# ---- keypad_scanner_flat ----
==> keypad_scanner_flat/congestion_map.png <==
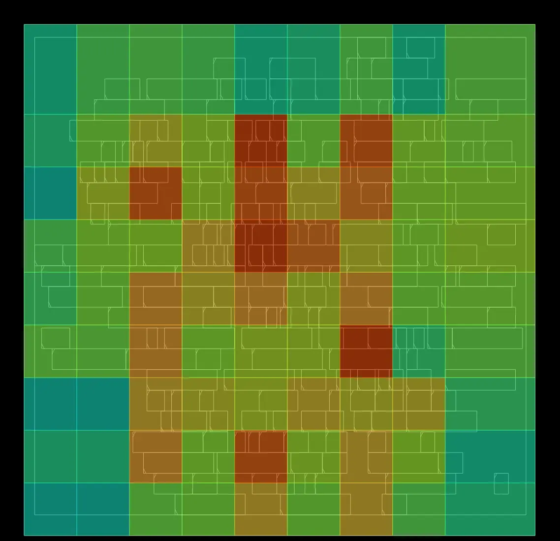

$ cat config.mk
export PLATFORM = sky130hd
export DESIGN_NAME = keypad_scanner_flat
export DESIGN_NICKNAME = d
export VERILOG_FILES = /design/src/rtl/keypad_pkg.sv /design/src/rtl/keypad_scanner_if.sv /design/src/rtl/keypad_tick_gen.sv /design/src/rtl/keypad_scanner.sv /design/src/flat_wrapper.sv
export SDC_FILE = /design/constraint.sdc
export NUM_CORES = 1
export LEC_CHECK = 0
export CAP_MARGIN = 10
export CORE_UTILIZATION = 50
export DETAILED_ROUTE_END_ITERATION = 16
export PLACE_DENSITY = 0.8
export SLEW_MARGIN = 20
export SYNTH_ARGS = -nofsm -noshare
export SYNTH_HDL_FRONTEND = slang
export SYNTH_HIERARCHICAL = 1
export SYNTH_SLANG_ARGS = --single-unit
$ cat constraint.sdc
create_clock -name clk -period 3.2 [get_ports clk]
set_input_delay 0.32 -clock clk [delete_from_list [all_inputs] [get_ports clk]]
set_output_delay 0.32 -clock clk [all_outputs]
set_load 0.01 [all_outputs]
$ cat src/rtl/keypad_pkg.sv
`default_nettype none
// ============================================================================
// Module   : keypad_pkg
// Brief    : Shared FSM states, key codes and keypad geometry for the scanner.
// Revision : 1.0 - initial release
// ============================================================================
package keypad_pkg;

  typedef enum logic [1:0] {
    SCAN     = 2'd0,
    DEBOUNCE = 2'd1,
    HELD     = 2'd2
  } state_t;

  localparam logic [3:0] KEY_NONE = 4'h0;
  localparam logic [3:0] KEY_STAR = 4'hA;
  localparam logic [3:0] KEY_ZERO = 4'hB;
  localparam logic [3:0] KEY_HASH = 4'hC;

  localparam int NUM_ROWS = 4;
  localparam int NUM_COLS = 3;

  // Layout gives row*3 + col + 1, so '*', '0', '#' fall out as A, B, C.
  function automatic logic [3:0] key_code(input logic [1:0] row, input logic [1:0] col);
    return ({2'b00, row} * 4'd3) + {2'b00, col} + 4'd1;
  endfunction

endpackage
`default_nettype wire

$ cat src/rtl/keypad_scanner_if.sv
`default_nettype none
// ============================================================================
// Module   : keypad_scanner_if
// Brief    : Keypad matrix lines plus the key/key_valid output bundle.
// Revision : 1.0 - initial release
// ============================================================================
interface keypad_scanner_if;
  import keypad_pkg::*;

  logic [NUM_COLS-1:0] col_n;
  logic [NUM_ROWS-1:0] row_n;
  logic [3:0]          key;
  logic                key_valid;

  modport master (input col_n, output row_n, output key, output key_valid);
  modport slave  (output col_n, input row_n, input key, input key_valid);

endinterface
`default_nettype wire

$ cat src/rtl/keypad_tick_gen.sv
`default_nettype none
// ============================================================================
// Module   : keypad_tick_gen
// Brief    : Divides clk by SCAN_DIV into a one-cycle scan tick.
// Revision : 1.0 - initial release
// ============================================================================
module keypad_tick_gen #(
  parameter int SCAN_DIV = 50000
) (
  input  logic clk,
  input  logic rst_n,
  output logic tick
);

  localparam int             c_cnt_w = $clog2(SCAN_DIV);
  localparam logic [c_cnt_w-1:0] c_last = c_cnt_w'(SCAN_DIV - 1);

  logic [c_cnt_w-1:0] r_cnt;

  always_ff @(posedge clk or negedge rst_n) begin
    if (!rst_n) begin
      r_cnt <= '0;
    end else if (r_cnt == c_last) begin
      r_cnt <= '0;
    end else begin
      r_cnt <= r_cnt + 1'b1;
    end
  end

  assign tick = (r_cnt == c_last);

endmodule
`default_nettype wire

$ cat src/rtl/keypad_scanner.sv
`default_nettype none
// ============================================================================
// Module   : keypad_scanner
// Brief    : 4x3 keypad row scanner with debounce and key encoding.
//            Define KEYPAD_REPEAT_EN for auto-repeat while a key is held.
// Revision : 1.0 - initial release
// ============================================================================
module keypad_scanner
  import keypad_pkg::*;
#(
  parameter int SCAN_DIV       = 50000,
  parameter int DEBOUNCE_TICKS = 4
`ifdef KEYPAD_REPEAT_EN
  ,
  parameter int REPEAT_DELAY   = 100,
  parameter int REPEAT_PERIOD  = 25
`endif
) (
  input  logic              clk,
  input  logic              rst_n,
  keypad_scanner_if.master  bus
);

  localparam int                c_db_w    = $clog2(DEBOUNCE_TICKS + 1);
  localparam logic [c_db_w-1:0] c_db_last = c_db_w'(DEBOUNCE_TICKS - 1);

  logic [NUM_COLS-1:0] r_sync1, r_sync2;
  logic                w_tick;
  state_t              r_state, w_state_nxt;
  logic [1:0]          r_row, w_row_nxt;
  logic [1:0]          r_key_col, w_key_col_nxt;
  logic [c_db_w-1:0]   r_db_cnt, w_db_cnt_nxt;
  logic [c_db_w-1:0]   r_rel_cnt, w_rel_cnt_nxt;
  logic [3:0]          r_key, w_key_nxt;
  logic                r_key_valid, w_key_valid_nxt;
  logic                w_all_high, w_one_low;
  logic [1:0]          w_low_idx;

`ifdef KEYPAD_REPEAT_EN
  localparam int c_rpt_max = (REPEAT_DELAY > REPEAT_PERIOD) ? REPEAT_DELAY : REPEAT_PERIOD;
  localparam int c_rpt_w   = $clog2(c_rpt_max + 1);
  localparam logic [c_rpt_w-1:0] c_delay_last  = c_rpt_w'(REPEAT_DELAY - 1);
  localparam logic [c_rpt_w-1:0] c_period_last = c_rpt_w'(REPEAT_PERIOD - 1);

  logic [c_rpt_w-1:0] r_rpt_cnt, w_rpt_cnt_nxt;
  logic               r_rpt_armed, w_rpt_armed_nxt;
  logic [c_rpt_w-1:0] w_rpt_limit;

  assign w_rpt_limit = r_rpt_armed ? c_period_last : c_delay_last;
`endif

  keypad_tick_gen #(.SCAN_DIV(SCAN_DIV)) u_tick_gen (
    .clk   (clk),
    .rst_n (rst_n),
    .tick  (w_tick)
  );

  always_ff @(posedge clk or negedge rst_n) begin
    if (!rst_n) begin
      r_sync1 <= '1;
      r_sync2 <= '1;
    end else begin
      r_sync1 <= bus.col_n;
      r_sync2 <= r_sync1;
    end
  end

  assign w_all_high = &r_sync2;

  always_comb begin
    w_one_low = 1'b1;
    w_low_idx = 2'd0;
    case (r_sync2)
      3'b110:  w_low_idx = 2'd0;
      3'b101:  w_low_idx = 2'd1;
      3'b011:  w_low_idx = 2'd2;
      default: w_one_low = 1'b0;
    endcase
  end

  always_ff @(posedge clk or negedge rst_n) begin
    if (!rst_n) begin
      r_state     <= SCAN;
      r_row       <= 2'd0;
      r_key_col   <= 2'd0;
      r_db_cnt    <= '0;
      r_rel_cnt   <= '0;
      r_key       <= KEY_NONE;
      r_key_valid <= 1'b0;
`ifdef KEYPAD_REPEAT_EN
      r_rpt_cnt   <= '0;
      r_rpt_armed <= 1'b0;
`endif
    end else begin
      r_state     <= w_state_nxt;
      r_row       <= w_row_nxt;
      r_key_col   <= w_key_col_nxt;
      r_db_cnt    <= w_db_cnt_nxt;
      r_rel_cnt   <= w_rel_cnt_nxt;
      r_key       <= w_key_nxt;
      r_key_valid <= w_key_valid_nxt;
`ifdef KEYPAD_REPEAT_EN
      r_rpt_cnt   <= w_rpt_cnt_nxt;
      r_rpt_armed <= w_rpt_armed_nxt;
`endif
    end
  end

  always_comb begin
    w_state_nxt     = r_state;
    w_row_nxt       = r_row;
    w_key_col_nxt   = r_key_col;
    w_db_cnt_nxt    = r_db_cnt;
    w_rel_cnt_nxt   = r_rel_cnt;
    w_key_nxt       = r_key;
    w_key_valid_nxt = 1'b0;
`ifdef KEYPAD_REPEAT_EN
    w_rpt_cnt_nxt   = r_rpt_cnt;
    w_rpt_armed_nxt = r_rpt_armed;
`endif
    if (w_tick) begin
      case (r_state)
        SCAN: begin
          if (w_one_low) begin
            w_key_col_nxt = w_low_idx;
            w_db_cnt_nxt  = '0;
            w_state_nxt   = DEBOUNCE;
          end else begin
            // Idle or ghosting pattern: keep scanning.
            w_row_nxt = r_row + 2'd1;
          end
        end
        DEBOUNCE: begin
          if (w_one_low && (w_low_idx == r_key_col)) begin
            if (r_db_cnt == c_db_last) begin
              w_key_nxt       = key_code(r_row, r_key_col);
              w_key_valid_nxt = 1'b1;
              w_rel_cnt_nxt   = '0;
              w_state_nxt     = HELD;
`ifdef KEYPAD_REPEAT_EN
              w_rpt_cnt_nxt   = '0;
              w_rpt_armed_nxt = 1'b0;
`endif
            end else begin
              w_db_cnt_nxt = r_db_cnt + 1'b1;
            end
          end else begin
            w_state_nxt = SCAN;
            w_row_nxt   = r_row + 2'd1;
          end
        end
        HELD: begin
          if (w_all_high) begin
            if (r_rel_cnt == c_db_last) begin
              w_state_nxt = SCAN;
              w_row_nxt   = r_row + 2'd1;
            end else begin
              w_rel_cnt_nxt = r_rel_cnt + 1'b1;
            end
`ifdef KEYPAD_REPEAT_EN
            w_rpt_cnt_nxt   = '0;
            w_rpt_armed_nxt = 1'b0;
`endif
          end else begin
            w_rel_cnt_nxt = '0;
`ifdef KEYPAD_REPEAT_EN
            if (r_rpt_cnt == w_rpt_limit) begin
              w_key_valid_nxt = 1'b1;
              w_rpt_cnt_nxt   = '0;
              w_rpt_armed_nxt = 1'b1;
            end else begin
              w_rpt_cnt_nxt = r_rpt_cnt + 1'b1;
            end
`endif
          end
        end
        default: w_state_nxt = SCAN;
      endcase
    end
  end

  assign bus.row_n     = ~(4'b0001 << r_row);
  assign bus.key       = r_key;
  assign bus.key_valid = r_key_valid;

endmodule
`default_nettype wire
$ cat src/flat_wrapper.sv
// flat-port wrapper written by rule: the top's interface ports become plain ports
module keypad_scanner_flat import keypad_pkg::*;
#(
  parameter int SCAN_DIV       = 50000,
  parameter int DEBOUNCE_TICKS = 4

)
  (clk, rst_n, bus_col_n, bus_row_n, bus_key, bus_key_valid);
  keypad_scanner_if bus_i ();
  input  logic clk;
  input  logic rst_n;
  input wire logic [$bits(bus_i.col_n)-1:0] bus_col_n;
  output wire logic [$bits(bus_i.row_n)-1:0] bus_row_n;
  output wire logic [$bits(bus_i.key)-1:0] bus_key;
  output wire logic [$bits(bus_i.key_valid)-1:0] bus_key_valid;
  assign bus_i.col_n = bus_col_n;
  assign bus_row_n = bus_i.row_n;
  assign bus_key = bus_i.key;
  assign bus_key_valid = bus_i.key_valid;
  keypad_scanner #(.SCAN_DIV(SCAN_DIV), .DEBOUNCE_TICKS(DEBOUNCE_TICKS)) u_core (.clk(clk), .rst_n(rst_n), .bus(bus_i));
endmodule
# ---- ahb_write_master ----
## config.mk

```make
export PLATFORM = sky130hd
export DESIGN_NAME = ahb_write_master
export DESIGN_NICKNAME = d
export VERILOG_FILES = /design/src/rtl/ahb_write_master.sv
export SDC_FILE = /design/constraint.sdc
export NUM_CORES = 1
export LEC_CHECK = 0
export CELL_PAD_IN_SITES_DETAIL_PLACEMENT = 0
export CELL_PAD_IN_SITES_GLOBAL_PLACEMENT = 1
export CORE_ASPECT_RATIO = 0.7
export CORE_MARGIN = 2
export CORE_UTILIZATION = 38
export DETAILED_ROUTE_END_ITERATION = 10
export GPL_ROUTABILITY_DRIVEN = 0
export GPL_TIMING_DRIVEN = 0
export PLACE_DENSITY = 0.9
export SYNTH_ARGS = -nofsm -noshare
export SYNTH_HDL_FRONTEND = slang
export SYNTH_SLANG_ARGS = --single-unit
```

## constraint.sdc

```tcl
create_clock -name hclk -period 4.55 [get_ports hclk]
set_input_delay 0.91 -clock hclk [delete_from_list [all_inputs] [get_ports hclk]]
set_output_delay 0.91 -clock hclk [all_outputs]
set_load 0.02 [all_outputs]
```

## src/rtl/ahb_write_master.sv

```systemverilog
// AHB-Lite master issuing one fixed 3-beat incrementing byte write burst per start.
// Optional AHB_WRITE_MASTER_ERR_ABORT_EN: an error response cancels the remaining beats.
module ahb_write_master #(
  parameter int                ADDR_W    = 8,
  parameter logic [ADDR_W-1:0] BASE_ADDR = '0
) (
  input  logic              hclk,
  input  logic              hreset_n,
  input  logic              start,
  input  logic [7:0]        payload_0,
  input  logic [7:0]        payload_1,
  input  logic [4:0]        data_size,
  output logic              busy,
  output logic              done,
  output logic              error,
  output logic [ADDR_W-1:0] haddr,
  output logic [1:0]        htrans,
  output logic              hwrite,
  output logic [2:0]        hsize,
  output logic [7:0]        hwdata,
  input  logic              hready,
  input  logic              hresp
);

  typedef enum logic [2:0] {IDLE, ADDR, PIPE, LAST, ERR} state_t;

  state_t     state, state_nxt;
  state_t     ret_state, ret_nxt;
  state_t     view;
  logic       beat2, beat2_nxt;
  logic       done_nxt, err_set, accept;
  logic [7:0] data_0, data_1, data_2;

  always_ff @(posedge hclk or negedge hreset_n) begin
    if (!hreset_n) begin
      state     <= IDLE;
      ret_state <= IDLE;
      beat2     <= 1'b0;
      done      <= 1'b0;
      error     <= 1'b0;
      data_0    <= '0;
      data_1    <= '0;
      data_2    <= '0;
    end else begin
      state     <= state_nxt;
      ret_state <= ret_nxt;
      beat2     <= beat2_nxt;
      done      <= done_nxt;
      if (accept) begin
        error  <= 1'b0;
        data_0 <= payload_0;
        data_1 <= payload_1;
        data_2 <= {3'b000, data_size};
      end else if (err_set) begin
        error <= 1'b1;
      end
    end
  end

  // ERR remembers the data phase it interrupted so the burst can resume from there.
  always_comb begin
    state_nxt = state;
    ret_nxt   = ret_state;
    beat2_nxt = beat2;
    done_nxt  = 1'b0;
    err_set   = 1'b0;
    accept    = 1'b0;
    view      = (state == ERR) ? ret_state : state;
    case (state)
      IDLE: begin
        if (start) begin
          state_nxt = ADDR;
          accept    = 1'b1;
        end
      end
      ADDR: begin
        if (hready) begin
          state_nxt = PIPE;
          beat2_nxt = 1'b0;
        end
      end
      PIPE, LAST: begin
        if (hresp && !hready) begin
          state_nxt = ERR;
          ret_nxt   = state;
          err_set   = 1'b1;
        end else if (hready) begin
          err_set = hresp;
          if (state == PIPE) begin
            beat2_nxt = 1'b1;
            state_nxt = beat2 ? LAST : PIPE;
          end else begin
            state_nxt = IDLE;
            done_nxt  = 1'b1;
          end
        end
      end
      ERR: begin
        if (hready) begin
`ifdef AHB_WRITE_MASTER_ERR_ABORT_EN
          state_nxt = IDLE;
          done_nxt  = 1'b1;
`else
          if (ret_state == PIPE) begin
            beat2_nxt = 1'b1;
            state_nxt = beat2 ? LAST : PIPE;
          end else begin
            state_nxt = IDLE;
            done_nxt  = 1'b1;
          end
`endif
        end
      end
      default: state_nxt = IDLE;
    endcase
  end

  // Bus outputs are decoded from registered state, so they hold through wait states.
  always_comb begin
    htrans = 2'b00;
    hwrite = 1'b0;
    haddr  = '0;
    hwdata = '0;
    hsize  = 3'b000;
    case (view)
      ADDR: begin
        htrans = 2'b10;
        hwrite = 1'b1;
        haddr  = BASE_ADDR;
      end
      PIPE: begin
        htrans = 2'b11;
        hwrite = 1'b1;
        haddr  = BASE_ADDR + (beat2 ? ADDR_W'(2) : ADDR_W'(1));
        hwdata = beat2 ? data_1 : data_0;
      end
      LAST:    hwdata = data_2;
      default: ;
    endcase
`ifdef AHB_WRITE_MASTER_ERR_ABORT_EN
    if (state == ERR) begin
      htrans = 2'b00;
      hwrite = 1'b0;
      haddr  = '0;
    end
`endif
  end

  assign busy = (state != IDLE);

endmodule

```


==> layout pictures side by side <==
Register map, names as in the netlist.
Other sequential cells in the stronger grey, the rest of the logic in the fainter grey.
picture 1
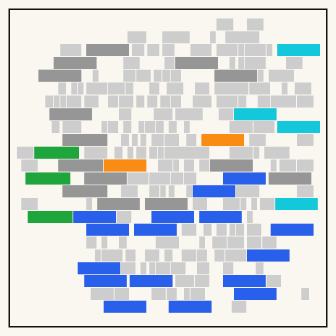
picture 2
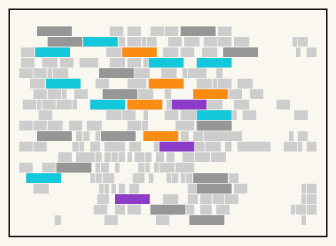
- most sequential cells: picture 1
keypad_scanner_flat is picture 1.
ahb_write_master is picture 2.

==> keypad_scanner_flat/m3.png <==
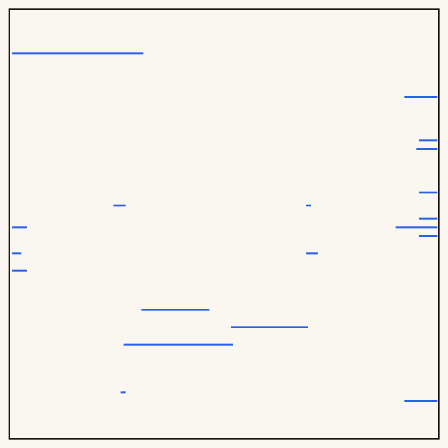
wire length on this layer	97.1 µm
main direction	horizontal
share of all routed wire	2.8%
longest straight run	20.2 µm
nets with wire on the layer	13

About keypad_scanner_flat/congestion_map.png:
most used routing layer in global routing: met2
M2 GR Usage: 30.1%
met1 demand-to-capacity share in global routing: 23.1%
routing usage on met3: 4.11%
Finished Core Util: 58.6%

==> run notes, keypad_scanner_flat <==
Status on the layout run. Mean instance size in the synthesized netlist landed at 11.2 µm². Routability congestion estimate from global placement landed at 0.864. The netlist uses 57 different library cells. Signed area change from the synthesized netlist to the final layout landed at 11.8%. The layout report gives the register share of total cell area as 41.7%. Number of design-rule violations left by the first detailed-router iteration landed at 80.

Slew at the pin with the worst max-slew slack landed at 0.826 ns. The die is 67.0 µm tall. Cell depth of the worst flop-to-flop path landed at 7.

Number of synthesized flops with an enable pin landed at 0. Area occupied by registers landed at 983 µm². The longest clock path from root to sink contains 2 buffers. The analysis reports a worst IR drop on VDD of 0.265 mV. The run finished with clean final reports.

Before any placement, the netlist area is recorded as 0.00211 mm². Area enclosed by the die boundary landed at 0.00449 mm². By instance count after routing, the leading logic cell type is sky130_fd_sc_hd__dfrtp_1. The data arrival time reported for the critical path is 2.57 ns. According to the floorplan report, the placeable core area is 0.00403 mm². Number of global-route vias before repair landed at 1358. STA classifies the critical path startpoint as a flip-flop. STA reports a reg2reg setup slack of 0.80 ns. In the placement report, post-DP HPWL is listed as 2470 µm.
[keypad_scanner_flat: where the power goes]
part / internal, mW / switching, mW / total, mW / leakage, nW
clock: 0.174 / 0.164 / 0.337 / 0.0482
sequential: 0.500 / 0.00672 / 0.507 / 0.510
combinational: 0.00997 / 0.0153 / 0.0253 / 0.518
total: 0.684 / 0.186 / 0.869 / 1.08
[keypad_scanner_flat: state kept, by name, indices dropped and copies added (netlist names)]
| register | flops |
|---|---|
| u_core/r_rel_cnt | 3 |
| u_core/r_row | 2 |
| u_core/r_sync1 | 3 |
| u_core/r_state | 2 |
| u_core/r_db_cnt | 3 |
| u_core/bus.key | 4 |
| u_core/r_key_col | 2 |
| u_core/u_tick_gen/r_cnt | 16 |
| u_core/bus.key_valid | 1 |
| u_core/r_sync2 | 3 |
[keypad_scanner_flat: per-layer routing]
metal / wire [µm] / GRT usage [%] / up-vias
met2: 1600 / 30.1 / 18
li1: - / - / 688
met3: 97 / 4.11 / 8
met1: 1650 / 23.1 / 679
met5: 0 / 0 / -
met4: 88 / 10.4 / 0
==> ahb_write_master/m3.png <==
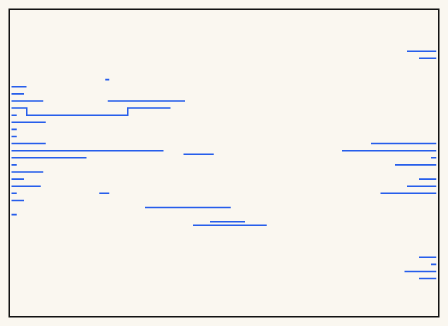
main direction	horizontal
share of all routed wire	7.0%
nets with wire on the layer	35
longest straight run	28.8 µm

==> run notes, ahb_write_master <==
Status on the layout run. Per the CTS log, the root buffer master is sky130_fd_sc_hd__clkbuf_8. Power per cell area landed at 664 mW/mm². The script reports the combined buffer and inverter count of the critical path as 2. The timing report attributes the biggest portion of critical-path delay to buffers and inverters. Post-synthesis chip area from yosys landed at 0.00162 mm².

The flow ran to the end, and the final reports show no timing, DRC or antenna violations. Total tool warning count landed at 26. CTS H-tree depth landed at 2. Derived from the worst setup path, the maximum achievable clock frequency is 293 MHz. Wire length of the first global-routing pass landed at 5910 µm.

Final number of hold-violating endpoints landed at 0. Multi-input combinational area share landed at 33.6%. Multi-input gate area in the final layout landed at 742 µm².

Mean instance size in the synthesized netlist landed at 11.5 µm². In the hold report, the worst path ends at data_0[6]$_DFFE_PN0P_. Data arrival time at the worst-slack endpoint landed at 2.51 ns. Final net count landed at 223.

Remaining number of nets flagged by the antenna check after routing landed at 0. The synthesized design contains 30 register bits. Setup slack on the worst reg-to-reg path comes out at 2.88 ns.
-- ahb_write_master: metal layers --
metal / wire length, µm / global-route usage [%] / vias up
met5: 0 / 0 / -
met4: 21 / 4.29 / 0
met3: 253 / 4.75 / 3
met2: 1610 / 25.2 / 43
met1: 1720 / 22.7 / 588
li1: - / - / 584
-- ahb_write_master: power by group --
part	internal, mW	leakage (nW)	total, mW	switching [mW]
registers	0.390	0.358	0.472	0.0825
logic	0.408	0.569	0.775	0.366
clock network	0.122	0.0482	0.218	0.0963
total	0.920	0.975	1.46	0.545
-- ahb_write_master: registers in the layout, indices dropped and copies added (netlist names) --
register / count
done: 1
data_0: 8
beat2: 1
data_2: 5
error: 1
state: 3
data_1: 8
ret_state: 3
-- ahb_write_master: stage by stage --
| stage | utilization [%] | power [mW] | worst slack [ns] | area [µm²] |
|---|---|---|---|---|
| after floorplan | - | 0.977 | 1.72 | 1650 |
| after global placement | 53.1 | 1.22 | 1.52 | 2120 |
| after detailed placement | 53.1 | 1.25 | 1.50 | 2120 |
| after CTS | 55.4 | 1.47 | 1.19 | 2210 |
| after global routing | 55.3 | 1.56 | 1.04 | 2210 |
| final | 55.3 | 1.46 | 1.13 | 2210 |

# ---- width_splitter ----
## config.mk

```make
export PLATFORM = sky130hd
export DESIGN_NAME = width_splitter
export DESIGN_NICKNAME = d
export VERILOG_FILES = /design/src/rtl/width_splitter.sv
export SDC_FILE = /design/constraint.sdc
export NUM_CORES = 1
export LEC_CHECK = 0
export ABC_AREA = 1
export CAP_MARGIN = 20
export CORE_MARGIN = 2
export CORE_UTILIZATION = 45
export DETAILED_ROUTE_END_ITERATION = 10
export HOLD_SLACK_MARGIN = 0.05
export PLACE_DENSITY = 0.86
export SLEW_MARGIN = 10
export SYNTH_ARGS = -nofsm -noshare
export SYNTH_HDL_FRONTEND = slang
export SYNTH_SLANG_ARGS = --single-unit
export TNS_END_PERCENT = 50
```

## constraint.sdc

```tcl
create_clock -name clk -period 3 [get_ports clk]
set_clock_uncertainty 0.15 [all_clocks]
set_input_delay 0.45 -clock clk [delete_from_list [all_inputs] [get_ports clk]]
set_output_delay 0.45 -clock clk [all_outputs]
set_load 0.01 [all_outputs]
```

## src/rtl/width_splitter.sv

```systemverilog
// rtl/width_splitter.sv - splits one wide backward word into up to RATIO forward beats
module width_splitter #(
    parameter int DATA_W    = 32,
    parameter int RATIO     = 4,
    parameter bit MSB_FIRST = 1'b0,
    localparam int IDX_W    = (RATIO > 2) ? $clog2(RATIO) : 1
) (
    input  logic                    clk,
    input  logic                    rst_n,
    input  logic [DATA_W*RATIO-1:0] bwd_data,
    input  logic [IDX_W-1:0]        bwd_len,
    input  logic                    bwd_vld,
    output logic                    bwd_rdy,
    output logic [DATA_W-1:0]       fwd_data,
    output logic [IDX_W-1:0]        fwd_idx,
    output logic                    fwd_last,
    output logic                    fwd_vld,
    input  logic                    fwd_rdy
);

    typedef enum logic {
        S_EMPTY = 1'b0,
        S_BUSY  = 1'b1
    } state_t;

    // Highest legal beat index; also the reversal base for MSB-first order.
    localparam logic [IDX_W-1:0] MAX_LEN = IDX_W'(RATIO - 1);

    state_t                    state;
    state_t                    state_nxt;
    logic [DATA_W*RATIO-1:0]   buffer;
    logic [IDX_W-1:0]          cnt;
    logic [IDX_W-1:0]          len;
    logic [IDX_W-1:0]          len_clamped;
    logic [IDX_W-1:0]          beat_sel;
    logic                      is_last;
    logic                      capture;

    // The current beat is the final one of the held word.
    assign is_last = (cnt == len);

    // A length field can only exceed the beat count when RATIO is not a power of two.
    generate
        if ((1 << IDX_W) == RATIO) begin : g_no_clamp
            assign len_clamped = bwd_len;
        end else begin : g_clamp
            assign len_clamped = (bwd_len > MAX_LEN) ? MAX_LEN : bwd_len;
        end
    endgenerate

    // State register.
    always_ff @(posedge clk or negedge rst_n) begin
        if (!rst_n) begin
            state <= S_EMPTY;
        end else begin
            state <= state_nxt;
        end
    end

    // Next state and handshakes; bwd_rdy in BUSY only opens on the last-beat handshake.
    always_comb begin
        state_nxt = state;
        bwd_rdy   = 1'b0;
        fwd_vld   = 1'b0;
        capture   = 1'b0;
        case (state)
            S_EMPTY: begin
                bwd_rdy = 1'b1;
                if (bwd_vld) begin
                    capture   = 1'b1;
                    state_nxt = S_BUSY;
                end
            end
            S_BUSY: begin
                fwd_vld = 1'b1;
                if (fwd_rdy && is_last) begin
                    bwd_rdy = 1'b1;
                    if (bwd_vld) begin
                        capture = 1'b1;
                    end else begin
                        state_nxt = S_EMPTY;
                    end
                end
            end
            default: begin
                state_nxt = S_EMPTY;
            end
        endcase
    end

    // Word buffer, length and beat counter; a capture always restarts at beat 0.
    always_ff @(posedge clk or negedge rst_n) begin
        if (!rst_n) begin
            buffer <= '0;
            len    <= '0;
            cnt    <= '0;
        end else if (capture) begin
            buffer <= bwd_data;
            len    <= len_clamped;
            cnt    <= '0;
        end else if (state == S_BUSY && fwd_rdy) begin
            cnt <= is_last ? '0 : cnt + 1'b1;
        end
    end

    // Physical beat position inside the buffer for the current emission index.
    assign beat_sel = MSB_FIRST ? (MAX_LEN - cnt) : cnt;

    // Beat multiplexer over the buffer slices.
    always_comb begin
        fwd_data = '0;
        for (int i = 0; i < RATIO; i++) begin
            if (beat_sel == IDX_W'(i)) begin
                fwd_data = buffer[i*DATA_W +: DATA_W];
            end
        end
    end

    assign fwd_idx  = cnt;
    assign fwd_last = fwd_vld & is_last;

endmodule

```

# ---- serial_encoder ----
**src/rtl/serial_encoder.sv**
```systemverilog
// LSB-first parallel-to-serial encoder with valid/ready load and optional inversion.
// Define SERIAL_ENCODER_PARITY_EN to append an even-parity bit to every frame.
module serial_encoder #(
  parameter int unsigned WIDTH      = 8,
  parameter bit          INVERT     = 1'b1,
  parameter bit          IDLE_LEVEL = 1'b0
) (
  input  logic             clock,
  input  logic             reset,
  input  logic [WIDTH-1:0] parallelIn,
  input  logic             loadValid,
  output logic             loadReady,
  output logic             serialOut,
  output logic             frameSync,
  output logic             done
);

  localparam int unsigned CW = $clog2(WIDTH + 1);
`ifdef SERIAL_ENCODER_PARITY_EN
  localparam logic [CW-1:0] LAST = CW'(WIDTH);
`else
  localparam logic [CW-1:0] LAST = CW'(WIDTH - 1);
`endif

  typedef enum logic {IDLE, SHIFT} state_t;

  state_t           state_q, state_n;
  logic [CW-1:0]    cnt_q, cnt_n;
  logic [WIDTH-1:0] sh_q, sh_n;
  logic             serial_q, serial_n;
  logic             sync_q, sync_n;
  logic             done_q, done_n;
  logic             ready_q, ready_n;
  logic [WIDTH-1:0] enc;
  logic             accept;
  logic [CW-1:0]    cnt_inc;
`ifdef SERIAL_ENCODER_PARITY_EN
  logic             parity_q, parity_n;
`endif

  assign enc     = INVERT ? ~parallelIn : parallelIn;
  assign accept  = loadValid & ready_q;
  assign cnt_inc = cnt_q + CW'(1);

  // State and output registers
  always_ff @(posedge clock or posedge reset) begin
    if (reset) begin
      state_q  <= IDLE;
      cnt_q    <= '0;
      sh_q     <= '0;
      serial_q <= IDLE_LEVEL;
      sync_q   <= 1'b0;
      done_q   <= 1'b0;
      ready_q  <= 1'b1;
`ifdef SERIAL_ENCODER_PARITY_EN
      parity_q <= 1'b0;
`endif
    end else begin
      state_q  <= state_n;
      cnt_q    <= cnt_n;
      sh_q     <= sh_n;
      serial_q <= serial_n;
      sync_q   <= sync_n;
      done_q   <= done_n;
      ready_q  <= ready_n;
`ifdef SERIAL_ENCODER_PARITY_EN
      parity_q <= parity_n;
`endif
    end
  end

  // Next-state logic; an accept always restarts a frame, including on the last bit
  always_comb begin
    state_n  = state_q;
    cnt_n    = cnt_q;
    sh_n     = sh_q;
    serial_n = serial_q;
    sync_n   = 1'b0;
    done_n   = 1'b0;
    ready_n  = ready_q;
`ifdef SERIAL_ENCODER_PARITY_EN
    parity_n = parity_q;
`endif
    if (accept) begin
      state_n  = SHIFT;
      cnt_n    = '0;
      sh_n     = enc >> 1;
      serial_n = enc[0];
      sync_n   = 1'b1;
      ready_n  = 1'b0;
`ifdef SERIAL_ENCODER_PARITY_EN
      parity_n = ^enc;
`endif
    end else begin
      case (state_q)
        IDLE: begin
          serial_n = IDLE_LEVEL;
          ready_n  = 1'b1;
        end
        SHIFT: begin
          if (cnt_q == LAST) begin
            state_n  = IDLE;
            cnt_n    = '0;
            serial_n = IDLE_LEVEL;
            ready_n  = 1'b1;
          end else begin
            cnt_n    = cnt_inc;
            sh_n     = sh_q >> 1;
            serial_n = sh_q[0];
`ifdef SERIAL_ENCODER_PARITY_EN
            if (cnt_q == CW'(WIDTH - 1)) serial_n = parity_q;
`endif
            done_n   = (cnt_inc == LAST);
            ready_n  = (cnt_inc == LAST);
          end
        end
        default: begin
          state_n  = IDLE;
          serial_n = IDLE_LEVEL;
          ready_n  = 1'b1;
        end
      endcase
    end
  end

  assign serialOut = serial_q;
  assign frameSync = sync_q;
  assign done      = done_q;
  assign loadReady = ready_q;

endmodule

```
**config.mk**
```make
export PLATFORM = sky130hd
export DESIGN_NAME = serial_encoder
export DESIGN_NICKNAME = d
export VERILOG_FILES = /design/src/rtl/serial_encoder.sv
export SDC_FILE = /design/constraint.sdc
export NUM_CORES = 1
export LEC_CHECK = 0
export ABC_AREA = 1
export CORE_MARGIN = 3
export CORE_UTILIZATION = 50
export CTS_BUF_LIST = sky130_fd_sc_hd__clkbuf_4 sky130_fd_sc_hd__clkbuf_8
export CTS_CLUSTER_DIAMETER = 30
export CTS_CLUSTER_SIZE = 16
export DETAILED_ROUTE_END_ITERATION = 10
export GPL_TIMING_DRIVEN = 0
export PLACE_DENSITY = 0.77
export SETUP_SLACK_MARGIN = 0.4
export SYNTH_ARGS = -nofsm -noshare
export SYNTH_HDL_FRONTEND = slang
export SYNTH_SLANG_ARGS = --single-unit
export TNS_END_PERCENT = 30
```
**constraint.sdc**
```tcl
create_clock -name clock -period 1.7 [get_ports clock]
set_input_delay 0.255 -clock clock [delete_from_list [all_inputs] [get_ports clock]]
set_output_delay 0.255 -clock clock [all_outputs]
set_load 0.03 [all_outputs]
```
==> width_splitter/pinout.png <==
Pins as bars across the die edge, other pins in grey.
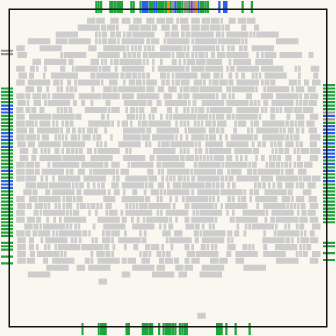
port	colour	pins	direction	edge
fwd_data	blue	32	output	11 right, 11 left, 10 top
bwd_len	orange	2	input	top
bwd_data	green	128	input	38 left, 32 right, 29 top, 29 bottom
fwd_vld	purple	1	output	top
all pins by edge	51 left, 46 top, 45 right, 29 bottom

==> run notes, width_splitter <==
Status on the layout run. The run finished, with violations left. The final reports fail on negative setup slack. Sorting the Yosys area breakdown by cell type puts at the top sky130_fd_sc_hd__dfrtp_1. Routability congestion estimate from global placement landed at 0.889.

Number of buffers added on ports landed at 170. Leaving out the clock tree, the finished layout contains an inverter count of 13. Final worst slack landed at -0.0289 ns. From left edge to right edge, the die measures 125 µm. Per the timing report, the biggest fanout along the worst path comes to 15.

Total setup violations reported at the end of the flow landed at 1. Fraction of area in clock buffers and inverters landed at 7.41%. Counting instances in the post-synthesis netlist gives the leading cell types as sky130_fd_sc_hd__nand2_1, sky130_fd_sc_hd__dfrtp_1, sky130_fd_sc_hd__nand4_1, sky130_fd_sc_hd__a21oi_1, sky130_fd_sc_hd__clkbuf_1.

The most used flip-flop cell after synthesis is sky130_fd_sc_hd__dfrtp_1. Sequential portion of the cell area landed at 35.9%. In this build the clock could be raised as far as 330 MHz. The detailed placer reported the number of placed instances as 1130. For reference, the critical path is launched at fwd_idx[1]$_DFFE_PN0P_. Measured against its own limit, the worst slew margin works out to 61.1%. Note that the worst hold path type here is in2reg.
## width_splitter: tightest hold or removal path, stage by stage
cell                      delay (ns)
sky130_fd_sc_hd__buf_4          0.21
sky130_fd_sc_hd__inv_1          0.09
sky130_fd_sc_hd__nand2_1        0.06
## width_splitter: routing by layer
metal | up-vias | wire length (µm) | global-route usage [%]
li1 | 3118 | - | -
met3 | 81 | 1970 | 6.50
met5 | - | 0 | 0
met1 | 3248 | 8390 | 36.6
met2 | 397 | 10800 | 45.0
met4 | 0 | 1050 | 14.3
## width_splitter: flip-flops by register name (all words and copies together), names as in the netlist
name and flops:
fwd_idx 2, state 1, buffer 128, len 2
## width_splitter: cells by family (layout without fill, tap and decap cells)
group	after synthesis	after routing	synth area share, %
AND-OR/OR-AND	98	98	8.43
adder cells (fa/ha/maj)	4	4	0.756
buffers and inverters	91	240	6.58
flip-flops	133	133	50.3
other	0	1	0
AND/OR/NAND/NOR	508	508	34.0
## width_splitter: power by group
group          internal [mW]  total, mW  leakage (nW)  switching [mW]
clock network           1.63       2.40         0.342           0.775
registers               2.63       3.16          1.66           0.530
logic                   1.97       4.83          2.67            2.86
==> serial_encoder/pinout.png <==
Pins as bars across the die edge, other pins in grey.
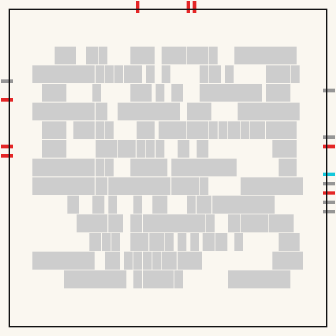
port	colour	pins	direction	edge
parallelIn	red	8	input	3 left, 3 top, 2 right
loadValid	cyan	1	input	right
x dimension of the die: 46.1 µm
PortBufs: 14
die outline height: 46.1 µm

==> serial_encoder/m3.png <==
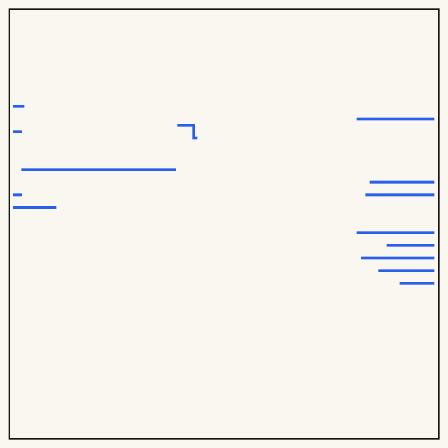
wire length on this layer	77.7 µm
longest straight run	16.3 µm
nets with wire on the layer	13
overall via count from detail_route: 625
aggregate routed wire length: 1590 µm

==> run notes, serial_encoder <==
Status on the layout run. Slew at the pin with the worst max-slew slack landed at 0.599 ns. In this run the number of H-tree levels came out at 1. The arrival time of data at the worst endpoint is listed as 1.01 ns. Number of buffers added by the clock tree synthesis step landed at 3. The worst setup path is captured at an output port. For this run the top cell type by instance count after synthesis was sky130_fd_sc_hd__nand2_1. The global routing report lists combined usage of all routing layers as 16.9%. TritonCTS built the clock tree. The tree is rooted in a sky130_fd_sc_hd__clkbuf_4.

Post-synthesis sequential element count landed at 16. In the final design, more cell area goes to sequential cells than to any other class. Top-level I/O count landed at 15.

Count of antenna diodes in the layout landed at 0. Area occupied by registers landed at 402 µm². The flow ran to the end, and the final reports show no timing, DRC or antenna violations. Total setup violations reported at the end of the flow landed at 0. The region available for standard cell placement spans 0.00140 mm². Standby leakage power landed at 0.544 nW.
## serial_encoder: through the flow
stage                     cell area, µm²  utilization, %
after detailed placement             962            68.8
after CTS                            990            70.8
final                                993            71.0
after global placement               962            68.8
after floorplan                      803               -
after global routing                 993            71.0
## serial_encoder: kinds of logic (layout without fill, tap and decap cells)
family                     after synthesis  after routing  synth area share, %
adders and majority gates                2              2                 3.11
buffers and inverters                    9             27                 5.76
and+or+nand+nor                         53             53                 31.9
DFF                                     16             16                 50.0
AOI/OAI and AO/OA                       10             10                 9.19
## serial_encoder: power breakdown
group          internal [mW]  switching (mW)  leakage, nW
clock                  0.107           0.119       0.0184
combinational          0.268           0.438        0.322
sequential             0.534           0.115        0.204
total                  0.909           0.672        0.544
## serial_encoder: per-layer routing
layer / track usage, % / wire length [µm]
met5: 0 / 0
met4: 5.11 / 6
met3: 2.34 / 77
met2: 26.4 / 743
met1: 24.1 / 761
## serial_encoder: registers in the layout (all words and copies together) (netlist names)
register,flops
sh_q,7
cnt_q,4
done,1
frameSync,1
loadReady,1
state_q,1
serialOut,1
## serial_encoder: what timing repair did
action                                  in CTS  in global routing
resized                                      2                  7
pin swaps                                    0                  0
endpoints found under the setup margin       4                 10

==> screenshots <==
Register map, names as in the netlist.
Other sequential cells in the stronger grey, the rest of the logic in the fainter grey.
Plate I
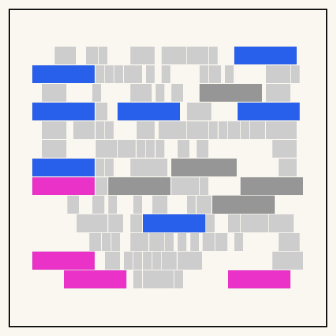
Plate II
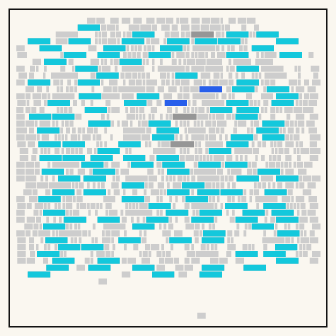
Plate I comes from serial_encoder.
Plate II comes from width_splitter.
Of these, most sequential cells: Plate II
Of these, most cells: Plate II

Key to Plate I:
netlist name	colour	flops
cnt_q	magenta	4
sh_q	blue	7
not coloured	5


# ---- ipreg_host_if ----
[src/rtl/custom_axi_ip_pkg.sv]
// Shared types for the custom IP and its register-side host interface.
// status_e mirrors the IP's status port; host_state_e is the initiator FSM.
package custom_axi_ip_pkg;

    typedef enum logic [1:0] {
        IDLE  = 2'd0,
        BUSY  = 2'd1,
        DONE  = 2'd2,
        ERROR = 2'd3
    } status_e;

    typedef enum logic [1:0] {
        H_IDLE  = 2'd0,
        H_ISSUE = 2'd1,
        H_WAIT  = 2'd2,
        H_RSP   = 2'd3
    } host_state_e;

    localparam int unsigned HOST_TIMEOUT_DEFAULT = 64;

endpackage

[src/rtl/ipreg_host_timeout.sv]
// Saturating watchdog counter with synchronous clear, count enable and a
// terminal flag that rises once LIMIT-1 cycles have been counted.
module ipreg_host_timeout #(
    parameter int unsigned LIMIT = 64
) (
    input  logic clk_i,
    input  logic rst_i,
    input  logic clear_i,
    input  logic enable_i,
    output logic terminal_o
);

    localparam int unsigned CW = $clog2(LIMIT + 1);
    localparam logic [CW-1:0] CNT_MAX  = CW'(LIMIT);
    localparam logic [CW-1:0] CNT_TERM = CW'(LIMIT - 1);

    logic [CW-1:0] cnt_q, cnt_d;

    // Holding at LIMIT keeps the terminal flag asserted without ever wrapping.
    always_comb begin
        cnt_d = cnt_q;
        if (clear_i) begin
            cnt_d = '0;
        end else if (enable_i && (cnt_q != CNT_MAX)) begin
            cnt_d = cnt_q + 1'b1;
        end
    end

    always_ff @(posedge clk_i or posedge rst_i) begin
        if (rst_i) begin
            cnt_q <= '0;
        end else begin
            cnt_q <= cnt_d;
        end
    end

    assign terminal_o = (cnt_q >= CNT_TERM);

endmodule

[src/rtl/ipreg_host_if.sv]
// Register-side initiator: issues one command to the IP, tracks its status
// sequence, and returns the result. Optional stats via IPREG_HOST_STATS_EN.
module ipreg_host_if
    import custom_axi_ip_pkg::*;
#(
    parameter int unsigned DATA_WIDTH     = 32,
    parameter int unsigned TIMEOUT_CYCLES = HOST_TIMEOUT_DEFAULT
) (
    input  logic                  clk_i,
    input  logic                  rst_i,
    input  logic                  cmd_valid_i,
    output logic                  cmd_ready_o,
    input  logic [DATA_WIDTH-1:0] cmd_data_i,
    output logic [DATA_WIDTH-1:0] ip_data_o,
    output logic                  ip_enable_o,
    input  logic [DATA_WIDTH-1:0] ip_data_i,
    input  status_e               ip_status_i,
    output logic                  rsp_valid_o,
    input  logic                  rsp_ready_i,
    output logic [DATA_WIDTH-1:0] rsp_data_o,
    output logic                  rsp_error_o,
    output logic                  rsp_timeout_o,
`ifdef IPREG_HOST_STATS_EN
    output logic [15:0]           stat_ok_o,
    output logic [15:0]           stat_err_o,
    input  logic                  stat_clr_i,
`endif
    output logic                  busy_o
);

    host_state_e           state_q, state_d;
    logic [DATA_WIDTH-1:0] ip_data_q, ip_data_d;
    logic [DATA_WIDTH-1:0] rsp_data_q, rsp_data_d;
    logic                  rsp_error_q, rsp_error_d;
    logic                  rsp_timeout_q, rsp_timeout_d;
    logic                  seen_done_q, seen_done_d;
    logic                  cnt_clear, cnt_en, cnt_term;

    ipreg_host_timeout #(
        .LIMIT (TIMEOUT_CYCLES)
    ) u_timeout (
        .clk_i      (clk_i),
        .rst_i      (rst_i),
        .clear_i    (cnt_clear),
        .enable_i   (cnt_en),
        .terminal_o (cnt_term)
    );

    // The IP must be idle before a new command may be started.
    assign cmd_ready_o   = (state_q == H_IDLE) && (ip_status_i == IDLE);
    assign ip_enable_o   = (state_q == H_ISSUE);
    assign rsp_valid_o   = (state_q == H_RSP);
    assign busy_o        = (state_q != H_IDLE);
    assign ip_data_o     = ip_data_q;
    assign rsp_data_o    = rsp_data_q;
    assign rsp_error_o   = rsp_error_q;
    assign rsp_timeout_o = rsp_timeout_q;

    always_comb begin
        state_d       = state_q;
        ip_data_d     = ip_data_q;
        rsp_data_d    = rsp_data_q;
        rsp_error_d   = rsp_error_q;
        rsp_timeout_d = rsp_timeout_q;
        seen_done_d   = seen_done_q;
        cnt_clear     = 1'b0;
        cnt_en        = 1'b0;
        case (state_q)
            H_IDLE: begin
                if (cmd_valid_i && cmd_ready_o) begin
                    ip_data_d = cmd_data_i;
                    state_d   = H_ISSUE;
                end
            end
            H_ISSUE: begin
                cnt_clear   = 1'b1;
                seen_done_d = 1'b0;
                state_d     = H_WAIT;
            end
            H_WAIT: begin
                cnt_en = 1'b1;
                if (ip_status_i == DONE) begin
                    seen_done_d = 1'b1;
                end
                // ERROR beats a completion, which beats the watchdog.
                if (ip_status_i == ERROR) begin
                    rsp_data_d    = ip_data_i;
                    rsp_error_d   = 1'b1;
                    rsp_timeout_d = 1'b0;
                    state_d       = H_RSP;
                end else if ((ip_status_i == IDLE) && seen_done_q) begin
                    rsp_data_d    = ip_data_i;
                    rsp_error_d   = 1'b0;
                    rsp_timeout_d = 1'b0;
                    state_d       = H_RSP;
                end else if (cnt_term) begin
                    rsp_data_d    = '0;
                    rsp_error_d   = 1'b1;
                    rsp_timeout_d = 1'b1;
                    state_d       = H_RSP;
                end
            end
            H_RSP: begin
                if (rsp_ready_i) begin
                    state_d = H_IDLE;
                end
            end
            default: state_d = H_IDLE;
        endcase
    end

    always_ff @(posedge clk_i or posedge rst_i) begin
        if (rst_i) begin
            state_q       <= H_IDLE;
            ip_data_q     <= '0;
            rsp_data_q    <= '0;
            rsp_error_q   <= 1'b0;
            rsp_timeout_q <= 1'b0;
            seen_done_q   <= 1'b0;
        end else begin
            state_q       <= state_d;
            ip_data_q     <= ip_data_d;
            rsp_data_q    <= rsp_data_d;
            rsp_error_q   <= rsp_error_d;
            rsp_timeout_q <= rsp_timeout_d;
            seen_done_q   <= seen_done_d;
        end
    end

`ifdef IPREG_HOST_STATS_EN
    logic [15:0] stat_ok_q, stat_ok_d;
    logic [15:0] stat_err_q, stat_err_d;
    logic        rsp_hsk;

    assign rsp_hsk    = rsp_valid_o && rsp_ready_i;
    assign stat_ok_o  = stat_ok_q;
    assign stat_err_o = stat_err_q;

    // Clear takes precedence over a coincident response handshake.
    always_comb begin
        stat_ok_d  = stat_ok_q;
        stat_err_d = stat_err_q;
        if (stat_clr_i) begin
            stat_ok_d  = '0;
            stat_err_d = '0;
        end else if (rsp_hsk) begin
            if (!rsp_error_q && (stat_ok_q != 16'hFFFF)) begin
                stat_ok_d = stat_ok_q + 16'd1;
            end else if (rsp_error_q && (stat_err_q != 16'hFFFF)) begin
                stat_err_d = stat_err_q + 16'd1;
            end
        end
    end

    always_ff @(posedge clk_i or posedge rst_i) begin
        if (rst_i) begin
            stat_ok_q  <= '0;
            stat_err_q <= '0;
        end else begin
            stat_ok_q  <= stat_ok_d;
            stat_err_q <= stat_err_d;
        end
    end
`endif

endmodule

[config.mk]
export PLATFORM = sky130hd
export DESIGN_NAME = ipreg_host_if
export DESIGN_NICKNAME = d
export VERILOG_FILES = /design/src/rtl/custom_axi_ip_pkg.sv /design/src/rtl/ipreg_host_timeout.sv /design/src/rtl/ipreg_host_if.sv
export SDC_FILE = /design/constraint.sdc
export NUM_CORES = 1
export LEC_CHECK = 0
export ABC_AREA = 0
export CAP_MARGIN = 5
export CORE_UTILIZATION = 39
export CTS_BUF_LIST = sky130_fd_sc_hd__clkbuf_2
export DETAILED_ROUTE_END_ITERATION = 6
export MAX_ROUTING_LAYER = met4
export PLACE_DENSITY = 0.79
export SLEW_MARGIN = 20
export SYNTH_ARGS = -nofsm -noshare
export SYNTH_HDL_FRONTEND = slang
export SYNTH_SLANG_ARGS = --single-unit
[constraint.sdc]
create_clock -name clk_i -period 2.2 [get_ports clk_i]
set_input_delay 0.44 -clock clk_i [delete_from_list [all_inputs] [get_ports clk_i]]
set_output_delay 0.44 -clock clk_i [all_outputs]
set_load 0.02 [all_outputs]
# ---- avg3_stream_collector ----
`src/rtl/avg3_pkg.sv`:
```
// Shared types and helpers for the 3-sample streaming averager.
package avg3_pkg;

    localparam int DATA_W_DEF = 8;

    typedef enum logic [1:0] {
        COLLECT,
        DIVIDE,
        OUTPUT
    } state_t;

    // Accumulator width that can hold ns samples of dw bits without overflow.
    function automatic int sum_w(input int dw, input int ns);
        return dw + $clog2(ns);
    endfunction

endpackage

```
`src/rtl/avg3_stream_collector_seq_div_const.sv`:
```
// Multi-cycle restoring divider by a constant: one quotient bit per cycle,
// MSB first, exactly SUM_W cycles from start to done.
module seq_div_const #(
    parameter int SUM_W   = 10,
    parameter int DIVISOR = 3
) (
    input  logic             clk,
    input  logic             rst_n,
    input  logic             start,
    input  logic [SUM_W-1:0] dividend,
    output logic             done,
    output logic [SUM_W-1:0] quotient
);

    // The remainder is always below DIVISOR, so RW-1 bits hold it; the
    // shifted trial value needs one more.
    localparam int RW = $clog2(DIVISOR) + 1;
    localparam int CW = $clog2(SUM_W + 1);
    localparam logic [RW-1:0] DIV = RW'(DIVISOR);

    logic [RW-2:0] rem;
    logic [RW-1:0] rem_sh;
    logic [RW-2:0] rem_nxt;
    logic          q_bit;
    logic [CW-1:0] bit_cnt;
    logic          busy;

    // One restoring step: bring down the next dividend bit and trial-subtract.
    always_comb begin
        rem_sh  = {rem, quotient[SUM_W-1]};
        q_bit   = (rem_sh >= DIV);
        rem_nxt = q_bit ? (RW-1)'(rem_sh - DIV) : rem_sh[RW-2:0];
    end

    // Quotient register doubles as the dividend shift register.
    always_ff @(posedge clk or negedge rst_n) begin
        if (!rst_n) begin
            rem      <= '0;
            quotient <= '0;
            bit_cnt  <= '0;
            busy     <= 1'b0;
            done     <= 1'b0;
        end else begin
            done <= 1'b0;
            if (start) begin
                rem      <= '0;
                quotient <= dividend;
                bit_cnt  <= '0;
                busy     <= 1'b1;
            end else if (busy) begin
                rem      <= rem_nxt;
                quotient <= {quotient[SUM_W-2:0], q_bit};
                if (bit_cnt == CW'(SUM_W - 1)) begin
                    busy <= 1'b0;
                    done <= 1'b1;
                end else begin
                    bit_cnt <= bit_cnt + CW'(1);
                end
            end
        end
    end

endmodule

```
`src/rtl/avg3_stream_collector.sv`:
```
// Streaming averager: groups NSAMP input samples, divides the sum by NSAMP
// with a sequential divider and presents the result on a valid/ready port.
// Optional macro AVG3_ROUND_NEAREST_EN selects round-half-up instead of floor.
module avg3_stream_collector
    import avg3_pkg::*;
#(
    parameter int DATA_W = DATA_W_DEF,
    parameter int NSAMP  = 3
) (
    input  logic              clk,
    input  logic              rst_n,
    input  logic              in_valid,
    output logic              in_ready,
    input  logic [DATA_W-1:0] in_data,
    output logic              out_valid,
    input  logic              out_ready,
    output logic [DATA_W-1:0] out_data
);

    localparam int SUM_W = sum_w(DATA_W, NSAMP);
    localparam int CNT_W = $clog2(NSAMP);
    localparam logic [SUM_W-1:0] Q_MAX = SUM_W'((1 << DATA_W) - 1);

    state_t             state;
    logic [SUM_W-1:0]   sum;
    logic [SUM_W-1:0]   sum_nxt;
    logic [SUM_W-1:0]   dividend;
    logic [CNT_W-1:0]   count;
    logic               in_xfer;
    logic               last_xfer;
    logic               div_done;
    logic [SUM_W-1:0]   quot;
    logic [DATA_W-1:0]  quot_sat;

    assign in_ready  = (state == COLLECT);
    assign in_xfer   = in_valid && in_ready;
    assign last_xfer = in_xfer && (count == CNT_W'(NSAMP - 1));
    assign sum_nxt   = sum + SUM_W'(in_data);

`ifdef AVG3_ROUND_NEAREST_EN
    assign dividend = sum_nxt + SUM_W'(NSAMP / 2);
`else
    assign dividend = sum_nxt;
`endif

    // Floor quotients always fit; only the rounded form can need clamping.
    assign quot_sat = (quot > Q_MAX) ? '1 : quot[DATA_W-1:0];

    // Divider is launched on the edge that accepts the last sample of a group.
    seq_div_const #(
        .SUM_W   (SUM_W),
        .DIVISOR (NSAMP)
    ) u_div (
        .clk      (clk),
        .rst_n    (rst_n),
        .start    (last_xfer),
        .dividend (dividend),
        .done     (div_done),
        .quotient (quot)
    );

    // Control FSM with accumulator, sample counter and output register.
    always_ff @(posedge clk or negedge rst_n) begin
        if (!rst_n) begin
            state     <= COLLECT;
            sum       <= '0;
            count     <= '0;
            out_valid <= 1'b0;
            out_data  <= '0;
        end else begin
            case (state)
                COLLECT: begin
                    if (in_xfer) begin
                        sum <= sum_nxt;
                        if (last_xfer) begin
                            count <= '0;
                            state <= DIVIDE;
                        end else begin
                            count <= count + CNT_W'(1);
                        end
                    end
                end
                DIVIDE: begin
                    if (div_done) begin
                        out_data  <= quot_sat;
                        out_valid <= 1'b1;
                        state     <= OUTPUT;
                    end
                end
                OUTPUT: begin
                    if (out_ready) begin
                        out_valid <= 1'b0;
                        sum       <= '0;
                        state     <= COLLECT;
                    end
                end
                default: state <= COLLECT;
            endcase
        end
    end

endmodule

```
`config.mk`:
```
export PLATFORM = sky130hd
export DESIGN_NAME = avg3_stream_collector
export DESIGN_NICKNAME = d
export VERILOG_FILES = /design/src/rtl/avg3_pkg.sv /design/src/rtl/avg3_stream_collector_seq_div_const.sv /design/src/rtl/avg3_stream_collector.sv
export SDC_FILE = /design/constraint.sdc
export NUM_CORES = 1
export LEC_CHECK = 0
export ABC_CLOCK_PERIOD_IN_PS = 5310
export CAP_MARGIN = 30
export CORE_UTILIZATION = 60
export CTS_CLUSTER_SIZE = 30
export DETAILED_ROUTE_END_ITERATION = 7
export PLACE_DENSITY_LB_ADDON = 0.15
export SYNTH_ARGS = -nofsm -noshare
export SYNTH_HDL_FRONTEND = slang
export SYNTH_HIERARCHICAL = 1
export SYNTH_SLANG_ARGS = --single-unit
```
`constraint.sdc`:
```
create_clock -name clk -period 5.31 [get_ports clk]
set_input_delay 1.3275 -clock clk [delete_from_list [all_inputs] [get_ports clk]]
set_output_delay 1.3275 -clock clk [all_outputs]
set_load 0.01 [all_outputs]
```
# ---- pipe_hazard_ctrl ----
## config.mk

```make
export PLATFORM = sky130hd
export DESIGN_NAME = pipe_hazard_ctrl
export DESIGN_NICKNAME = d
export VERILOG_FILES = /design/src/rtl/pipe_hazard_ctrl_pkg.sv /design/src/rtl/pipe_hazard_ctrl_mem_wait_timer.sv /design/src/rtl/pipe_hazard_ctrl.sv
export SDC_FILE = /design/constraint.sdc
export NUM_CORES = 1
export LEC_CHECK = 0
export CORE_ASPECT_RATIO = 1.2
export CORE_MARGIN = 4
export CORE_UTILIZATION = 30
export CTS_BUF_LIST = sky130_fd_sc_hd__clkbuf_8
export CTS_CLUSTER_SIZE = 8
export DETAILED_ROUTE_END_ITERATION = 12
export PLACE_DENSITY = 0.79
export SKIP_LAST_GASP = 1
export SLEW_MARGIN = 10
export SYNTH_ARGS = -nofsm -noshare
export SYNTH_HDL_FRONTEND = slang
export SYNTH_SLANG_ARGS = --single-unit
```

## constraint.sdc

```tcl
create_clock -name clk -period 2.08 [get_ports clk]
set_input_delay 0.416 -clock clk [delete_from_list [all_inputs] [get_ports clk]]
set_output_delay 0.416 -clock clk [all_outputs]
set_load 0.005 [all_outputs]
```

## src/rtl/pipe_hazard_ctrl_pkg.sv

```systemverilog
`default_nettype none
// ============================================================================
// Module   : Pipe_Ctrl_PKG
// Brief    : Shared types and control-word helpers for the pipeline hazard
//            controller (FSM states, bundled buffer controls).
// Revision : 1.0 - initial release
// ============================================================================
package Pipe_Ctrl_PKG;

    typedef enum logic [1:0] {
        RUN      = 2'd0,
        MEM_WAIT = 2'd1,
        ERROR    = 2'd2
    } haz_state_e;

    typedef struct packed {
        logic pc_en;
        logic if_id_en;
        logic if_id_flush;
        logic id_ex_en;
        logic id_ex_flush;
        logic ex_mem_en;
        logic mem_wb_bubble;
        logic mem_timeout;
    } pipe_ctrl_t;

    localparam logic [31:0] NOP_INSTR = 32'h00000013;

    function automatic pipe_ctrl_t ctrl_run();
        pipe_ctrl_t c;
        c.pc_en         = 1'b1;
        c.if_id_en      = 1'b1;
        c.if_id_flush   = 1'b0;
        c.id_ex_en      = 1'b1;
        c.id_ex_flush   = 1'b0;
        c.ex_mem_en     = 1'b1;
        c.mem_wb_bubble = 1'b0;
        c.mem_timeout   = 1'b0;
        return c;
    endfunction

    // Whole pipe holds while a data access is outstanding; WB gets a bubble.
    function automatic pipe_ctrl_t ctrl_freeze();
        pipe_ctrl_t c;
        c               = ctrl_run();
        c.pc_en         = 1'b0;
        c.if_id_en      = 1'b0;
        c.id_ex_en      = 1'b0;
        c.ex_mem_en     = 1'b0;
        c.mem_wb_bubble = 1'b1;
        return c;
    endfunction

    function automatic pipe_ctrl_t ctrl_kill();
        pipe_ctrl_t c;
        c               = ctrl_freeze();
        c.if_id_flush   = 1'b1;
        c.id_ex_flush   = 1'b1;
        return c;
    endfunction

    // A redirect squashes the ID instruction, so its load-use hazard is moot.
    function automatic pipe_ctrl_t ctrl_hazard(input logic redirect, input logic load_use);
        pipe_ctrl_t c;
        c = ctrl_run();
        if (redirect) begin
            c.if_id_flush = 1'b1;
            c.id_ex_flush = 1'b1;
        end else if (load_use) begin
            c.pc_en       = 1'b0;
            c.if_id_en    = 1'b0;
            c.id_ex_flush = 1'b1;
        end
        return c;
    endfunction

endpackage
`default_nettype wire

```

## src/rtl/pipe_hazard_ctrl_mem_wait_timer.sv

```systemverilog
`default_nettype none
// ============================================================================
// Module   : mem_wait_timer
// Brief    : Saturating data-memory wait counter; flags expiry once the count
//            reaches MEM_TIMEOUT.
// Revision : 1.0 - initial release
// ============================================================================
module mem_wait_timer #(
    parameter int MEM_TIMEOUT = 16
) (
    input  logic clk,
    input  logic rst,
    input  logic i_clr,
    input  logic i_inc,
    output logic o_expired
);

    localparam int CW = (MEM_TIMEOUT < 1) ? 1 : $clog2(MEM_TIMEOUT + 1);
    localparam logic [CW-1:0] C_LIMIT = CW'(MEM_TIMEOUT);

    logic [CW-1:0] r_cnt;
    logic          w_expired;

    assign w_expired = (r_cnt == C_LIMIT);
    assign o_expired = w_expired;

    // Holding at the limit keeps the count from ever passing MEM_TIMEOUT.
    always_ff @(posedge clk) begin
        if (rst || i_clr) begin
            r_cnt <= '0;
        end else if (i_inc && !w_expired) begin
            r_cnt <= r_cnt + CW'(1);
        end
    end

endmodule
`default_nettype wire

```

## src/rtl/pipe_hazard_ctrl.sv

```systemverilog
`default_nettype none
// ============================================================================
// Module   : pipe_hazard_ctrl
// Brief    : Stall/flush controller for the 5-stage pipeline buffers and PC.
//            Optional feature macro: HAZ_PERF_CNT_EN (stall/redirect counters).
// Revision : 1.0 - initial release
// ============================================================================
module pipe_hazard_ctrl
    import Pipe_Ctrl_PKG::*;
#(
    parameter int MEM_TIMEOUT = 16,
    parameter int CNT_W       = 32
) (
    input  logic             clk,
    input  logic             reset,
    input  logic [4:0]       id_rs1,
    input  logic [4:0]       id_rs2,
    input  logic             id_uses_rs1,
    input  logic             id_uses_rs2,
    input  logic             ex_memread,
    input  logic [4:0]       ex_rd,
    input  logic             ex_redirect,
    input  logic             mem_req,
    input  logic             mem_ready,
    output logic             pc_en,
    output logic             if_id_en,
    output logic             if_id_flush,
    output logic             id_ex_en,
    output logic             id_ex_flush,
    output logic             ex_mem_en,
    output logic             mem_wb_bubble,
    output logic             mem_timeout,
    output logic [1:0]       state,
    output logic [CNT_W-1:0] stall_cnt,
    output logic [CNT_W-1:0] flush_cnt
);

    haz_state_e r_state;
    haz_state_e w_next;
    pipe_ctrl_t w_ctrl;
    logic       w_load_use;
    logic       w_tmr_clr;
    logic       w_tmr_inc;
    logic       w_tmr_expired;

    assign w_load_use = ex_memread && (ex_rd != 5'd0) &&
                        ((id_uses_rs1 && (id_rs1 == ex_rd)) ||
                         (id_uses_rs2 && (id_rs2 == ex_rd)));

    mem_wait_timer #(
        .MEM_TIMEOUT (MEM_TIMEOUT)
    ) u_timer (
        .clk       (clk),
        .rst       (reset),
        .i_clr     (w_tmr_clr),
        .i_inc     (w_tmr_inc),
        .o_expired (w_tmr_expired)
    );

    always_comb begin
        w_ctrl    = ctrl_run();
        w_next    = r_state;
        w_tmr_clr = 1'b0;
        w_tmr_inc = 1'b0;
        case (r_state)
            RUN: begin
                if (mem_req && !mem_ready) begin
                    w_ctrl    = ctrl_freeze();
                    w_next    = MEM_WAIT;
                    w_tmr_inc = 1'b1;
                end else begin
                    w_ctrl    = ctrl_hazard(ex_redirect, w_load_use);
                    w_tmr_clr = 1'b1;
                end
            end
            MEM_WAIT: begin
                // Release wins over a timeout landing in the same cycle.
                if (mem_ready) begin
                    w_ctrl    = ctrl_hazard(ex_redirect, w_load_use);
                    w_next    = RUN;
                    w_tmr_clr = 1'b1;
                end else begin
                    w_ctrl    = ctrl_freeze();
                    w_tmr_inc = 1'b1;
                    if (w_tmr_expired) begin
                        w_next = ERROR;
                    end
                end
            end
            ERROR: begin
                w_ctrl = ctrl_kill();
            end
            default: begin
                w_ctrl = ctrl_kill();
                w_next = ERROR;
            end
        endcase
        if (reset) begin
            w_ctrl = ctrl_kill();
        end
        w_ctrl.mem_timeout = (r_state == ERROR);
    end

    always_ff @(posedge clk) begin
        if (reset) begin
            r_state <= RUN;
        end else begin
            r_state <= w_next;
        end
    end

    assign pc_en         = w_ctrl.pc_en;
    assign if_id_en      = w_ctrl.if_id_en;
    assign if_id_flush   = w_ctrl.if_id_flush;
    assign id_ex_en      = w_ctrl.id_ex_en;
    assign id_ex_flush   = w_ctrl.id_ex_flush;
    assign ex_mem_en     = w_ctrl.ex_mem_en;
    assign mem_wb_bubble = w_ctrl.mem_wb_bubble;
    assign mem_timeout   = w_ctrl.mem_timeout;
    assign state         = r_state;

`ifdef HAZ_PERF_CNT_EN
    logic [CNT_W-1:0] r_stall_cnt;
    logic [CNT_W-1:0] r_flush_cnt;
    logic             w_stalling;
    logic             w_flushing;

    assign w_stalling = !w_ctrl.pc_en && ((r_state == RUN) || (r_state == MEM_WAIT));
    assign w_flushing = ex_redirect && w_ctrl.id_ex_flush;

    always_ff @(posedge clk) begin
        if (reset) begin
            r_stall_cnt <= '0;
            r_flush_cnt <= '0;
        end else begin
            if (w_stalling && (r_stall_cnt != '1)) begin
                r_stall_cnt <= r_stall_cnt + CNT_W'(1);
            end
            if (w_flushing && (r_flush_cnt != '1)) begin
                r_flush_cnt <= r_flush_cnt + CNT_W'(1);
            end
        end
    end

    assign stall_cnt = r_stall_cnt;
    assign flush_cnt = r_flush_cnt;
`else
    assign stall_cnt = '0;
    assign flush_cnt = '0;
`endif

endmodule
`default_nettype wire
```

# ---- x_ibufds_bus_filter ----
===== src/rtl/x_ibufds_bus_filter.sv =====
// Multi-channel differential receiver: per-pin synchroniser, pair decode, glitch filter, invalid-pair fault flags (X_IBUFDS_BUS_ERRCNT_EN adds ERR_CNT).
// Pin-to-O latency SYNC_STAGES+FILT_LEN edges; no backpressure, every channel takes one sample per clock.
module x_ibufds_bus_filter #(
    parameter int   WIDTH       = 8,
    parameter int   SYNC_STAGES = 2,
    parameter int   FILT_LEN    = 4,
    parameter int   INV_LIMIT   = 16,
    parameter logic INIT_O      = 1'b0
) (
    input  logic             CLK,
    input  logic             RST,
    input  logic [WIDTH-1:0] I,
    input  logic [WIDTH-1:0] IB,
    input  logic             FAULT_CLR,
    output logic [WIDTH-1:0] O,
    output logic [WIDTH-1:0] VALID,
    output logic [WIDTH-1:0] FAULT
`ifdef X_IBUFDS_BUS_ERRCNT_EN
    ,
    output logic [15:0]      ERR_CNT
`endif
);

    localparam int FW = $clog2(FILT_LEN + 1);
    localparam int IW = $clog2(INV_LIMIT + 1);
    localparam logic [FW-1:0] FLT_TOP = FW'(FILT_LEN - 1);
    localparam logic [FW-1:0] OK_MAX  = FW'(FILT_LEN);
    localparam logic [IW-1:0] INV_MAX = IW'(INV_LIMIT);
    localparam logic [IW-1:0] INV_PRE = IW'(INV_LIMIT - 1);

    logic [SYNC_STAGES-1:0][WIDTH-1:0] i_sync_q, ib_sync_q;

    logic [WIDTH-1:0] o_q, o_d;
    logic [WIDTH-1:0] valid_q, valid_d;
    logic [WIDTH-1:0] fault_q, fault_d;

    logic [WIDTH-1:0][FW-1:0] flt_cnt_q, flt_cnt_d;
    logic [WIDTH-1:0][FW-1:0] ok_cnt_q, ok_cnt_d;
    logic [WIDTH-1:0][IW-1:0] inv_cnt_q, inv_cnt_d;

    logic [WIDTH-1:0] s_i;
    logic [WIDTH-1:0] s_ok;

    assign s_i  = i_sync_q[SYNC_STAGES-1];
    assign s_ok = i_sync_q[SYNC_STAGES-1] ^ ib_sync_q[SYNC_STAGES-1];

    // Legs reset to opposite levels so the first post-reset samples decode valid.
    always_ff @(posedge CLK) begin
        if (RST) begin
            i_sync_q  <= {SYNC_STAGES{{WIDTH{INIT_O}}}};
            ib_sync_q <= {SYNC_STAGES{{WIDTH{~INIT_O}}}};
        end else begin
            i_sync_q  <= {i_sync_q[SYNC_STAGES-2:0], I};
            ib_sync_q <= {ib_sync_q[SYNC_STAGES-2:0], IB};
        end
    end

    always_comb begin
        o_d       = o_q;
        valid_d   = '0;
        fault_d   = fault_q & ~{WIDTH{FAULT_CLR}};
        flt_cnt_d = '0;
        ok_cnt_d  = '0;
        inv_cnt_d = '0;
        for (int c = 0; c < WIDTH; c++) begin
            if (s_ok[c]) begin
                ok_cnt_d[c] = (ok_cnt_q[c] == OK_MAX) ? OK_MAX : ok_cnt_q[c] + 1'b1;
                if (s_i[c] != o_q[c]) begin
                    if (flt_cnt_q[c] == FLT_TOP) begin
                        o_d[c] = s_i[c];
                    end else begin
                        flt_cnt_d[c] = flt_cnt_q[c] + 1'b1;
                    end
                end
            end else begin
                inv_cnt_d[c] = (inv_cnt_q[c] == INV_MAX) ? INV_MAX : inv_cnt_q[c] + 1'b1;
                // Only the transition into the limit sets FAULT, so a clear sticks while the pair stays bad.
                if (inv_cnt_q[c] == INV_PRE) begin
                    fault_d[c] = 1'b1;
                end
            end
            valid_d[c] = (ok_cnt_d[c] == OK_MAX);
        end
    end

    always_ff @(posedge CLK) begin
        if (RST) begin
            o_q       <= {WIDTH{INIT_O}};
            valid_q   <= '0;
            fault_q   <= '0;
            flt_cnt_q <= '0;
            ok_cnt_q  <= '0;
            inv_cnt_q <= '0;
        end else begin
            o_q       <= o_d;
            valid_q   <= valid_d;
            fault_q   <= fault_d;
            flt_cnt_q <= flt_cnt_d;
            ok_cnt_q  <= ok_cnt_d;
            inv_cnt_q <= inv_cnt_d;
        end
    end

    assign O     = o_q;
    assign VALID = valid_q;
    assign FAULT = fault_q;

`ifdef X_IBUFDS_BUS_ERRCNT_EN
    logic [15:0] err_cnt_q, err_cnt_d;
    logic        fault_rise;

    assign fault_rise = |(fault_d & ~fault_q);

    always_comb begin
        err_cnt_d = err_cnt_q;
        if (FAULT_CLR) begin
            err_cnt_d = {15'd0, fault_rise};
        end else if (fault_rise && (err_cnt_q != 16'hFFFF)) begin
            err_cnt_d = err_cnt_q + 16'd1;
        end
    end

    always_ff @(posedge CLK) begin
        if (RST) begin
            err_cnt_q <= '0;
        end else begin
            err_cnt_q <= err_cnt_d;
        end
    end

    assign ERR_CNT = err_cnt_q;
`endif

endmodule


===== config.mk =====
export PLATFORM = sky130hd
export DESIGN_NAME = x_ibufds_bus_filter
export DESIGN_NICKNAME = d
export VERILOG_FILES = /design/src/rtl/x_ibufds_bus_filter.sv
export SDC_FILE = /design/constraint.sdc
export NUM_CORES = 1
export LEC_CHECK = 0
export CORE_ASPECT_RATIO = 1.5
export CORE_UTILIZATION = 50
export DETAILED_ROUTE_END_ITERATION = 12
export GPL_TIMING_DRIVEN = 0
export PLACE_DENSITY = 0.7
export SYNTH_ARGS = -nofsm -noshare
export SYNTH_HDL_FRONTEND = slang
export SYNTH_SLANG_ARGS = --single-unit

===== constraint.sdc =====
create_clock -name CLK -period 1.6 [get_ports CLK]
set_input_delay 0.24 -clock CLK [delete_from_list [all_inputs] [get_ports CLK]]
set_output_delay 0.24 -clock CLK [all_outputs]
set_load 0.05 [all_outputs]

==> ipreg_host_if/layers.png <==
Two of the layers only.
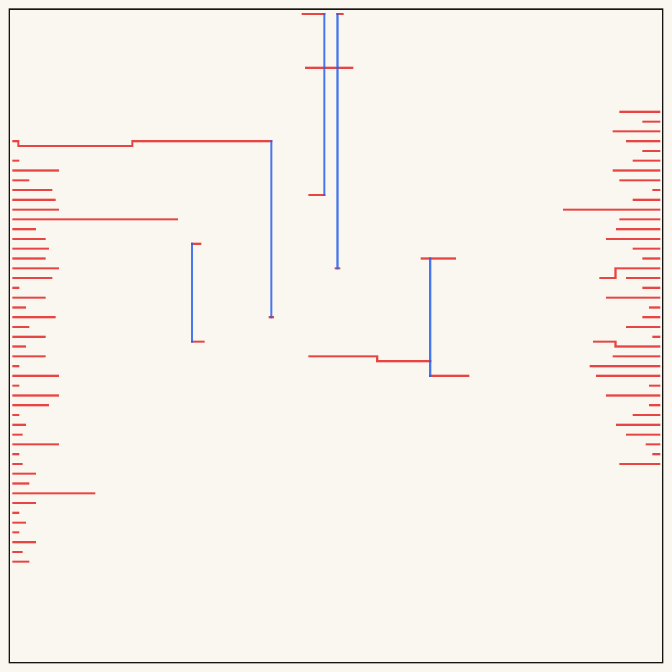
layer	colour	wire length
M4	blue	115 µm
M3	red	416 µm

==> ipreg_host_if/m3.png <==
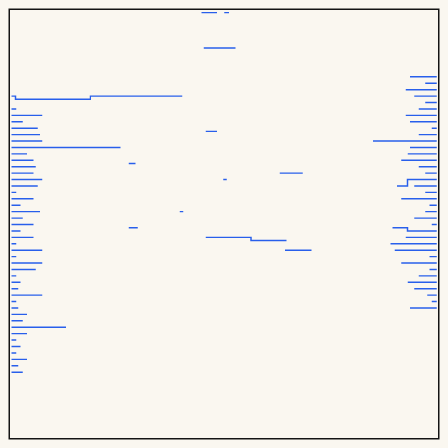
nets with wire on the layer	84
longest straight run	22.8 µm

==> run notes, ipreg_host_if <==
Status on the layout run. The synthesis report names the predominant flop master as sky130_fd_sc_hd__dfrtp_1. Standard cell core area landed at 0.00741 mm². In this run the top signal layer used is met4. Number of synthesized flops with an enable pin landed at 0. Counting the buffers created by CTS gives 9. Cell depth of the worst flop-to-flop path landed at 5.

STA classifies the critical path endpoint as an output port. Sorting the synthesized cells by how often they occur yields sky130_fd_sc_hd__dfrtp_1, sky130_fd_sc_hd__a22o_1, sky130_fd_sc_hd__mux2_2, sky130_fd_sc_hd__nor2_1, sky130_fd_sc_hd__inv_1. Per the placement log, port buffering inserted 139 buffers. The run finished with clean final reports. Total power for the finished layout comes to 6.55 mW.

Setup violations remaining at the end of the flow were counted as 0. Leaving out fill and tap cells, the most frequent cell in the layout is sky130_fd_sc_hd__clkdlybuf4s50_1. After detailed routing, the average wire length per cell comes to 15.2 µm.

For this run, the number of Yosys warnings is 0. Critical path depth in cells landed at 4. Total wirelength of the detailed-routed design landed at 7140 µm.

The filler cells instantiated in the layout total 600. Global routing usage on met2 landed at 29.9%. The slowest stage of the critical path belongs to the cell sky130_fd_sc_hd__dfrtp_1. Total tool warning count landed at 30.

TritonCTS built the clock tree. Setup slack at placement landed at 0.0284 ns.
-- ipreg_host_if: power by group --
part	leakage, nW	switching [mW]	internal [mW]
Clock	0.0781	0.503	0.384
Sequential	0.950	0.376	2.01
Combinational	1.07	1.54	1.74
Total	2.10	2.42	4.13
-- ipreg_host_if: repair_timing --
item	4_1_cts	5_1_grt
resized	8	4
hold buffers	0	0
setup endpoints to repair	4	2
setup buffers	0	2
-- ipreg_host_if: registers in the layout, indices dropped and copies added, names as in the netlist --
register         flops
rsp_timeout_o        1
u_timeout.cnt_q      7
ip_data_o           32
seen_done_q          1
rsp_error_o          1
state_q              2
rsp_data_o          32
-- ipreg_host_if: kinds of logic after synthesis --
logic type                 count (synthesis)  share of synthesized area, %
DFF                                       76                          62.0
muxes                                     34                          12.4
buffers and inverters                     19                          3.63
adders and majority gates                  6                          2.45
xor gates and xnor gates                   5                          1.43
AOI/OAI and AO/OA                         49                          13.6
and+or+nand+nor                           25                          4.41
-- ipreg_host_if: final cells by class --
type,instances,area share (%)
clock buffer,9,0.947
clock inverter,7,2.08
inverter,7,0.631
multi-input combinational,119,22.3
sequential,76,40.0
tap,99,2.60
timing repair buffer,152,31.4
==> x_ibufds_bus_filter/layers.png <==
Two of the layers only.
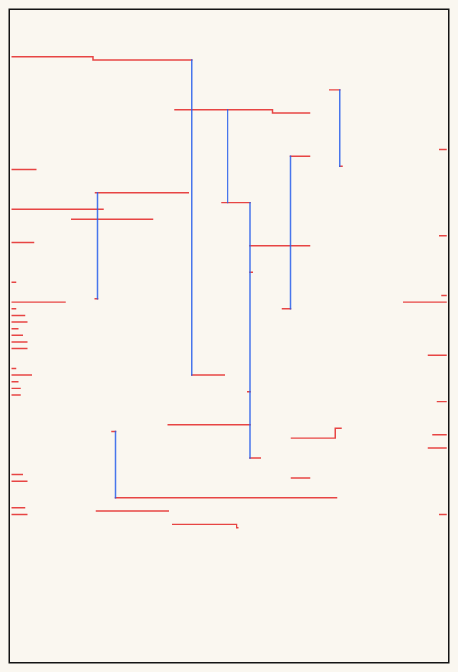
layer	colour	wire length
M3	red	343 µm
M4	blue	218 µm
Wirelength per Cell: 12.8 µm
overall routing resource usage: 19.1%

==> run notes, x_ibufds_bus_filter <==
Status on the layout run. Among all stages on the critical path, the maximum delay recorded is 0.52 ns. Data arrives at the worst endpoint at 1.32 ns. The script parses the final routing iteration and logs DRC violations as 0. Number of buffers added by the clock tree synthesis step landed at 17. Max-slew violation count landed at 0.

The worst setup path is launched from a flip-flop. Total non-filler cell area in the finished layout landed at 0.00686 mm². Final global-route overflow total landed at 0. For the worst reg-to-reg path, the endpoint reported by OpenROAD is inv_cnt_q[10]$_SDFF_PP0_.

Insertion delay at the late pin of the worst-skew pair landed at 0.41 ns. The final critical path takes up 97.7% of the cycle. Total power draw landed at 7.66 mW.

Counting the warning lines in the Yosys log gives 0. In the final layout, the share of cells above drive strength 1 is 9.19%. Looking at the critical path, the single cell with the biggest stage delay is sky130_fd_sc_hd__clkdlybuf4s15_1. The flow ran to the end, and the final reports show no timing, DRC or antenna violations. Final worst slack landed at 0.0368 ns. The post-placement cell area is 0.00638 mm². In this run the critical register-to-register path is launched from ib_sync_q[10]$_SDFF_PP1_.

Fraction of the mapped netlist area in compound gates landed at 6.30%.
-- x_ibufds_bus_filter: layout make-up --
type | instances | area (µm²) | share of cell area (%)
Sequential cell | 144 | 2880 | 42.0
Multi-Input combinational cell | 389 | 2630 | 38.4
Clock buffer | 23 | 478 | 6.96
Timing Repair Buffer | 42 | 382 | 5.56
Inverter | 61 | 229 | 3.34
Tap cell | 147 | 184 | 2.68
Clock inverter | 7 | 37.5 | 0.547
Buffer | 9 | 37.5 | 0.547
-- x_ibufds_bus_filter: registers in the layout, indices dropped and copies added, names as in the netlist --
name,cells
inv_cnt_q,40
flt_cnt_q,24
ok_cnt_q,24
ib_sync_q,16
FAULT,8
O,8
VALID,8
i_sync_q,8
s_i,8
-- x_ibufds_bus_filter: power by group --
group          total [mW]  internal [mW]  switching, mW
Sequential           3.77           3.70         0.0745
Combinational       0.434          0.201          0.233
Clock                3.45           2.07           1.39
-- x_ibufds_bus_filter: metrics by stage --
| stage | setup TNS (ns) | std cells |
|---|---|---|
| 6_report | 0 | 822 |
| 5_1_grt | 0 | 822 |
| 4_1_cts | 0 | 822 |
| 3_5_place_dp | -19.92 | 792 |
| 3_3_place_gp | -17.74 | 792 |
| 2_1_floorplan | 0 | 603 |
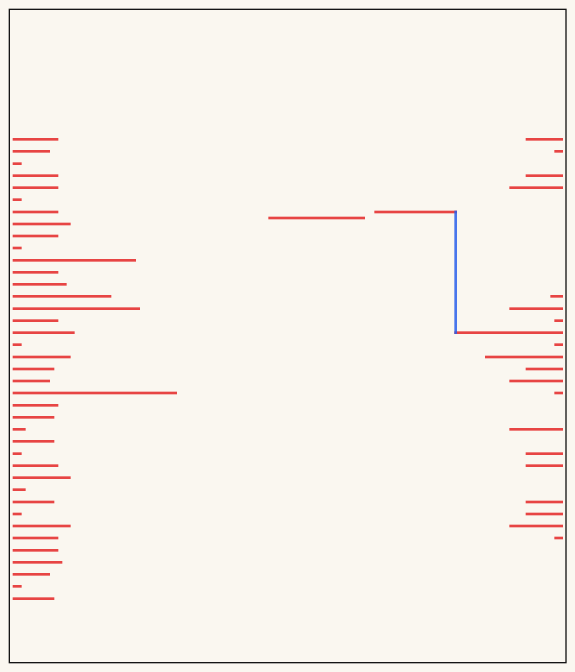
(pipe_hazard_ctrl/layers.png)
Two of the layers only.
layer	colour	wire length
M3	red	294 µm
M4	blue	13.6 µm
Wirelength per Cell: 9.92 µm
aggregate routed wire length: 2060 µm
overall via count from detail_route: 783

==> run notes, pipe_hazard_ctrl <==
Status on the layout run. Across the placement rows, the number of tap cells is 37. TritonCTS built the clock tree. Post-synthesis chip area from yosys landed at 0.00107 mm². Maximum clock skew at final layout landed at 0.00332 ns. Count of clock tree sinks landed at 7. The net count of the finished layout is 197. Total power for the finished layout comes to 0.497 mW. Measured on the finished design, the core utilization comes to 39.6%.

Looking at the critical path, the single cell with the biggest stage delay is sky130_fd_sc_hd__or3_4. The biggest slice of the total power is consumed by clock. Final worst slack landed at 0.0418 ns. In this run, the combinational gates consume 33.0% of the power. The finished cells cover 0.00134 mm².

Cell depth of the worst flop-to-flop path landed at 6. The launch point of the worst register-to-register path is recorded as u_timer.r_cnt[0]$_SDFFE_PP0P_. The flow reports that sequential cells draw 27.7% of the design power. After layout, the inverter instance count without clock inverters stands at 5. The number of global-route vias before repair was 678. Number of cells in the finished layout apart from fillers landed at 208. By count the netlist is led by sky130_fd_sc_hd__buf_4, sky130_fd_sc_hd__nor2_1, sky130_fd_sc_hd__xor2_1, sky130_fd_sc_hd__dfxtp_1, sky130_fd_sc_hd__xnor2_1. The run finished with clean final reports.
[pipe_hazard_ctrl: cell families after synthesis]
kind of cell | count (synthesis) | synth area share (%)
buffers and inverters | 72 | 48.5
AND/OR/NAND/NOR | 21 | 15.8
XOR/XNOR | 14 | 11.5
AND-OR/OR-AND | 9 | 7.50
flip-flops | 7 | 13.1
adder cells (fa/ha/maj) | 2 | 2.34
other | 1 | 0.351
multiplexers | 1 | 0.937
[pipe_hazard_ctrl: registers in the layout, summed over array words and instances (netlist names)]
register       cells
u_timer.r_cnt      5
state              2
[pipe_hazard_ctrl: how the worst max path moves through the flow]
stage,cells past startpoint,slack (ns),to
floorplan,5,0.25,pc_en
global placement,6,-0.70,id_ex_flush
detailed placement,6,-0.73,id_ex_flush
global route,6,-0.05,pc_en
CTS,6,0.007,pc_en
finish,8,0.04,ex_mem_en
[pipe_hazard_ctrl: timing repair]
action,in CTS,in global routing
pin swaps,11,10
buffers inserted,3,0
resized,51,30
setup endpoints to repair,7,5
[pipe_hazard_ctrl: worst max-delay path: cells and delay by family]
kind          cells  cell delay [ns]
buf+inv           5             0.65
simple gates      3             0.56
==> avg3_stream_collector/m3.png <==
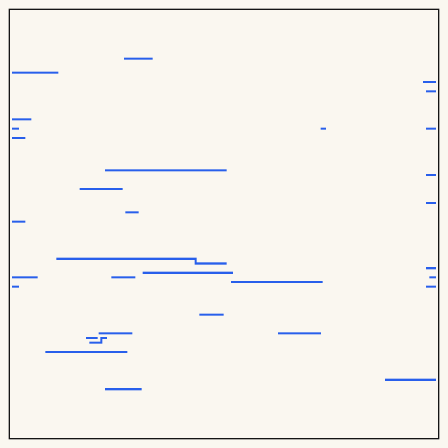
longest straight run	20.2 µm
share of all routed wire	3.5%
wire length on this layer	152 µm
routing usage on met3: 5.29%
overall via count from detail_route: 1663

==> avg3_stream_collector/layers.png <==
Two of the layers only.
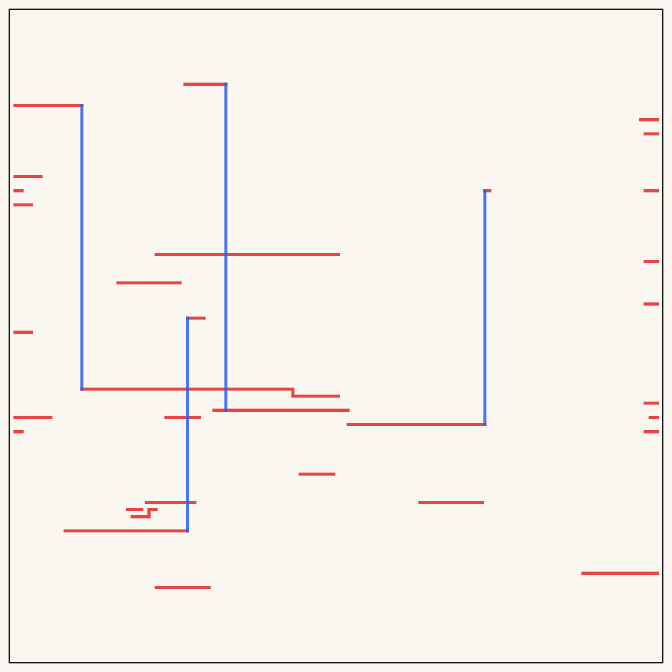
layer	colour	wire length
M4	blue	101 µm
M3	red	152 µm
Wirelength per Cell: 15.1 µm
overall routing resource usage: 26.0%

==> run notes, avg3_stream_collector <==
Status on the layout run. The flow ran to the end, and the final reports show no timing, DRC or antenna violations. Routability congestion estimate from global placement landed at 0.819. Cell internal power was estimated by the tool at 0.871 mW. The die is 62.5 µm wide. The final timing summary puts the cycle share of the worst path at 60.0%. The report shows a maximum critical-path fanout of 3. Number of synthesized flops with an enable pin landed at 0. Power per cell area landed at 592 mW/mm². Non-clock buffers make up 8.62% of the layout cell area. Global routing usage on met2 landed at 41.0%. The share of total power dissipated in combinational logic is 48.3%. After detailed placement, the total cell area comes to 0.00242 mm². Height of the die landed at 62.5 µm. TritonRoute reported its final design rule violation total as 0. Count of antenna diodes in the layout landed at 0. Total non-filler cell area in the finished layout landed at 0.00247 mm². TritonCTS built the clock tree. Total tool warning count landed at 27.
[avg3_stream_collector: metrics by stage]
step                      std cells  total power [mW]  setup slack [ns]  hold WS (ns)  utilization, %
after floorplan                 221              1.11              2.36         0.467               -
after global placement          279              1.25              1.87         0.463            70.8
after detailed placement        279              1.31              1.78         0.475            70.8
after CTS                       287              1.46              2.16         0.500            72.3
after global routing            287              1.59              2.03         0.523            72.3
final                           287              1.46              2.13         0.494            72.3
[avg3_stream_collector: critical path: stages]
cell and delay [ns]:
sky130_fd_sc_hd__clkdlybuf4s50_1 0.48, sky130_fd_sc_hd__ha_1 0.17, sky130_fd_sc_hd__inv_1 0.06, sky130_fd_sc_hd__fa_1 0.41, sky130_fd_sc_hd__nor2b_1 0.18, sky130_fd_sc_hd__o31a_1 0.21
sky130_fd_sc_hd__a2bb2oi_1 0.31, sky130_fd_sc_hd__o21bai_1 0.12, sky130_fd_sc_hd__a22o_1 0.18
[avg3_stream_collector: cell families after synthesis]
kind of cell	share of synthesized area (%)
adders and majority gates	7.17
DFF	46.6
xor gates and xnor gates	2.79
buffers and inverters	3.70
muxes	6.09
and+or+nand+nor	15.2
AOI/OAI and AO/OA	18.4

# ---- alu_core_param ----
==> alu_core_param/m3.png <==
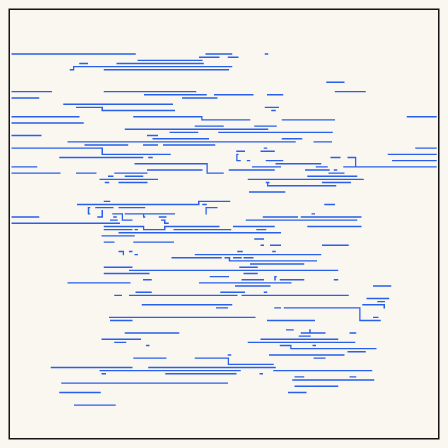

[src/rtl/alu_core_param.sv]
// alu_core_param: registered accumulator ALU with valid/ready commands, status flags and bit-serial shifts
module alu_core_param #(
  parameter int DATA_W  = 8,
  parameter int ADDR_W  = 8,
  parameter int SHAMT_W = 3
) (
  input  logic              clk,
  input  logic              rst,
  input  logic              cmd_valid,
  output logic              cmd_ready,
  input  logic [4:0]        cmd_op,
  input  logic [DATA_W-1:0] data_in,
  output logic [DATA_W-1:0] acc,
  output logic [ADDR_W-1:0] index,
  output logic              flag_z,
  output logic              flag_c,
  output logic              flag_cmp,
  output logic              flag_err,
  output logic [DATA_W-1:0] out_data,
  output logic              out_valid,
  output logic              done,
  output logic              busy
);
  localparam logic [4:0] NOP = 5'd0, LDA = 5'd1, LDB = 5'd2, LDACC = 5'd3, LDID = 5'd4,
    MV2ID = 5'd5, MV2A = 5'd6, MV2B = 5'd7, ADD = 5'd8, SUB = 5'd9, SHL = 5'd10,
    SHR = 5'd11, AND_ = 5'd12, OR_ = 5'd13, XOR_ = 5'd14, CMPE = 5'd15, CMPL = 5'd16,
    CMPG = 5'd17, A2B = 5'd18, B2A = 5'd19, OEACC = 5'd20;
  typedef enum logic {IDLE, SHIFT} state_t;
  state_t state;
  logic [DATA_W-1:0] a, b, acc_nxt;
  logic [SHAMT_W-1:0] cnt, n;
  logic dir, fire, acc_we, c_we, c_nxt, is_shift;
  logic [DATA_W:0] sum;
  logic [7:0] a8, a2b, b2a;
  logic [3:0] nib;
  logic dig, up, lo, a2b_ok, b2a_ok;
  assign cmd_ready = state == IDLE;
  assign busy      = state != IDLE;
  assign fire      = cmd_valid & cmd_ready;
  assign n         = b[SHAMT_W-1:0];
  assign is_shift  = cmd_op == SHL || cmd_op == SHR;
  assign sum       = {1'b0, a} + {1'b0, b};
  assign a8        = 8'(a);
  assign dig       = a8 >= 8'h30 && a8 <= 8'h39;
  assign up        = a8 >= 8'h41 && a8 <= 8'h46;
  assign lo        = a8 >= 8'h61 && a8 <= 8'h66;
  assign a2b_ok    = dig | up | lo;
  assign a2b       = dig ? a8 - 8'h30 : up ? a8 - 8'h37 : lo ? a8 - 8'h57 : 8'h00;
  assign nib       = a[3:0];
  assign b2a_ok    = (a >> 4) == '0;
  assign b2a       = {4'h0, nib} + (nib < 4'd10 ? 8'h30 : 8'h37);
  // ACC and carry writers are shared by the shift engine and single-cycle ops
  always_comb begin
    acc_we  = 1'b0;
    acc_nxt = acc;
    c_we    = 1'b0;
    c_nxt   = flag_c;
    if (state == SHIFT) begin
      acc_we  = 1'b1;
      acc_nxt = dir ? acc >> 1 : acc << 1;
      c_we    = 1'b1;
      c_nxt   = dir ? acc[0] : acc[DATA_W-1];
    end else if (fire) begin
      case (cmd_op)
        LDACC:    begin acc_we = 1'b1; acc_nxt = data_in; end
        ADD:      begin acc_we = 1'b1; acc_nxt = sum[DATA_W-1:0]; c_we = 1'b1; c_nxt = sum[DATA_W]; end
        SUB:      begin acc_we = 1'b1; acc_nxt = a - b; c_we = 1'b1; c_nxt = a < b; end
        SHL, SHR: begin acc_we = 1'b1; acc_nxt = a; end
        AND_:     begin acc_we = 1'b1; acc_nxt = a & b; end
        OR_:      begin acc_we = 1'b1; acc_nxt = a | b; end
        XOR_:     begin acc_we = 1'b1; acc_nxt = a ^ b; end
        A2B:      begin acc_we = 1'b1; acc_nxt = DATA_W'(a2b); end
        B2A:      begin acc_we = 1'b1; acc_nxt = b2a_ok ? DATA_W'(b2a) : DATA_W'(8'h3F); end
        default:  ;
      endcase
    end
  end
  always_ff @(posedge clk) begin
    if (rst) begin
      state     <= IDLE;
      a         <= '0;
      b         <= '0;
      acc       <= '0;
      index     <= '0;
      out_data  <= '0;
      cnt       <= '0;
      dir       <= 1'b0;
      flag_z    <= 1'b0;
      flag_c    <= 1'b0;
      flag_cmp  <= 1'b0;
      flag_err  <= 1'b0;
      out_valid <= 1'b0;
      done      <= 1'b0;
    end else begin
      done      <= 1'b0;
      out_valid <= 1'b0;
      if (acc_we) begin
        acc    <= acc_nxt;
        flag_z <= acc_nxt == '0;
      end
      if (c_we) flag_c <= c_nxt;
      if (state == SHIFT) begin
        if (cnt == '0) begin
          state <= IDLE;
          done  <= 1'b1;
        end else cnt <= cnt - 1'b1;
      end else if (fire) begin
        done     <= !(is_shift && n != '0);
        flag_err <= cmd_op > OEACC || (cmd_op == A2B && !a2b_ok) || (cmd_op == B2A && !b2a_ok);
        case (cmd_op)
          LDA:      a <= data_in;
          LDB:      b <= data_in;
          LDID:     index <= ADDR_W'(data_in);
          MV2ID:    index <= ADDR_W'(acc);
          MV2A:     a <= acc;
          MV2B:     b <= acc;
          CMPE:     flag_cmp <= a == b;
          CMPL:     flag_cmp <= a < b;
          CMPG:     flag_cmp <= a > b;
          OEACC:    begin out_data <= acc; out_valid <= 1'b1; end
          SHL, SHR: if (n != '0) begin
            state <= SHIFT;
            cnt   <= n - 1'b1;
            dir   <= cmd_op == SHR;
          end
          default:  ;
        endcase
      end
    end
  end
endmodule

[config.mk]
export PLATFORM = sky130hd
export DESIGN_NAME = alu_core_param
export DESIGN_NICKNAME = d
export VERILOG_FILES = /design/src/rtl/alu_core_param.sv
export SDC_FILE = /design/constraint.sdc
export NUM_CORES = 1
export LEC_CHECK = 0
export ABC_AREA = 1
export CAP_MARGIN = 20
export CORE_MARGIN = 5
export CORE_UTILIZATION = 65
export DETAILED_ROUTE_END_ITERATION = 7
export DONT_BUFFER_PORTS = 1
export PLACE_DENSITY = 0.77
export SLEW_MARGIN = 10
export SYNTH_ARGS = -nofsm -noshare
export SYNTH_HDL_FRONTEND = slang
export SYNTH_SLANG_ARGS = --single-unit
[constraint.sdc]
create_clock -name clk -period 3.65 [get_ports clk]
set_clock_uncertainty 0.15 [all_clocks]
set_input_delay 1.095 -clock clk [delete_from_list [all_inputs] [get_ports clk]]
set_output_delay 1.095 -clock clk [all_outputs]
set_load 0.02 [all_outputs]
# ---- mem_access_stage_flat ----
==> config.mk <==
export PLATFORM = sky130hd
export DESIGN_NAME = mem_access_stage_flat
export DESIGN_NICKNAME = d
export VERILOG_FILES = /design/src/rtl/mem_access_stage_if.sv /design/src/rtl/mem_access_stage.sv /design/src/flat_wrapper.sv
export SDC_FILE = /design/constraint.sdc
export NUM_CORES = 1
export LEC_CHECK = 0
export CORE_ASPECT_RATIO = 0.6
export CORE_MARGIN = 2
export CORE_UTILIZATION = 40
export CTS_CLUSTER_DIAMETER = 40
export DETAILED_ROUTE_END_ITERATION = 6
export PLACE_DENSITY = 0.85
export SYNTH_ARGS = -nofsm -noshare
export SYNTH_HDL_FRONTEND = slang
export SYNTH_SLANG_ARGS = --single-unit
==> constraint.sdc <==
create_clock -name clock -period 3.9 [get_ports clock]
set_input_delay 0.78 -clock clock [delete_from_list [all_inputs] [get_ports clock]]
set_output_delay 0.78 -clock clock [all_outputs]
set_load 0.01 [all_outputs]
==> src/rtl/mem_access_stage_if.sv <==
// Data-memory port of the LC3 memory-access stage: request/complete handshake
// plus address, write data and read data.
interface mem_access_stage_if;
  logic [15:0] Data_addr;
  logic [15:0] Data_dout;
  logic        Data_rd;
  logic        Data_req;
  logic        complete_data;
  logic [15:0] Data_din;

  modport master (
    output Data_addr, Data_dout, Data_rd, Data_req,
    input  complete_data, Data_din
  );

  modport slave (
    input  Data_addr, Data_dout, Data_rd, Data_req,
    output complete_data, Data_din
  );
endinterface

==> src/rtl/mem_access_stage.sv <==
// LC3 memory-access stage: runs load, store, indirect load and indirect store
// over the data-memory handshake with a request timeout and sticky error flag.
module mem_access_stage #(
  parameter int TIMEOUT = 16,
  parameter int CNT_W   = 5
) (
  input  logic                clock,
  input  logic                reset,
  input  logic [1:0]          mem_state,
  input  logic [15:0]         M_Addr,
  input  logic [15:0]         M_Data,
  mem_access_stage_if.master  dmem,
  output logic [15:0]         memout,
  output logic                mem_done,
  output logic                mem_busy,
  output logic                mem_err
);

  typedef enum logic [2:0] {IDLE, IND, RD, WR, DONE} state_t;

  localparam logic [1:0] CMD_READ  = 2'd0;
  localparam logic [1:0] CMD_IND   = 2'd1;
  localparam logic [1:0] CMD_WRITE = 2'd2;

  state_t           state_reg, state_next;
  logic [CNT_W-1:0] cnt_reg, cnt_next;
  logic [15:0]      addr_reg, addr_next;
  logic [15:0]      dout_reg, dout_next;
  logic             rd_reg, rd_next;
  logic             req_reg, req_next;
  logic [15:0]      memout_reg, memout_next;
  logic             done_reg, done_next;
  logic             err_reg, err_next;

  logic in_access;
  logic complete;
  logic timeout_hit;

  // complete_data only counts while a request is actually on the bus.
  assign in_access   = (state_reg == IND) || (state_reg == RD) || (state_reg == WR);
  assign complete    = in_access && dmem.complete_data;
  assign timeout_hit = in_access && !dmem.complete_data
                       && (cnt_reg == CNT_W'(TIMEOUT - 1));

  always_ff @(posedge clock) begin
    if (reset) begin
      state_reg  <= IDLE;
      cnt_reg    <= '0;
      addr_reg   <= '0;
      dout_reg   <= '0;
      rd_reg     <= 1'b1;
      req_reg    <= 1'b0;
      memout_reg <= '0;
      done_reg   <= 1'b0;
      err_reg    <= 1'b0;
    end else begin
      state_reg  <= state_next;
      cnt_reg    <= cnt_next;
      addr_reg   <= addr_next;
      dout_reg   <= dout_next;
      rd_reg     <= rd_next;
      req_reg    <= req_next;
      memout_reg <= memout_next;
      done_reg   <= done_next;
      err_reg    <= err_next;
    end
  end

  always_comb begin
    state_next = state_reg;
    case (state_reg)
      IDLE: begin
        case (mem_state)
          CMD_READ:  state_next = RD;
          CMD_IND:   state_next = IND;
          CMD_WRITE: state_next = WR;
          default:   state_next = IDLE;
        endcase
      end
      IND: begin
        if (complete) begin
          case (mem_state)
            CMD_READ:  state_next = RD;
            CMD_WRITE: state_next = WR;
            default:   state_next = IDLE;
          endcase
        end else if (timeout_hit) begin
          state_next = IDLE;
        end
      end
      RD, WR: begin
        if (complete)         state_next = DONE;
        else if (timeout_hit) state_next = IDLE;
      end
      DONE:    state_next = IDLE;
      default: state_next = IDLE;
    endcase
  end

  always_comb begin
    addr_next   = addr_reg;
    dout_next   = dout_reg;
    rd_next     = rd_reg;
    memout_next = memout_reg;
    err_next    = err_reg;
    cnt_next    = '0;

    if (state_next == state_reg && in_access)
      cnt_next = cnt_reg + CNT_W'(1);

    case (state_reg)
      IDLE: begin
        if (mem_state != 2'd3) begin
          addr_next = M_Addr;
          rd_next   = (mem_state != CMD_WRITE);
          err_next  = 1'b0;
          if (mem_state != CMD_READ)
            dout_next = M_Data;
        end
      end
      IND: begin
        if (complete) begin
          // The fetched word is the pointer for the follow-on access.
          addr_next = dmem.Data_din;
          if (mem_state == CMD_READ)       rd_next  = 1'b1;
          else if (mem_state == CMD_WRITE) rd_next  = 1'b0;
          else                             err_next = 1'b1;
        end
      end
      RD: begin
        if (complete) memout_next = dmem.Data_din;
      end
      DONE:    rd_next = 1'b1;
      default: ;
    endcase

    if (timeout_hit) err_next = 1'b1;
  end

  assign req_next  = (state_next == IND) || (state_next == RD) || (state_next == WR);
  assign done_next = (state_next == DONE);

  assign dmem.Data_addr = addr_reg;
  assign dmem.Data_dout = dout_reg;
  assign dmem.Data_rd   = rd_reg;
  assign dmem.Data_req  = req_reg;
  assign memout         = memout_reg;
  assign mem_done       = done_reg;
  assign mem_err        = err_reg;
  assign mem_busy       = (state_reg != IDLE);

endmodule

==> src/flat_wrapper.sv <==
// flat-port wrapper written by rule: the top's interface ports become plain ports
module mem_access_stage_flat 
#(
  parameter int TIMEOUT = 16,
  parameter int CNT_W   = 5
)
  (clock, reset, mem_state, M_Addr, M_Data, memout, mem_done, mem_busy, mem_err, dmem_Data_addr, dmem_Data_dout, dmem_Data_rd, dmem_Data_req, dmem_complete_data, dmem_Data_din);
  mem_access_stage_if dmem_i ();
  input  logic clock;
  input  logic reset;
  input  logic [1:0] mem_state;
  input  logic [15:0] M_Addr;
  input  logic [15:0] M_Data;
  output logic [15:0] memout;
  output logic mem_done;
  output logic mem_busy;
  output logic mem_err;
  output wire logic [$bits(dmem_i.Data_addr)-1:0] dmem_Data_addr;
  output wire logic [$bits(dmem_i.Data_dout)-1:0] dmem_Data_dout;
  output wire logic [$bits(dmem_i.Data_rd)-1:0] dmem_Data_rd;
  output wire logic [$bits(dmem_i.Data_req)-1:0] dmem_Data_req;
  input wire logic [$bits(dmem_i.complete_data)-1:0] dmem_complete_data;
  input wire logic [$bits(dmem_i.Data_din)-1:0] dmem_Data_din;
  assign dmem_Data_addr = dmem_i.Data_addr;
  assign dmem_Data_dout = dmem_i.Data_dout;
  assign dmem_Data_rd = dmem_i.Data_rd;
  assign dmem_Data_req = dmem_i.Data_req;
  assign dmem_i.complete_data = dmem_complete_data;
  assign dmem_i.Data_din = dmem_Data_din;
  mem_access_stage #(.TIMEOUT(TIMEOUT), .CNT_W(CNT_W)) u_core (.clock(clock), .reset(reset), .mem_state(mem_state), .M_Addr(M_Addr), .M_Data(M_Data), .dmem(dmem_i), .memout(memout), .mem_done(mem_done), .mem_busy(mem_busy), .mem_err(mem_err));
endmodule
# ---- fixed_point_divider ----
<file path="src/rtl/fixed_point_divider.sv">
// Sequential signed fixed-point divider, M.Q two's complement (W = M+Q+1 bits).
// Restoring division on magnitudes, one quotient bit per clock, saturating result.
// Ports:
//   clk, reset             clock, synchronous active-high reset
//   in_valid/in_ready      operand handshake (ready only while idle)
//   dividend, divisor      signed M.Q operands
//   out_valid/out_ready    result handshake (result held until accepted)
//   quotient               signed M.Q result
//   overflow               result saturated
//   div_by_zero            divisor was zero
module fixed_point_divider #(
  parameter int unsigned M = 7,
  parameter int unsigned Q = 8
) (
  input  logic         clk,
  input  logic         reset,
  input  logic         in_valid,
  output logic         in_ready,
  input  logic [M+Q:0] dividend,
  input  logic [M+Q:0] divisor,
  output logic         out_valid,
  input  logic         out_ready,
  output logic [M+Q:0] quotient,
  output logic         overflow,
  output logic         div_by_zero
);

  localparam int unsigned W    = M + Q + 1;
  localparam int unsigned ITER = W + Q;
  localparam int unsigned CW   = $clog2(ITER);

  localparam logic [ITER-1:0] POS_LIMIT = ITER'((1 << (W - 1)) - 1);
  localparam logic [ITER-1:0] NEG_LIMIT = ITER'(1 << (W - 1));
  localparam logic [W-1:0]    POS_SAT   = {1'b0, {(W-1){1'b1}}};
  localparam logic [W-1:0]    NEG_SAT   = {1'b1, {(W-1){1'b0}}};

  typedef enum logic [1:0] {IDLE, DIVIDE, DONE} state_t;

  state_t state, state_next;

  logic [CW-1:0]   counter;
  logic [W-1:0]    rem;
  logic [ITER-1:0] dvd;
  logic [ITER-1:0] qm;
  logic [W-1:0]    dvsr_mag;
  logic            neg;

  logic            accept;
  logic [W-1:0]    dividend_mag;
  logic [W-1:0]    divisor_mag;
  logic [W:0]      rem_shift;
  logic [W:0]      rem_diff;
  logic            rem_ge;
  logic [ITER-1:0] qm_next;
  logic [W-1:0]    res_q;
  logic            res_ovf;
  logic [W-1:0]    zero_q;

  // Next-state logic
  always_comb begin
    state_next = state;
    accept     = 1'b0;
    case (state)
      IDLE: begin
        accept = in_valid;
        if (in_valid) state_next = (divisor == W'(0)) ? DONE : DIVIDE;
      end
      DIVIDE:  if (counter == CW'(0)) state_next = DONE;
      DONE:    if (out_ready) state_next = IDLE;
      default: state_next = IDLE;
    endcase
  end

  // State register with registered handshake outputs
  always_ff @(posedge clk) begin
    if (reset) begin
      state     <= IDLE;
      in_ready  <= 1'b1;
      out_valid <= 1'b0;
    end else begin
      state     <= state_next;
      in_ready  <= (state_next == IDLE);
      out_valid <= (state_next == DONE);
    end
  end

  // Operand magnitudes, one restoring step, and saturated result of the final step
  always_comb begin
    dividend_mag = dividend[W-1] ? W'(0) - dividend : dividend;
    divisor_mag  = divisor[W-1]  ? W'(0) - divisor  : divisor;
    rem_shift    = {rem, dvd[ITER-1]};
    rem_diff     = rem_shift - {1'b0, dvsr_mag};
    rem_ge       = (rem_shift >= {1'b0, dvsr_mag});
    qm_next      = {qm[ITER-2:0], rem_ge};
    res_q        = neg ? W'(0) - qm_next[W-1:0] : qm_next[W-1:0];
    res_ovf      = 1'b0;
    if (!neg && qm_next > POS_LIMIT) begin
      res_q   = POS_SAT;
      res_ovf = 1'b1;
    end else if (neg && qm_next > NEG_LIMIT) begin
      res_q   = NEG_SAT;
      res_ovf = 1'b1;
    end
    zero_q = (dividend == W'(0)) ? W'(0) : (dividend[W-1] ? NEG_SAT : POS_SAT);
  end

  // Datapath registers
  always_ff @(posedge clk) begin
    if (reset) begin
      counter     <= '0;
      rem         <= '0;
      dvd         <= '0;
      qm          <= '0;
      dvsr_mag    <= '0;
      neg         <= 1'b0;
      quotient    <= '0;
      overflow    <= 1'b0;
      div_by_zero <= 1'b0;
    end else if (accept) begin
      dvsr_mag <= divisor_mag;
      neg      <= dividend[W-1] ^ divisor[W-1];
      rem      <= '0;
      qm       <= '0;
      dvd      <= {dividend_mag, {Q{1'b0}}};
      counter  <= CW'(ITER - 1);
      if (divisor == W'(0)) begin
        quotient    <= zero_q;
        overflow    <= 1'b0;
        div_by_zero <= 1'b1;
      end
    end else if (state == DIVIDE) begin
      rem     <= rem_ge ? rem_diff[W-1:0] : rem_shift[W-1:0];
      dvd     <= {dvd[ITER-2:0], 1'b0};
      qm      <= qm_next;
      counter <= counter - CW'(1);
      if (counter == CW'(0)) begin
        quotient    <= res_q;
        overflow    <= res_ovf;
        div_by_zero <= 1'b0;
      end
    end
  end

endmodule

</file>
<file path="config.mk">
export PLATFORM = sky130hd
export DESIGN_NAME = fixed_point_divider
export DESIGN_NICKNAME = d
export VERILOG_FILES = /design/src/rtl/fixed_point_divider.sv
export SDC_FILE = /design/constraint.sdc
export NUM_CORES = 1
export LEC_CHECK = 0
export CELL_PAD_IN_SITES_DETAIL_PLACEMENT = 1
export CELL_PAD_IN_SITES_GLOBAL_PLACEMENT = 2
export CORE_MARGIN = 3
export CORE_UTILIZATION = 31
export DETAILED_ROUTE_END_ITERATION = 10
export GPL_TIMING_DRIVEN = 0
export PLACE_DENSITY_LB_ADDON = 0.1
export SETUP_SLACK_MARGIN = 0.05
export SYNTH_ARGS = -nofsm -noshare
export SYNTH_HDL_FRONTEND = slang
export SYNTH_SLANG_ARGS = --single-unit
</file>
<file path="constraint.sdc">
create_clock -name clk -period 2.8 [get_ports clk]
set_input_delay 0.56 -clock clk [delete_from_list [all_inputs] [get_ports clk]]
set_output_delay 0.56 -clock clk [all_outputs]
set_load 0.03 [all_outputs]
</file>
==> mem_access_stage_flat/layers.png <==
Two of the layers only.
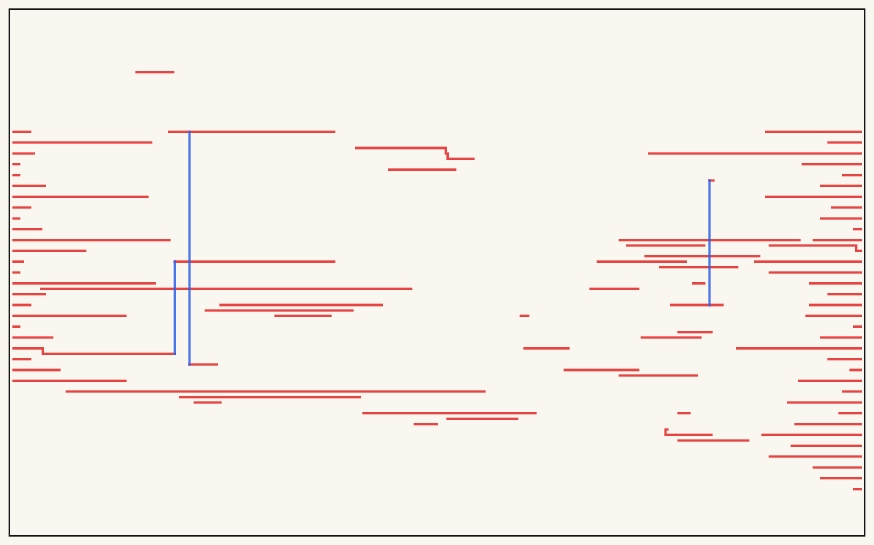
layer	colour	wire length
M3	red	823 µm
M4	blue	56.4 µm

==> run notes, mem_access_stage_flat <==
Status on the layout run. Final global-route overflow total landed at 0. Fraction of the core area occupied by cells at floorplan landed at 41.7%. TritonCTS created 9 clock buffers. Number of distinct library cells after synthesis landed at 35. STA classifies the critical path startpoint as a primary input.

The clock reaches the later pin of the worst-skew pair after 0.33 ns. Worst hold margin landed at 0.450 ns. In this run the top signal layer used is met4. Count of synthesis-stage warnings from yosys landed at 0. The average instance in the mapped netlist occupies 7.85 µm². CTS H-tree depth landed at 3.

The clock arrives with 0.00653 ns of skew. Switching share of total power landed at 27.1%. Final cycle utilization of the critical path landed at 67.8%. The run finished with clean final reports. Via density per instance landed at 5.17. Initial antenna violation count landed at 0.

The STA report counts the stages on the worst setup path as 6. Maximum vdd ir drop landed at 0.214 mV. Among logic cells in the layout, the one with the most instances is sky130_fd_sc_hd__clkdlybuf4s50_1. Register area share after synthesis landed at 46.9%.

Cell count after placement landed at 491. After detailed routing, the met3 layer carries 822 µm of wire.
## mem_access_stage_flat: cell type report
type	instances	area [µm²]
clock inverter	5	83.8
fill	528	2320
sequential	60	1200
inverter	21	78.8
timing repair buffer	108	1070
clock buffer	11	151
multi-input combinational	218	1130
tap	84	105
## mem_access_stage_flat: cell usage after synthesis (all sizes together)
cell type / n / area share [%]
clkbuf: 9 / 1.3
nand3: 3 / 0.59
a311oi: 1 / 0.34
a31oi: 17 / 4.2
a221oi: 1 / 0.59
nand2: 69 / 10
and3: 2 / 0.49
o41ai: 1 / 0.34
or2: 3 / 0.73
nand2b: 2 / 0.49
dfxtp: 60 / 47
nor2b: 3 / 0.73
o2111ai: 1 / 0.34
ha: 5 / 2.4
a21boi: 1 / 0.29
nor2: 32 / 4.8
nand3b: 2 / 0.59
xnor2: 1 / 0.34
inv: 21 / 3.1
buf: 18 / 4.4
o31ai: 1 / 0.29
o211ai: 1 / 0.29
and2: 1 / 0.24
nor3: 17 / 3.8
a221o: 1 / 0.39
xor2: 1 / 0.34
o22ai: 17 / 4.2
o21bai: 1 / 0.29
a21oi: 34 / 7.1
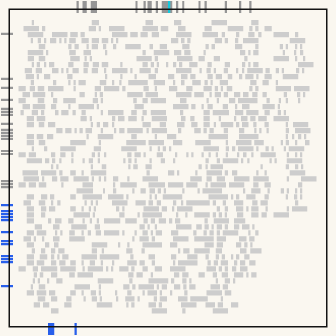
(fixed_point_divider/pinout.png)
Pins as bars across the die edge, other pins in grey.
port	colour	pins	direction	edge
divisor	blue	16	input	12 left, 4 bottom
overflow	cyan	1	output	top

==> fixed_point_divider/layers.png <==
Two of the layers only.
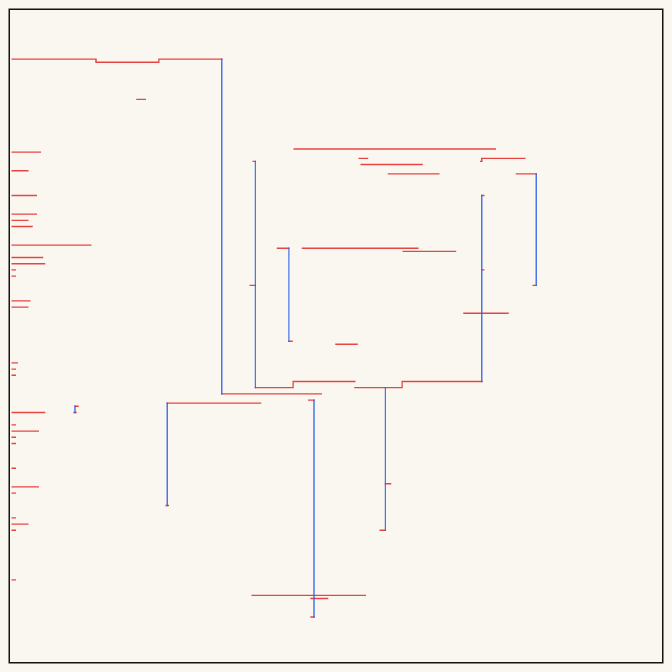
layer	colour	wire length
M3	red	418 µm
M4	blue	311 µm

==> run notes, fixed_point_divider <==
Status on the layout run. The tree is rooted in a sky130_fd_sc_hd__clkbuf_16. Counting endpoints that fail hold in the final report gives 0. For this design, the slowest cell found on the critical path is sky130_fd_sc_hd__dfxtp_2. Total setup violations reported at the end of the flow landed at 16.

By startpoint and endpoint, the worst setup path is classified as reg2reg. Xor/xnor cell area share of the yosys netlist landed at 7.07%. The worst setup path is captured at a flip-flop. Area fraction in full adders, half adders and majority gates landed at 4.64%. The checks that failed: negative setup slack. Proportion of synthesized flip-flops having asynchronous set or reset landed at 0%. Measured against the total synthesized area, the mux share comes to 2.41%. Net count entering floorplan landed at 793.

At the end of the flow the core is filled with cells to 41.3%. After floorplanning, the core was sized to cover 0.0182 mm². For reference, the top logic cell family by area is AND-OR/OR-AND gates. Maximum vdd ir drop landed at 0.360 mV. Power spread over the standard cell area amounts to 640 mW/mm². Final worst slack landed at -0.184 ns. Count of antenna diodes in the layout landed at 0. Warnings raised by the tools during the run amount to 29.

The flow ran to the end, but the final reports show violations. Counting both buffers and inverters, the worst setup path holds a total of 3.
-- fixed_point_divider: kinds of logic (layout without fill, tap and decap cells) --
group | after synthesis | after routing
adder cells (fa/ha/maj) | 21 | 21
flip-flops | 99 | 99
AND-OR/OR-AND | 222 | 222
buffers and inverters | 91 | 191
XOR/XNOR | 47 | 47
multiplexers | 14 | 14
AND/OR/NAND/NOR | 242 | 242
-- fixed_point_divider: worst max-delay path by stage --
| stage | endpoint | slack [ns] | depth (start not counted) |
|---|---|---|---|
| after floorplan | quotient[12]$_SDFFE_PP0P_ | -0.08 | 16 |
| after global placement | quotient[12]$_SDFFE_PP0P_ | -0.49 | 16 |
| after detailed placement | quotient[12]$_SDFFE_PP0P_ | -0.54 | 16 |
| after CTS | quotient[12]$_SDFFE_PP0P_ | -0.19 | 16 |
| after global routing | quotient[12]$_SDFFE_PP0P_ | -0.35 | 15 |
| final | quotient[12]$_SDFFE_PP0P_ | -0.18 | 16 |
-- fixed_point_divider: repair_timing --
action / in CTS / in global routing
hold buffers: 0 / 0
endpoints found under the setup margin: 17 / 31
gates cloned: 1 / 2
pin swaps: 16 / 24
buffers inserted: 13 / 16
resized: 20 / 50
==> alu_core_param/port_trees.png <==
The bar under the picture is 20 µm long.
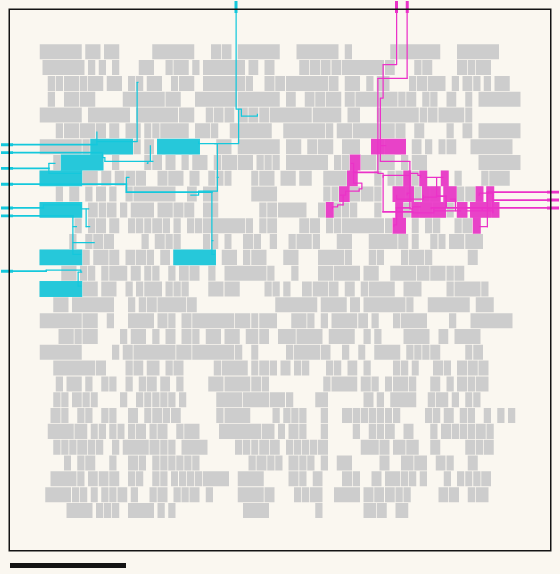
port	colour	bits	direction	end cells	buffers	wire
acc	cyan	8	output	8	0	232 µm
cmd_op	magenta	5	input	25	0	215 µm

==> alu_core_param/pinout.png <==
Pins as bars across the die edge, other pins in grey.
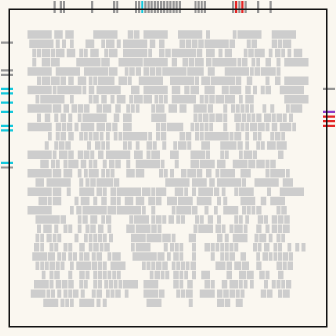
port	colour	pins	direction	edge
cmd_op	red	5	input	3 right, 2 top
flag_cmp	purple	1	output	right
acc	cyan	8	output	7 left, 1 top
all pins by edge	32 top, 11 left, 5 right
x dimension of the die: 92.9 µm
PortBufs: 0
die outline height: 92.9 µm

Notes on alu_core_param/m3.png above:
wire length on this layer	1790 µm
share of all routed wire	12%
nets with wire on the layer	131
longest straight run	49.2 µm
main direction	horizontal
overall via count from detail_route: 5091
routing usage on met3: 7.96%
aggregate routed wire length: 14900 µm

==> run notes, alu_core_param <==
Status on the layout run. The flow ran to the end, and the final reports show no timing, DRC or antenna violations. At the placement stage, the worst setup path has a slack of 0.612 ns. The worst setup path is launched from a flip-flop. The first global-routing pass estimated 23000 µm of wire. Yosys reports a chip area of 0.00446 mm². Setup repair after global routing left no endpoint under its margin.

Number of distinct library cells after synthesis landed at 45. Portion of total power attributed to the clock network landed at 30.0%. Max-cap violation count landed at 0. In this run the cell area measured after placement is 0.00455 mm². The clock tree synthesis step divided the H-tree into 2 levels. TritonRoute output was used to compute an average wire per cell of 18.8 µm. For the worst min-delay path, the startpoint reported by OpenROAD is cnt[1]$_SDFFE_PP0P_. The floorplan step defined a core boundary enclosing 0.00676 mm². Combinational share of power landed at 17.3%. Per the finish-stage timing summary, setup violations number 0. TritonCTS built the clock tree. The tightest min-delay check is of the reg2reg type. Max-slew violation count landed at 0. After Yosys synthesis, XOR and XNOR cells account for 0.785% of the synthesized area. Placed wire-length estimate landed at 11300 µm. Time the final worst path needs with I/O delays and setup landed at 3.11 ns.
## alu_core_param: routing by layer
layer / wire (µm) / global-route usage [%]
met1: 5960 / 45.6
met2: 6530 / 51.8
met3: 1790 / 7.96
met4: 626 / 14.3
met5: 0 / 0
## alu_core_param: flip-flops by register name, summed over array words and instances, names as in the netlist
name and count:
flag_z 1, flag_c 1, cnt 3, busy 1
done 1, acc 8, index 8, a 8
b 8, flag_err 1, out_valid 1, flag_cmp 1
out_data 8, dir 1
## alu_core_param: final cells by class
type	instances	area [µm²]
inverters	89	339
repair buffers	14	105
clock buffers	5	68.8
well taps	80	100
multi-input cells	550	2990
fillers	628	2120
flip-flops and latches	51	1020
clock inverters	3	18.8
## alu_core_param: cell usage in the layout (no fill, tap or decap), types with 16 or more instances in the layout
cell,instances
sky130_fd_sc_hd__o21ai_0,49
sky130_fd_sc_hd__o211ai_1,16
sky130_fd_sc_hd__inv_1,80
sky130_fd_sc_hd__nand3_1,55
sky130_fd_sc_hd__a211oi_1,35
sky130_fd_sc_hd__nand2_1,168
sky130_fd_sc_hd__nor2_1,86
sky130_fd_sc_hd__ha_1,36
sky130_fd_sc_hd__a21oi_1,44
sky130_fd_sc_hd__dfxtp_1,51

# ---- apb_slave_mem ----
==> apb_slave_mem/m3.png <==
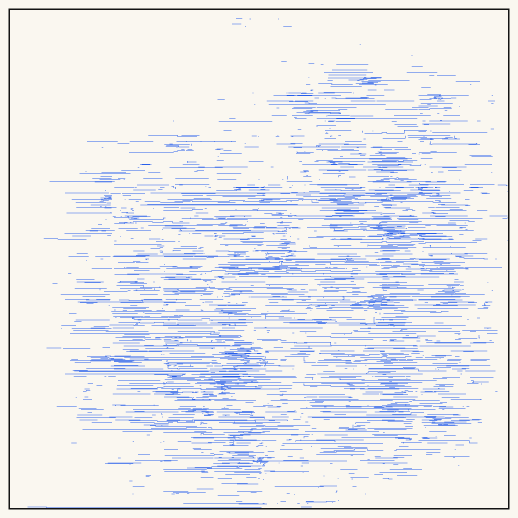

`src/rtl/apb_slave_mem.sv`:
```
// APB3 completer backed by a word-addressed register memory.
// Registered PREADY/PSLVERR/PRDATA, fixed wait states, saturating error counter.
module apb_slave_mem #(
  parameter int unsigned ADDR_WIDTH  = 10,
  parameter int unsigned DATA_WIDTH  = 32,
  parameter int unsigned DEPTH       = 64,
  parameter int unsigned WAIT_STATES = 0
) (
  input  logic                  PCLK,
  input  logic                  PRESET,
  input  logic                  PSEL,
  input  logic                  PENABLE,
  input  logic                  PWRITE,
  input  logic [ADDR_WIDTH-1:0] PADDR,
  input  logic [DATA_WIDTH-1:0] PWDATA,
  output logic [DATA_WIDTH-1:0] PRDATA,
  output logic                  PREADY,
  output logic                  PSLVERR,
  output logic [15:0]           err_cnt
);

  localparam int unsigned IdxW = (DEPTH > 1) ? $clog2(DEPTH) : 1;

  localparam logic [0:0] StIdle   = 1'b0;
  localparam logic [0:0] StAccess = 1'b1;

  logic [0:0]            state_q;
  logic [ADDR_WIDTH-1:0] addr_q;
  logic                  write_q;
  logic [DATA_WIDTH-1:0] wdata_q;
  logic [3:0]            cnt_q;
  logic                  ready_q;
  logic                  slverr_q;
  logic [DATA_WIDTH-1:0] rdata_q;
  logic [15:0]           err_cnt_q;
  logic [DATA_WIDTH-1:0] mem_q [DEPTH];

  logic [ADDR_WIDTH-1:0] rsp_addr;
  logic                  rsp_write;
  logic                  rsp_err;
  logic [DATA_WIDTH-1:0] rsp_rdata;

  // With zero wait states the response is built from the live setup-phase bus,
  // otherwise from the copy latched at setup.
  always_comb begin
    rsp_addr  = (state_q == StIdle) ? PADDR : addr_q;
    rsp_write = (state_q == StIdle) ? PWRITE : write_q;
    rsp_err   = (rsp_addr[1:0] != 2'b00) ||
                (32'(rsp_addr[ADDR_WIDTH-1:2]) >= DEPTH);
    rsp_rdata = '0;
    if (!rsp_err && !rsp_write) begin
      rsp_rdata = mem_q[rsp_addr[IdxW+1:2]];
    end
  end

  always_ff @(posedge PCLK) begin
    if (PRESET) begin
      state_q   <= StIdle;
      addr_q    <= '0;
      write_q   <= 1'b0;
      wdata_q   <= '0;
      cnt_q     <= '0;
      ready_q   <= 1'b0;
      slverr_q  <= 1'b0;
      rdata_q   <= '0;
      err_cnt_q <= '0;
      for (int i = 0; i < int'(DEPTH); i++) begin
        mem_q[i] <= '0;
      end
    end else begin
      unique case (state_q)
        StIdle: begin
          if (PSEL && !PENABLE) begin
            state_q <= StAccess;
            addr_q  <= PADDR;
            write_q <= PWRITE;
            wdata_q <= PWDATA;
            cnt_q   <= 4'(WAIT_STATES);
            ready_q <= (WAIT_STATES == 0);
            if (WAIT_STATES == 0) begin
              slverr_q <= rsp_err;
              rdata_q  <= rsp_rdata;
            end
          end
        end
        StAccess: begin
          if (!(PSEL && PENABLE)) begin
            // Abort: drop the transfer without side effects.
            state_q  <= StIdle;
            ready_q  <= 1'b0;
            slverr_q <= 1'b0;
            rdata_q  <= '0;
          end else if (ready_q) begin
            if (write_q && !slverr_q) begin
              mem_q[addr_q[IdxW+1:2]] <= wdata_q;
            end
            if (slverr_q && (err_cnt_q != 16'hFFFF)) begin
              err_cnt_q <= err_cnt_q + 16'd1;
            end
            state_q  <= StIdle;
            ready_q  <= 1'b0;
            slverr_q <= 1'b0;
            rdata_q  <= '0;
          end else begin
            cnt_q <= cnt_q - 4'd1;
            if (cnt_q == 4'd1) begin
              ready_q  <= 1'b1;
              slverr_q <= rsp_err;
              rdata_q  <= rsp_rdata;
            end
          end
        end
        default: state_q <= StIdle;
      endcase
    end
  end

  assign PREADY  = ready_q;
  assign PSLVERR = slverr_q;
  assign PRDATA  = rdata_q;
  assign err_cnt = err_cnt_q;

endmodule

```
`config.mk`:
```
export PLATFORM = sky130hd
export DESIGN_NAME = apb_slave_mem
export DESIGN_NICKNAME = d
export VERILOG_FILES = /design/src/rtl/apb_slave_mem.sv
export SDC_FILE = /design/constraint.sdc
export NUM_CORES = 2
export LEC_CHECK = 0
export CAP_MARGIN = 10
export CORE_MARGIN = 2
export CORE_UTILIZATION = 45
export DETAILED_ROUTE_END_ITERATION = 8
export PLACE_DENSITY = 0.66
export RECOVER_POWER = 50
export SLEW_MARGIN = 20
export SYNTH_ARGS = -nofsm -noshare
export SYNTH_HDL_FRONTEND = slang
export SYNTH_SLANG_ARGS = --single-unit
```
`constraint.sdc`:
```
create_clock -name PCLK -period 2.9 [get_ports PCLK]
set_input_delay 0.29 -clock PCLK [delete_from_list [all_inputs] [get_ports PCLK]]
set_output_delay 0.29 -clock PCLK [all_outputs]
set_load 0.01 [all_outputs]
```
# ---- axi4_lite_reg_master ----
<file path="src/rtl/axi4_lite_reg_master.sv">
// AXI4-Lite initiator: turns a command/response stream into single register reads and writes.
// Define AXI4_REG_MASTER_TIMEOUT_EN to build the debug-recovery wait timeout (TIMEOUT_CYCLES_P).
module axi4_lite_reg_master #(
    parameter int AXI_DATA_WIDTH_P = 32,
    parameter int AXI_ADDR_WIDTH_P = 16,
    parameter int TIMEOUT_CYCLES_P = 1024
) (
    input  logic                          clk,
    input  logic                          rst_n,
    input  logic                          cmd_valid,
    output logic                          cmd_ready,
    input  logic                          cmd_write,
    input  logic [AXI_ADDR_WIDTH_P-1:0]   cmd_addr,
    input  logic [AXI_DATA_WIDTH_P-1:0]   cmd_wdata,
    input  logic [AXI_DATA_WIDTH_P/8-1:0] cmd_wstrb,
    output logic                          rsp_valid,
    input  logic                          rsp_ready,
    output logic                          rsp_write,
    output logic [AXI_DATA_WIDTH_P-1:0]   rsp_rdata,
    output logic [1:0]                    rsp_resp,
    output logic [AXI_ADDR_WIDTH_P-1:0]   awaddr,
    output logic                          awvalid,
    input  logic                          awready,
    output logic [AXI_DATA_WIDTH_P-1:0]   wdata,
    output logic [AXI_DATA_WIDTH_P/8-1:0] wstrb,
    output logic                          wvalid,
    input  logic                          wready,
    input  logic [1:0]                    bresp,
    input  logic                          bvalid,
    output logic                          bready,
    output logic [AXI_ADDR_WIDTH_P-1:0]   araddr,
    output logic                          arvalid,
    input  logic                          arready,
    input  logic [AXI_DATA_WIDTH_P-1:0]   rdata,
    input  logic [1:0]                    rresp,
    input  logic                          rvalid,
    output logic                          rready
);

    localparam int StrbW = AXI_DATA_WIDTH_P / 8;

    typedef enum logic [2:0] {
        IDLE,
        WR,
        WR_RESP,
        RD_ADDR,
        RD_DATA,
        RSP
    } state_e;

    state_e                      state_q, state_d;
    logic                        awValid_q, awValid_d;
    logic                        wValid_q, wValid_d;
    logic                        arValid_q, arValid_d;
    logic                        bReady_q, bReady_d;
    logic                        rReady_q, rReady_d;
    logic                        rspValid_q, rspValid_d;
    logic                        isWrite_q, isWrite_d;
    logic [AXI_ADDR_WIDTH_P-1:0] addr_q, addr_d;
    logic [AXI_DATA_WIDTH_P-1:0] wData_q, wData_d;
    logic [StrbW-1:0]            wStrb_q, wStrb_d;
    logic [AXI_DATA_WIDTH_P-1:0] rData_q, rData_d;
    logic [1:0]                  resp_q, resp_d;

`ifdef AXI4_REG_MASTER_TIMEOUT_EN
    localparam int                WaitW       = $clog2(TIMEOUT_CYCLES_P);
    localparam logic [WaitW-1:0]  TimeoutLast = WaitW'(TIMEOUT_CYCLES_P - 1);
    logic [WaitW-1:0]             waitCnt_q, waitCnt_d;
    logic                         waitState;

    always_ff @(posedge clk or negedge rst_n) begin
        if (!rst_n) begin
            waitCnt_q <= '0;
        end else begin
            waitCnt_q <= waitCnt_d;
        end
    end
`endif

    always_ff @(posedge clk or negedge rst_n) begin
        if (!rst_n) begin
            state_q    <= IDLE;
            awValid_q  <= 1'b0;
            wValid_q   <= 1'b0;
            arValid_q  <= 1'b0;
            bReady_q   <= 1'b0;
            rReady_q   <= 1'b0;
            rspValid_q <= 1'b0;
            isWrite_q  <= 1'b0;
            addr_q     <= '0;
            wData_q    <= '0;
            wStrb_q    <= '0;
            rData_q    <= '0;
            resp_q     <= '0;
        end else begin
            state_q    <= state_d;
            awValid_q  <= awValid_d;
            wValid_q   <= wValid_d;
            arValid_q  <= arValid_d;
            bReady_q   <= bReady_d;
            rReady_q   <= rReady_d;
            rspValid_q <= rspValid_d;
            isWrite_q  <= isWrite_d;
            addr_q     <= addr_d;
            wData_q    <= wData_d;
            wStrb_q    <= wStrb_d;
            rData_q    <= rData_d;
            resp_q     <= resp_d;
        end
    end

    always_comb begin
        state_d    = state_q;
        awValid_d  = awValid_q;
        wValid_d   = wValid_q;
        arValid_d  = arValid_q;
        bReady_d   = bReady_q;
        rReady_d   = rReady_q;
        rspValid_d = rspValid_q;
        isWrite_d  = isWrite_q;
        addr_d     = addr_q;
        wData_d    = wData_q;
        wStrb_d    = wStrb_q;
        rData_d    = rData_q;
        resp_d     = resp_q;

        case (state_q)
            IDLE: begin
                if (cmd_valid) begin
                    isWrite_d = cmd_write;
                    addr_d    = cmd_addr;
                    wData_d   = cmd_wdata;
                    wStrb_d   = cmd_wstrb;
                    rData_d   = '0;
                    resp_d    = '0;
                    if (cmd_write) begin
                        awValid_d = 1'b1;
                        wValid_d  = 1'b1;
                        state_d   = WR;
                    end else begin
                        arValid_d = 1'b1;
                        state_d   = RD_ADDR;
                    end
                end
            end
            // AW and W retire independently; a low valid means that channel is already done.
            WR: begin
                if (awready) begin
                    awValid_d = 1'b0;
                end
                if (wready) begin
                    wValid_d = 1'b0;
                end
                if ((!awValid_q || awready) && (!wValid_q || wready)) begin
                    bReady_d = 1'b1;
                    state_d  = WR_RESP;
                end
            end
            WR_RESP: begin
                if (bvalid) begin
                    resp_d     = bresp;
                    bReady_d   = 1'b0;
                    rspValid_d = 1'b1;
                    state_d    = RSP;
                end
            end
            RD_ADDR: begin
                if (arready) begin
                    arValid_d = 1'b0;
                    rReady_d  = 1'b1;
                    state_d   = RD_DATA;
                end
            end
            RD_DATA: begin
                if (rvalid) begin
                    rData_d    = rdata;
                    resp_d     = rresp;
                    rReady_d   = 1'b0;
                    rspValid_d = 1'b1;
                    state_d    = RSP;
                end
            end
            RSP: begin
                if (rsp_ready) begin
                    rspValid_d = 1'b0;
                    state_d    = IDLE;
                end
            end
            default: begin
                state_d = IDLE;
            end
        endcase

`ifdef AXI4_REG_MASTER_TIMEOUT_EN
        // A stalled slave is abandoned only if no normal transition happens this cycle.
        waitState = (state_q == WR) || (state_q == WR_RESP) ||
                    (state_q == RD_ADDR) || (state_q == RD_DATA);
        if (waitState && (state_d == state_q) && (waitCnt_q == TimeoutLast)) begin
            awValid_d  = 1'b0;
            wValid_d   = 1'b0;
            arValid_d  = 1'b0;
            bReady_d   = 1'b0;
            rReady_d   = 1'b0;
            rspValid_d = 1'b1;
            resp_d     = 2'b10;
            rData_d    = '0;
            state_d    = RSP;
        end
        if (state_d != state_q) begin
            waitCnt_d = '0;
        end else if (waitState) begin
            waitCnt_d = waitCnt_q + 1'b1;
        end else begin
            waitCnt_d = waitCnt_q;
        end
`endif
    end

    assign cmd_ready = (state_q == IDLE);
    assign rsp_valid = rspValid_q;
    assign rsp_write = isWrite_q;
    assign rsp_rdata = rData_q;
    assign rsp_resp  = resp_q;
    assign awaddr    = addr_q;
    assign awvalid   = awValid_q;
    assign wdata     = wData_q;
    assign wstrb     = wStrb_q;
    assign wvalid    = wValid_q;
    assign bready    = bReady_q;
    assign araddr    = addr_q;
    assign arvalid   = arValid_q;
    assign rready    = rReady_q;

endmodule

</file>
<file path="config.mk">
export PLATFORM = sky130hd
export DESIGN_NAME = axi4_lite_reg_master
export DESIGN_NICKNAME = d
export VERILOG_FILES = /design/src/rtl/axi4_lite_reg_master.sv
export SDC_FILE = /design/constraint.sdc
export NUM_CORES = 1
export LEC_CHECK = 0
export CORE_ASPECT_RATIO = 0.6
export CORE_MARGIN = 1
export CORE_UTILIZATION = 35
export CTS_CLUSTER_DIAMETER = 40
export DETAILED_ROUTE_END_ITERATION = 7
export DONT_BUFFER_PORTS = 1
export GPL_TIMING_DRIVEN = 0
export PLACE_DENSITY = 0.6
export RECOVER_POWER = 100
export SETUP_SLACK_MARGIN = 0.5
export SYNTH_ARGS = -nofsm -noshare
export SYNTH_HDL_FRONTEND = slang
export SYNTH_SLANG_ARGS = --single-unit
export TNS_END_PERCENT = 30
</file>
<file path="constraint.sdc">
create_clock -name clk -period 4.84 [get_ports clk]
set_input_delay 0.968 -clock clk [delete_from_list [all_inputs] [get_ports clk]]
set_output_delay 0.968 -clock clk [all_outputs]
set_load 0.005 [all_outputs]
</file>
# ---- session_table ----
### src/rtl/toe_pkg.sv
// Shared definitions for the TCP offload session table: request codes,
// result codes, FSM states and the connection key layout.
package toe_pkg;

    localparam int DEFAULT_DEPTH = 8;

    typedef enum logic [1:0] {
        RQ_IDLE   = 2'b00,
        RQ_INSERT = 2'b01,
        RQ_LOOKUP = 2'b10,
        RQ_DELETE = 2'b11
    } rq_e;

    localparam logic [7:0] RET_NONE     = 8'h00;
    localparam logic [7:0] RET_INSERTED = 8'h01;
    localparam logic [7:0] RET_FOUND    = 8'h02;
    localparam logic [7:0] RET_DELETED  = 8'h03;
    localparam logic [7:0] RET_MISS     = 8'h80;
    localparam logic [7:0] RET_FULL     = 8'h81;
    localparam logic [7:0] RET_DUP      = 8'h82;

    typedef enum logic [1:0] {
        ST_IDLE = 2'b00,
        ST_SCAN = 2'b01,
        ST_DONE = 2'b10
    } state_e;

    typedef struct packed {
        logic [31:0] ip_src;
        logic [31:0] ip_dst;
        logic [15:0] port_src;
        logic [15:0] port_dst;
    } key_t;

endpackage

### src/rtl/session_table.sv
// Connection table with a sequential one-entry-per-cycle scan for insert,
// lookup and delete of TCP/IPv4 four-tuples.
module session_table
    import toe_pkg::*;
#(
    parameter int DEPTH = DEFAULT_DEPTH
) (
    input  logic                     clk,
    input  logic                     rst,
    input  logic [1:0]               st_rq,
    input  logic [7:0]               st_id_in,
    input  logic [31:0]              st_ip_src,
    input  logic [31:0]              st_ip_dst,
    input  logic [23:0]              st_mac_src,
    input  logic [23:0]              st_mac_dst,
    input  logic [15:0]              st_port_src,
    input  logic [15:0]              st_port_dst,
    output logic [7:0]               st_return,
    output logic [7:0]               st_hit_id,
    output logic [$clog2(DEPTH):0]   st_count
);

    localparam int IW = $clog2(DEPTH);
    localparam int CW = IW + 1;

    state_e          state_reg, state_next;

    rq_e             rq_reg;
    key_t            key_reg;
    logic [23:0]     mac_src_reg, mac_dst_reg;
    logic [7:0]      id_reg;

    logic [IW-1:0]   scan_idx_reg, scan_idx_next;
    logic            free_found_reg, free_found_next;
    logic [IW-1:0]   free_idx_reg, free_idx_next;
    logic [CW-1:0]   count_reg, count_next;
    logic [7:0]      ret_reg, ret_next;
    logic [7:0]      hit_reg, hit_next;

    // Entry storage: MACs travel with the entry but never take part in matching.
    key_t            key_mem     [DEPTH];
    logic [23:0]     mac_src_mem [DEPTH];
    logic [23:0]     mac_dst_mem [DEPTH];
    logic [7:0]      id_mem      [DEPTH];
    logic [DEPTH-1:0] valid_reg, wr_sel, clr_sel;

    logic            latch_en, wr_en, clr_en;
    logic [IW-1:0]   wr_slot;
    logic            entry_hit, scan_last, free_avail;
    logic [IW-1:0]   free_slot;

    // Single read port addressed by the scan index, compared inline.
    assign entry_hit  = valid_reg[scan_idx_reg] && (key_mem[scan_idx_reg] == key_reg);
    assign scan_last  = (scan_idx_reg == IW'(DEPTH - 1));
    assign free_avail = free_found_reg || !valid_reg[scan_idx_reg];
    assign free_slot  = free_found_reg ? free_idx_reg : scan_idx_reg;
    assign wr_slot    = free_slot;

    always_ff @(posedge clk) begin
        if (!rst) begin
            state_reg <= ST_IDLE;
        end else begin
            state_reg <= state_next;
        end
    end

    always_comb begin
        state_next = state_reg;
        case (state_reg)
            ST_IDLE: if (st_rq != RQ_IDLE)     state_next = ST_SCAN;
            ST_SCAN: if (entry_hit || scan_last) state_next = ST_DONE;
            ST_DONE: if (st_rq == RQ_IDLE)     state_next = ST_IDLE;
            default:                           state_next = ST_IDLE;
        endcase
    end

    always_comb begin
        latch_en        = 1'b0;
        wr_en           = 1'b0;
        clr_en          = 1'b0;
        scan_idx_next   = scan_idx_reg;
        free_found_next = free_found_reg;
        free_idx_next   = free_idx_reg;
        count_next      = count_reg;
        ret_next        = ret_reg;
        hit_next        = hit_reg;
        case (state_reg)
            ST_IDLE: begin
                if (st_rq != RQ_IDLE) begin
                    latch_en        = 1'b1;
                    scan_idx_next   = '0;
                    free_found_next = 1'b0;
                    free_idx_next   = '0;
                end
            end
            ST_SCAN: begin
                if (entry_hit) begin
                    hit_next = id_mem[scan_idx_reg];
                    case (rq_reg)
                        RQ_LOOKUP: ret_next = RET_FOUND;
                        RQ_INSERT: ret_next = RET_DUP;
                        RQ_DELETE: begin
                            ret_next = RET_DELETED;
                            clr_en   = 1'b1;
                            if (count_reg != '0) count_next = count_reg - 1'b1;
                        end
                        default:   ret_next = RET_MISS;
                    endcase
                end else if (scan_last) begin
                    if (rq_reg == RQ_INSERT && free_avail && count_reg < CW'(DEPTH)) begin
                        wr_en      = 1'b1;
                        ret_next   = RET_INSERTED;
                        hit_next   = id_reg;
                        count_next = count_reg + 1'b1;
                    end else begin
                        ret_next = (rq_reg == RQ_INSERT) ? RET_FULL : RET_MISS;
                        hit_next = 8'h00;
                    end
                end else begin
                    scan_idx_next = scan_idx_reg + 1'b1;
                    // Remember the lowest empty slot for a possible insert.
                    if (!valid_reg[scan_idx_reg] && !free_found_reg) begin
                        free_found_next = 1'b1;
                        free_idx_next   = scan_idx_reg;
                    end
                end
            end
            ST_DONE: begin
                if (st_rq == RQ_IDLE) begin
                    ret_next = RET_NONE;
                    hit_next = 8'h00;
                end
            end
            default: ;
        endcase
    end

    always_ff @(posedge clk) begin
        if (!rst) begin
            scan_idx_reg   <= '0;
            free_found_reg <= 1'b0;
            free_idx_reg   <= '0;
            count_reg      <= '0;
            ret_reg        <= RET_NONE;
            hit_reg        <= 8'h00;
        end else begin
            scan_idx_reg   <= scan_idx_next;
            free_found_reg <= free_found_next;
            free_idx_reg   <= free_idx_next;
            count_reg      <= count_next;
            ret_reg        <= ret_next;
            hit_reg        <= hit_next;
        end
    end

    always_ff @(posedge clk) begin
        if (latch_en) begin
            rq_reg           <= rq_e'(st_rq);
            key_reg.ip_src   <= st_ip_src;
            key_reg.ip_dst   <= st_ip_dst;
            key_reg.port_src <= st_port_src;
            key_reg.port_dst <= st_port_dst;
            mac_src_reg      <= st_mac_src;
            mac_dst_reg      <= st_mac_dst;
            id_reg           <= st_id_in;
        end
    end

    generate
        for (genvar gi = 0; gi < DEPTH; gi++) begin : g_sel
            assign wr_sel[gi]  = wr_en  && (wr_slot == IW'(gi));
            assign clr_sel[gi] = clr_en && (scan_idx_reg == IW'(gi));
        end
    endgenerate

    always_ff @(posedge clk) begin
        if (!rst) begin
            valid_reg <= '0;
        end else begin
            valid_reg <= (valid_reg | wr_sel) & ~clr_sel;
        end
    end

    always_ff @(posedge clk) begin
        for (int i = 0; i < DEPTH; i++) begin
            if (wr_sel[i]) begin
                key_mem[i]     <= key_reg;
                mac_src_mem[i] <= mac_src_reg;
                mac_dst_mem[i] <= mac_dst_reg;
                id_mem[i]      <= id_reg;
            end
        end
    end

    assign st_return = ret_reg;
    assign st_hit_id = hit_reg;
    assign st_count  = count_reg;

endmodule

### config.mk
export PLATFORM = sky130hd
export DESIGN_NAME = session_table
export DESIGN_NICKNAME = d
export VERILOG_FILES = /design/src/rtl/toe_pkg.sv /design/src/rtl/session_table.sv
export SDC_FILE = /design/constraint.sdc
export NUM_CORES = 1
export LEC_CHECK = 0
export CAP_MARGIN = 20
export CORE_UTILIZATION = 60
export DETAILED_ROUTE_END_ITERATION = 16
export PLACE_DENSITY = 0.79
export SYNTH_ARGS = -nofsm -noshare
export SYNTH_HDL_FRONTEND = slang
export SYNTH_SLANG_ARGS = --single-unit
### constraint.sdc
create_clock -name clk -period 13.1 [get_ports clk]
set_clock_uncertainty 0.15 [all_clocks]
set_input_delay 1.31 -clock clk [delete_from_list [all_inputs] [get_ports clk]]
set_output_delay 1.31 -clock clk [all_outputs]
set_load 0.02 [all_outputs]
==> session_table/layers.png <==
Two of the layers only.
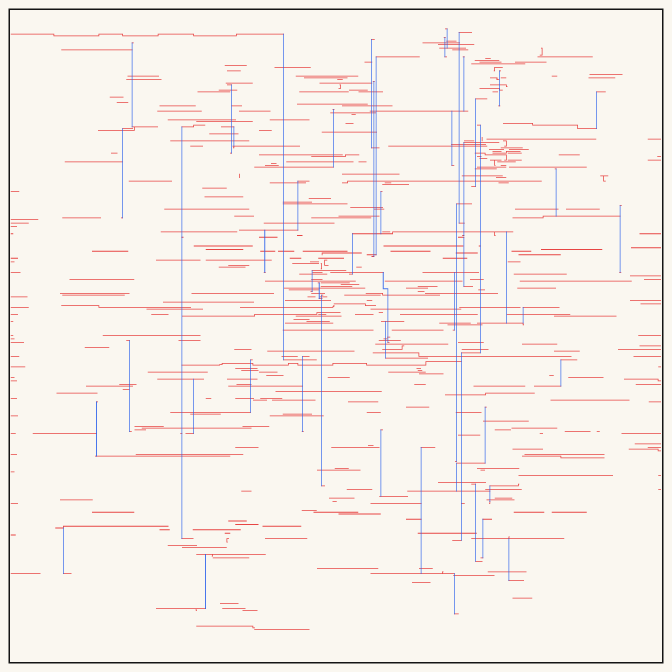
layer	colour	wire length
M3	red	5680 µm
M4	blue	1780 µm
overall routing resource usage: 25.1%
overall via count from detail_route: 18823
Wirelength per Cell: 26.0 µm
aggregate routed wire length: 77700 µm

==> run notes, session_table <==
Status on the layout run. Count of synthesis-stage warnings from yosys landed at 0. Setup repair after global routing left no endpoint under its margin. For the finished layout, the period the worst path requires is 7.58 ns. The critical path maximum fanout is 56. Total setup violations reported at the end of the flow landed at 0. In the hold report, the worst path ends at st_hit_id[0]$_SDFFE_PN0P_. Relative area of non-clock buffer cells in the final design landed at 3.50%.

Count of hold buffers inserted by post-cts repair landed at 0. Per STA, the worst path is made up of buf_4 -> buf_4 -> mux4_2 -> mux2i_1 -> xnor2_1 -> nor2_1 -> nand4_1 -> and4b_1 -> and4_1 -> nor2b_1 -> nand3_1 -> nor2_4 -> buf_4 -> buf_4. DRC violation count after routing landed at 0. The first global-routing pass estimated 119000 µm of wire. The flow ran to the end, and the final reports show no timing, DRC or antenna violations. STA classifies the critical path startpoint as a flip-flop. Top-level I/O count landed at 176.

Per the layout area report, the combinational fraction of cell area is 19.8%. Counting flops with an async set or reset pin after synthesis yields a share of 0%. Final global-route overflow total landed at 0. Measured along the x axis, the die boundary spans 253 µm.

The cell type that accounts for the most area after synthesis is sky130_fd_sc_hd__edfxtp_1. Power dissipated in sequential cells landed at 3.54 mW. Prior to clock tree synthesis, the placed netlist has a worst setup slack of 5.42 ns.

Xor/xnor cell area share of the yosys netlist landed at 1.48%. Number of global-route vias before repair landed at 19369. Max-slew violation count landed at 0. The type recorded for the worst min-delay path is reg2reg.

Final number of hold-violating endpoints landed at 0. Maximum root-to-sink buffer count landed at 3. Summing all non-filler instances in the final layout gives an area of 0.0432 mm².
[session_table: routing by layer]
metal  share of wire (%)  vias to the layer above  GRT usage [%]  wire [µm]
li1                    -                     8106              -          -
met1                  40                     9711           34.8      31000
met2                  50                      882           41.8      39200
met3                 7.3                      124           3.34       5680
met4                 2.3                        0           8.02       1780
met5                   0                        -              0          0
[session_table: cell usage after synthesis, types with 15 or more instances]
cell type	number
sky130_fd_sc_hd__nand3_1	15
sky130_fd_sc_hd__xnor2_1	36
sky130_fd_sc_hd__a22o_1	30
sky130_fd_sc_hd__mux4_2	144
sky130_fd_sc_hd__buf_2	36
sky130_fd_sc_hd__dfxtp_1	35
sky130_fd_sc_hd__nor4_1	18
sky130_fd_sc_hd__mux2_2	31
sky130_fd_sc_hd__a22oi_1	26
sky130_fd_sc_hd__mux2i_1	177
sky130_fd_sc_hd__nor3_1	21
sky130_fd_sc_hd__buf_4	19
sky130_fd_sc_hd__clkbuf_1	24
sky130_fd_sc_hd__a21oi_1	23
sky130_fd_sc_hd__nor2_1	37
sky130_fd_sc_hd__xor2_1	28
sky130_fd_sc_hd__nand2_1	67
sky130_fd_sc_hd__o21ai_0	39
sky130_fd_sc_hd__edfxtp_1	938
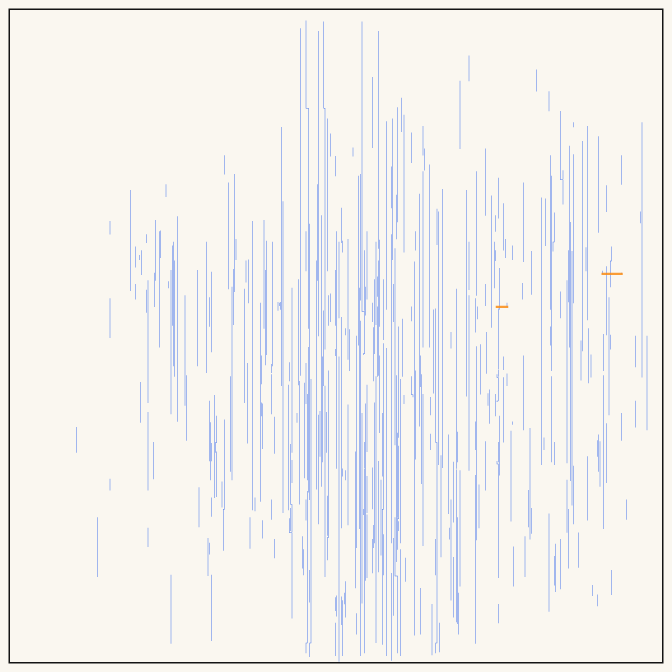
(apb_slave_mem/layers.png)
Two of the layers only.
layer	colour	wire length
M4	blue	21.7 mm
M5	orange	21.2 µm

## Picture notes: apb_slave_mem/m3.png
longest straight run	293 µm
nets with wire on the layer	894

==> run notes, apb_slave_mem <==
Status on the layout run. For reference, simple AND, OR, NAND and NOR cells occupy 19.9% of the area reported after synthesis. The final reports fail on max-capacitance violations, max-slew violations, negative setup slack. The run finished, with violations left. In the final report, the number of endpoints failing setup comes to 1378. Combinational share of power landed at 10.9%. Registers take 0.0635 mm².

Portion of total power attributed to the clock network landed at 39.3%. The type recorded for the worst min-delay path is in2reg. Buffering stage count on the worst path with inverters included landed at 4. The run reported a max-capacitance violation count of 2.

In this run the most used layer during global routing was met2. In this run the count of I/O pins placed on the die edge is 97. In the per-layer breakdown of the detailed-route log, met1 shows 121000 µm. For reference, the final report shows the max-slew violation count at 109. From bottom edge to top edge, the die measures 471 µm. Data arrival time at the worst-slack endpoint landed at 3.83 ns. Total power normalized to cell area comes to 599 mW/mm². Per the OpenROAD power report, switching power amounts to 17.4 mW.

Looking at the group totals, the largest power group turns out to be registers. Number of logic gates landed at 4595. The synthesized design contains 2048 enable-type register cells.

The initial antenna violation count came to 14. Placed wire-length estimate landed at 208000 µm. Final worst slack landed at -0.205 ns.
## apb_slave_mem: flip-flops by register name, summed over array words and instances, names as in the netlist
register  flops
state_q       1
PSLVERR       1
wdata_q      32
PRDATA       32
PREADY        1
err_cnt      16
addr_q       10
write_q       1
mem_q      2048
cnt_q         4
## apb_slave_mem: path summary, 6_finish.rpt
check	cells past startpoint	slack [ns]	startpoint	endpoint
max	10	-0.21	state_q$_SDFF_PP0_	PRDATA[27]$_SDFFE_PP0P_
min	3	0.05	PWDATA[7]	wdata_q[7]$_SDFFE_PP0P_
max reg2reg	10	-0.21	state_q$_SDFF_PP0_	PRDATA[27]$_SDFFE_PP0P_
min reg2reg	2	0.48	wdata_q[2]$_SDFFE_PP0P_	wdata_q[2]$_SDFFE_PP0P_
## apb_slave_mem: timing repair
action / CTS / global route
gates resized: 175 / 221
setup buffers: 47 / 92
pin swaps: 37 / 88
hold endpoints to repair: 35 / 0
hold buffers: 35 / 0
gates cloned: 2 / 11
setup endpoints to repair: 32 / 32
## apb_slave_mem: worst reg2reg max path: cells and delay by family, from the launching register on
kind	cells	cell delay, ns
AOI/OAI and AO/OA	4	1.05
muxes	2	0.90
buffers and inverters	4	0.62
DFF	1	0.41
==> axi4_lite_reg_master/layers.png <==
Two of the layers only.
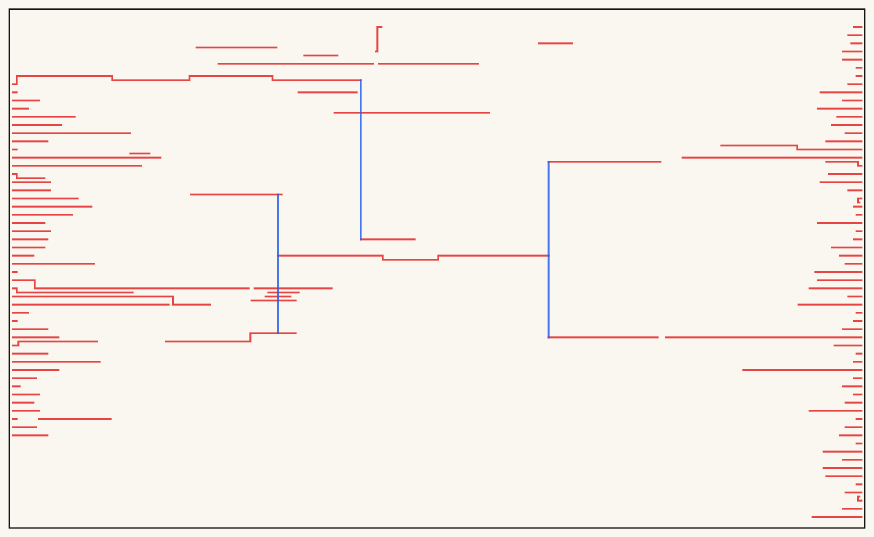
layer	colour	wire length
M3	red	1050 µm
M4	blue	78.9 µm

==> run notes, axi4_lite_reg_master <==
Status on the layout run. Final global-route overflow total landed at 0. Synthesis produced a netlist whose cell count is 341. Sequential portion of the cell area landed at 52.0%. Global routing usage on met2 landed at 22.9%. Sum of negative setup slack landed at 0 ns. Looking at the critical path, the highest net fanout was 10. The leakage component of the power was reported as 2.05 nW. Relative contribution of sequential cells to total power landed at 45.8%. Final design utilization landed at 40.5%. The flow measured a signed area growth from synthesis to layout of 11.8%. The final antenna diode tally reported by the flow is 0. The post-synth count of flops with an enable pin is 0. Yosys reports a chip area of 0.00413 mm². The run finished with clean final reports. sky130_fd_sc_hd__dfrtp_1 is the most common cell in the netlist. Fraction of area in clock buffers and inverters landed at 7.75%.

Count of hold buffers inserted by post-cts repair landed at 0. Max-slew violation count landed at 0. Power in the clock group landed at 0.837 mW. For the pin with the worst max-slew slack, the measured transition is 0.626 ns. Data arrives at the worst endpoint at 2.02 ns. Per Yosys stat, the portion of area used by sequential elements is 58.2%.

Per the layout report, the design carries 7 non-clock inverters. The clock passes through at most 2 buffers. Average wire length per cell after detail routing landed at 18.1 µm.

From left edge to right edge, the die measures 142 µm.
==> axi4_lite_reg_master: metal layers <==
| layer | wire [µm] | vias to the layer above |
|---|---|---|
| met5 | 0 | - |
| met4 | 78 | 0 |
| met3 | 1050 | 8 |
| met2 | 4240 | 147 |
| met1 | 3940 | 1316 |
| li1 | - | 1212 |
==> axi4_lite_reg_master: flip-flops by register name, summed over array words and instances, names as in the netlist <==
register / count
rsp_rdata: 32
wdata: 32
araddr: 16
wstrb: 4
state_q: 3
rsp_resp: 2
arvalid: 1
awvalid: 1
bready: 1
rready: 1
rsp_valid: 1
rsp_write: 1
wvalid: 1
==> axi4_lite_reg_master: worst max-delay path by stage <==
stage               slack [ns]                        end  depth (start not counted)                   start
detailed placement        2.50  rsp_rdata[25]$_DFFE_PN0P_                          6                  rvalid
floorplan                 2.78                  cmd_ready                          4  state_q[2]$_DFFE_PN0P_
global route              1.67                  cmd_ready                          4  state_q[2]$_DFFE_PN0P_
finish                    1.86                  cmd_ready                          4  state_q[2]$_DFFE_PN0P_
global placement          2.53  rsp_rdata[20]$_DFFE_PN0P_                          6                  rvalid
CTS                       2.16                  cmd_ready                          4  state_q[2]$_DFFE_PN0P_

# ---- dec_scan_seq ----
**src/rtl/dec_scan_seq.sv**
```systemverilog
// Channel scan sequencer driving the select/enable lines of a 4-to-16 decoder.
// Walks first..last (modulo 16) with a programmable dwell and optional blanking gap.
module dec_scan_seq #(
  parameter int unsigned DWELL_W   = 8,
  parameter int unsigned BLANK_CYC = 1
) (
  input  logic               clk,
  input  logic               rst,
  input  logic               start,
  input  logic               stop,
  input  logic               cont,
  input  logic [3:0]         first,
  input  logic [3:0]         last,
  input  logic [DWELL_W-1:0] dwell,
  output logic               X,
  output logic               Y,
  output logic               Z,
  output logic               W,
  output logic               en,
  output logic               busy,
  output logic               done,
  output logic               wrap
);

  localparam int unsigned BW         = (BLANK_CYC > 1) ? $clog2(BLANK_CYC) : 1;
  localparam int unsigned BLANK_LAST = (BLANK_CYC > 0) ? BLANK_CYC - 1 : 0;

  typedef enum logic [1:0] {
    S_IDLE  = 2'd0,
    S_DWELL = 2'd1,
    S_BLANK = 2'd2
  } state_t;

  // Where a channel change goes: through a blanking gap unless it is disabled.
  localparam state_t S_ADV = (BLANK_CYC == 0) ? S_DWELL : S_BLANK;

  state_t             state_q, state_d;
  logic [3:0]         idx_q, idx_d;
  logic [3:0]         first_q, first_d;
  logic [3:0]         last_q, last_d;
  logic [DWELL_W-1:0] dwell_q, dwell_d;
  logic               cont_q, cont_d;
  logic [DWELL_W-1:0] cnt_q, cnt_d;
  logic [BW-1:0]      bcnt_q, bcnt_d;
  logic               en_q, en_d;
  logic               busy_q, busy_d;
  logic               done_q, done_d;
  logic               wrap_q, wrap_d;

  always_comb begin
    state_d = state_q;
    idx_d   = idx_q;
    first_d = first_q;
    last_d  = last_q;
    dwell_d = dwell_q;
    cont_d  = cont_q;
    cnt_d   = cnt_q;
    bcnt_d  = bcnt_q;
    done_d  = 1'b0;
    wrap_d  = 1'b0;

    case (state_q)
      S_IDLE: begin
        if (start) begin
          first_d = first;
          last_d  = last;
          dwell_d = dwell;
          cont_d  = cont;
          idx_d   = first;
          cnt_d   = '0;
          state_d = S_DWELL;
        end
      end
      S_DWELL: begin
        if (cnt_q == dwell_q) begin
          cnt_d  = '0;
          bcnt_d = '0;
          if (idx_q != last_q) begin
            idx_d   = idx_q + 4'd1;
            state_d = S_ADV;
          end else if (cont_q) begin
            idx_d   = first_q;
            wrap_d  = 1'b1;
            state_d = S_ADV;
          end else begin
            done_d  = 1'b1;
            state_d = S_IDLE;
          end
        end else begin
          cnt_d = cnt_q + DWELL_W'(1);
        end
      end
      S_BLANK: begin
        if (bcnt_q == BW'(BLANK_LAST)) begin
          state_d = S_DWELL;
        end else begin
          bcnt_d = bcnt_q + BW'(1);
        end
      end
      default: state_d = S_IDLE;
    endcase

    // Abort wins over start capture and terminal transitions; index stays put.
    if (stop) begin
      state_d = S_IDLE;
      idx_d   = idx_q;
      first_d = first_q;
      last_d  = last_q;
      dwell_d = dwell_q;
      cont_d  = cont_q;
      done_d  = 1'b0;
      wrap_d  = 1'b0;
    end

    en_d   = (state_d == S_DWELL);
    busy_d = (state_d != S_IDLE);
  end

  always_ff @(posedge clk or posedge rst) begin
    if (rst) begin
      state_q <= S_IDLE;
      idx_q   <= '0;
      first_q <= '0;
      last_q  <= '0;
      dwell_q <= '0;
      cont_q  <= 1'b0;
      cnt_q   <= '0;
      bcnt_q  <= '0;
      en_q    <= 1'b0;
      busy_q  <= 1'b0;
      done_q  <= 1'b0;
      wrap_q  <= 1'b0;
    end else begin
      state_q <= state_d;
      idx_q   <= idx_d;
      first_q <= first_d;
      last_q  <= last_d;
      dwell_q <= dwell_d;
      cont_q  <= cont_d;
      cnt_q   <= cnt_d;
      bcnt_q  <= bcnt_d;
      en_q    <= en_d;
      busy_q  <= busy_d;
      done_q  <= done_d;
      wrap_q  <= wrap_d;
    end
  end

  assign {W, X, Y, Z} = idx_q;
  assign en           = en_q;
  assign busy         = busy_q;
  assign done         = done_q;
  assign wrap         = wrap_q;

endmodule

```
**config.mk**
```make
export PLATFORM = sky130hd
export DESIGN_NAME = dec_scan_seq
export DESIGN_NICKNAME = d
export VERILOG_FILES = /design/src/rtl/dec_scan_seq.sv
export SDC_FILE = /design/constraint.sdc
export NUM_CORES = 1
export LEC_CHECK = 0
export ABC_AREA = 1
export CORE_ASPECT_RATIO = 0.75
export CORE_MARGIN = 2
export CORE_UTILIZATION = 57
export DETAILED_ROUTE_END_ITERATION = 10
export PLACE_DENSITY = 0.81
export SLEW_MARGIN = 20
export SYNTH_ARGS = -nofsm -noshare
export SYNTH_HDL_FRONTEND = slang
export SYNTH_SLANG_ARGS = --single-unit
```
**constraint.sdc**
```tcl
create_clock -name clk -period 3.45 [get_ports clk]
set_input_delay 0.69 -clock clk [delete_from_list [all_inputs] [get_ports clk]]
set_output_delay 0.69 -clock clk [all_outputs]
set_load 0.01 [all_outputs]
```
# ---- spi_slave_shift_frame ----
$ cat config.mk
export PLATFORM = sky130hd
export DESIGN_NAME = spi_slave_shift_frame
export DESIGN_NICKNAME = d
export VERILOG_FILES = /design/src/rtl/spi_slave_shift_frame.sv
export SDC_FILE = /design/constraint.sdc
export NUM_CORES = 1
export LEC_CHECK = 0
export CAP_MARGIN = 25
export CORE_MARGIN = 8
export CORE_UTILIZATION = 47
export DETAILED_ROUTE_END_ITERATION = 7
export MAX_ROUTING_LAYER = met4
export PLACE_DENSITY = 0.72
export SLEW_MARGIN = 10
export SYNTH_ARGS = -nofsm -noshare
export SYNTH_HDL_FRONTEND = slang
export SYNTH_SLANG_ARGS = --single-unit
$ cat constraint.sdc
create_clock -name clk -period 4.5 [get_ports clk]
set_clock_uncertainty 0.15 [all_clocks]
set_input_delay 1.125 -clock clk [delete_from_list [all_inputs] [get_ports clk]]
set_output_delay 1.125 -clock clk [all_outputs]
set_load 0.02 [all_outputs]
$ cat src/rtl/spi_slave_shift_frame.sv
// SPI slave shift engine: oversampled pins, configurable mode and bit order,
// back-to-back frames inside one ss window and a mid-frame release error pulse.
module spi_slave_shift_frame #(
    parameter int          WIDTH     = 8,
    parameter int          CPOL      = 0,
    parameter int          CPHA      = 0,
    parameter int          MSB_FIRST = 1,
    parameter logic [31:0] RST_RX    = 32'h7E
) (
    input  logic                         clk,
    input  logic                         rst_n,
    input  logic                         sclk,
    input  logic                         ss,
    input  logic                         din,
    input  logic [WIDTH-1:0]             tx_data,
    output logic                         miso,
    output logic                         miso_oe,
    output logic [WIDTH-1:0]             rx_data,
    output logic                         rx_valid,
    output logic                         busy,
    output logic                         frame_err,
    output logic [$clog2(WIDTH+1)-1:0]   bit_cnt
);

    localparam int             CW       = $clog2(WIDTH + 1);
    localparam logic [CW-1:0]  FULL     = CW'(WIDTH);
    localparam logic [CW-1:0]  CNT_ONE  = CW'(1);
    localparam logic [WIDTH-1:0] RX_INIT = RST_RX[WIDTH-1:0];
    localparam logic           IDLE_LVL = CPOL[0];

    typedef enum logic {IDLE, ACTIVE} state_t;

    state_t           state_q, state_d;
    logic [2:0]       sclk_q, ss_q;
    logic [1:0]       din_q;
    logic [WIDTH-1:0] rx_shift_q, rx_shift_d;
    logic [WIDTH-1:0] tx_shift_q, tx_shift_d;
    logic [WIDTH-1:0] rx_data_q, rx_data_d;
    logic             rx_valid_q, rx_valid_d;
    logic             frame_err_q, frame_err_d;
    logic [CW-1:0]    bit_cnt_q, bit_cnt_d;
    logic             shifted_q, shifted_d;

    logic lead, trail, sample_edge, shift_edge, ss_fall, ss_rise, done;

    // Index 1 is the synchronised level, index 2 its one-clk-old copy for edges.
    assign lead        = (sclk_q[1] != IDLE_LVL) && (sclk_q[2] == IDLE_LVL);
    assign trail       = (sclk_q[1] == IDLE_LVL) && (sclk_q[2] != IDLE_LVL);
    assign sample_edge = (CPHA != 0) ? trail : lead;
    assign shift_edge  = (CPHA != 0) ? lead : trail;
    assign ss_fall     = !ss_q[1] && ss_q[2];
    assign ss_rise     = ss_q[1] && !ss_q[2];
    assign done        = (bit_cnt_q == FULL);

    always_comb begin
        // NOTE: every _d gets a default first so no path leaves it unassigned (no latches).
        state_d     = state_q;
        rx_shift_d  = rx_shift_q;
        tx_shift_d  = tx_shift_q;
        rx_data_d   = rx_data_q;
        rx_valid_d  = 1'b0;
        frame_err_d = 1'b0;
        bit_cnt_d   = bit_cnt_q;
        shifted_d   = shifted_q;

        // A full count completes the frame one clk after the last sample, in either state.
        if (done) begin
            rx_data_d  = rx_shift_q;
            rx_valid_d = 1'b1;
            bit_cnt_d  = '0;
        end

        case (state_q)
            IDLE: begin
                if (ss_fall) begin
                    state_d    = ACTIVE;
                    tx_shift_d = tx_data;
                    bit_cnt_d  = '0;
                    shifted_d  = 1'b0;
                end
            end
            ACTIVE: begin
                if (sample_edge) begin
                    rx_shift_d = (MSB_FIRST != 0) ? {rx_shift_q[WIDTH-2:0], din_q[1]}
                                                  : {din_q[1], rx_shift_q[WIDTH-1:1]};
                    bit_cnt_d  = bit_cnt_d + CNT_ONE;
                end
                // The first shift edge of a frame only holds the first bit on miso.
                if (done) begin
                    tx_shift_d = tx_data;
                    shifted_d  = 1'b0;
                end else if (shift_edge && (bit_cnt_q != '0 || shifted_q)) begin
                    tx_shift_d = (MSB_FIRST != 0) ? {tx_shift_q[WIDTH-2:0], 1'b0}
                                                  : {1'b0, tx_shift_q[WIDTH-1:1]};
                    shifted_d  = 1'b1;
                end
                if (ss_rise) begin
                    state_d     = IDLE;
                    frame_err_d = (bit_cnt_d != '0) && (bit_cnt_d != FULL);
                    if (bit_cnt_d != FULL) bit_cnt_d = '0;
                end
            end
            default: state_d = IDLE;
        endcase
    end

    always_ff @(posedge clk or negedge rst_n) begin
        if (!rst_n) begin
            sclk_q      <= {3{IDLE_LVL}};
            ss_q        <= 3'b111;
            din_q       <= 2'b00;
            state_q     <= IDLE;
            rx_shift_q  <= RX_INIT;
            tx_shift_q  <= '0;
            rx_data_q   <= RX_INIT;
            rx_valid_q  <= 1'b0;
            frame_err_q <= 1'b0;
            bit_cnt_q   <= '0;
            shifted_q   <= 1'b0;
        end else begin
            // NOTE: non-blocking so every flop samples pre-edge values, as in hardware.
            sclk_q      <= {sclk_q[1:0], sclk};
            ss_q        <= {ss_q[1:0], ss};
            din_q       <= {din_q[0], din};
            state_q     <= state_d;
            rx_shift_q  <= rx_shift_d;
            tx_shift_q  <= tx_shift_d;
            rx_data_q   <= rx_data_d;
            rx_valid_q  <= rx_valid_d;
            frame_err_q <= frame_err_d;
            bit_cnt_q   <= bit_cnt_d;
            shifted_q   <= shifted_d;
        end
    end

    assign miso      = (MSB_FIRST != 0) ? tx_shift_q[WIDTH-1] : tx_shift_q[0];
    assign miso_oe   = ~ss_q[1];
    assign rx_data   = rx_data_q;
    assign rx_valid  = rx_valid_q;
    assign busy      = (state_q == ACTIVE);
    assign frame_err = frame_err_q;
    assign bit_cnt   = bit_cnt_q;

endmodule

# ---- umi_to_axi ----
--- src/rtl/umi_to_axi_pkg.sv ---
// rtl/umi_to_axi_pkg.sv - shared constants, UMI field offsets and FSM encoding for umi_to_axi
package umi_to_axi_pkg;

    localparam int UMI_PKT_W  = 256;
    localparam int AXI_ADDR_W = 64;
    localparam int AXI_DATA_W = 256;

    // Packet layout: {data[255:128], srcaddr[127:96], dstaddr[95:32], cmd[31:0]}
    localparam int UMI_WRITE_BIT = 0;
    localparam int UMI_CMD_LSB   = 1;
    localparam int UMI_CMD_W     = 7;
    localparam int UMI_SIZE_LSB  = 8;
    localparam int UMI_SIZE_W    = 4;
    localparam int UMI_BURST_LSB = 12;
    localparam int UMI_BURST_W   = 4;
    localparam int UMI_OPT_LSB   = 16;
    localparam int UMI_OPT_W     = 16;
    localparam int UMI_DST_LSB   = 32;
    localparam int UMI_SRC_LSB   = 96;
    localparam int UMI_SRC_W     = 32;
    localparam int UMI_DATA_LSB  = 128;
    localparam int UMI_DATA_W    = 128;

    localparam logic [7:0] UMI_WRITE_POSTED = 8'h01;
    localparam logic [1:0] AXI_RESP_OKAY    = 2'b00;

    typedef enum logic [1:0] {
        ST_IDLE = 2'd0,
        ST_SEND = 2'd1,
        ST_RESP = 2'd2
    } state_t;

endpackage

--- src/rtl/umi_to_axi_unpack.sv ---
// rtl/umi_to_axi_unpack.sv - combinational field decode of a 256-bit UMI packet
module umi_unpack
    import umi_to_axi_pkg::*;
(
    input  logic [UMI_PKT_W-1:0]  i_packet,
    output logic                  o_write,
    output logic [UMI_CMD_W-1:0]  o_command,
    output logic [UMI_SIZE_W-1:0] o_size,
    output logic [UMI_OPT_W-1:0]  o_options,
    output logic [UMI_BURST_W-1:0] o_burst,
    output logic [AXI_ADDR_W-1:0] o_dstaddr,
    output logic [UMI_SRC_W-1:0]  o_srcaddr,
    output logic [UMI_DATA_W-1:0] o_data
);

    assign o_write   = i_packet[UMI_WRITE_BIT];
    assign o_command = i_packet[UMI_CMD_LSB +: UMI_CMD_W];
    assign o_size    = i_packet[UMI_SIZE_LSB +: UMI_SIZE_W];
    assign o_burst   = i_packet[UMI_BURST_LSB +: UMI_BURST_W];
    assign o_options = i_packet[UMI_OPT_LSB +: UMI_OPT_W];
    assign o_dstaddr = i_packet[UMI_DST_LSB +: AXI_ADDR_W];
    assign o_srcaddr = i_packet[UMI_SRC_LSB +: UMI_SRC_W];
    assign o_data    = i_packet[UMI_DATA_LSB +: UMI_DATA_W];

endmodule

--- src/rtl/umi_to_axi.sv ---
// rtl/umi_to_axi.sv - write-only UMI to AXI bridge, one single-beat write in flight
module umi_to_axi
    import umi_to_axi_pkg::*;
#(
    parameter int CNT_W = 8
) (
    input  logic                  clk,
    input  logic                  nreset,
    input  logic [UMI_PKT_W-1:0]  umi_packet,
    input  logic                  umi_valid,
    output logic                  umi_ready,
    output logic                  axi_awvalid,
    input  logic                  axi_awready,
    output logic [AXI_ADDR_W-1:0] axi_awaddr,
    output logic                  axi_wvalid,
    input  logic                  axi_wready,
    output logic [AXI_DATA_W-1:0] axi_wdata,
    input  logic                  axi_bvalid,
    output logic                  axi_bready,
    input  logic [1:0]            axi_bresp,
    output logic [CNT_W-1:0]      drop_count,
    output logic [CNT_W-1:0]      resp_err_count
);

    localparam logic [CNT_W-1:0] CNT_ONE = {{(CNT_W-1){1'b0}}, 1'b1};

    logic                   w_write;
    logic [UMI_CMD_W-1:0]   w_command;
    logic [UMI_SIZE_W-1:0]  w_size;
    logic [UMI_OPT_W-1:0]   w_options;
    logic [UMI_BURST_W-1:0] w_burst;
    logic [AXI_ADDR_W-1:0]  w_dstaddr;
    logic [UMI_SRC_W-1:0]   w_srcaddr;
    logic [UMI_DATA_W-1:0]  w_data;
    logic                   w_unused_fields;

    umi_unpack u_unpack (
        .i_packet  (umi_packet),
        .o_write   (w_write),
        .o_command (w_command),
        .o_size    (w_size),
        .o_options (w_options),
        .o_burst   (w_burst),
        .o_dstaddr (w_dstaddr),
        .o_srcaddr (w_srcaddr),
        .o_data    (w_data)
    );

    assign w_unused_fields = ^{w_size, w_options, w_burst, w_srcaddr};

    state_t                r_state;
    logic                  r_umi_ready;
    logic                  r_awvalid;
    logic                  r_wvalid;
    logic                  r_bready;
    logic [AXI_ADDR_W-1:0] r_awaddr;
    logic [AXI_DATA_W-1:0] r_wdata;
    logic [CNT_W-1:0]      r_drop_count;
    logic [CNT_W-1:0]      r_resp_err_count;

    state_t w_next_state;
    logic   w_load;
    logic   w_drop;
    logic   w_resp_err;
    logic   w_awvalid_nxt;
    logic   w_wvalid_nxt;
    logic   w_bready_nxt;

    always_comb begin
        w_next_state  = r_state;
        w_load        = 1'b0;
        w_drop        = 1'b0;
        w_resp_err    = 1'b0;
        w_awvalid_nxt = r_awvalid;
        w_wvalid_nxt  = r_wvalid;
        w_bready_nxt  = r_bready;
        case (r_state)
            ST_IDLE: begin
                if (umi_valid && r_umi_ready) begin
                    if ({w_command, w_write} == UMI_WRITE_POSTED) begin
                        w_load        = 1'b1;
                        w_awvalid_nxt = 1'b1;
                        w_wvalid_nxt  = 1'b1;
                        w_next_state  = ST_SEND;
                    end else begin
                        w_drop = 1'b1;
                    end
                end
            end
            ST_SEND: begin
                // Each channel retires on its own handshake; leave once neither is outstanding.
                if (axi_awready) w_awvalid_nxt = 1'b0;
                if (axi_wready)  w_wvalid_nxt  = 1'b0;
                if ((!r_awvalid || axi_awready) && (!r_wvalid || axi_wready)) begin
                    w_bready_nxt = 1'b1;
                    w_next_state = ST_RESP;
                end
            end
            ST_RESP: begin
                if (axi_bvalid && r_bready) begin
                    w_bready_nxt = 1'b0;
                    w_resp_err   = (axi_bresp != AXI_RESP_OKAY);
                    w_next_state = ST_IDLE;
                end
            end
            default: w_next_state = ST_IDLE;
        endcase
    end

    always_ff @(posedge clk or negedge nreset) begin
        if (!nreset) begin
            r_state          <= ST_IDLE;
            r_umi_ready      <= 1'b0;
            r_awvalid        <= 1'b0;
            r_wvalid         <= 1'b0;
            r_bready         <= 1'b0;
            r_awaddr         <= '0;
            r_wdata          <= '0;
            r_drop_count     <= '0;
            r_resp_err_count <= '0;
        end else begin
            r_state     <= w_next_state;
            r_umi_ready <= (w_next_state == ST_IDLE);
            r_awvalid   <= w_awvalid_nxt;
            r_wvalid    <= w_wvalid_nxt;
            r_bready    <= w_bready_nxt;
            if (w_load) begin
                r_awaddr <= w_dstaddr;
                r_wdata  <= {{(AXI_DATA_W-UMI_DATA_W){1'b0}}, w_data};
            end
            if (w_drop && (r_drop_count != '1)) begin
                r_drop_count <= r_drop_count + CNT_ONE;
            end
            if (w_resp_err && (r_resp_err_count != '1)) begin
                r_resp_err_count <= r_resp_err_count + CNT_ONE;
            end
        end
    end

    assign umi_ready      = r_umi_ready;
    assign axi_awvalid    = r_awvalid;
    assign axi_wvalid     = r_wvalid;
    assign axi_bready     = r_bready;
    assign axi_awaddr     = r_awaddr;
    assign axi_wdata      = r_wdata;
    assign drop_count     = r_drop_count;
    assign resp_err_count = r_resp_err_count;

endmodule

--- config.mk ---
export PLATFORM = sky130hd
export DESIGN_NAME = umi_to_axi
export DESIGN_NICKNAME = d
export VERILOG_FILES = /design/src/rtl/umi_to_axi_pkg.sv /design/src/rtl/umi_to_axi_unpack.sv /design/src/rtl/umi_to_axi.sv
export SDC_FILE = /design/constraint.sdc
export NUM_CORES = 1
export LEC_CHECK = 0
export CAP_MARGIN = 20
export CORE_AREA = 2 2 232 234
export CTS_CLUSTER_DIAMETER = 60
export DETAILED_ROUTE_END_ITERATION = 8
export DIE_AREA = 0 0 234 236
export GPL_TIMING_DRIVEN = 0
export PLACE_DENSITY = 0.48
export SLEW_MARGIN = 15
export SYNTH_ARGS = -nofsm -noshare
export SYNTH_HDL_FRONTEND = slang
export SYNTH_SLANG_ARGS = --single-unit
--- constraint.sdc ---
create_clock -name clk -period 2.4 [get_ports clk]
set_input_delay 0.48 -clock clk [delete_from_list [all_inputs] [get_ports clk]]
set_output_delay 0.48 -clock clk [all_outputs]
set_load 0.01 [all_outputs]
# ---- keypad_time_entry ----
==> src/rtl/keypad_time_entry.sv <==
// keypad_time_entry
//   Sits after the microwave keyboard encoder. Synchronises the encoder's digit code and
//   key-present flag, debounces press and release, and accepts one digit per physical press.
//   Accepted digits shift right-to-left into a 4-digit BCD MM:SS entry register that the
//   countdown timer consumes with a single-cycle take strobe.
//
//   Optional feature: define KEY_BEEP_EN to build the beep pulse generator
//   (BEEP_CYCLES clocks per accepted digit). Without it beep is tied low.
//
// Ports
//   clk          system clock, rising edge
//   clearn       asynchronous active-low reset
//   enablen      active-low entry enable (high: presses tracked, digits discarded)
//   D[3:0]       digit code from encoder, 0-9
//   key_held     encoder key-present flag
//   cancel       synchronous clear of the entry register (level)
//   take         timer consumes the entry (single-cycle strobe)
//   min_tens, min_units, sec_tens, sec_units   BCD entry digits
//   digit_count  digits entered, 0-4
//   time_valid   digit_count != 0
//   key_accept   one-cycle pulse per shifted digit
//   beep         beep pulse (KEY_BEEP_EN only)
module keypad_time_entry #(
    parameter int unsigned DEBOUNCE_CYCLES = 16,
    parameter int unsigned BEEP_CYCLES     = 1000
) (
    input  logic       clk,
    input  logic       clearn,
    input  logic       enablen,
    input  logic [3:0] D,
    input  logic       key_held,
    input  logic       cancel,
    input  logic       take,
    output logic [3:0] min_tens,
    output logic [3:0] min_units,
    output logic [3:0] sec_tens,
    output logic [3:0] sec_units,
    output logic [2:0] digit_count,
    output logic       time_valid,
    output logic       key_accept,
    output logic       beep
);

    localparam int unsigned CntW = $clog2(DEBOUNCE_CYCLES + 1);

    typedef enum logic [1:0] {StIdle, StPressDb, StHeld, StReleaseDb} state_e;

    // Two-flop synchronisers
    logic       key_meta_q, key_s_q;
    logic [3:0] d_meta_q, d_s_q;

    always_ff @(posedge clk or negedge clearn) begin
        if (!clearn) begin
            key_meta_q <= 1'b0;
            key_s_q    <= 1'b0;
            d_meta_q   <= 4'd0;
            d_s_q      <= 4'd0;
        end else begin
            key_meta_q <= key_held;
            key_s_q    <= key_meta_q;
            d_meta_q   <= D;
            d_s_q      <= d_meta_q;
        end
    end

    // Debounce FSM
    state_e          state_q, state_d;
    logic [CntW-1:0] cnt_q, cnt_d;
    logic [3:0]      cand_q, cand_d;
    logic            db_done;
    logic            press_done;

    assign db_done = (cnt_q == CntW'(DEBOUNCE_CYCLES));

    always_comb begin
        state_d    = state_q;
        cnt_d      = cnt_q;
        cand_d     = cand_q;
        press_done = 1'b0;
        unique case (state_q)
            StIdle: begin
                if (key_s_q) begin
                    state_d = StPressDb;
                    cnt_d   = CntW'(1);
                    cand_d  = d_s_q;
                end
            end
            StPressDb: begin
                if (!key_s_q) begin
                    state_d = StIdle;
                end else if (d_s_q != cand_q) begin
                    // Code changed mid-press: restart the count on the new digit
                    cand_d = d_s_q;
                    cnt_d  = CntW'(1);
                end else if (db_done) begin
                    state_d    = StHeld;
                    press_done = 1'b1;
                end else begin
                    cnt_d = cnt_q + CntW'(1);
                end
            end
            StHeld: begin
                if (!key_s_q) begin
                    state_d = StReleaseDb;
                    cnt_d   = CntW'(1);
                end
            end
            StReleaseDb: begin
                // A bounce back to pressed returns to HELD without a new accept
                if (key_s_q) begin
                    state_d = StHeld;
                end else if (db_done) begin
                    state_d = StIdle;
                end else begin
                    cnt_d = cnt_q + CntW'(1);
                end
            end
            default: state_d = StIdle;
        endcase
    end

    // Entry register: cancel > take > accept
    logic [15:0] entry_q, entry_d;
    logic [2:0]  count_q, count_d;
    logic        accept_q, accept_d;
    logic        digit_ok;

    assign digit_ok = press_done && !enablen && (count_q < 3'd4) && (cand_q <= 4'd9);

    always_comb begin
        entry_d  = entry_q;
        count_d  = count_q;
        accept_d = 1'b0;
        if (cancel || (take && (count_q != 3'd0))) begin
            entry_d = 16'd0;
            count_d = 3'd0;
        end else if (digit_ok) begin
            entry_d  = {entry_q[11:0], cand_q};
            count_d  = count_q + 3'd1;
            accept_d = 1'b1;
        end
    end

    always_ff @(posedge clk or negedge clearn) begin
        if (!clearn) begin
            state_q  <= StIdle;
            cnt_q    <= '0;
            cand_q   <= 4'd0;
            entry_q  <= 16'd0;
            count_q  <= 3'd0;
            accept_q <= 1'b0;
        end else begin
            state_q  <= state_d;
            cnt_q    <= cnt_d;
            cand_q   <= cand_d;
            entry_q  <= entry_d;
            count_q  <= count_d;
            accept_q <= accept_d;
        end
    end

    assign min_tens    = entry_q[15:12];
    assign min_units   = entry_q[11:8];
    assign sec_tens    = entry_q[7:4];
    assign sec_units   = entry_q[3:0];
    assign digit_count = count_q;
    assign time_valid  = (count_q != 3'd0);
    assign key_accept  = accept_q;

`ifdef KEY_BEEP_EN
    localparam int unsigned BeepW = $clog2(BEEP_CYCLES + 1);

    // Loaded on the same edge key_accept rises; a new accept restarts the count
    logic [BeepW-1:0] beep_cnt_q, beep_cnt_d;

    always_comb begin
        beep_cnt_d = beep_cnt_q;
        if (accept_d) begin
            beep_cnt_d = BeepW'(BEEP_CYCLES);
        end else if (beep_cnt_q != '0) begin
            beep_cnt_d = beep_cnt_q - BeepW'(1);
        end
    end

    always_ff @(posedge clk or negedge clearn) begin
        if (!clearn) begin
            beep_cnt_q <= '0;
        end else begin
            beep_cnt_q <= beep_cnt_d;
        end
    end

    assign beep = (beep_cnt_q != '0);
`else
    logic unused_beep_cycles;
    assign unused_beep_cycles = (BEEP_CYCLES != 0);
    assign beep               = 1'b0;
`endif

endmodule

==> config.mk <==
export PLATFORM = sky130hd
export DESIGN_NAME = keypad_time_entry
export DESIGN_NICKNAME = d
export VERILOG_FILES = /design/src/rtl/keypad_time_entry.sv
export SDC_FILE = /design/constraint.sdc
export NUM_CORES = 1
export LEC_CHECK = 0
export CORE_MARGIN = 2
export CORE_UTILIZATION = 50
export DETAILED_ROUTE_END_ITERATION = 10
export PLACE_DENSITY = 0.77
export SLEW_MARGIN = 15
export SYNTH_ARGS = -nofsm -noshare
export SYNTH_HDL_FRONTEND = slang
export SYNTH_SLANG_ARGS = --single-unit
==> constraint.sdc <==
create_clock -name clk -period 2.4 [get_ports clk]
set_input_delay 0.48 -clock clk [delete_from_list [all_inputs] [get_ports clk]]
set_output_delay 0.48 -clock clk [all_outputs]
set_load 0.02 [all_outputs]
==> keypad_time_entry/congestion_map.png <==
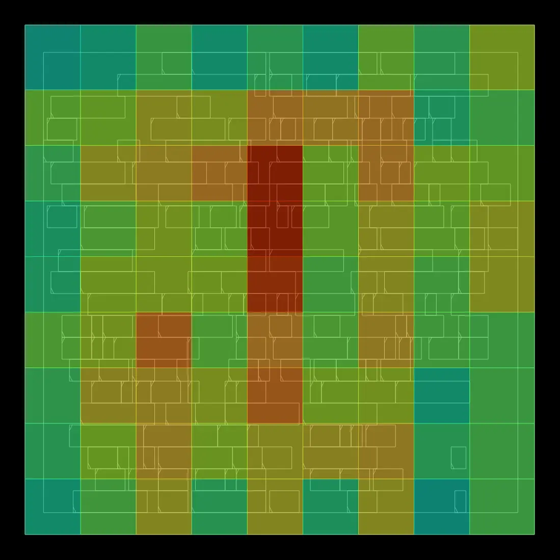
overall routing resource usage: 16.9%
Finished Core Util: 64.5%
met1 demand-to-capacity share in global routing: 18.6%

==> keypad_time_entry/ff_map.png <==
Other sequential cells in the stronger grey, the rest of the logic in the fainter grey.
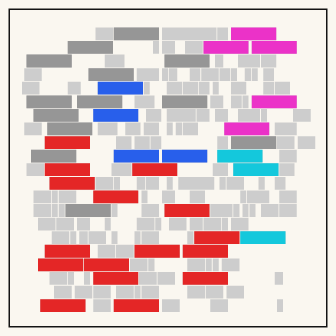
netlist name	colour	flops
cand_q	blue	4
digit_count	cyan	3
entry_q	red	16
cnt_q	magenta	5
not coloured	13

==> run notes, keypad_time_entry <==
Status on the layout run. The flow ran to the end, and the final reports show no timing, DRC or antenna violations. Routability congestion estimate from global placement landed at 0.740. The most common cell in the synthesized netlist is sky130_fd_sc_hd__dfrtp_1. Number of buffers added by the clock tree synthesis step landed at 5. After legalization and detailed placement, the total HPWL measured 2180 µm.

Total non-filler cell area in the finished layout landed at 0.00217 mm². Once layout is complete, the cells apart from fillers number 224. Slew at the pin with the worst max-slew slack landed at 0.885 ns. Pin count of the biggest net entering global routing landed at 42. Counting along the longest clock path gives a buffer depth of 2. The commonest cells after synthesis are sky130_fd_sc_hd__dfrtp_1, sky130_fd_sc_hd__nand2_1, sky130_fd_sc_hd__mux2i_1, sky130_fd_sc_hd__inv_1. The flow measured a signed area growth from synthesis to layout of 23.7%. For reference, the most critical setup path is categorized as reg2out. Per the STA report, the cell with the highest stage delay on the worst path is sky130_fd_sc_hd__clkdlybuf4s50_1.

Number of global-route vias before repair landed at 1221. Register area share after synthesis landed at 58.4%. In the log, the iteration count for the first detailed-route pass is 4. Final global-route overflow total landed at 0.

The script logs the mean routed wire length per placed instance as 13.3 µm. Standard cell core area landed at 0.00336 mm². Met3 capacity usage during global routing landed at 6.96%. For the worst-skew pair, the clock arrives at the later sink with an insertion delay of 0.35 ns. Once the clock tree was built, the setup fixing pass inserted 0 buffers. Synthesis produced a netlist whose cell count is 144. Summed over all nets, wire length on met2 after detailed routing comes to 1600 µm. STA reports the tightest min-delay check as being of type in2async. The biggest area contributor in the post-synthesis netlist is sky130_fd_sc_hd__dfrtp_1. Total setup violations reported at the end of the flow landed at 0.
-- keypad_time_entry: critical path: cells and delay by family, from the launching register on --
family | cells | cell delay (ns)
buf+inv | 2 | 0.69
flops | 1 | 0.40
fa+ha+maj | 1 | 0.19
simple gates | 1 | 0.11
-- keypad_time_entry: cell type report --
class                   instances  area (µm²)  share of cell area [%]
flip-flops and latches         41        1030                    47.3
well taps                      46        57.6                    2.65
inverters                       8        30.0                    1.38
clock buffers                   5        37.5                    1.73
clock inverters                 3        43.8                    2.02
multi-input cells              89         653                    30.1
repair buffers                 32         323                    14.9
-- keypad_time_entry: report_power, final --
part / leakage [nW] / internal [mW] / total [mW] / switching [mW]
sequential: 0.535 / 0.709 / 0.726 / 0.0163
combinational: 0.338 / 0.0382 / 0.0840 / 0.0458
clock: 0.0456 / 0.221 / 0.447 / 0.226
-- keypad_time_entry: logic make-up after synthesis --
| logic type | count (synthesis) |
|---|---|
| AND-OR/OR-AND | 10 |
| buffers and inverters | 14 |
| AND/OR/NAND/NOR | 44 |
| multiplexers | 22 |
| other | 1 |
| adder cells (fa/ha/maj) | 5 |
| flip-flops | 41 |
| XOR/XNOR | 7 |
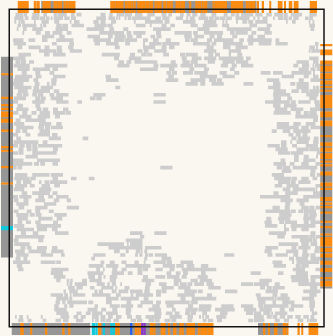
(umi_to_axi/pinout.png)
Pins as bars across the die edge, other pins in grey.
port	colour	pins	direction	edge
axi_bresp	purple	2	input	bottom
drop_count	cyan	8	output	6 bottom, 2 left
axi_wdata	orange	256	output	117 top, 69 right, 56 bottom, 14 left
axi_awready	blue	1	input	bottom
all pins by edge	192 bottom, 173 top, 129 right, 110 left
x dimension of the die: 234 µm
die outline height: 236 µm
PortBufs: 419

==> run notes, umi_to_axi <==
Status on the layout run. The run finished with clean final reports. For reference, the final report shows the hold violation count at 0. The top cell types in the final layout, fill and taps aside, are sky130_fd_sc_hd__clkdlybuf4s50_1, sky130_fd_sc_hd__dfrtp_1, sky130_fd_sc_hd__buf_4, sky130_fd_sc_hd__conb_1, sky130_fd_sc_hd__mux2_4.

The final critical path takes up 88.1% of the cycle. In this run, placement finished with an instance count of 1872. For this block, the routed nets add up to 28200 µm of wire. The launch point of the critical path was reported as umi_packet[1]. Number of cells in the finished layout apart from fillers landed at 1926. In this run the worst setup path terminates at axi_wdata[116]$_DFFE_PN0P_. For this block, the initial DRC count from the detailed router was 163.

Static timing analysis puts the maximum clock frequency at 473 MHz. For the worst reg-to-reg path, the startpoint reported by OpenROAD is r_state[0]$_DFF_PN0_. Count of standard-cell rows landed at 85. Global routing used 9.81% of the available tracks.

Across the VDD grid, the largest voltage drop is 0.426 mV. The detailed router reports a met2 wire length of 14200 µm. The final timing report gives a worst setup slack of 0.287 ns. The layout report gives the multi-input gate share of total cell area as 21.6%.

Number of instances in the synthesized netlist landed at 628. Signed area change from the synthesized netlist to the final layout landed at 67.9%. Post-synthesis chip area from yosys landed at 0.00971 mm². The script logs the mean routed wire length per placed instance as 14.7 µm.
-- umi_to_axi: power by group through the flow --
stage / Clock [mW] / Sequential (mW) / Combinational, mW
4_1_cts: 4.58 / 3.61 / 0.695
2_1_floorplan: 0 / 3.67 / 0.251
5_1_grt: 4.75 / 3.61 / 0.758
3_5_place_dp: 0 / 3.67 / 0.690
3_3_place_gp: 0 / 3.68 / 0.675
6_report: 4.38 / 3.61 / 0.692
-- umi_to_axi: metrics by stage --
| step | util [%] | power [mW] |
|---|---|---|
| floorplan | - | 3.93 |
| global placement | 28.7 | 4.35 |
| detailed placement | 28.8 | 4.36 |
| CTS | 30.7 | 8.88 |
| global route | 30.7 | 9.11 |
| finish | 30.7 | 8.68 |
-- umi_to_axi: Yosys cell counts, drive strengths merged, types with 2 or more instances --
cell type	number
dfrtp	214
mux2	195
buf	150
xnor2	9
nand2	8
nand4	8
and3	4
a211oi	3
a21oi	3
inv	3
nand3	3
o21ai	3
a31oi	2
ha	2
nor2b	2
-- umi_to_axi: sequential cells by signal (all words and copies together) (netlist names) --
signal	flops
axi_wvalid	1
axi_awvalid	1
drop_count	8
umi_ready	1
resp_err_count	8
r_state	2
axi_wdata	128
axi_bready	1
axi_awaddr	64
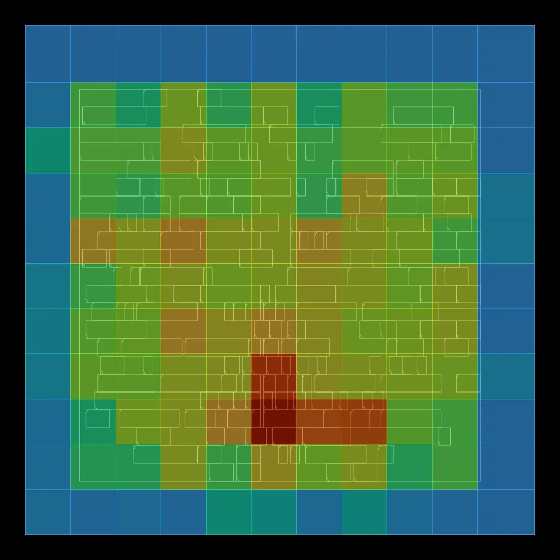
(spi_slave_shift_frame/congestion_map.png)
overall routing resource usage: 11.5%
routing usage on met3: 4.95%

==> spi_slave_shift_frame/layers.png <==
Two of the layers only.
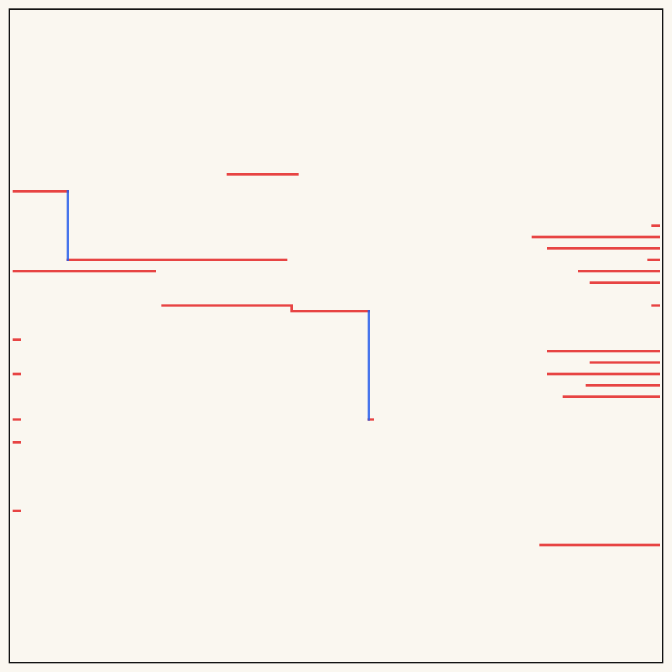
layer	colour	wire length
M3	red	203 µm
M4	blue	21.1 µm
overall via count from detail_route: 1159
aggregate routed wire length: 3150 µm
Wirelength per Cell: 13.8 µm

==> run notes, spi_slave_shift_frame <==
Status on the layout run. After layout, the worst path uses 67.0% of the clock period. Power per cell area landed at 424 mW/mm². Synthesized cell area landed at 0.00179 mm². Port buffering added 29 buffers. Setup repair after global routing left no endpoint under its margin. Per the slew report, the remaining headroom to the max-slew limit stands at 44.0%. For the finished layout, the period the worst path requires is 3.02 ns. Max-slew violation count landed at 0. The run finished with clean final reports.

Wire segments on met2 add up to 1430 µm in the final route. Basic-gate share of the synthesized area counting and, or, nand and nor cells landed at 14.1%. The iteration count recorded for the first detailed-route pass is 4.

The clock drives 40 sinks. Yosys printed 0 warnings. Per the OpenROAD floorplan log, the area of the core is 0.00366 mm².

According to the timing report, the data required time at the worst endpoint equals 3.22 ns. Counting only logic cells after layout, the most numerous master is sky130_fd_sc_hd__nand2_1. Final worst slack landed at 1.48 ns.

Share of post-route cells with drive strength above 1 landed at 27.2%. The most used flip-flop cell after synthesis is sky130_fd_sc_hd__dfrtp_1. In this run the most critical hold path is launched from din_q[0]$_DFF_PN0_.
spi_slave_shift_frame: final timing paths:
kind                                             end  slack (ns)  cells after the start
setup reg to reg           tx_shift_q[3]$_DFFE_PN0P_        2.44                      6
max in group asynchronous        sclk_q[1]$_DFF_PN0_        2.88                      1
min in group asynchronous      shifted_q$_DFFE_PN0P_        0.79                      1
hold / removal                    din_q[1]$_DFF_PN0_        0.20                      0
setup / recovery                                busy        1.48                      1
hold reg to reg                   din_q[1]$_DFF_PN0_        0.20                      0
spi_slave_shift_frame: metrics by stage:
stage / instances / utilization (%)
after floorplan: 148 / -
after global placement: 220 / 57.0
after detailed placement: 220 / 57.0
after CTS: 228 / 59.3
after global routing: 228 / 59.3
final: 228 / 59.3
spi_slave_shift_frame: final cells by class:
class                           instances  area (µm²)
Timing Repair Buffer                   29         285
Sequential cell                        40        1020
Clock inverter                          1        5.00
Inverter                                6        22.5
Multi-Input combinational cell         97         701
Fill cell                             299        1490
Clock buffer                            7        76.3
Tap cell                               48        60.1
spi_slave_shift_frame: power breakdown:
part	internal [mW]	switching, mW	leakage (nW)
sequential	0.453	0.0517	0.468
combinational	0.120	0.0721	0.445
clock	0.109	0.114	0.0422
total	0.681	0.238	0.956
==> dec_scan_seq/pinout.png <==
Pins as bars across the die edge, other pins in grey.
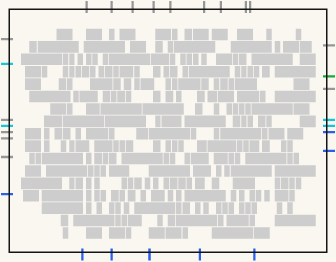
port	colour	pins	direction	edge
wrap	green	1	output	right
dwell	blue	8	input	5 bottom, 2 right, 1 left
last	cyan	4	input	2 right, 2 left
all pins by edge	9 top, 8 left, 7 right, 5 bottom

==> dec_scan_seq/congestion_map.png <==
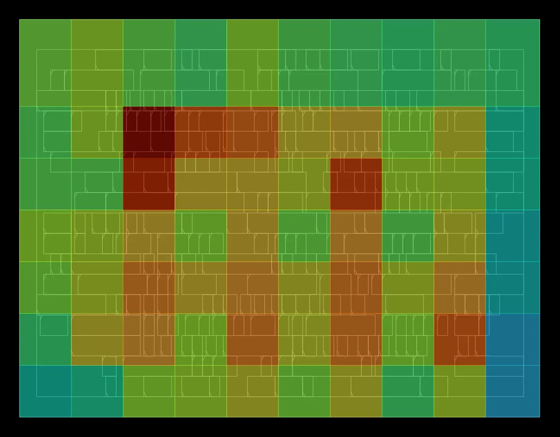
met1 demand-to-capacity share in global routing: 32.3%
most used routing layer in global routing: met2

==> run notes, dec_scan_seq <==
Status on the layout run. The flow ran to the end, and the final reports show no timing, DRC or antenna violations. Wires add up to 3680 µm. Number of instances in the synthesized netlist landed at 236. Per the final report, max-transition violations number 0. In the log, the iteration count for the first detailed-route pass is 4. Remaining number of nets flagged by the antenna check after routing landed at 0. The clock buffers instantiated in the layout total 8. Of all cell types, the one taking the most synthesized area is sky130_fd_sc_hd__dfrtp_1.

Entering global routing, the biggest net connects 36 pins. The number of buffers and inverters on the critical path is 1. In the final routed layout, each cell accounts on average for 12.0 µm.

Total non-filler cell area in the finished layout landed at 0.00224 mm². The violation tally recorded at the end of detailed-routing iteration 0 is 102. Cells fill 74.7% of the core in the end. The design draws 1.20 mW.

The floorplan step defined a core boundary enclosing 0.00300 mm². Initial antenna violation count landed at 0. Cell count after placement landed at 300. Count of hold buffers inserted by post-cts repair landed at 0. Fraction of the core area occupied by cells at floorplan landed at 60.8%. Top cell type's share of synthesized area landed at 48.0%. Total tool warning count landed at 26. The routed design shows a via density per instance of 4.96.
dec_scan_seq: logic make-up after synthesis:
family	after synthesis	synth area share, %
flip-flops	35	48.0
buffers and inverters	40	8.78
adder cells (fa/ha/maj)	2	1.37
XOR/XNOR	7	3.36
AND-OR/OR-AND	22	6.31
multiplexers	1	0.618
AND/OR/NAND/NOR	129	31.5
dec_scan_seq: where the power goes:
group	switching [mW]	internal [mW]
sequential	0.0584	0.480
clock	0.142	0.182
combinational	0.195	0.146
total	0.395	0.808
dec_scan_seq: worst paths after layout:
kind | from | to | slack (ns) | cells past startpoint
worst max-delay path | idx_q[0]$_DFFE_PP0P_ | Z | 1.42 | 1
min in group asynchronous | rst | idx_q[0]$_DFFE_PP0P_ | 0.80 | 3
worst min register to register | first_q[0]$_DFFE_PP0P_ | first_q[0]$_DFFE_PP0P_ | 0.52 | 2
worst min-delay path | first_q[0]$_DFFE_PP0P_ | first_q[0]$_DFFE_PP0P_ | 0.52 | 2
worst max register to register | idx_q[0]$_DFFE_PP0P_ | idx_q[1]$_DFFE_PP0P_ | 1.91 | 9
max in group asynchronous | rst | first_q[0]$_DFFE_PP0P_ | 2.34 | 3

# ---- apb_arb_master ----
==> apb_arb_master/layers.png <==
Two of the layers only.
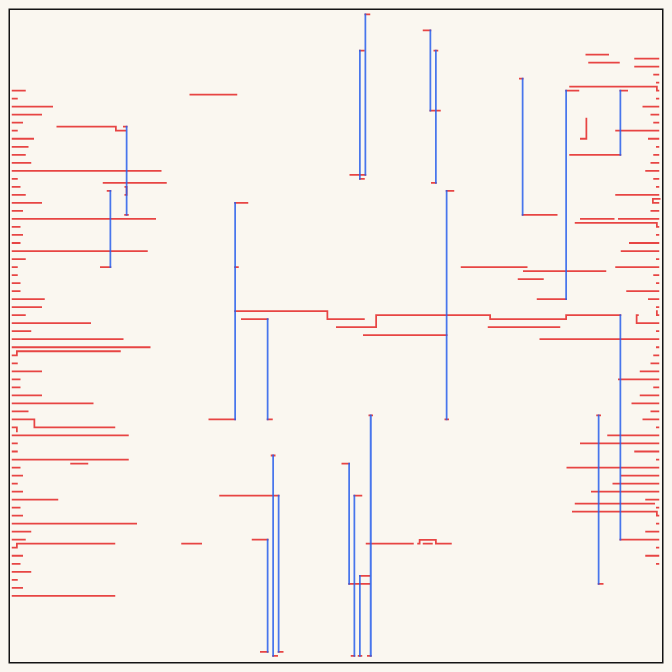

--- src/rtl/apb_pkg.sv ---
// Shared definitions for the two-requester APB master.
// Contents:
//   apb_state_e - transfer FSM state encoding (IDLE, SETUP, ACCESS)
//   slave_sel   - maps the slave-select address bit to a one-hot psel value
package apb_pkg;

  typedef enum logic [1:0] {
    IDLE   = 2'd0,
    SETUP  = 2'd1,
    ACCESS = 2'd2
  } apb_state_e;

  function automatic logic [1:0] slave_sel(input logic msb);
    return msb ? 2'b10 : 2'b01;
  endfunction

endpackage

--- src/rtl/apb_rr_arb2.sv ---
// Two-way round-robin grant logic, purely combinational.
// Ports:
//   valid[1:0] - request valid per requester
//   last       - index of the requester granted most recently
//   grant[1:0] - one-hot grant, zero when no request is valid
module apb_rr_arb2 (
  input  logic [1:0] valid,
  input  logic       last,
  output logic [1:0] grant
);

  always_comb begin
    grant = 2'b00;
    if (valid == 2'b11) begin
      // Contention: the requester that was not served last time wins.
      grant = last ? 2'b01 : 2'b10;
    end else begin
      grant = valid;
    end
  end

endmodule

--- src/rtl/apb_arb_master.sv ---
// APB master shared by two requesters through a round-robin arbiter.
// Ports:
//   pclk, preset              - clock and synchronous active-high reset
//   req_valid/ready/write     - per-requester handshake and direction
//   req_addr/wdata/strb       - per-requester request fields, packed by index
//   rsp_valid/rdata/err       - one-cycle completion pulse to the owner
//   psel/penable/pwrite/paddr/pwdata/pstrb - APB request bus
//   prdata/pready/pslverr     - APB slave response
//   fsm_state                 - current transfer state, for observation
// Handshake: a request is transferred on a rising edge where req_valid[i]
// and req_ready[i] are both high; req_ready only rises in IDLE, and the
// requester keeps its fields stable until then.
module apb_arb_master
  import apb_pkg::*;
#(
  parameter int ADD_WIDTH = 9,
  parameter int WIDTH     = 32,
  parameter int TIMEOUT   = 16
) (
  input  logic                     pclk,
  input  logic                     preset,
  input  logic [1:0]               req_valid,
  output logic [1:0]               req_ready,
  input  logic [1:0]               req_write,
  input  logic [2*ADD_WIDTH-1:0]   req_addr,
  input  logic [2*WIDTH-1:0]       req_wdata,
  input  logic [2*(WIDTH/8)-1:0]   req_strb,
  output logic [1:0]               rsp_valid,
  output logic [WIDTH-1:0]         rsp_rdata,
  output logic                     rsp_err,
  output logic [1:0]               psel,
  output logic                     penable,
  output logic                     pwrite,
  output logic [ADD_WIDTH-1:0]     paddr,
  output logic [WIDTH-1:0]         pwdata,
  output logic [WIDTH/8-1:0]       pstrb,
  input  logic [WIDTH-1:0]         prdata,
  input  logic                     pready,
  input  logic                     pslverr,
  output apb_state_e               fsm_state
);

  localparam int SW = WIDTH / 8;
  localparam int CW = $clog2(TIMEOUT + 1);

  apb_state_e           state_q, state_d;
  logic [1:0]           grant;
  logic                 accept, done, abort;
  logic                 last_q, own_q, wr_q;
  logic [ADD_WIDTH-1:0] addr_q;
  logic [WIDTH-1:0]     wdata_q;
  logic [SW-1:0]        strb_q;
  logic [CW-1:0]        cnt_q;
  logic [1:0]           rsp_valid_q;
  logic [WIDTH-1:0]     rsp_rdata_q;
  logic                 rsp_err_q;

  apb_rr_arb2 u_arb (
    .valid (req_valid),
    .last  (last_q),
    .grant (grant)
  );

  // No acceptance while reset is asserted: that edge discards everything.
  assign accept    = (state_q == IDLE) && (grant != 2'b00) && !preset;
  assign req_ready = accept ? grant : 2'b00;

  always_comb begin
    state_d = state_q;
    done    = 1'b0;
    abort   = 1'b0;
    case (state_q)
      IDLE:   if (accept) state_d = SETUP;
      SETUP:  state_d = ACCESS;
      ACCESS: begin
        // pready takes priority over a timeout in the same cycle.
        if (pready) begin
          done    = 1'b1;
          state_d = IDLE;
        end else if (cnt_q == CW'(TIMEOUT - 1)) begin
          abort   = 1'b1;
          state_d = IDLE;
        end
      end
      default: state_d = IDLE;
    endcase
  end

  always_ff @(posedge pclk) begin
    if (preset) begin
      state_q     <= IDLE;
      last_q      <= 1'b1;
      own_q       <= 1'b0;
      wr_q        <= 1'b0;
      addr_q      <= '0;
      wdata_q     <= '0;
      strb_q      <= '0;
      cnt_q       <= '0;
      rsp_valid_q <= 2'b00;
      rsp_rdata_q <= '0;
      rsp_err_q   <= 1'b0;
    end else begin
      state_q     <= state_d;
      rsp_valid_q <= 2'b00;
      if (accept) begin
        own_q   <= grant[1];
        last_q  <= grant[1];
        wr_q    <= grant[1] ? req_write[1] : req_write[0];
        addr_q  <= grant[1] ? req_addr[2*ADD_WIDTH-1:ADD_WIDTH] : req_addr[ADD_WIDTH-1:0];
        wdata_q <= grant[1] ? req_wdata[2*WIDTH-1:WIDTH] : req_wdata[WIDTH-1:0];
        strb_q  <= grant[1] ? req_strb[2*SW-1:SW] : req_strb[SW-1:0];
      end
      if (state_q == SETUP) begin
        cnt_q <= '0;
      end else if (state_q == ACCESS && !pready) begin
        cnt_q <= cnt_q + CW'(1);
      end
      if (done) begin
        rsp_valid_q <= own_q ? 2'b10 : 2'b01;
        rsp_rdata_q <= wr_q ? '0 : prdata;
        rsp_err_q   <= pslverr;
      end else if (abort) begin
        rsp_valid_q <= own_q ? 2'b10 : 2'b01;
        rsp_rdata_q <= '0;
        rsp_err_q   <= 1'b1;
      end
    end
  end

  // Bus outputs are decoded from the state and the captured request so
  // that they are stable for the whole SETUP/ACCESS window.
  assign psel      = (state_q == IDLE) ? 2'b00 : slave_sel(addr_q[ADD_WIDTH-1]);
  assign penable   = (state_q == ACCESS);
  assign pwrite    = wr_q;
  assign paddr     = addr_q;
  assign pwdata    = wr_q ? wdata_q : '0;
  assign pstrb     = wr_q ? strb_q : '0;
  assign rsp_valid = rsp_valid_q;
  assign rsp_rdata = rsp_rdata_q;
  assign rsp_err   = rsp_err_q;
  assign fsm_state = state_q;

endmodule

--- config.mk ---
export PLATFORM = sky130hd
export DESIGN_NAME = apb_arb_master
export DESIGN_NICKNAME = d
export VERILOG_FILES = /design/src/rtl/apb_pkg.sv /design/src/rtl/apb_rr_arb2.sv /design/src/rtl/apb_arb_master.sv
export SDC_FILE = /design/constraint.sdc
export NUM_CORES = 1
export LEC_CHECK = 0
export ABC_AREA = 1
export CAP_MARGIN = 20
export CORE_UTILIZATION = 36
export CTS_CLUSTER_DIAMETER = 60
export CTS_CLUSTER_SIZE = 8
export DETAILED_ROUTE_END_ITERATION = 8
export PLACE_DENSITY = 0.87
export SLEW_MARGIN = 20
export SYNTH_ARGS = -nofsm -noshare
export SYNTH_HDL_FRONTEND = slang
export SYNTH_HIERARCHICAL = 1
export SYNTH_SLANG_ARGS = --single-unit
--- constraint.sdc ---
create_clock -name pclk -period 1.3 [get_ports pclk]
set_clock_uncertainty 0.05 [all_clocks]
set_input_delay 0.26 -clock pclk [delete_from_list [all_inputs] [get_ports pclk]]
set_output_delay 0.26 -clock pclk [all_outputs]
set_load 0.005 [all_outputs]
# ---- register_file_flat ----
`src/rtl/riscv_pkg.sv`:
```
// riscv_pkg
// Shared constants and types for the single-cycle RV32I core.
// The register file and the arithmetic_logic_unit both use word_t, so that
// register read data and ALU operands are always the same type.
//
// Optional build macro used by files importing this package: REGFILE_BYPASS_EN
package riscv_pkg;

    localparam int XLEN       = 32;
    localparam int REG_ADDR_W = 5;
    localparam int NREGS      = 32;

    typedef logic [XLEN-1:0]       word_t;
    typedef logic [REG_ADDR_W-1:0] reg_addr_t;

    localparam reg_addr_t ZERO_REG = 5'd0;

endpackage : riscv_pkg

```
`src/rtl/register_file_if.sv`:
```
// register_file_if
// Register-file access bundle between decode/writeback and the storage.
//   A1, A2 : read addresses (rs1, rs2)
//   A3     : write address (rd)
//   WD3    : write data (ALUResult, load data or PC+4)
//   WE3    : write enable (RegWrite)
//   RD1    : read data port 1 (ALU in1)
//   RD2    : read data port 2 (ALU in2 mux / store data)
// master : the core datapath that drives addresses and write data
// slave  : the register file itself
interface register_file_if;
    import riscv_pkg::*;

    reg_addr_t A1;
    reg_addr_t A2;
    reg_addr_t A3;
    word_t     WD3;
    logic      WE3;
    word_t     RD1;
    word_t     RD2;

    modport master (
        output A1, A2, A3, WD3, WE3,
        input  RD1, RD2
    );

    modport slave (
        input  A1, A2, A3, WD3, WE3,
        output RD1, RD2
    );

endinterface : register_file_if

```
`src/rtl/register_file_read_port.sv`:
```
// regfile_read_port
// One combinational read port of the register file: selects an entry from
// the storage array, forces x0 to zero and, when REGFILE_BYPASS_EN is
// defined, forwards the in-flight write data on an address match.
//   rd_addr  : register to read
//   mem_q    : current contents of the storage array
//   wr_en    : qualified write enable (bypass build only)
//   wr_addr  : write address (bypass build only)
//   wr_data  : write data (bypass build only)
//   rd_data  : read result
// Macro: REGFILE_BYPASS_EN enables write-first forwarding.
module regfile_read_port
    import riscv_pkg::*;
(
    input  reg_addr_t rd_addr,
    input  word_t     mem_q [NREGS],
`ifdef REGFILE_BYPASS_EN
    input  logic      wr_en,
    input  reg_addr_t wr_addr,
    input  word_t     wr_data,
`endif
    output word_t     rd_data
);

    always_comb begin
        rd_data = mem_q[rd_addr];
`ifdef REGFILE_BYPASS_EN
        // Write-first: the value being written this cycle wins over storage.
        if (wr_en && (wr_addr != ZERO_REG) && (wr_addr == rd_addr)) begin
            rd_data = wr_data;
        end
`endif
        // x0 reads as zero regardless of storage or forwarding.
        if (rd_addr == ZERO_REG) begin
            rd_data = '0;
        end
    end

endmodule : regfile_read_port

```
`src/rtl/register_file.sv`:
```
// register_file
// RV32I integer register file x0..x31: two combinational read ports and one
// synchronous write port. x0 is hardwired to zero.
//   clk   : core clock, writes on rising edge
//   rst_n : asynchronous active-low reset, clears every entry
//   bus   : register_file_if.slave (A1/A2/A3/WD3/WE3 in, RD1/RD2 out)
// Macro: REGFILE_BYPASS_EN -- when defined, a same-cycle write to a register
// being read is forwarded to RD1/RD2; otherwise reads return the old value
// until the clock edge.
module register_file
    import riscv_pkg::*;
(
    input  logic                  clk,
    input  logic                  rst_n,
    register_file_if.slave        bus
);

    word_t mem_q [NREGS];
    word_t mem_d [NREGS];

    always_comb begin
        mem_d = mem_q;
        // Writes to x0 are discarded so the entry never leaves zero.
        if (bus.WE3 && (bus.A3 != ZERO_REG)) begin
            mem_d[bus.A3] = bus.WD3;
        end
    end

    always_ff @(posedge clk or negedge rst_n) begin
        if (!rst_n) begin
            for (int i = 0; i < NREGS; i++) begin
                mem_q[i] <= '0;
            end
        end else begin
            mem_q <= mem_d;
        end
    end

`ifdef REGFILE_BYPASS_EN
    // No write can happen while reset is held, so nothing is forwarded then.
    logic wr_fwd_en;
    assign wr_fwd_en = bus.WE3 && rst_n;
`endif

    regfile_read_port u_rd1 (
        .rd_addr (bus.A1),
        .mem_q   (mem_q),
`ifdef REGFILE_BYPASS_EN
        .wr_en   (wr_fwd_en),
        .wr_addr (bus.A3),
        .wr_data (bus.WD3),
`endif
        .rd_data (bus.RD1)
    );

    regfile_read_port u_rd2 (
        .rd_addr (bus.A2),
        .mem_q   (mem_q),
`ifdef REGFILE_BYPASS_EN
        .wr_en   (wr_fwd_en),
        .wr_addr (bus.A3),
        .wr_data (bus.WD3),
`endif
        .rd_data (bus.RD2)
    );

endmodule : register_file

```
`src/flat_wrapper.sv`:
```
// flat-port wrapper written by rule: the top's interface ports become plain ports
module register_file_flat import riscv_pkg::*;
  (clk, rst_n, bus_A1, bus_A2, bus_A3, bus_WD3, bus_WE3, bus_RD1, bus_RD2);
  register_file_if bus_i ();
  input  logic clk;
  input  logic rst_n;
  input wire logic [$bits(bus_i.A1)-1:0] bus_A1;
  input wire logic [$bits(bus_i.A2)-1:0] bus_A2;
  input wire logic [$bits(bus_i.A3)-1:0] bus_A3;
  input wire logic [$bits(bus_i.WD3)-1:0] bus_WD3;
  input wire logic [$bits(bus_i.WE3)-1:0] bus_WE3;
  output wire logic [$bits(bus_i.RD1)-1:0] bus_RD1;
  output wire logic [$bits(bus_i.RD2)-1:0] bus_RD2;
  assign bus_i.A1 = bus_A1;
  assign bus_i.A2 = bus_A2;
  assign bus_i.A3 = bus_A3;
  assign bus_i.WD3 = bus_WD3;
  assign bus_i.WE3 = bus_WE3;
  assign bus_RD1 = bus_i.RD1;
  assign bus_RD2 = bus_i.RD2;
  register_file u_core (.clk(clk), .rst_n(rst_n), .bus(bus_i));
endmodule
```
`config.mk`:
```
export PLATFORM = sky130hd
export DESIGN_NAME = register_file_flat
export DESIGN_NICKNAME = d
export VERILOG_FILES = /design/src/rtl/riscv_pkg.sv /design/src/rtl/register_file_if.sv /design/src/rtl/register_file_read_port.sv /design/src/rtl/register_file.sv /design/src/flat_wrapper.sv
export SDC_FILE = /design/constraint.sdc
export NUM_CORES = 2
export LEC_CHECK = 0
export CAP_MARGIN = 10
export CORE_MARGIN = 5
export CORE_UTILIZATION = 57
export DETAILED_ROUTE_END_ITERATION = 8
export PLACE_DENSITY = 0.77
export RECOVER_POWER = 25
export SLEW_MARGIN = 30
export SYNTH_ARGS = -nofsm -noshare
export SYNTH_HDL_FRONTEND = slang
export SYNTH_SLANG_ARGS = --single-unit
```
`constraint.sdc`:
```
create_clock -name clk -period 2.1 [get_ports clk]
set_input_delay 0.42 -clock clk [delete_from_list [all_inputs] [get_ports clk]]
set_output_delay 0.42 -clock clk [all_outputs]
set_load 0.01 [all_outputs]
```
# ---- apb_slave_regfile_flat ----
### src/rtl/apb_slave_regfile_if.sv
// apb_slave_regfile_if: APB bus between the bridge (master) and a register-file completer (slave).
interface apb_if;
    logic        psel;
    logic        penable;
    logic        pwrite;
    logic [31:0] paddr;
    logic [31:0] pwdata;
    logic [31:0] prdata;
    logic        pready;
    logic        pslverr;
    modport master (output psel, penable, pwrite, paddr, pwdata, input prdata, pready, pslverr);
    modport slave  (input psel, penable, pwrite, paddr, pwdata, output prdata, pready, pslverr);
endinterface

### src/rtl/apb_slave_regfile.sv
// apb_slave_regfile: APB completer with a bank of 32-bit registers, programmable wait states
// and pslverr decode; address, direction and write data are captured in the setup phase.
module apb_slave_regfile #(
    parameter logic [31:0] BASE_ADDR   = 32'h0000_0000,
    parameter int          NUM_REGS    = 8,
    parameter int          WAIT_STATES = 0,
    parameter logic [31:0] ID_VALUE    = 32'hA5B0_0001
) (
    input logic hclk,
    input logic hresetn,
    apb_if.slave bus
);
    localparam int IW = $clog2(NUM_REGS);
    typedef enum logic [1:0] {S_IDLE, S_WAIT, S_ACCESS} state_t;
    state_t      r_state, w_next;
    logic [31:0] r_addr, r_wd, r_prdata;
    logic        r_wr, r_pready, r_pslverr;
    logic [3:0]  r_cnt;
    logic [31:0] r_regs [NUM_REGS];
    logic        w_setup, w_load, w_wr, w_err;
    logic [31:0] w_addr, w_rd;
    logic [30:0] w_word;
    logic [IW-1:0] w_idx;
    assign w_setup = bus.psel & ~bus.penable;
    // In IDLE the transfer is still on the bus; once latched, decode from the captured copy.
    assign w_addr  = (r_state == S_IDLE) ? bus.paddr  : r_addr;
    assign w_wr    = (r_state == S_IDLE) ? bus.pwrite : r_wr;
    // Word-granular offset; bit 30 is the borrow, set when the address lies below the window.
    assign w_word  = {1'b0, w_addr[31:2]} - {1'b0, BASE_ADDR[31:2]};
    assign w_idx   = w_word[IW-1:0];
    assign w_err   = w_word[30] | (w_addr[1:0] != 2'b00) | ({1'b0, w_word} >= 32'(NUM_REGS))
                   | (w_wr & (w_word == 31'd0));
    assign w_rd    = (w_idx == '0) ? ID_VALUE : r_regs[w_idx];
    always_comb begin
        w_next = r_state;
        w_load = 1'b0;
        case (r_state)
            S_IDLE: begin
                w_next = w_setup ? ((WAIT_STATES == 0) ? S_ACCESS : S_WAIT) : S_IDLE;
                w_load = w_setup && (WAIT_STATES == 0);
            end
            S_WAIT: begin
                w_next = !bus.psel ? S_IDLE : (r_cnt == 4'd1) ? S_ACCESS : S_WAIT;
                w_load = bus.psel && (r_cnt == 4'd1);
            end
            default: w_next = S_IDLE;
        endcase
    end
    always_ff @(posedge hclk or negedge hresetn) begin
        if (!hresetn) begin
            r_state   <= S_IDLE;
            r_addr    <= '0;
            r_wd      <= '0;
            r_wr      <= 1'b0;
            r_cnt     <= '0;
            r_prdata  <= '0;
            r_pready  <= 1'b0;
            r_pslverr <= 1'b0;
            for (int i = 0; i < NUM_REGS; i++) r_regs[i] <= '0;
        end else begin
            r_state   <= w_next;
            r_pready  <= w_load;
            r_pslverr <= w_load & w_err;
            r_prdata  <= (w_load & ~w_wr & ~w_err) ? w_rd : '0;
            if (r_state == S_IDLE && w_setup) begin
                r_addr <= bus.paddr;
                r_wr   <= bus.pwrite;
                r_wd   <= bus.pwdata;
                r_cnt  <= 4'(WAIT_STATES);
            end else if (r_state == S_WAIT) begin
                r_cnt <= r_cnt - 4'd1;
            end
            if (r_state == S_ACCESS && bus.psel && bus.penable && r_wr && !w_err)
                r_regs[w_idx] <= r_wd;
        end
    end
    assign bus.prdata  = r_prdata;
    assign bus.pready  = r_pready;
    assign bus.pslverr = r_pslverr;
endmodule

### src/flat_wrapper.sv
// flat-port wrapper written by rule: the top's interface ports become plain ports
module apb_slave_regfile_flat 
#(
    parameter logic [31:0] BASE_ADDR   = 32'h0000_0000,
    parameter int          NUM_REGS    = 8,
    parameter int          WAIT_STATES = 0,
    parameter logic [31:0] ID_VALUE    = 32'hA5B0_0001
)
  (hclk, hresetn, bus_psel, bus_penable, bus_pwrite, bus_paddr, bus_pwdata, bus_prdata, bus_pready, bus_pslverr);
  apb_if bus_i ();
  input logic hclk;
  input logic hresetn;
  input wire logic [$bits(bus_i.psel)-1:0] bus_psel;
  input wire logic [$bits(bus_i.penable)-1:0] bus_penable;
  input wire logic [$bits(bus_i.pwrite)-1:0] bus_pwrite;
  input wire logic [$bits(bus_i.paddr)-1:0] bus_paddr;
  input wire logic [$bits(bus_i.pwdata)-1:0] bus_pwdata;
  output wire logic [$bits(bus_i.prdata)-1:0] bus_prdata;
  output wire logic [$bits(bus_i.pready)-1:0] bus_pready;
  output wire logic [$bits(bus_i.pslverr)-1:0] bus_pslverr;
  assign bus_i.psel = bus_psel;
  assign bus_i.penable = bus_penable;
  assign bus_i.pwrite = bus_pwrite;
  assign bus_i.paddr = bus_paddr;
  assign bus_i.pwdata = bus_pwdata;
  assign bus_prdata = bus_i.prdata;
  assign bus_pready = bus_i.pready;
  assign bus_pslverr = bus_i.pslverr;
  apb_slave_regfile #(.BASE_ADDR(BASE_ADDR), .NUM_REGS(NUM_REGS), .WAIT_STATES(WAIT_STATES), .ID_VALUE(ID_VALUE)) u_core (.hclk(hclk), .hresetn(hresetn), .bus(bus_i));
endmodule
### config.mk
export PLATFORM = sky130hd
export DESIGN_NAME = apb_slave_regfile_flat
export DESIGN_NICKNAME = d
export VERILOG_FILES = /design/src/rtl/apb_slave_regfile_if.sv /design/src/rtl/apb_slave_regfile.sv /design/src/flat_wrapper.sv
export SDC_FILE = /design/constraint.sdc
export NUM_CORES = 1
export LEC_CHECK = 0
export ABC_AREA = 0
export CORE_ASPECT_RATIO = 0.6
export CORE_MARGIN = 4
export CORE_UTILIZATION = 45
export DETAILED_ROUTE_END_ITERATION = 8
export PLACE_DENSITY = 0.66
export SETUP_SLACK_MARGIN = 0.5
export SYNTH_ARGS = -nofsm -noshare
export SYNTH_HDL_FRONTEND = slang
export SYNTH_SLANG_ARGS = --single-unit
### constraint.sdc
create_clock -name hclk -period 2.23 [get_ports hclk]
set_input_delay 0.446 -clock hclk [delete_from_list [all_inputs] [get_ports hclk]]
set_output_delay 0.446 -clock hclk [all_outputs]
set_load 0.01 [all_outputs]
==> apb_arb_master/ff_map.png <==
Other sequential cells in the stronger grey, the rest of the logic in the fainter grey.
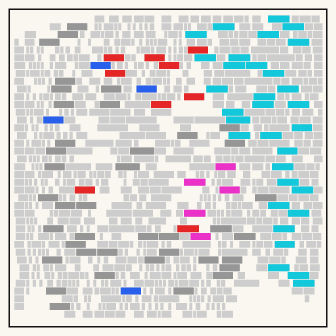
netlist name	colour	flops
rsp_rdata	cyan	32
cnt_q	magenta	5
paddr	red	9
strb_q	blue	4
sequential logic power: 3.19 mW
combined flip-flop and latch cell area: 0.00186 mm²

About apb_arb_master/layers.png:
layer	colour	wire length
M4	blue	523 µm
M3	red	916 µm
overall via count from detail_route: 5231
Wirelength per Cell: 15.5 µm

==> run notes, apb_arb_master <==
Status on the layout run. The run finished, with violations left. OpenSTA lists the critical path endpoint as req_ready[0]. Before antenna repair, the detailed router went through 5 iterations. Setup repair after global routing could not meet its margin everywhere. Top-level I/O count landed at 218.

The worst register-to-register path depth is 12. Per the timing report, the most critical flop-to-flop path originates at last_q$_SDFFE_PP1P_. For this run, the number of standard cells in the final layout without fillers is 1068. Delay of the slowest critical-path stage landed at 0.36 ns. The share of the core area taken by cells at floorplan is 37.0%.

After Yosys synthesis, and, or, nand and nor cells account for 40.4% of the synthesized area. The power report puts the leakage power at 4.45 nW. Mean instance size in the synthesized netlist landed at 6.58 µm². The library cells used most frequently in the layout, excluding fill and tap cells, are sky130_fd_sc_hd__nand2_1, sky130_fd_sc_hd__clkdlybuf4s50_1, sky130_fd_sc_hd__nand3_1, sky130_fd_sc_hd__nand2_4, sky130_fd_sc_hd__dfxtp_1. Worst-case headroom to the max-slew limit landed at 61.1%.

The portion of synthesized area spent on multiplexers is 0%. Number of synthesized flops with an enable pin landed at 0. Among logic cells in the layout, the one with the most instances is sky130_fd_sc_hd__nand2_1.

Per STA, the startpoint of the critical path is last_q$_SDFFE_PP1P_. Number of distinct library cells after synthesis landed at 24. Total setup violations reported at the end of the flow landed at 126. The highest supply drop recorded on VDD is 0.593 mV.

Count of antenna diodes in the layout landed at 0. The final reports fail on negative setup slack. Final worst slack landed at -0.440 ns. In this run the core area contains 39 standard-cell rows. Power per cell area landed at 987 mW/mm². The post-route utilization of the core is recorded as 75.8%.
## apb_arb_master: report_power, final
group / switching [mW] / internal [mW]
Sequential: 0.199 / 2.99
Clock: 1.17 / 1.70
Combinational: 1.17 / 1.35
Total: 2.54 / 6.04
## apb_arb_master: state kept, by name, summed over array words and instances (netlist names)
name       count
rsp_err        1
fsm_state      2
strb_q         4
rsp_rdata     32
paddr          9
pwrite         1
cnt_q          5
rsp_valid      2
own_q          1
wdata_q       32
last_q         1
## apb_arb_master: routing by layer
layer	vias up	GRT usage [%]	share of wire, %	routed length, µm
li1	2548	-	-	-
met1	2429	28.5	40	6550
met2	209	46.6	52	8580
met3	45	5.49	5.5	915
met4	0	9.42	3.2	522
met5	-	0	0	0
## apb_arb_master: what timing repair did
item                       in CTS  in global routing
pin swaps                      27                 24
setup endpoints to repair     177                138
resized                       441                184
setup buffers                  37                 13
hold buffers                    0                  0
cloned                         10                  4
## apb_arb_master: area by class of cell
type / count / area share (%)
clock buffer: 9 / 2.59
timing repair buffer: 304 / 37.3
multi-input combinational: 460 / 32.7
tap: 143 / 2.06
inverter: 54 / 2.72
sequential: 90 / 21.3
timing repair inverter: 1 / 0.187
clock inverter: 7 / 1.15
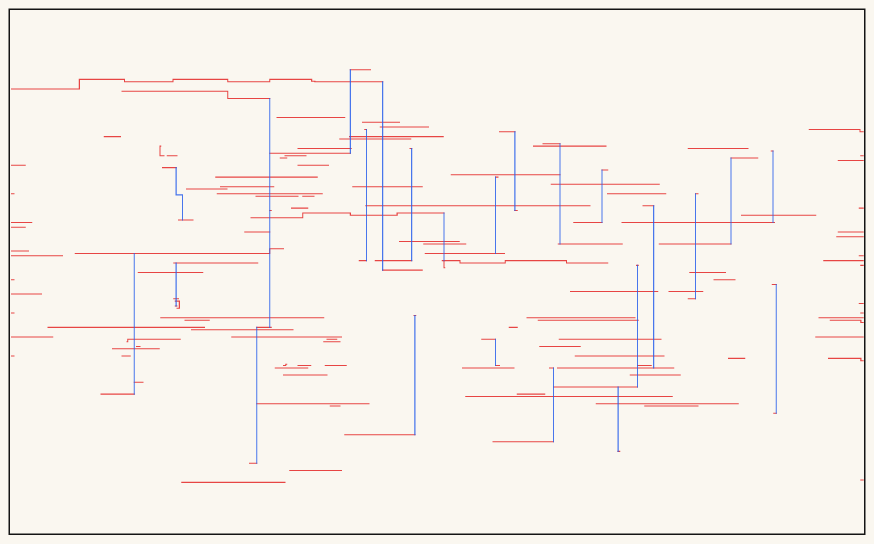
(apb_slave_regfile_flat/layers.png)
Two of the layers only.
layer	colour	wire length
M4	blue	695 µm
M3	red	1990 µm
overall routing resource usage: 21.2%
overall via count from detail_route: 9903
Wirelength per Cell: 23.2 µm

==> run notes, apb_slave_regfile_flat <==
Status on the layout run. After synthesis the cells add up to 0.0150 mm². Maximum clock skew at final layout landed at 0.0171 ns. The timing report gives the clock slew at the launch and capture registers of the worst setup and hold paths as 0.06 ns.

The critical path starts at u_core.r_state[0]$_DFF_PN0_. Internal power landed at 10.2 mW. The final timing report gives a worst setup slack of -0.116 ns. The flow ran to the end, but the final reports show violations. DRC violation count after routing landed at 0. Of all the cell area in the finished design, non-clock buffers hold 16.4%. STA lists the startpoint of the worst register-to-register path as u_core.r_state[0]$_DFF_PN0_. The final reports fail on negative setup slack. Before placement the cells fill 45.9% of the core. Setup repair after global routing could not meet its margin everywhere. Subtracting the final worst setup slack from the clock period gives 2.35 ns.

For this run, the number of standard cells in the final layout without fillers is 1776. Initial antenna violation count landed at 0. Per the layout report, the design carries 283 non-clock buffers. Placed wire-length estimate landed at 25500 µm. Summing the sequential cell areas from Yosys gives 54.8% of the chip area.

The worst path uses 105% of the clock period. In the final report, the number of endpoints failing setup comes to 248. Signed area change from the synthesized netlist to the final layout landed at 33.7%.
-- apb_slave_regfile_flat: path summary, 6_finish.rpt --
check,end,slack [ns],depth (start not counted)
setup / recovery,u_core.r_regs[223]$_DFFE_PN0P_,-0.12,9
hold / removal,u_core.r_regs[90]$_DFFE_PN0P_,0.38,2
max in group asynchronous,u_core.bus.pready$_DFF_PN0_,1.13,3
setup reg to reg,u_core.r_regs[223]$_DFFE_PN0P_,-0.12,9
hold reg to reg,u_core.r_regs[214]$_DFFE_PN0P_,0.51,1
min in group hclk,u_core.r_wd[5]$_DFFE_PN0P_,0.48,2
-- apb_slave_regfile_flat: layer usage --
metal / GRT usage [%] / vias up
li1: - / 4384
met1: 32.4 / 5233
met2: 31.4 / 229
met3: 3.95 / 57
met4: 4.79 / 0
met5: 0 / -
-- apb_slave_regfile_flat: sequential cells by signal, indices dropped and copies added, names as in the netlist --
signal and count:
u_core.bus.pslverr 1, u_core.bus.pready 1, u_core.r_regs 224, u_core.r_cnt 4
u_core.r_state 1, u_core.r_wr 1, u_core.bus.prdata 32, u_core.r_addr 32
u_core.r_wd 32
==> register_file_flat/m3.png <==
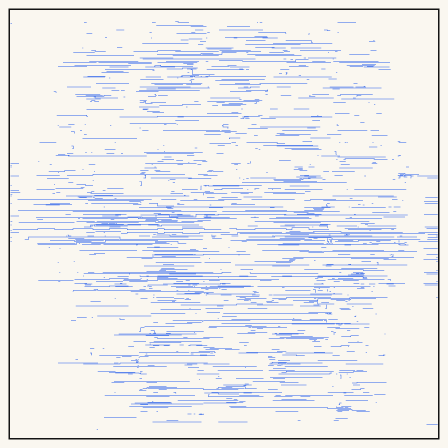
longest straight run	139 µm
wire length on this layer	17700 µm

==> register_file_flat/layers.png <==
Two of the layers only.
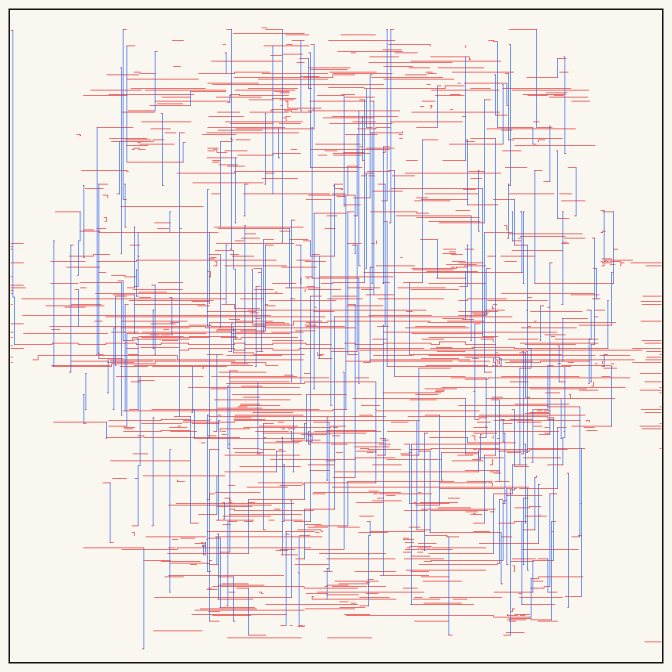
layer	colour	wire length
M4	blue	10500 µm
M3	red	17700 µm

==> run notes, register_file_flat <==
Status on the layout run. The flow ran to the end, but the final reports show violations. The checks that failed: negative setup slack. After detailed routing, no signal wire sits above met4. The warning tally printed by Yosys for this design is 0. Global routing usage summed across all routing layers landed at 34.4%. The critical path is of the reg2out type. Placed wire-length estimate landed at 114000 µm. Clock input transition at the sequential cells of the worst setup and hold paths landed at 0.06 ns. Setup repair after global routing could not meet its margin everywhere.

The initial antenna violation count was 0. In the Yosys report, the sequential cells make up 46.6% of the chip area. The first TritonRoute pass finished after 7 iterations.

Final worst slack landed at -0.697 ns. Net count entering floorplan landed at 3663. In this run the count of I/O pins placed on the die edge is 114. Number of instances in the synthesized netlist landed at 3613. Time the final worst path needs with I/O delays and setup landed at 2.80 ns. The final timing summary puts the cycle share of the worst path at 133%. Max-cap violation count landed at 0. The last timing report of the flow puts the setup violation total at 64. Sequential portion of the cell area landed at 38.1%. Met3 capacity usage during global routing landed at 9.12%. At the end of the flow, the number of nets in the layout was 4067. The detailed router reports a met3 wire length of 17700 µm. Worst hold margin landed at 0.396 ns.

The data required time reported for the critical path is 1.68 ns. Fraction of the core area occupied by cells at floorplan landed at 57.1%. The synthesis report lists the most area-consuming cells as sky130_fd_sc_hd__dfrtp_1, sky130_fd_sc_hd__mux2_2, sky130_fd_sc_hd__mux4_2. Of all flip-flops after synthesis, the portion carrying an async set or reset was 100%.
-- register_file_flat: power by group --
part           switching, mW  internal [mW]
registers               2.90           23.5
clock network           8.18           11.5
logic                   5.46           8.35
-- register_file_flat: worst reg2reg max path, cell delays in order, from the launching register on --
cell and delay, ns:
sky130_fd_sc_hd__dfrtp_1 0.40, sky130_fd_sc_hd__buf_4 0.14, sky130_fd_sc_hd__buf_4 0.12, sky130_fd_sc_hd__mux2_1 0.28
-- register_file_flat: placed cells by master, fill, tap and decap left out, drive strengths merged, types with 3 or more instances in the layout --
master and instances:
mux2 1056, dfrtp 1024, buf 664, mux4 448, clkbuf 173, mux2i 128, o21ai 110, nor2b 67
a311oi 64, a211oi 64, a22oi 64, nand2 52, a221oi 46, clkdlybuf4s50 38, clkinv 23, nor2 23
o2111ai 18, bufinv 10, inv 6, nand3b 4, nor3b 4, clkinvlp 3, or2 3
-- register_file_flat: repair_timing --
item | in CTS | in global routing
endpoints found under the hold margin | 52 | 0
resized | 432 | 74
pin swaps | 73 | 29
setup buffers | 18 | 13
endpoints found under the setup margin | 64 | 99
hold buffers | 1 | 0

==> gallery <==
Pin placement.
Pins as bars across the die edge, other pins in grey.
shot_01.png
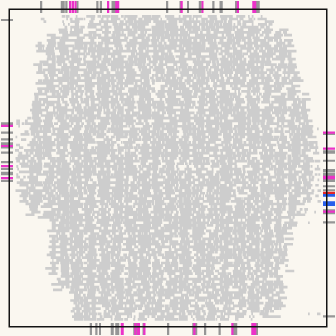
shot_02.png
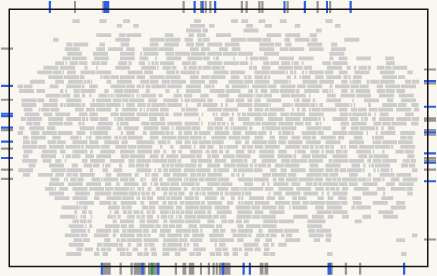
shot_03.png
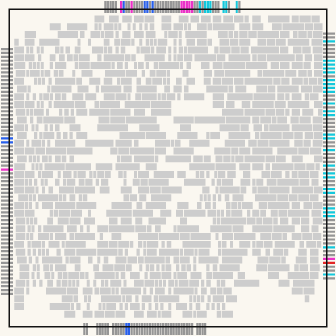
shot_01.png: register_file_flat
shot_02.png: apb_slave_regfile_flat
shot_03.png: apb_arb_master
Of these, most pins: shot_03.png


# ---- fcims_order_ctrl ----
==> fcims_order_ctrl/layers.png <==
Two of the layers only.
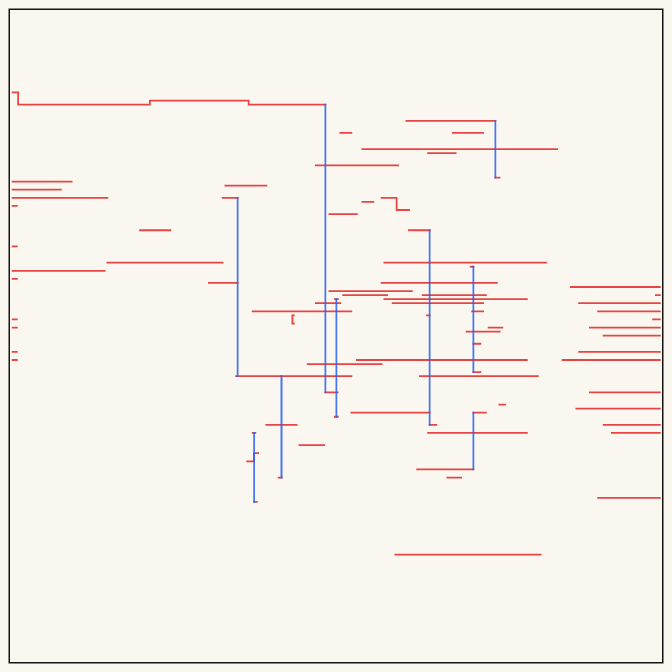

$ cat src/rtl/fcims_order_ctrl.sv
// fcims_order_ctrl
//   Sequential food-court order engine. Holds a unit price and a stock count
//   for each of ITEMS slots and processes sell/refund orders accepted over a
//   valid/ready handshake. The line price (price * qty) is formed by a
//   shift-add multiplier that consumes one quantity bit per cycle. One commit
//   cycle then checks the order, updates the running total and item stock,
//   and reports the result with a one-cycle done pulse.
//
// Ports
//   clk, reset_n            rising-edge clock, synchronous active-low reset
//   op_valid/op_ready       order handshake (op_ready = engine idle)
//   op_mode/op_item/op_qty  0 = sell, 1 = refund; item index; quantity
//   cfg_we/cfg_item/        write unit price and stock of one slot
//   cfg_price/cfg_stock       (idle only, ignored when an order is offered)
//   clr_total               clear running total (idle only, no order offered)
//   done, err_*             one-cycle completion pulse with error flags
//   line_price, total       last line price, running total (registered)
//   rd_item/rd_stock        combinational stock read port
module fcims_order_ctrl #(
  parameter  int ITEMS = 4,
  parameter  int PW    = 4,
  parameter  int QW    = 4,
  parameter  int TW    = 8,
  localparam int IW    = $clog2(ITEMS),
  localparam int LW    = PW + QW
) (
  input  logic          clk,
  input  logic          reset_n,
  input  logic          op_valid,
  output logic          op_ready,
  input  logic          op_mode,
  input  logic [IW-1:0] op_item,
  input  logic [QW-1:0] op_qty,
  input  logic          cfg_we,
  input  logic [IW-1:0] cfg_item,
  input  logic [PW-1:0] cfg_price,
  input  logic [QW-1:0] cfg_stock,
  input  logic          clr_total,
  output logic          done,
  output logic          err_stock,
  output logic          err_ovf,
  output logic          err_unf,
  output logic          err_item,
  output logic [LW-1:0] line_price,
  output logic [TW-1:0] total,
  input  logic [IW-1:0] rd_item,
  output logic [QW-1:0] rd_stock
);

  localparam int CW  = $clog2(QW) + 1;
  localparam int TW1 = TW + 1;

  typedef enum logic [1:0] {
    S_IDLE,
    S_MUL,
    S_COMMIT
  } state_t;

  state_t        state_reg;
  logic [PW-1:0] price_reg [ITEMS];
  logic [QW-1:0] stock_reg [ITEMS];

  // Order latched at accept
  logic          mode_reg;
  logic [IW-1:0] item_reg;
  logic [QW-1:0] qty_reg;

  // Multiplier: qsh_reg shifts right (LSB first), mcand_reg shifts left
  logic [QW-1:0] qsh_reg;
  logic [LW-1:0] mcand_reg;
  logic [LW-1:0] acc_reg;
  logic [CW-1:0] cnt_reg;

  logic [TW-1:0] total_reg;
  logic [LW-1:0] line_reg;
  logic          done_reg;
  logic          err_stock_reg;
  logic          err_ovf_reg;
  logic          err_unf_reg;
  logic          err_item_reg;

  // Non-power-of-two ITEMS leaves index codes without a slot behind them.
  function automatic logic idx_ok(input logic [IW-1:0] idx);
    return int'(idx) < ITEMS;
  endfunction

  logic          accept;
  logic          cfg_hit;
  logic [IW-1:0] op_item_safe;
  logic          item_ok;
  logic [IW-1:0] item_safe;
  logic [QW-1:0] cur_stock;
  logic [QW:0]   stock_sum;
  logic [QW-1:0] stock_next;
  logic [TW:0]   tot_add;
  logic [TW:0]   tot_sub;
  logic          e_item;
  logic          e_stock;
  logic          e_ovf;
  logic          e_unf;
  logic          commit_ok;

  always_comb begin
    accept       = (state_reg == S_IDLE) && op_valid;
    // An offered order always takes priority over configuration.
    cfg_hit      = (state_reg == S_IDLE) && !op_valid && cfg_we && idx_ok(cfg_item);
    op_item_safe = idx_ok(op_item) ? op_item : '0;

    item_ok   = idx_ok(item_reg);
    item_safe = item_ok ? item_reg : '0;
    cur_stock = stock_reg[item_safe];
    stock_sum = {1'b0, cur_stock} + {1'b0, qty_reg};
    // One extra bit: carry flags sell overflow, borrow flags refund underflow.
    tot_add   = {1'b0, total_reg} + TW1'(acc_reg);
    tot_sub   = {1'b0, total_reg} - TW1'(acc_reg);

    e_item  = !item_ok;
    e_stock = 1'b0;
    e_ovf   = 1'b0;
    e_unf   = 1'b0;
    if (item_ok) begin
      if (!mode_reg) begin
        e_stock = qty_reg > cur_stock;
        e_ovf   = !e_stock && tot_add[TW];
      end else begin
        e_stock = stock_sum[QW];
        e_unf   = !e_stock && tot_sub[TW];
      end
    end
    commit_ok  = (state_reg == S_COMMIT) && !(e_item || e_stock || e_ovf || e_unf);
    stock_next = mode_reg ? stock_sum[QW-1:0] : (cur_stock - qty_reg);
  end

  always_ff @(posedge clk) begin
    if (!reset_n) begin
      state_reg     <= S_IDLE;
      mode_reg      <= 1'b0;
      item_reg      <= '0;
      qty_reg       <= '0;
      qsh_reg       <= '0;
      mcand_reg     <= '0;
      acc_reg       <= '0;
      cnt_reg       <= '0;
      total_reg     <= '0;
      line_reg      <= '0;
      done_reg      <= 1'b0;
      err_stock_reg <= 1'b0;
      err_ovf_reg   <= 1'b0;
      err_unf_reg   <= 1'b0;
      err_item_reg  <= 1'b0;
      for (int i = 0; i < ITEMS; i++) begin
        price_reg[i] <= '0;
        stock_reg[i] <= '0;
      end
    end else begin
      done_reg      <= 1'b0;
      err_stock_reg <= 1'b0;
      err_ovf_reg   <= 1'b0;
      err_unf_reg   <= 1'b0;
      err_item_reg  <= 1'b0;

      if (cfg_hit) begin
        price_reg[cfg_item] <= cfg_price;
        stock_reg[cfg_item] <= cfg_stock;
      end
      if (commit_ok) begin
        stock_reg[item_safe] <= stock_next;
      end

      case (state_reg)
        S_IDLE: begin
          if (accept) begin
            mode_reg  <= op_mode;
            item_reg  <= op_item;
            qty_reg   <= op_qty;
            qsh_reg   <= op_qty;
            mcand_reg <= LW'(price_reg[op_item_safe]);
            acc_reg   <= '0;
            cnt_reg   <= '0;
            state_reg <= S_MUL;
          end else if (clr_total) begin
            total_reg <= '0;
          end
        end
        S_MUL: begin
          if (qsh_reg[0]) begin
            acc_reg <= acc_reg + mcand_reg;
          end
          mcand_reg <= mcand_reg << 1;
          qsh_reg   <= qsh_reg >> 1;
          cnt_reg   <= cnt_reg + 1'b1;
          if (cnt_reg == CW'(QW - 1)) begin
            state_reg <= S_COMMIT;
          end
        end
        S_COMMIT: begin
          done_reg      <= 1'b1;
          err_item_reg  <= e_item;
          err_stock_reg <= e_stock;
          err_ovf_reg   <= e_ovf;
          err_unf_reg   <= e_unf;
          line_reg      <= e_item ? '0 : acc_reg;
          if (commit_ok) begin
            total_reg <= mode_reg ? tot_sub[TW-1:0] : tot_add[TW-1:0];
          end
          state_reg <= S_IDLE;
        end
        default: state_reg <= S_IDLE;
      endcase
    end
  end

  always_comb begin
    rd_stock = idx_ok(rd_item) ? stock_reg[rd_item] : '0;
  end

  assign op_ready   = (state_reg == S_IDLE);
  assign done       = done_reg;
  assign err_stock  = err_stock_reg;
  assign err_ovf    = err_ovf_reg;
  assign err_unf    = err_unf_reg;
  assign err_item   = err_item_reg;
  assign line_price = line_reg;
  assign total      = total_reg;

endmodule

$ cat config.mk
export PLATFORM = sky130hd
export DESIGN_NAME = fcims_order_ctrl
export DESIGN_NICKNAME = d
export VERILOG_FILES = /design/src/rtl/fcims_order_ctrl.sv
export SDC_FILE = /design/constraint.sdc
export NUM_CORES = 1
export LEC_CHECK = 0
export ABC_CLOCK_PERIOD_IN_PS = 8200
export CORE_MARGIN = 8
export CORE_UTILIZATION = 55
export CTS_CLUSTER_SIZE = 20
export DETAILED_ROUTE_END_ITERATION = 6
export HOLD_SLACK_MARGIN = 0.02
export PLACE_DENSITY = 0.83
export SETUP_SLACK_MARGIN = 0.4
export SYNTH_ARGS = -nofsm -noshare
export SYNTH_HDL_FRONTEND = slang
export SYNTH_SLANG_ARGS = --single-unit
export TNS_END_PERCENT = 5
$ cat constraint.sdc
create_clock -name clk -period 8.2 [get_ports clk]
set_clock_uncertainty 0.2 [all_clocks]
set_input_delay 1.64 -clock clk [delete_from_list [all_inputs] [get_ports clk]]
set_output_delay 1.64 -clock clk [all_outputs]
set_load 0.01 [all_outputs]
# ---- sched_tx_sec ----
`src/rtl/sched_tx_sec.sv`:
```
// Transmit scheduler for the serial sequence-detector link. It round-robins
// 5-bit words from two requesters into frames of the form sync, words, restart.
//
// state  | meaning
// IDLE   | line at SEP, waiting for any request
// PRE    | shifting out SECUENCIA, MSB first
// SEPB   | separator bit; arbitration and word capture happen here
// DATOS  | shifting out the captured word, MSB first
// CIERRE | shifting out SEC_REINICIO, then back to IDLE
module sched_tx_sec #(
   parameter logic [4:0] SECUENCIA    = 5'b10100,
   parameter logic [4:0] SEC_REINICIO = 5'b00000,
   parameter logic       SEP          = 1'b1,
   parameter int         WORDS_MAX    = 4
) (
   input  logic       clk,
   input  logic       rst,
   input  logic       req_a,
   input  logic [4:0] dat_a,
   output logic       gnt_a,
   input  logic       req_b,
   input  logic [4:0] dat_b,
   output logic       gnt_b,
   output logic       s_out,
   output logic       activo,
   output logic       err_palabra
);

   localparam logic [3:0] WMAX = 4'(WORDS_MAX);

   typedef enum logic [2:0] {IDLE, PRE, SEPB, DATOS, CIERRE} state_t;

   state_t     state, state_nxt;
   logic [2:0] bit_idx, bit_nxt;
   logic [3:0] n_words, n_words_nxt;
   logic       rr_b, rr_b_nxt;
   logic [4:0] word, word_nxt;
   logic [4:0] sel_word;
   logic       pick_b;
   logic       s_out_nxt;

   always_ff @(posedge clk or posedge rst) begin
      if (rst) begin
         state   <= IDLE;
         bit_idx <= 3'd0;
         n_words <= 4'd0;
         rr_b    <= 1'b0;
         word    <= 5'd0;
         s_out   <= SEP;
      end else begin
         state   <= state_nxt;
         bit_idx <= bit_nxt;
         n_words <= n_words_nxt;
         rr_b    <= rr_b_nxt;
         word    <= word_nxt;
         s_out   <= s_out_nxt;
      end
   end

   assign activo = (state != IDLE);

   always_comb begin
      state_nxt   = state;
      bit_nxt     = bit_idx;
      n_words_nxt = n_words;
      rr_b_nxt    = rr_b;
      word_nxt    = word;
      gnt_a       = 1'b0;
      gnt_b       = 1'b0;
      err_palabra = 1'b0;
      pick_b      = 1'b0;
      sel_word    = dat_a;
      case (state)
         IDLE: begin
            if (req_a || req_b) begin
               state_nxt   = PRE;
               bit_nxt     = 3'd4;
               n_words_nxt = 4'd0;
            end
         end
         PRE: begin
            if (bit_idx == 3'd0) state_nxt = SEPB;
            else                 bit_nxt   = bit_idx - 3'd1;
         end
         SEPB: begin
            if ((n_words == WMAX) || !(req_a || req_b)) begin
               state_nxt = CIERRE;
               bit_nxt   = 3'd4;
            end else begin
               pick_b   = req_b && (!req_a || rr_b);
               gnt_a    = !pick_b;
               gnt_b    = pick_b;
               rr_b_nxt = !pick_b;
               sel_word = pick_b ? dat_b : dat_a;
               // a restart pattern is consumed but never sent; stay for another SEP bit
               if (sel_word == SEC_REINICIO) begin
                  err_palabra = 1'b1;
               end else begin
                  word_nxt    = sel_word;
                  n_words_nxt = n_words + 4'd1;
                  state_nxt   = DATOS;
                  bit_nxt     = 3'd4;
               end
            end
         end
         DATOS: begin
            if (bit_idx == 3'd0) state_nxt = SEPB;
            else                 bit_nxt   = bit_idx - 3'd1;
         end
         CIERRE: begin
            if (bit_idx == 3'd0) state_nxt = IDLE;
            else                 bit_nxt   = bit_idx - 3'd1;
         end
         default: state_nxt = IDLE;
      endcase
   end

   // line value is registered from the upcoming state so it lines up with it
   always_comb begin
      s_out_nxt = SEP;
      case (state_nxt)
         PRE:     s_out_nxt = SECUENCIA[bit_nxt];
         DATOS:   s_out_nxt = word_nxt[bit_nxt];
         CIERRE:  s_out_nxt = SEC_REINICIO[bit_nxt];
         default: s_out_nxt = SEP;
      endcase
   end

endmodule
```
`config.mk`:
```
export PLATFORM = sky130hd
export DESIGN_NAME = sched_tx_sec
export DESIGN_NICKNAME = d
export VERILOG_FILES = /design/src/rtl/sched_tx_sec.sv
export SDC_FILE = /design/constraint.sdc
export NUM_CORES = 1
export LEC_CHECK = 0
export ABC_AREA = 1
export CAP_MARGIN = 30
export CORE_MARGIN = 2
export CORE_UTILIZATION = 50
export DETAILED_ROUTE_END_ITERATION = 8
export PLACE_DENSITY = 0.75
export RECOVER_POWER = 100
export SYNTH_ARGS = -nofsm -noshare
export SYNTH_HDL_FRONTEND = slang
export SYNTH_SLANG_ARGS = --single-unit
```
`constraint.sdc`:
```
create_clock -name clk -period 3.1 [get_ports clk]
set_clock_uncertainty 0.1 [all_clocks]
set_input_delay 0.93 -clock clk [delete_from_list [all_inputs] [get_ports clk]]
set_output_delay 0.93 -clock clk [all_outputs]
set_load 0.005 [all_outputs]
```
==> fcims_order_ctrl/ff_map.png <==
Other sequential cells in the stronger grey, the rest of the logic in the fainter grey.
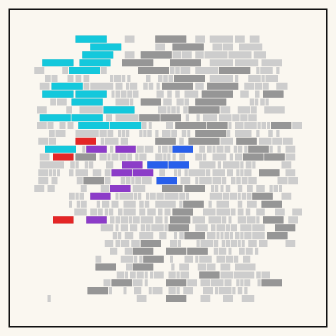
netlist name	colour	flops
mcand_reg	purple	8
price_reg	cyan	16
qsh_reg	blue	4
cnt_reg	red	3
not coloured	55

==> fcims_order_ctrl/m3.png <==
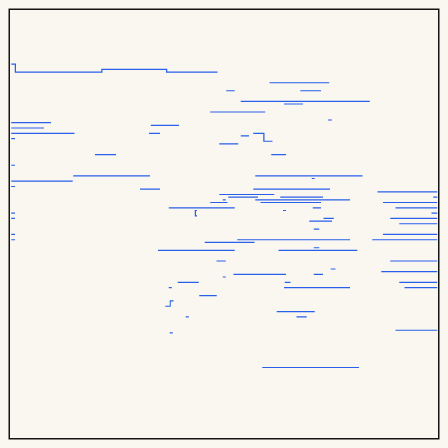
wire length on this layer	702 µm
longest straight run	32.7 µm
aggregate routed wire length: 11000 µm
routing usage on met3: 3.99%

## Picture notes: fcims_order_ctrl/layers.png
layer	colour	wire length
M3	red	702 µm
M4	blue	196 µm
overall via count from detail_route: 3724
overall routing resource usage: 19.1%
Wirelength per Cell: 17.3 µm

==> run notes, fcims_order_ctrl <==
Status on the layout run. The run finished with clean final reports. Maximum vdd ir drop landed at 0.0756 mV. According to the timing report, the data required time at the worst endpoint equals 6.36 ns.

The synthesis log from Yosys contains 0 warnings. Final design utilization landed at 64.1%. Critical path depth in cells landed at 3. The tool flagged a number of max-cap violations equal to 0. Area enclosed by the die boundary landed at 0.0120 mm². Clock input transition at the sequential cells of the worst setup and hold paths landed at 0.09 ns.

The clock H-tree reported by CTS has 3 levels. In the routed layout, each cell is associated on average with a via count of 5.85. Routability congestion estimate from global placement landed at 0.913. The synthesized netlist devotes 16.9% of its cell area to compound gates. Met1 layer usage reported by global route landed at 23.2%. Total setup violations reported at the end of the flow landed at 0. STA reports a reg2reg setup slack of 4.44 ns. Number of global-route vias before repair landed at 3738.
[fcims_order_ctrl: power by group]
group	internal (mW)	total, mW	switching [mW]
combinational	0.0461	0.100	0.0541
sequential	0.456	0.467	0.0118
clock	0.113	0.279	0.165
total	0.615	0.846	0.231
[fcims_order_ctrl: worst min path at each step]
stage                                 endpoint  slack [ns]  depth (start not counted)
finish              line_price[0]$_SDFFE_PN0P_        0.27                          2
global route        line_price[0]$_SDFFE_PN0P_        0.29                          2
CTS                 line_price[0]$_SDFFE_PN0P_        0.27                          2
detailed placement  line_price[0]$_SDFFE_PN0P_        0.26                          2
global placement       qsh_reg[3]$_SDFFE_PN0P_        0.25                          2
floorplan              qsh_reg[3]$_SDFFE_PN0P_        0.24                          2
[fcims_order_ctrl: cell type report]
type                       count  area, µm²  share of cell area, %
inverter                      34        128                   2.32
sequential                    86       2040                   37.0
timing repair buffer          49        488                   8.85
clock inverter                 7       55.1                  0.999
tap                          108        135                   2.45
multi-input combinational    344       2540                   46.1
clock buffer                   9        124                   2.25
==> sched_tx_sec/layers.png <==
Two of the layers only.
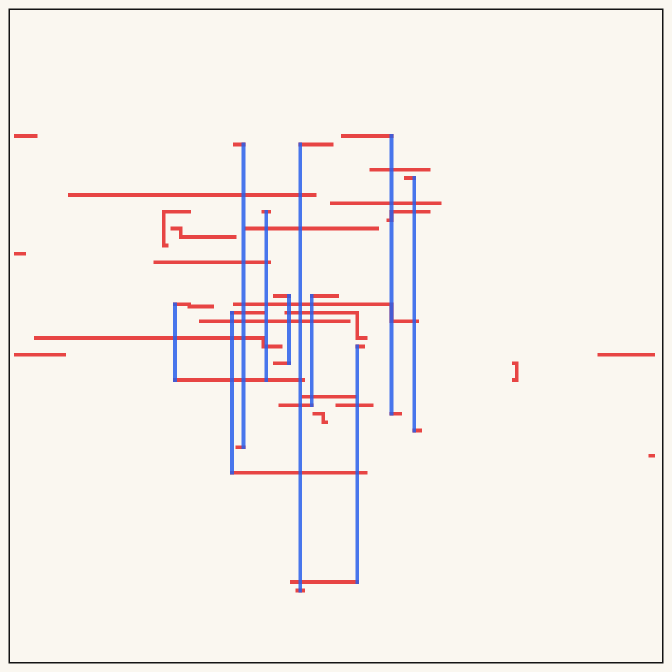
layer	colour	wire length
M3	red	194 µm
M4	blue	169 µm
aggregate routed wire length: 3410 µm
Wirelength per Cell: 13.8 µm

==> run notes, sched_tx_sec <==
Status on the layout run. The flow ran to the end, and the final reports show no timing, DRC or antenna violations. The script extracted a net switching power of 0.646 mW. Internal power comes to 0.712 mW. For the worst flop-to-flop path, the logic depth is 17. Buffering stage count on the worst path with inverters included landed at 4. Number of distinct library cells after synthesis landed at 27. Note, the detailed placer reported a final HPWL of 2170 µm. At the pin with the least slew margin, the transition time is 0.648 ns.

Fraction of the core area occupied by cells at floorplan landed at 53.1%. The fraction of cell area in sequential cells is reported as 25.6%. The highest metal layer carrying signal wires in the routed design is met4. CTS H-tree depth landed at 1. Counting flops per register, the top entry is word. Height of the die landed at 52.7 µm. The global routing report lists met3 layer usage as 5.71%. Detailed routing inserted a total of 1315 vias. The library cell used most frequently in the layout, excluding fill and tap cells, is sky130_fd_sc_hd__nand2_1.

The type recorded for the worst min-delay path is reg2reg. Per STA, the worst path accumulates the most delay in the family buffers and inverters. Per the timing report, the most critical flop-to-flop path originates at rr_b$_DFFE_PP0P_. At the worst endpoint, the required time is 2.07 ns. The report gives the cell count of the worst hold path as 2.

The worst-case IR drop observed on VDD is 0.658 mV.
[sched_tx_sec: cells by family (layout without fill, tap and decap cells)]
family | count (synthesis) | in the layout | synth area share, %
adders and majority gates | 4 | 4 | 4.22
and+or+nand+nor | 86 | 87 | 33.6
buffers and inverters | 34 | 84 | 11.4
xor gates and xnor gates | 1 | 1 | 0.739
DFF | 17 | 17 | 36.0
AOI/OAI and AO/OA | 24 | 25 | 14.0
[sched_tx_sec: repair_timing]
item                                    CTS  global route
endpoints found under the setup margin    3             4
pin swaps                                 9            15
cloned                                    2             0
resized                                  18            11
buffers inserted                         14             2
hold buffers                              0             0
[sched_tx_sec: worst max-delay path by stage]
stage / startpoint / end / depth (start not counted)
detailed placement: req_a / err_palabra / 10
global route: dat_b[0] / err_palabra / 9
CTS: dat_b[0] / err_palabra / 9
floorplan: req_a / err_palabra / 9
global placement: req_a / err_palabra / 10
finish: dat_b[0] / err_palabra / 9
[sched_tx_sec: power by group through the flow]
stage	clock [mW]	combinational, mW	sequential (mW)
2_1_floorplan	0	0.548	0.351
3_3_place_gp	0	0.721	0.357
3_5_place_dp	0	0.742	0.361
4_1_cts	0.122	0.811	0.357
5_1_grt	0.134	0.957	0.367
6_report	0.127	0.871	0.360

# ---- nom_sweeper ----
**src/rtl/nom_sweeper.sv**
```systemverilog
// Sequencer that walks the variant table indices 0..15, dwells on each, samples y,
// and accumulates the sum, maximum and index of the maximum over the sweep.
module nom_sweeper #(
    parameter int unsigned DWELL = 4
) (
    input  logic       clk,
    input  logic       rst,
    input  logic       start,
    input  logic       hold,
    output logic [3:0] nom,
    input  logic [3:0] y,
    output logic       busy,
    output logic       done,
    output logic [3:0] cur_y,
    output logic [7:0] sum,
    output logic [3:0] max_val,
    output logic [3:0] max_idx
);

    // state  | meaning
    // IDLE   | waiting for start, nom parked at 0, results held
    // DRIVE  | nom held while the dwell counter runs
    // SAMPLE | one cycle: capture y, update sum/max, advance nom
    // DONE   | one-cycle done pulse, then back to IDLE
    typedef enum logic [1:0] {
        IDLE   = 2'd0,
        DRIVE  = 2'd1,
        SAMPLE = 2'd2,
        DONE   = 2'd3
    } state_t;

    localparam logic [15:0] DWELL_LAST = 16'(DWELL - 1);

    state_t      state_q,   state_d;
    logic [15:0] cnt_q,     cnt_d;
    logic [3:0]  nom_q,     nom_d;
    logic        busy_q,    busy_d;
    logic        done_q,    done_d;
    logic [3:0]  cur_y_q,   cur_y_d;
    logic [7:0]  sum_q,     sum_d;
    logic [3:0]  max_val_q, max_val_d;
    logic [3:0]  max_idx_q, max_idx_d;

    always_comb begin
        state_d   = state_q;
        cnt_d     = cnt_q;
        nom_d     = nom_q;
        busy_d    = busy_q;
        done_d    = 1'b0;
        cur_y_d   = cur_y_q;
        sum_d     = sum_q;
        max_val_d = max_val_q;
        max_idx_d = max_idx_q;
        case (state_q)
            IDLE: begin
                nom_d  = 4'h0;
                busy_d = 1'b0;
                if (start) begin
                    state_d   = DRIVE;
                    cnt_d     = 16'd0;
                    busy_d    = 1'b1;
                    cur_y_d   = 4'h0;
                    sum_d     = 8'h00;
                    max_val_d = 4'h0;
                    max_idx_d = 4'h0;
                end
            end
            DRIVE: begin
                if (!hold) begin
                    if (cnt_q == DWELL_LAST) begin
                        state_d = SAMPLE;
                    end else begin
                        cnt_d = cnt_q + 16'd1;
                    end
                end
            end
            SAMPLE: begin
                cur_y_d = y;
                sum_d   = sum_q + {4'h0, y};
                // Strict compare so ties keep the lowest index.
                if (y > max_val_q) begin
                    max_val_d = y;
                    max_idx_d = nom_q;
                end
                cnt_d = 16'd0;
                if (nom_q == 4'hF) begin
                    state_d = DONE;
                    busy_d  = 1'b0;
                    done_d  = 1'b1;
                end else begin
                    nom_d   = nom_q + 4'h1;
                    state_d = DRIVE;
                end
            end
            DONE: begin
                state_d = IDLE;
                nom_d   = 4'h0;
            end
            default: begin
                state_d = IDLE;
            end
        endcase
    end

    always_ff @(posedge clk) begin
        if (rst) begin
            state_q   <= IDLE;
            cnt_q     <= 16'd0;
            nom_q     <= 4'h0;
            busy_q    <= 1'b0;
            done_q    <= 1'b0;
            cur_y_q   <= 4'h0;
            sum_q     <= 8'h00;
            max_val_q <= 4'h0;
            max_idx_q <= 4'h0;
        end else begin
            state_q   <= state_d;
            cnt_q     <= cnt_d;
            nom_q     <= nom_d;
            busy_q    <= busy_d;
            done_q    <= done_d;
            cur_y_q   <= cur_y_d;
            sum_q     <= sum_d;
            max_val_q <= max_val_d;
            max_idx_q <= max_idx_d;
        end
    end

    assign nom     = nom_q;
    assign busy    = busy_q;
    assign done    = done_q;
    assign cur_y   = cur_y_q;
    assign sum     = sum_q;
    assign max_val = max_val_q;
    assign max_idx = max_idx_q;

endmodule

```
**config.mk**
```make
export PLATFORM = sky130hd
export DESIGN_NAME = nom_sweeper
export DESIGN_NICKNAME = d
export VERILOG_FILES = /design/src/rtl/nom_sweeper.sv
export SDC_FILE = /design/constraint.sdc
export NUM_CORES = 1
export LEC_CHECK = 0
export CORE_UTILIZATION = 35
export CTS_CLUSTER_SIZE = 28
export DETAILED_ROUTE_END_ITERATION = 10
export RECOVER_POWER = 25
export SKIP_CTS_REPAIR_TIMING = 1
export SYNTH_ARGS = -nofsm -noshare
export SYNTH_HDL_FRONTEND = slang
export SYNTH_SLANG_ARGS = --single-unit
export TNS_END_PERCENT = 10
```
**constraint.sdc**
```tcl
create_clock -name clk -period 2.3 [get_ports clk]
set_input_delay 0.46 -clock clk [delete_from_list [all_inputs] [get_ports clk]]
set_output_delay 0.46 -clock clk [all_outputs]
set_load 0.02 [all_outputs]
```
==> nom_sweeper/layers.png <==
Two of the layers only.
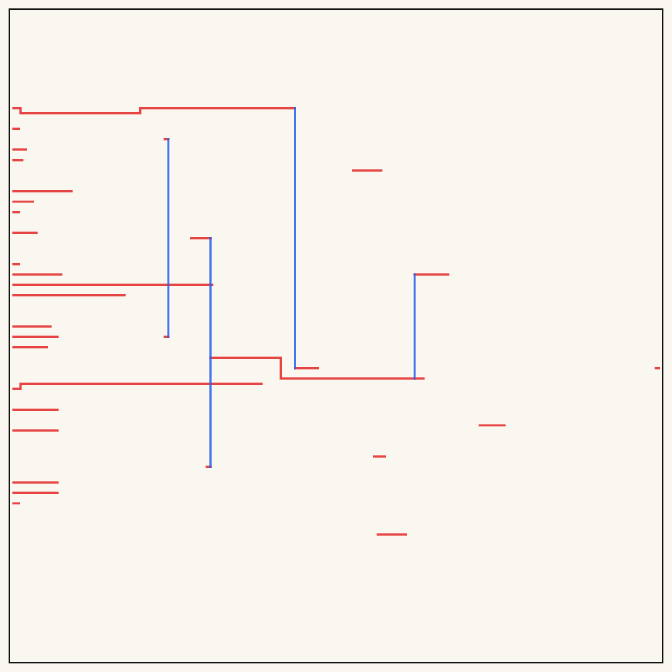
layer	colour	wire length
M3	red	228 µm
M4	blue	103 µm
overall via count from detail_route: 2184
overall routing resource usage: 16.1%
aggregate routed wire length: 5430 µm
Wirelength per Cell: 13.5 µm

==> nom_sweeper/m3.png <==
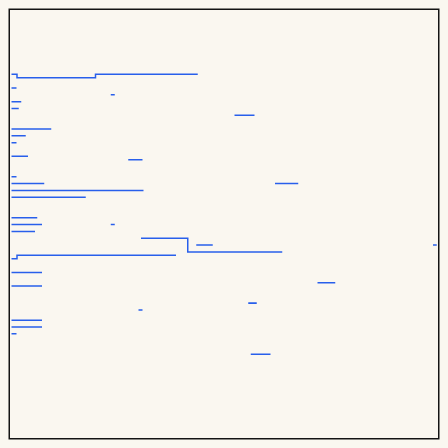
share of all routed wire	4.2%
main direction	horizontal
nets with wire on the layer	27
wire length on this layer	228 µm
routing usage on met3: 3.89%

==> run notes <==
Status on the layout run. The run finished with clean final reports. The critical path ends at max_idx[1]$_SDFFE_PP0P_. Number of instances in the synthesized netlist landed at 277.

The synthesized netlist devotes 20.8% of its cell area to compound gates. DRC violation count after routing landed at 0. Width of the chip landed at 85.2 µm.

Multi-input gate area in the final layout landed at 0.00142 mm². Number of standard cells reported by yosys landed at 277. The first global-routing pass estimated 9300 µm of wire. STA classifies the critical path endpoint as a flip-flop. Height of the die landed at 85.2 µm. Final number of hold-violating endpoints landed at 0. Number of cells on the worst hold path landed at 2. Total power draw landed at 2.24 mW. The class occupying the most area after layout is reported as logic gates. Of all flip-flops after synthesis, the portion carrying an async set or reset was 0%.

For reference, the mux area share after synthesis is 4.59%. In the placement report, post-DP HPWL is listed as 3950 µm. Inserted tap cell count landed at 77.

Per the hold report, the tightest min-delay path originates at max_idx[3]$_SDFFE_PP0P_. Register area share after synthesis landed at 36.3%.
[sequential cells by signal, summed over array words and instances (netlist names)]
register	cells
done	1
busy	1
nom	4
sum	8
state_q	2
max_idx	4
cnt_q	16
cur_y	4
max_val	4
[critical path, stage by stage]
cell	delay, ns
sky130_fd_sc_hd__clkdlybuf4s50_1	0.50
sky130_fd_sc_hd__ha_1	0.35
sky130_fd_sc_hd__nor2b_1	0.13
sky130_fd_sc_hd__o21a_1	0.16
sky130_fd_sc_hd__o21a_1	0.18
sky130_fd_sc_hd__o21ai_2	0.13
sky130_fd_sc_hd__buf_4	0.18
sky130_fd_sc_hd__mux2i_1	0.18
[power by group]
group	total (mW)	internal [mW]	switching, mW
Combinational	0.862	0.352	0.509
Sequential	0.850	0.806	0.0440
Clock	0.528	0.244	0.285
[metal layers]
layer | global-route usage, % | vias up | wire, µm
li1 | - | 1090 | -
met5 | 0 | - | 0
met3 | 3.89 | 9 | 228
met2 | 25.3 | 37 | 2450
met1 | 21.2 | 1048 | 2650
met4 | 6.47 | 0 | 103


==> gallery <==
Pin placement.
Pins as bars across the die edge, other pins in grey.
panel A
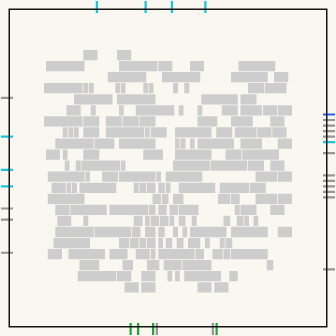
panel B
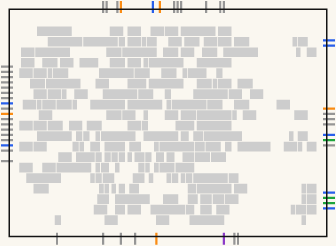
panel C
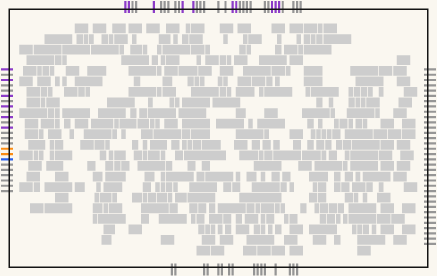
panel D
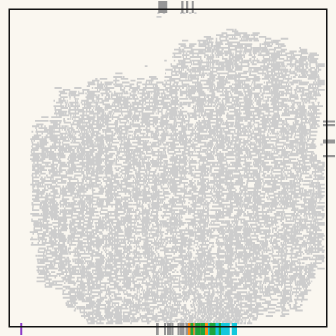
panel E
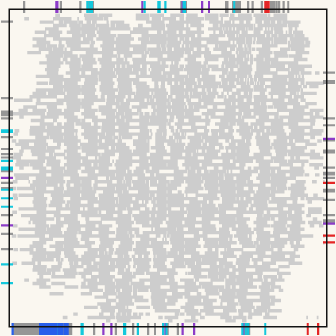
panel F
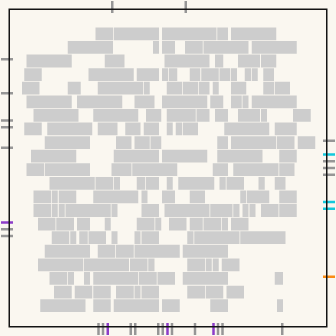
panel C -> mem_access_stage_flat
panel E -> session_table
panel A -> spi_slave_shift_frame
panel F -> keypad_time_entry
panel B -> ahb_write_master
panel D -> apb_slave_mem


==> notes/layouts.md <==
Pictures saved along the way, in no particular order.

Pin placement.
Pins as bars across the die edge, other pins in grey.
image #1
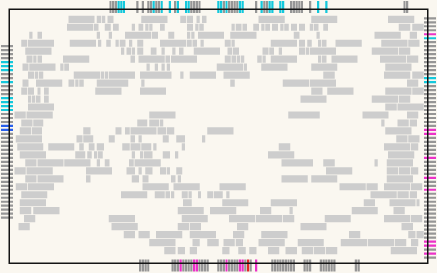
image #2
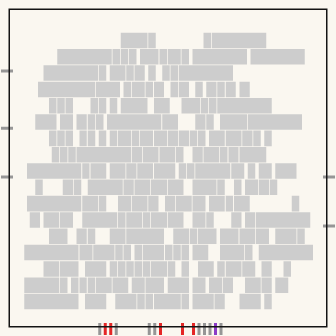
image #3
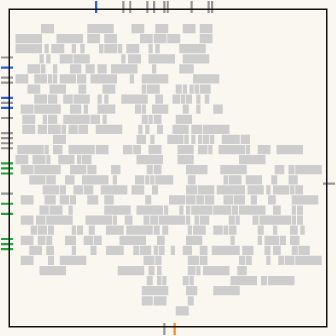
image #4
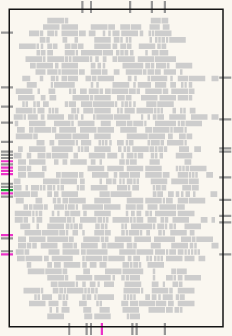
image #5
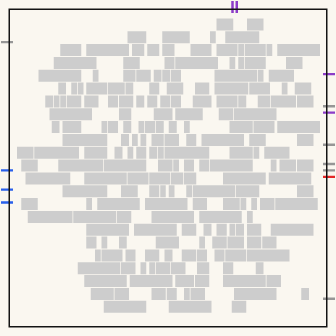
image #6
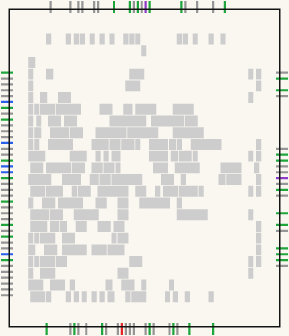
axi4_lite_reg_master -> image #1
keypad_scanner_flat -> image #5
pipe_hazard_ctrl -> image #6
sched_tx_sec -> image #2
nom_sweeper -> image #3
x_ibufds_bus_filter -> image #4
Of these, fewest pins: image #5
Of these, most pins: image #1

Key to image #4:
port	colour	pins	direction	edge
IB	magenta	8	input	7 left, 1 bottom
RST	green	1	input	left

No activity file was given, so power comes from the tool's default toggle rates.
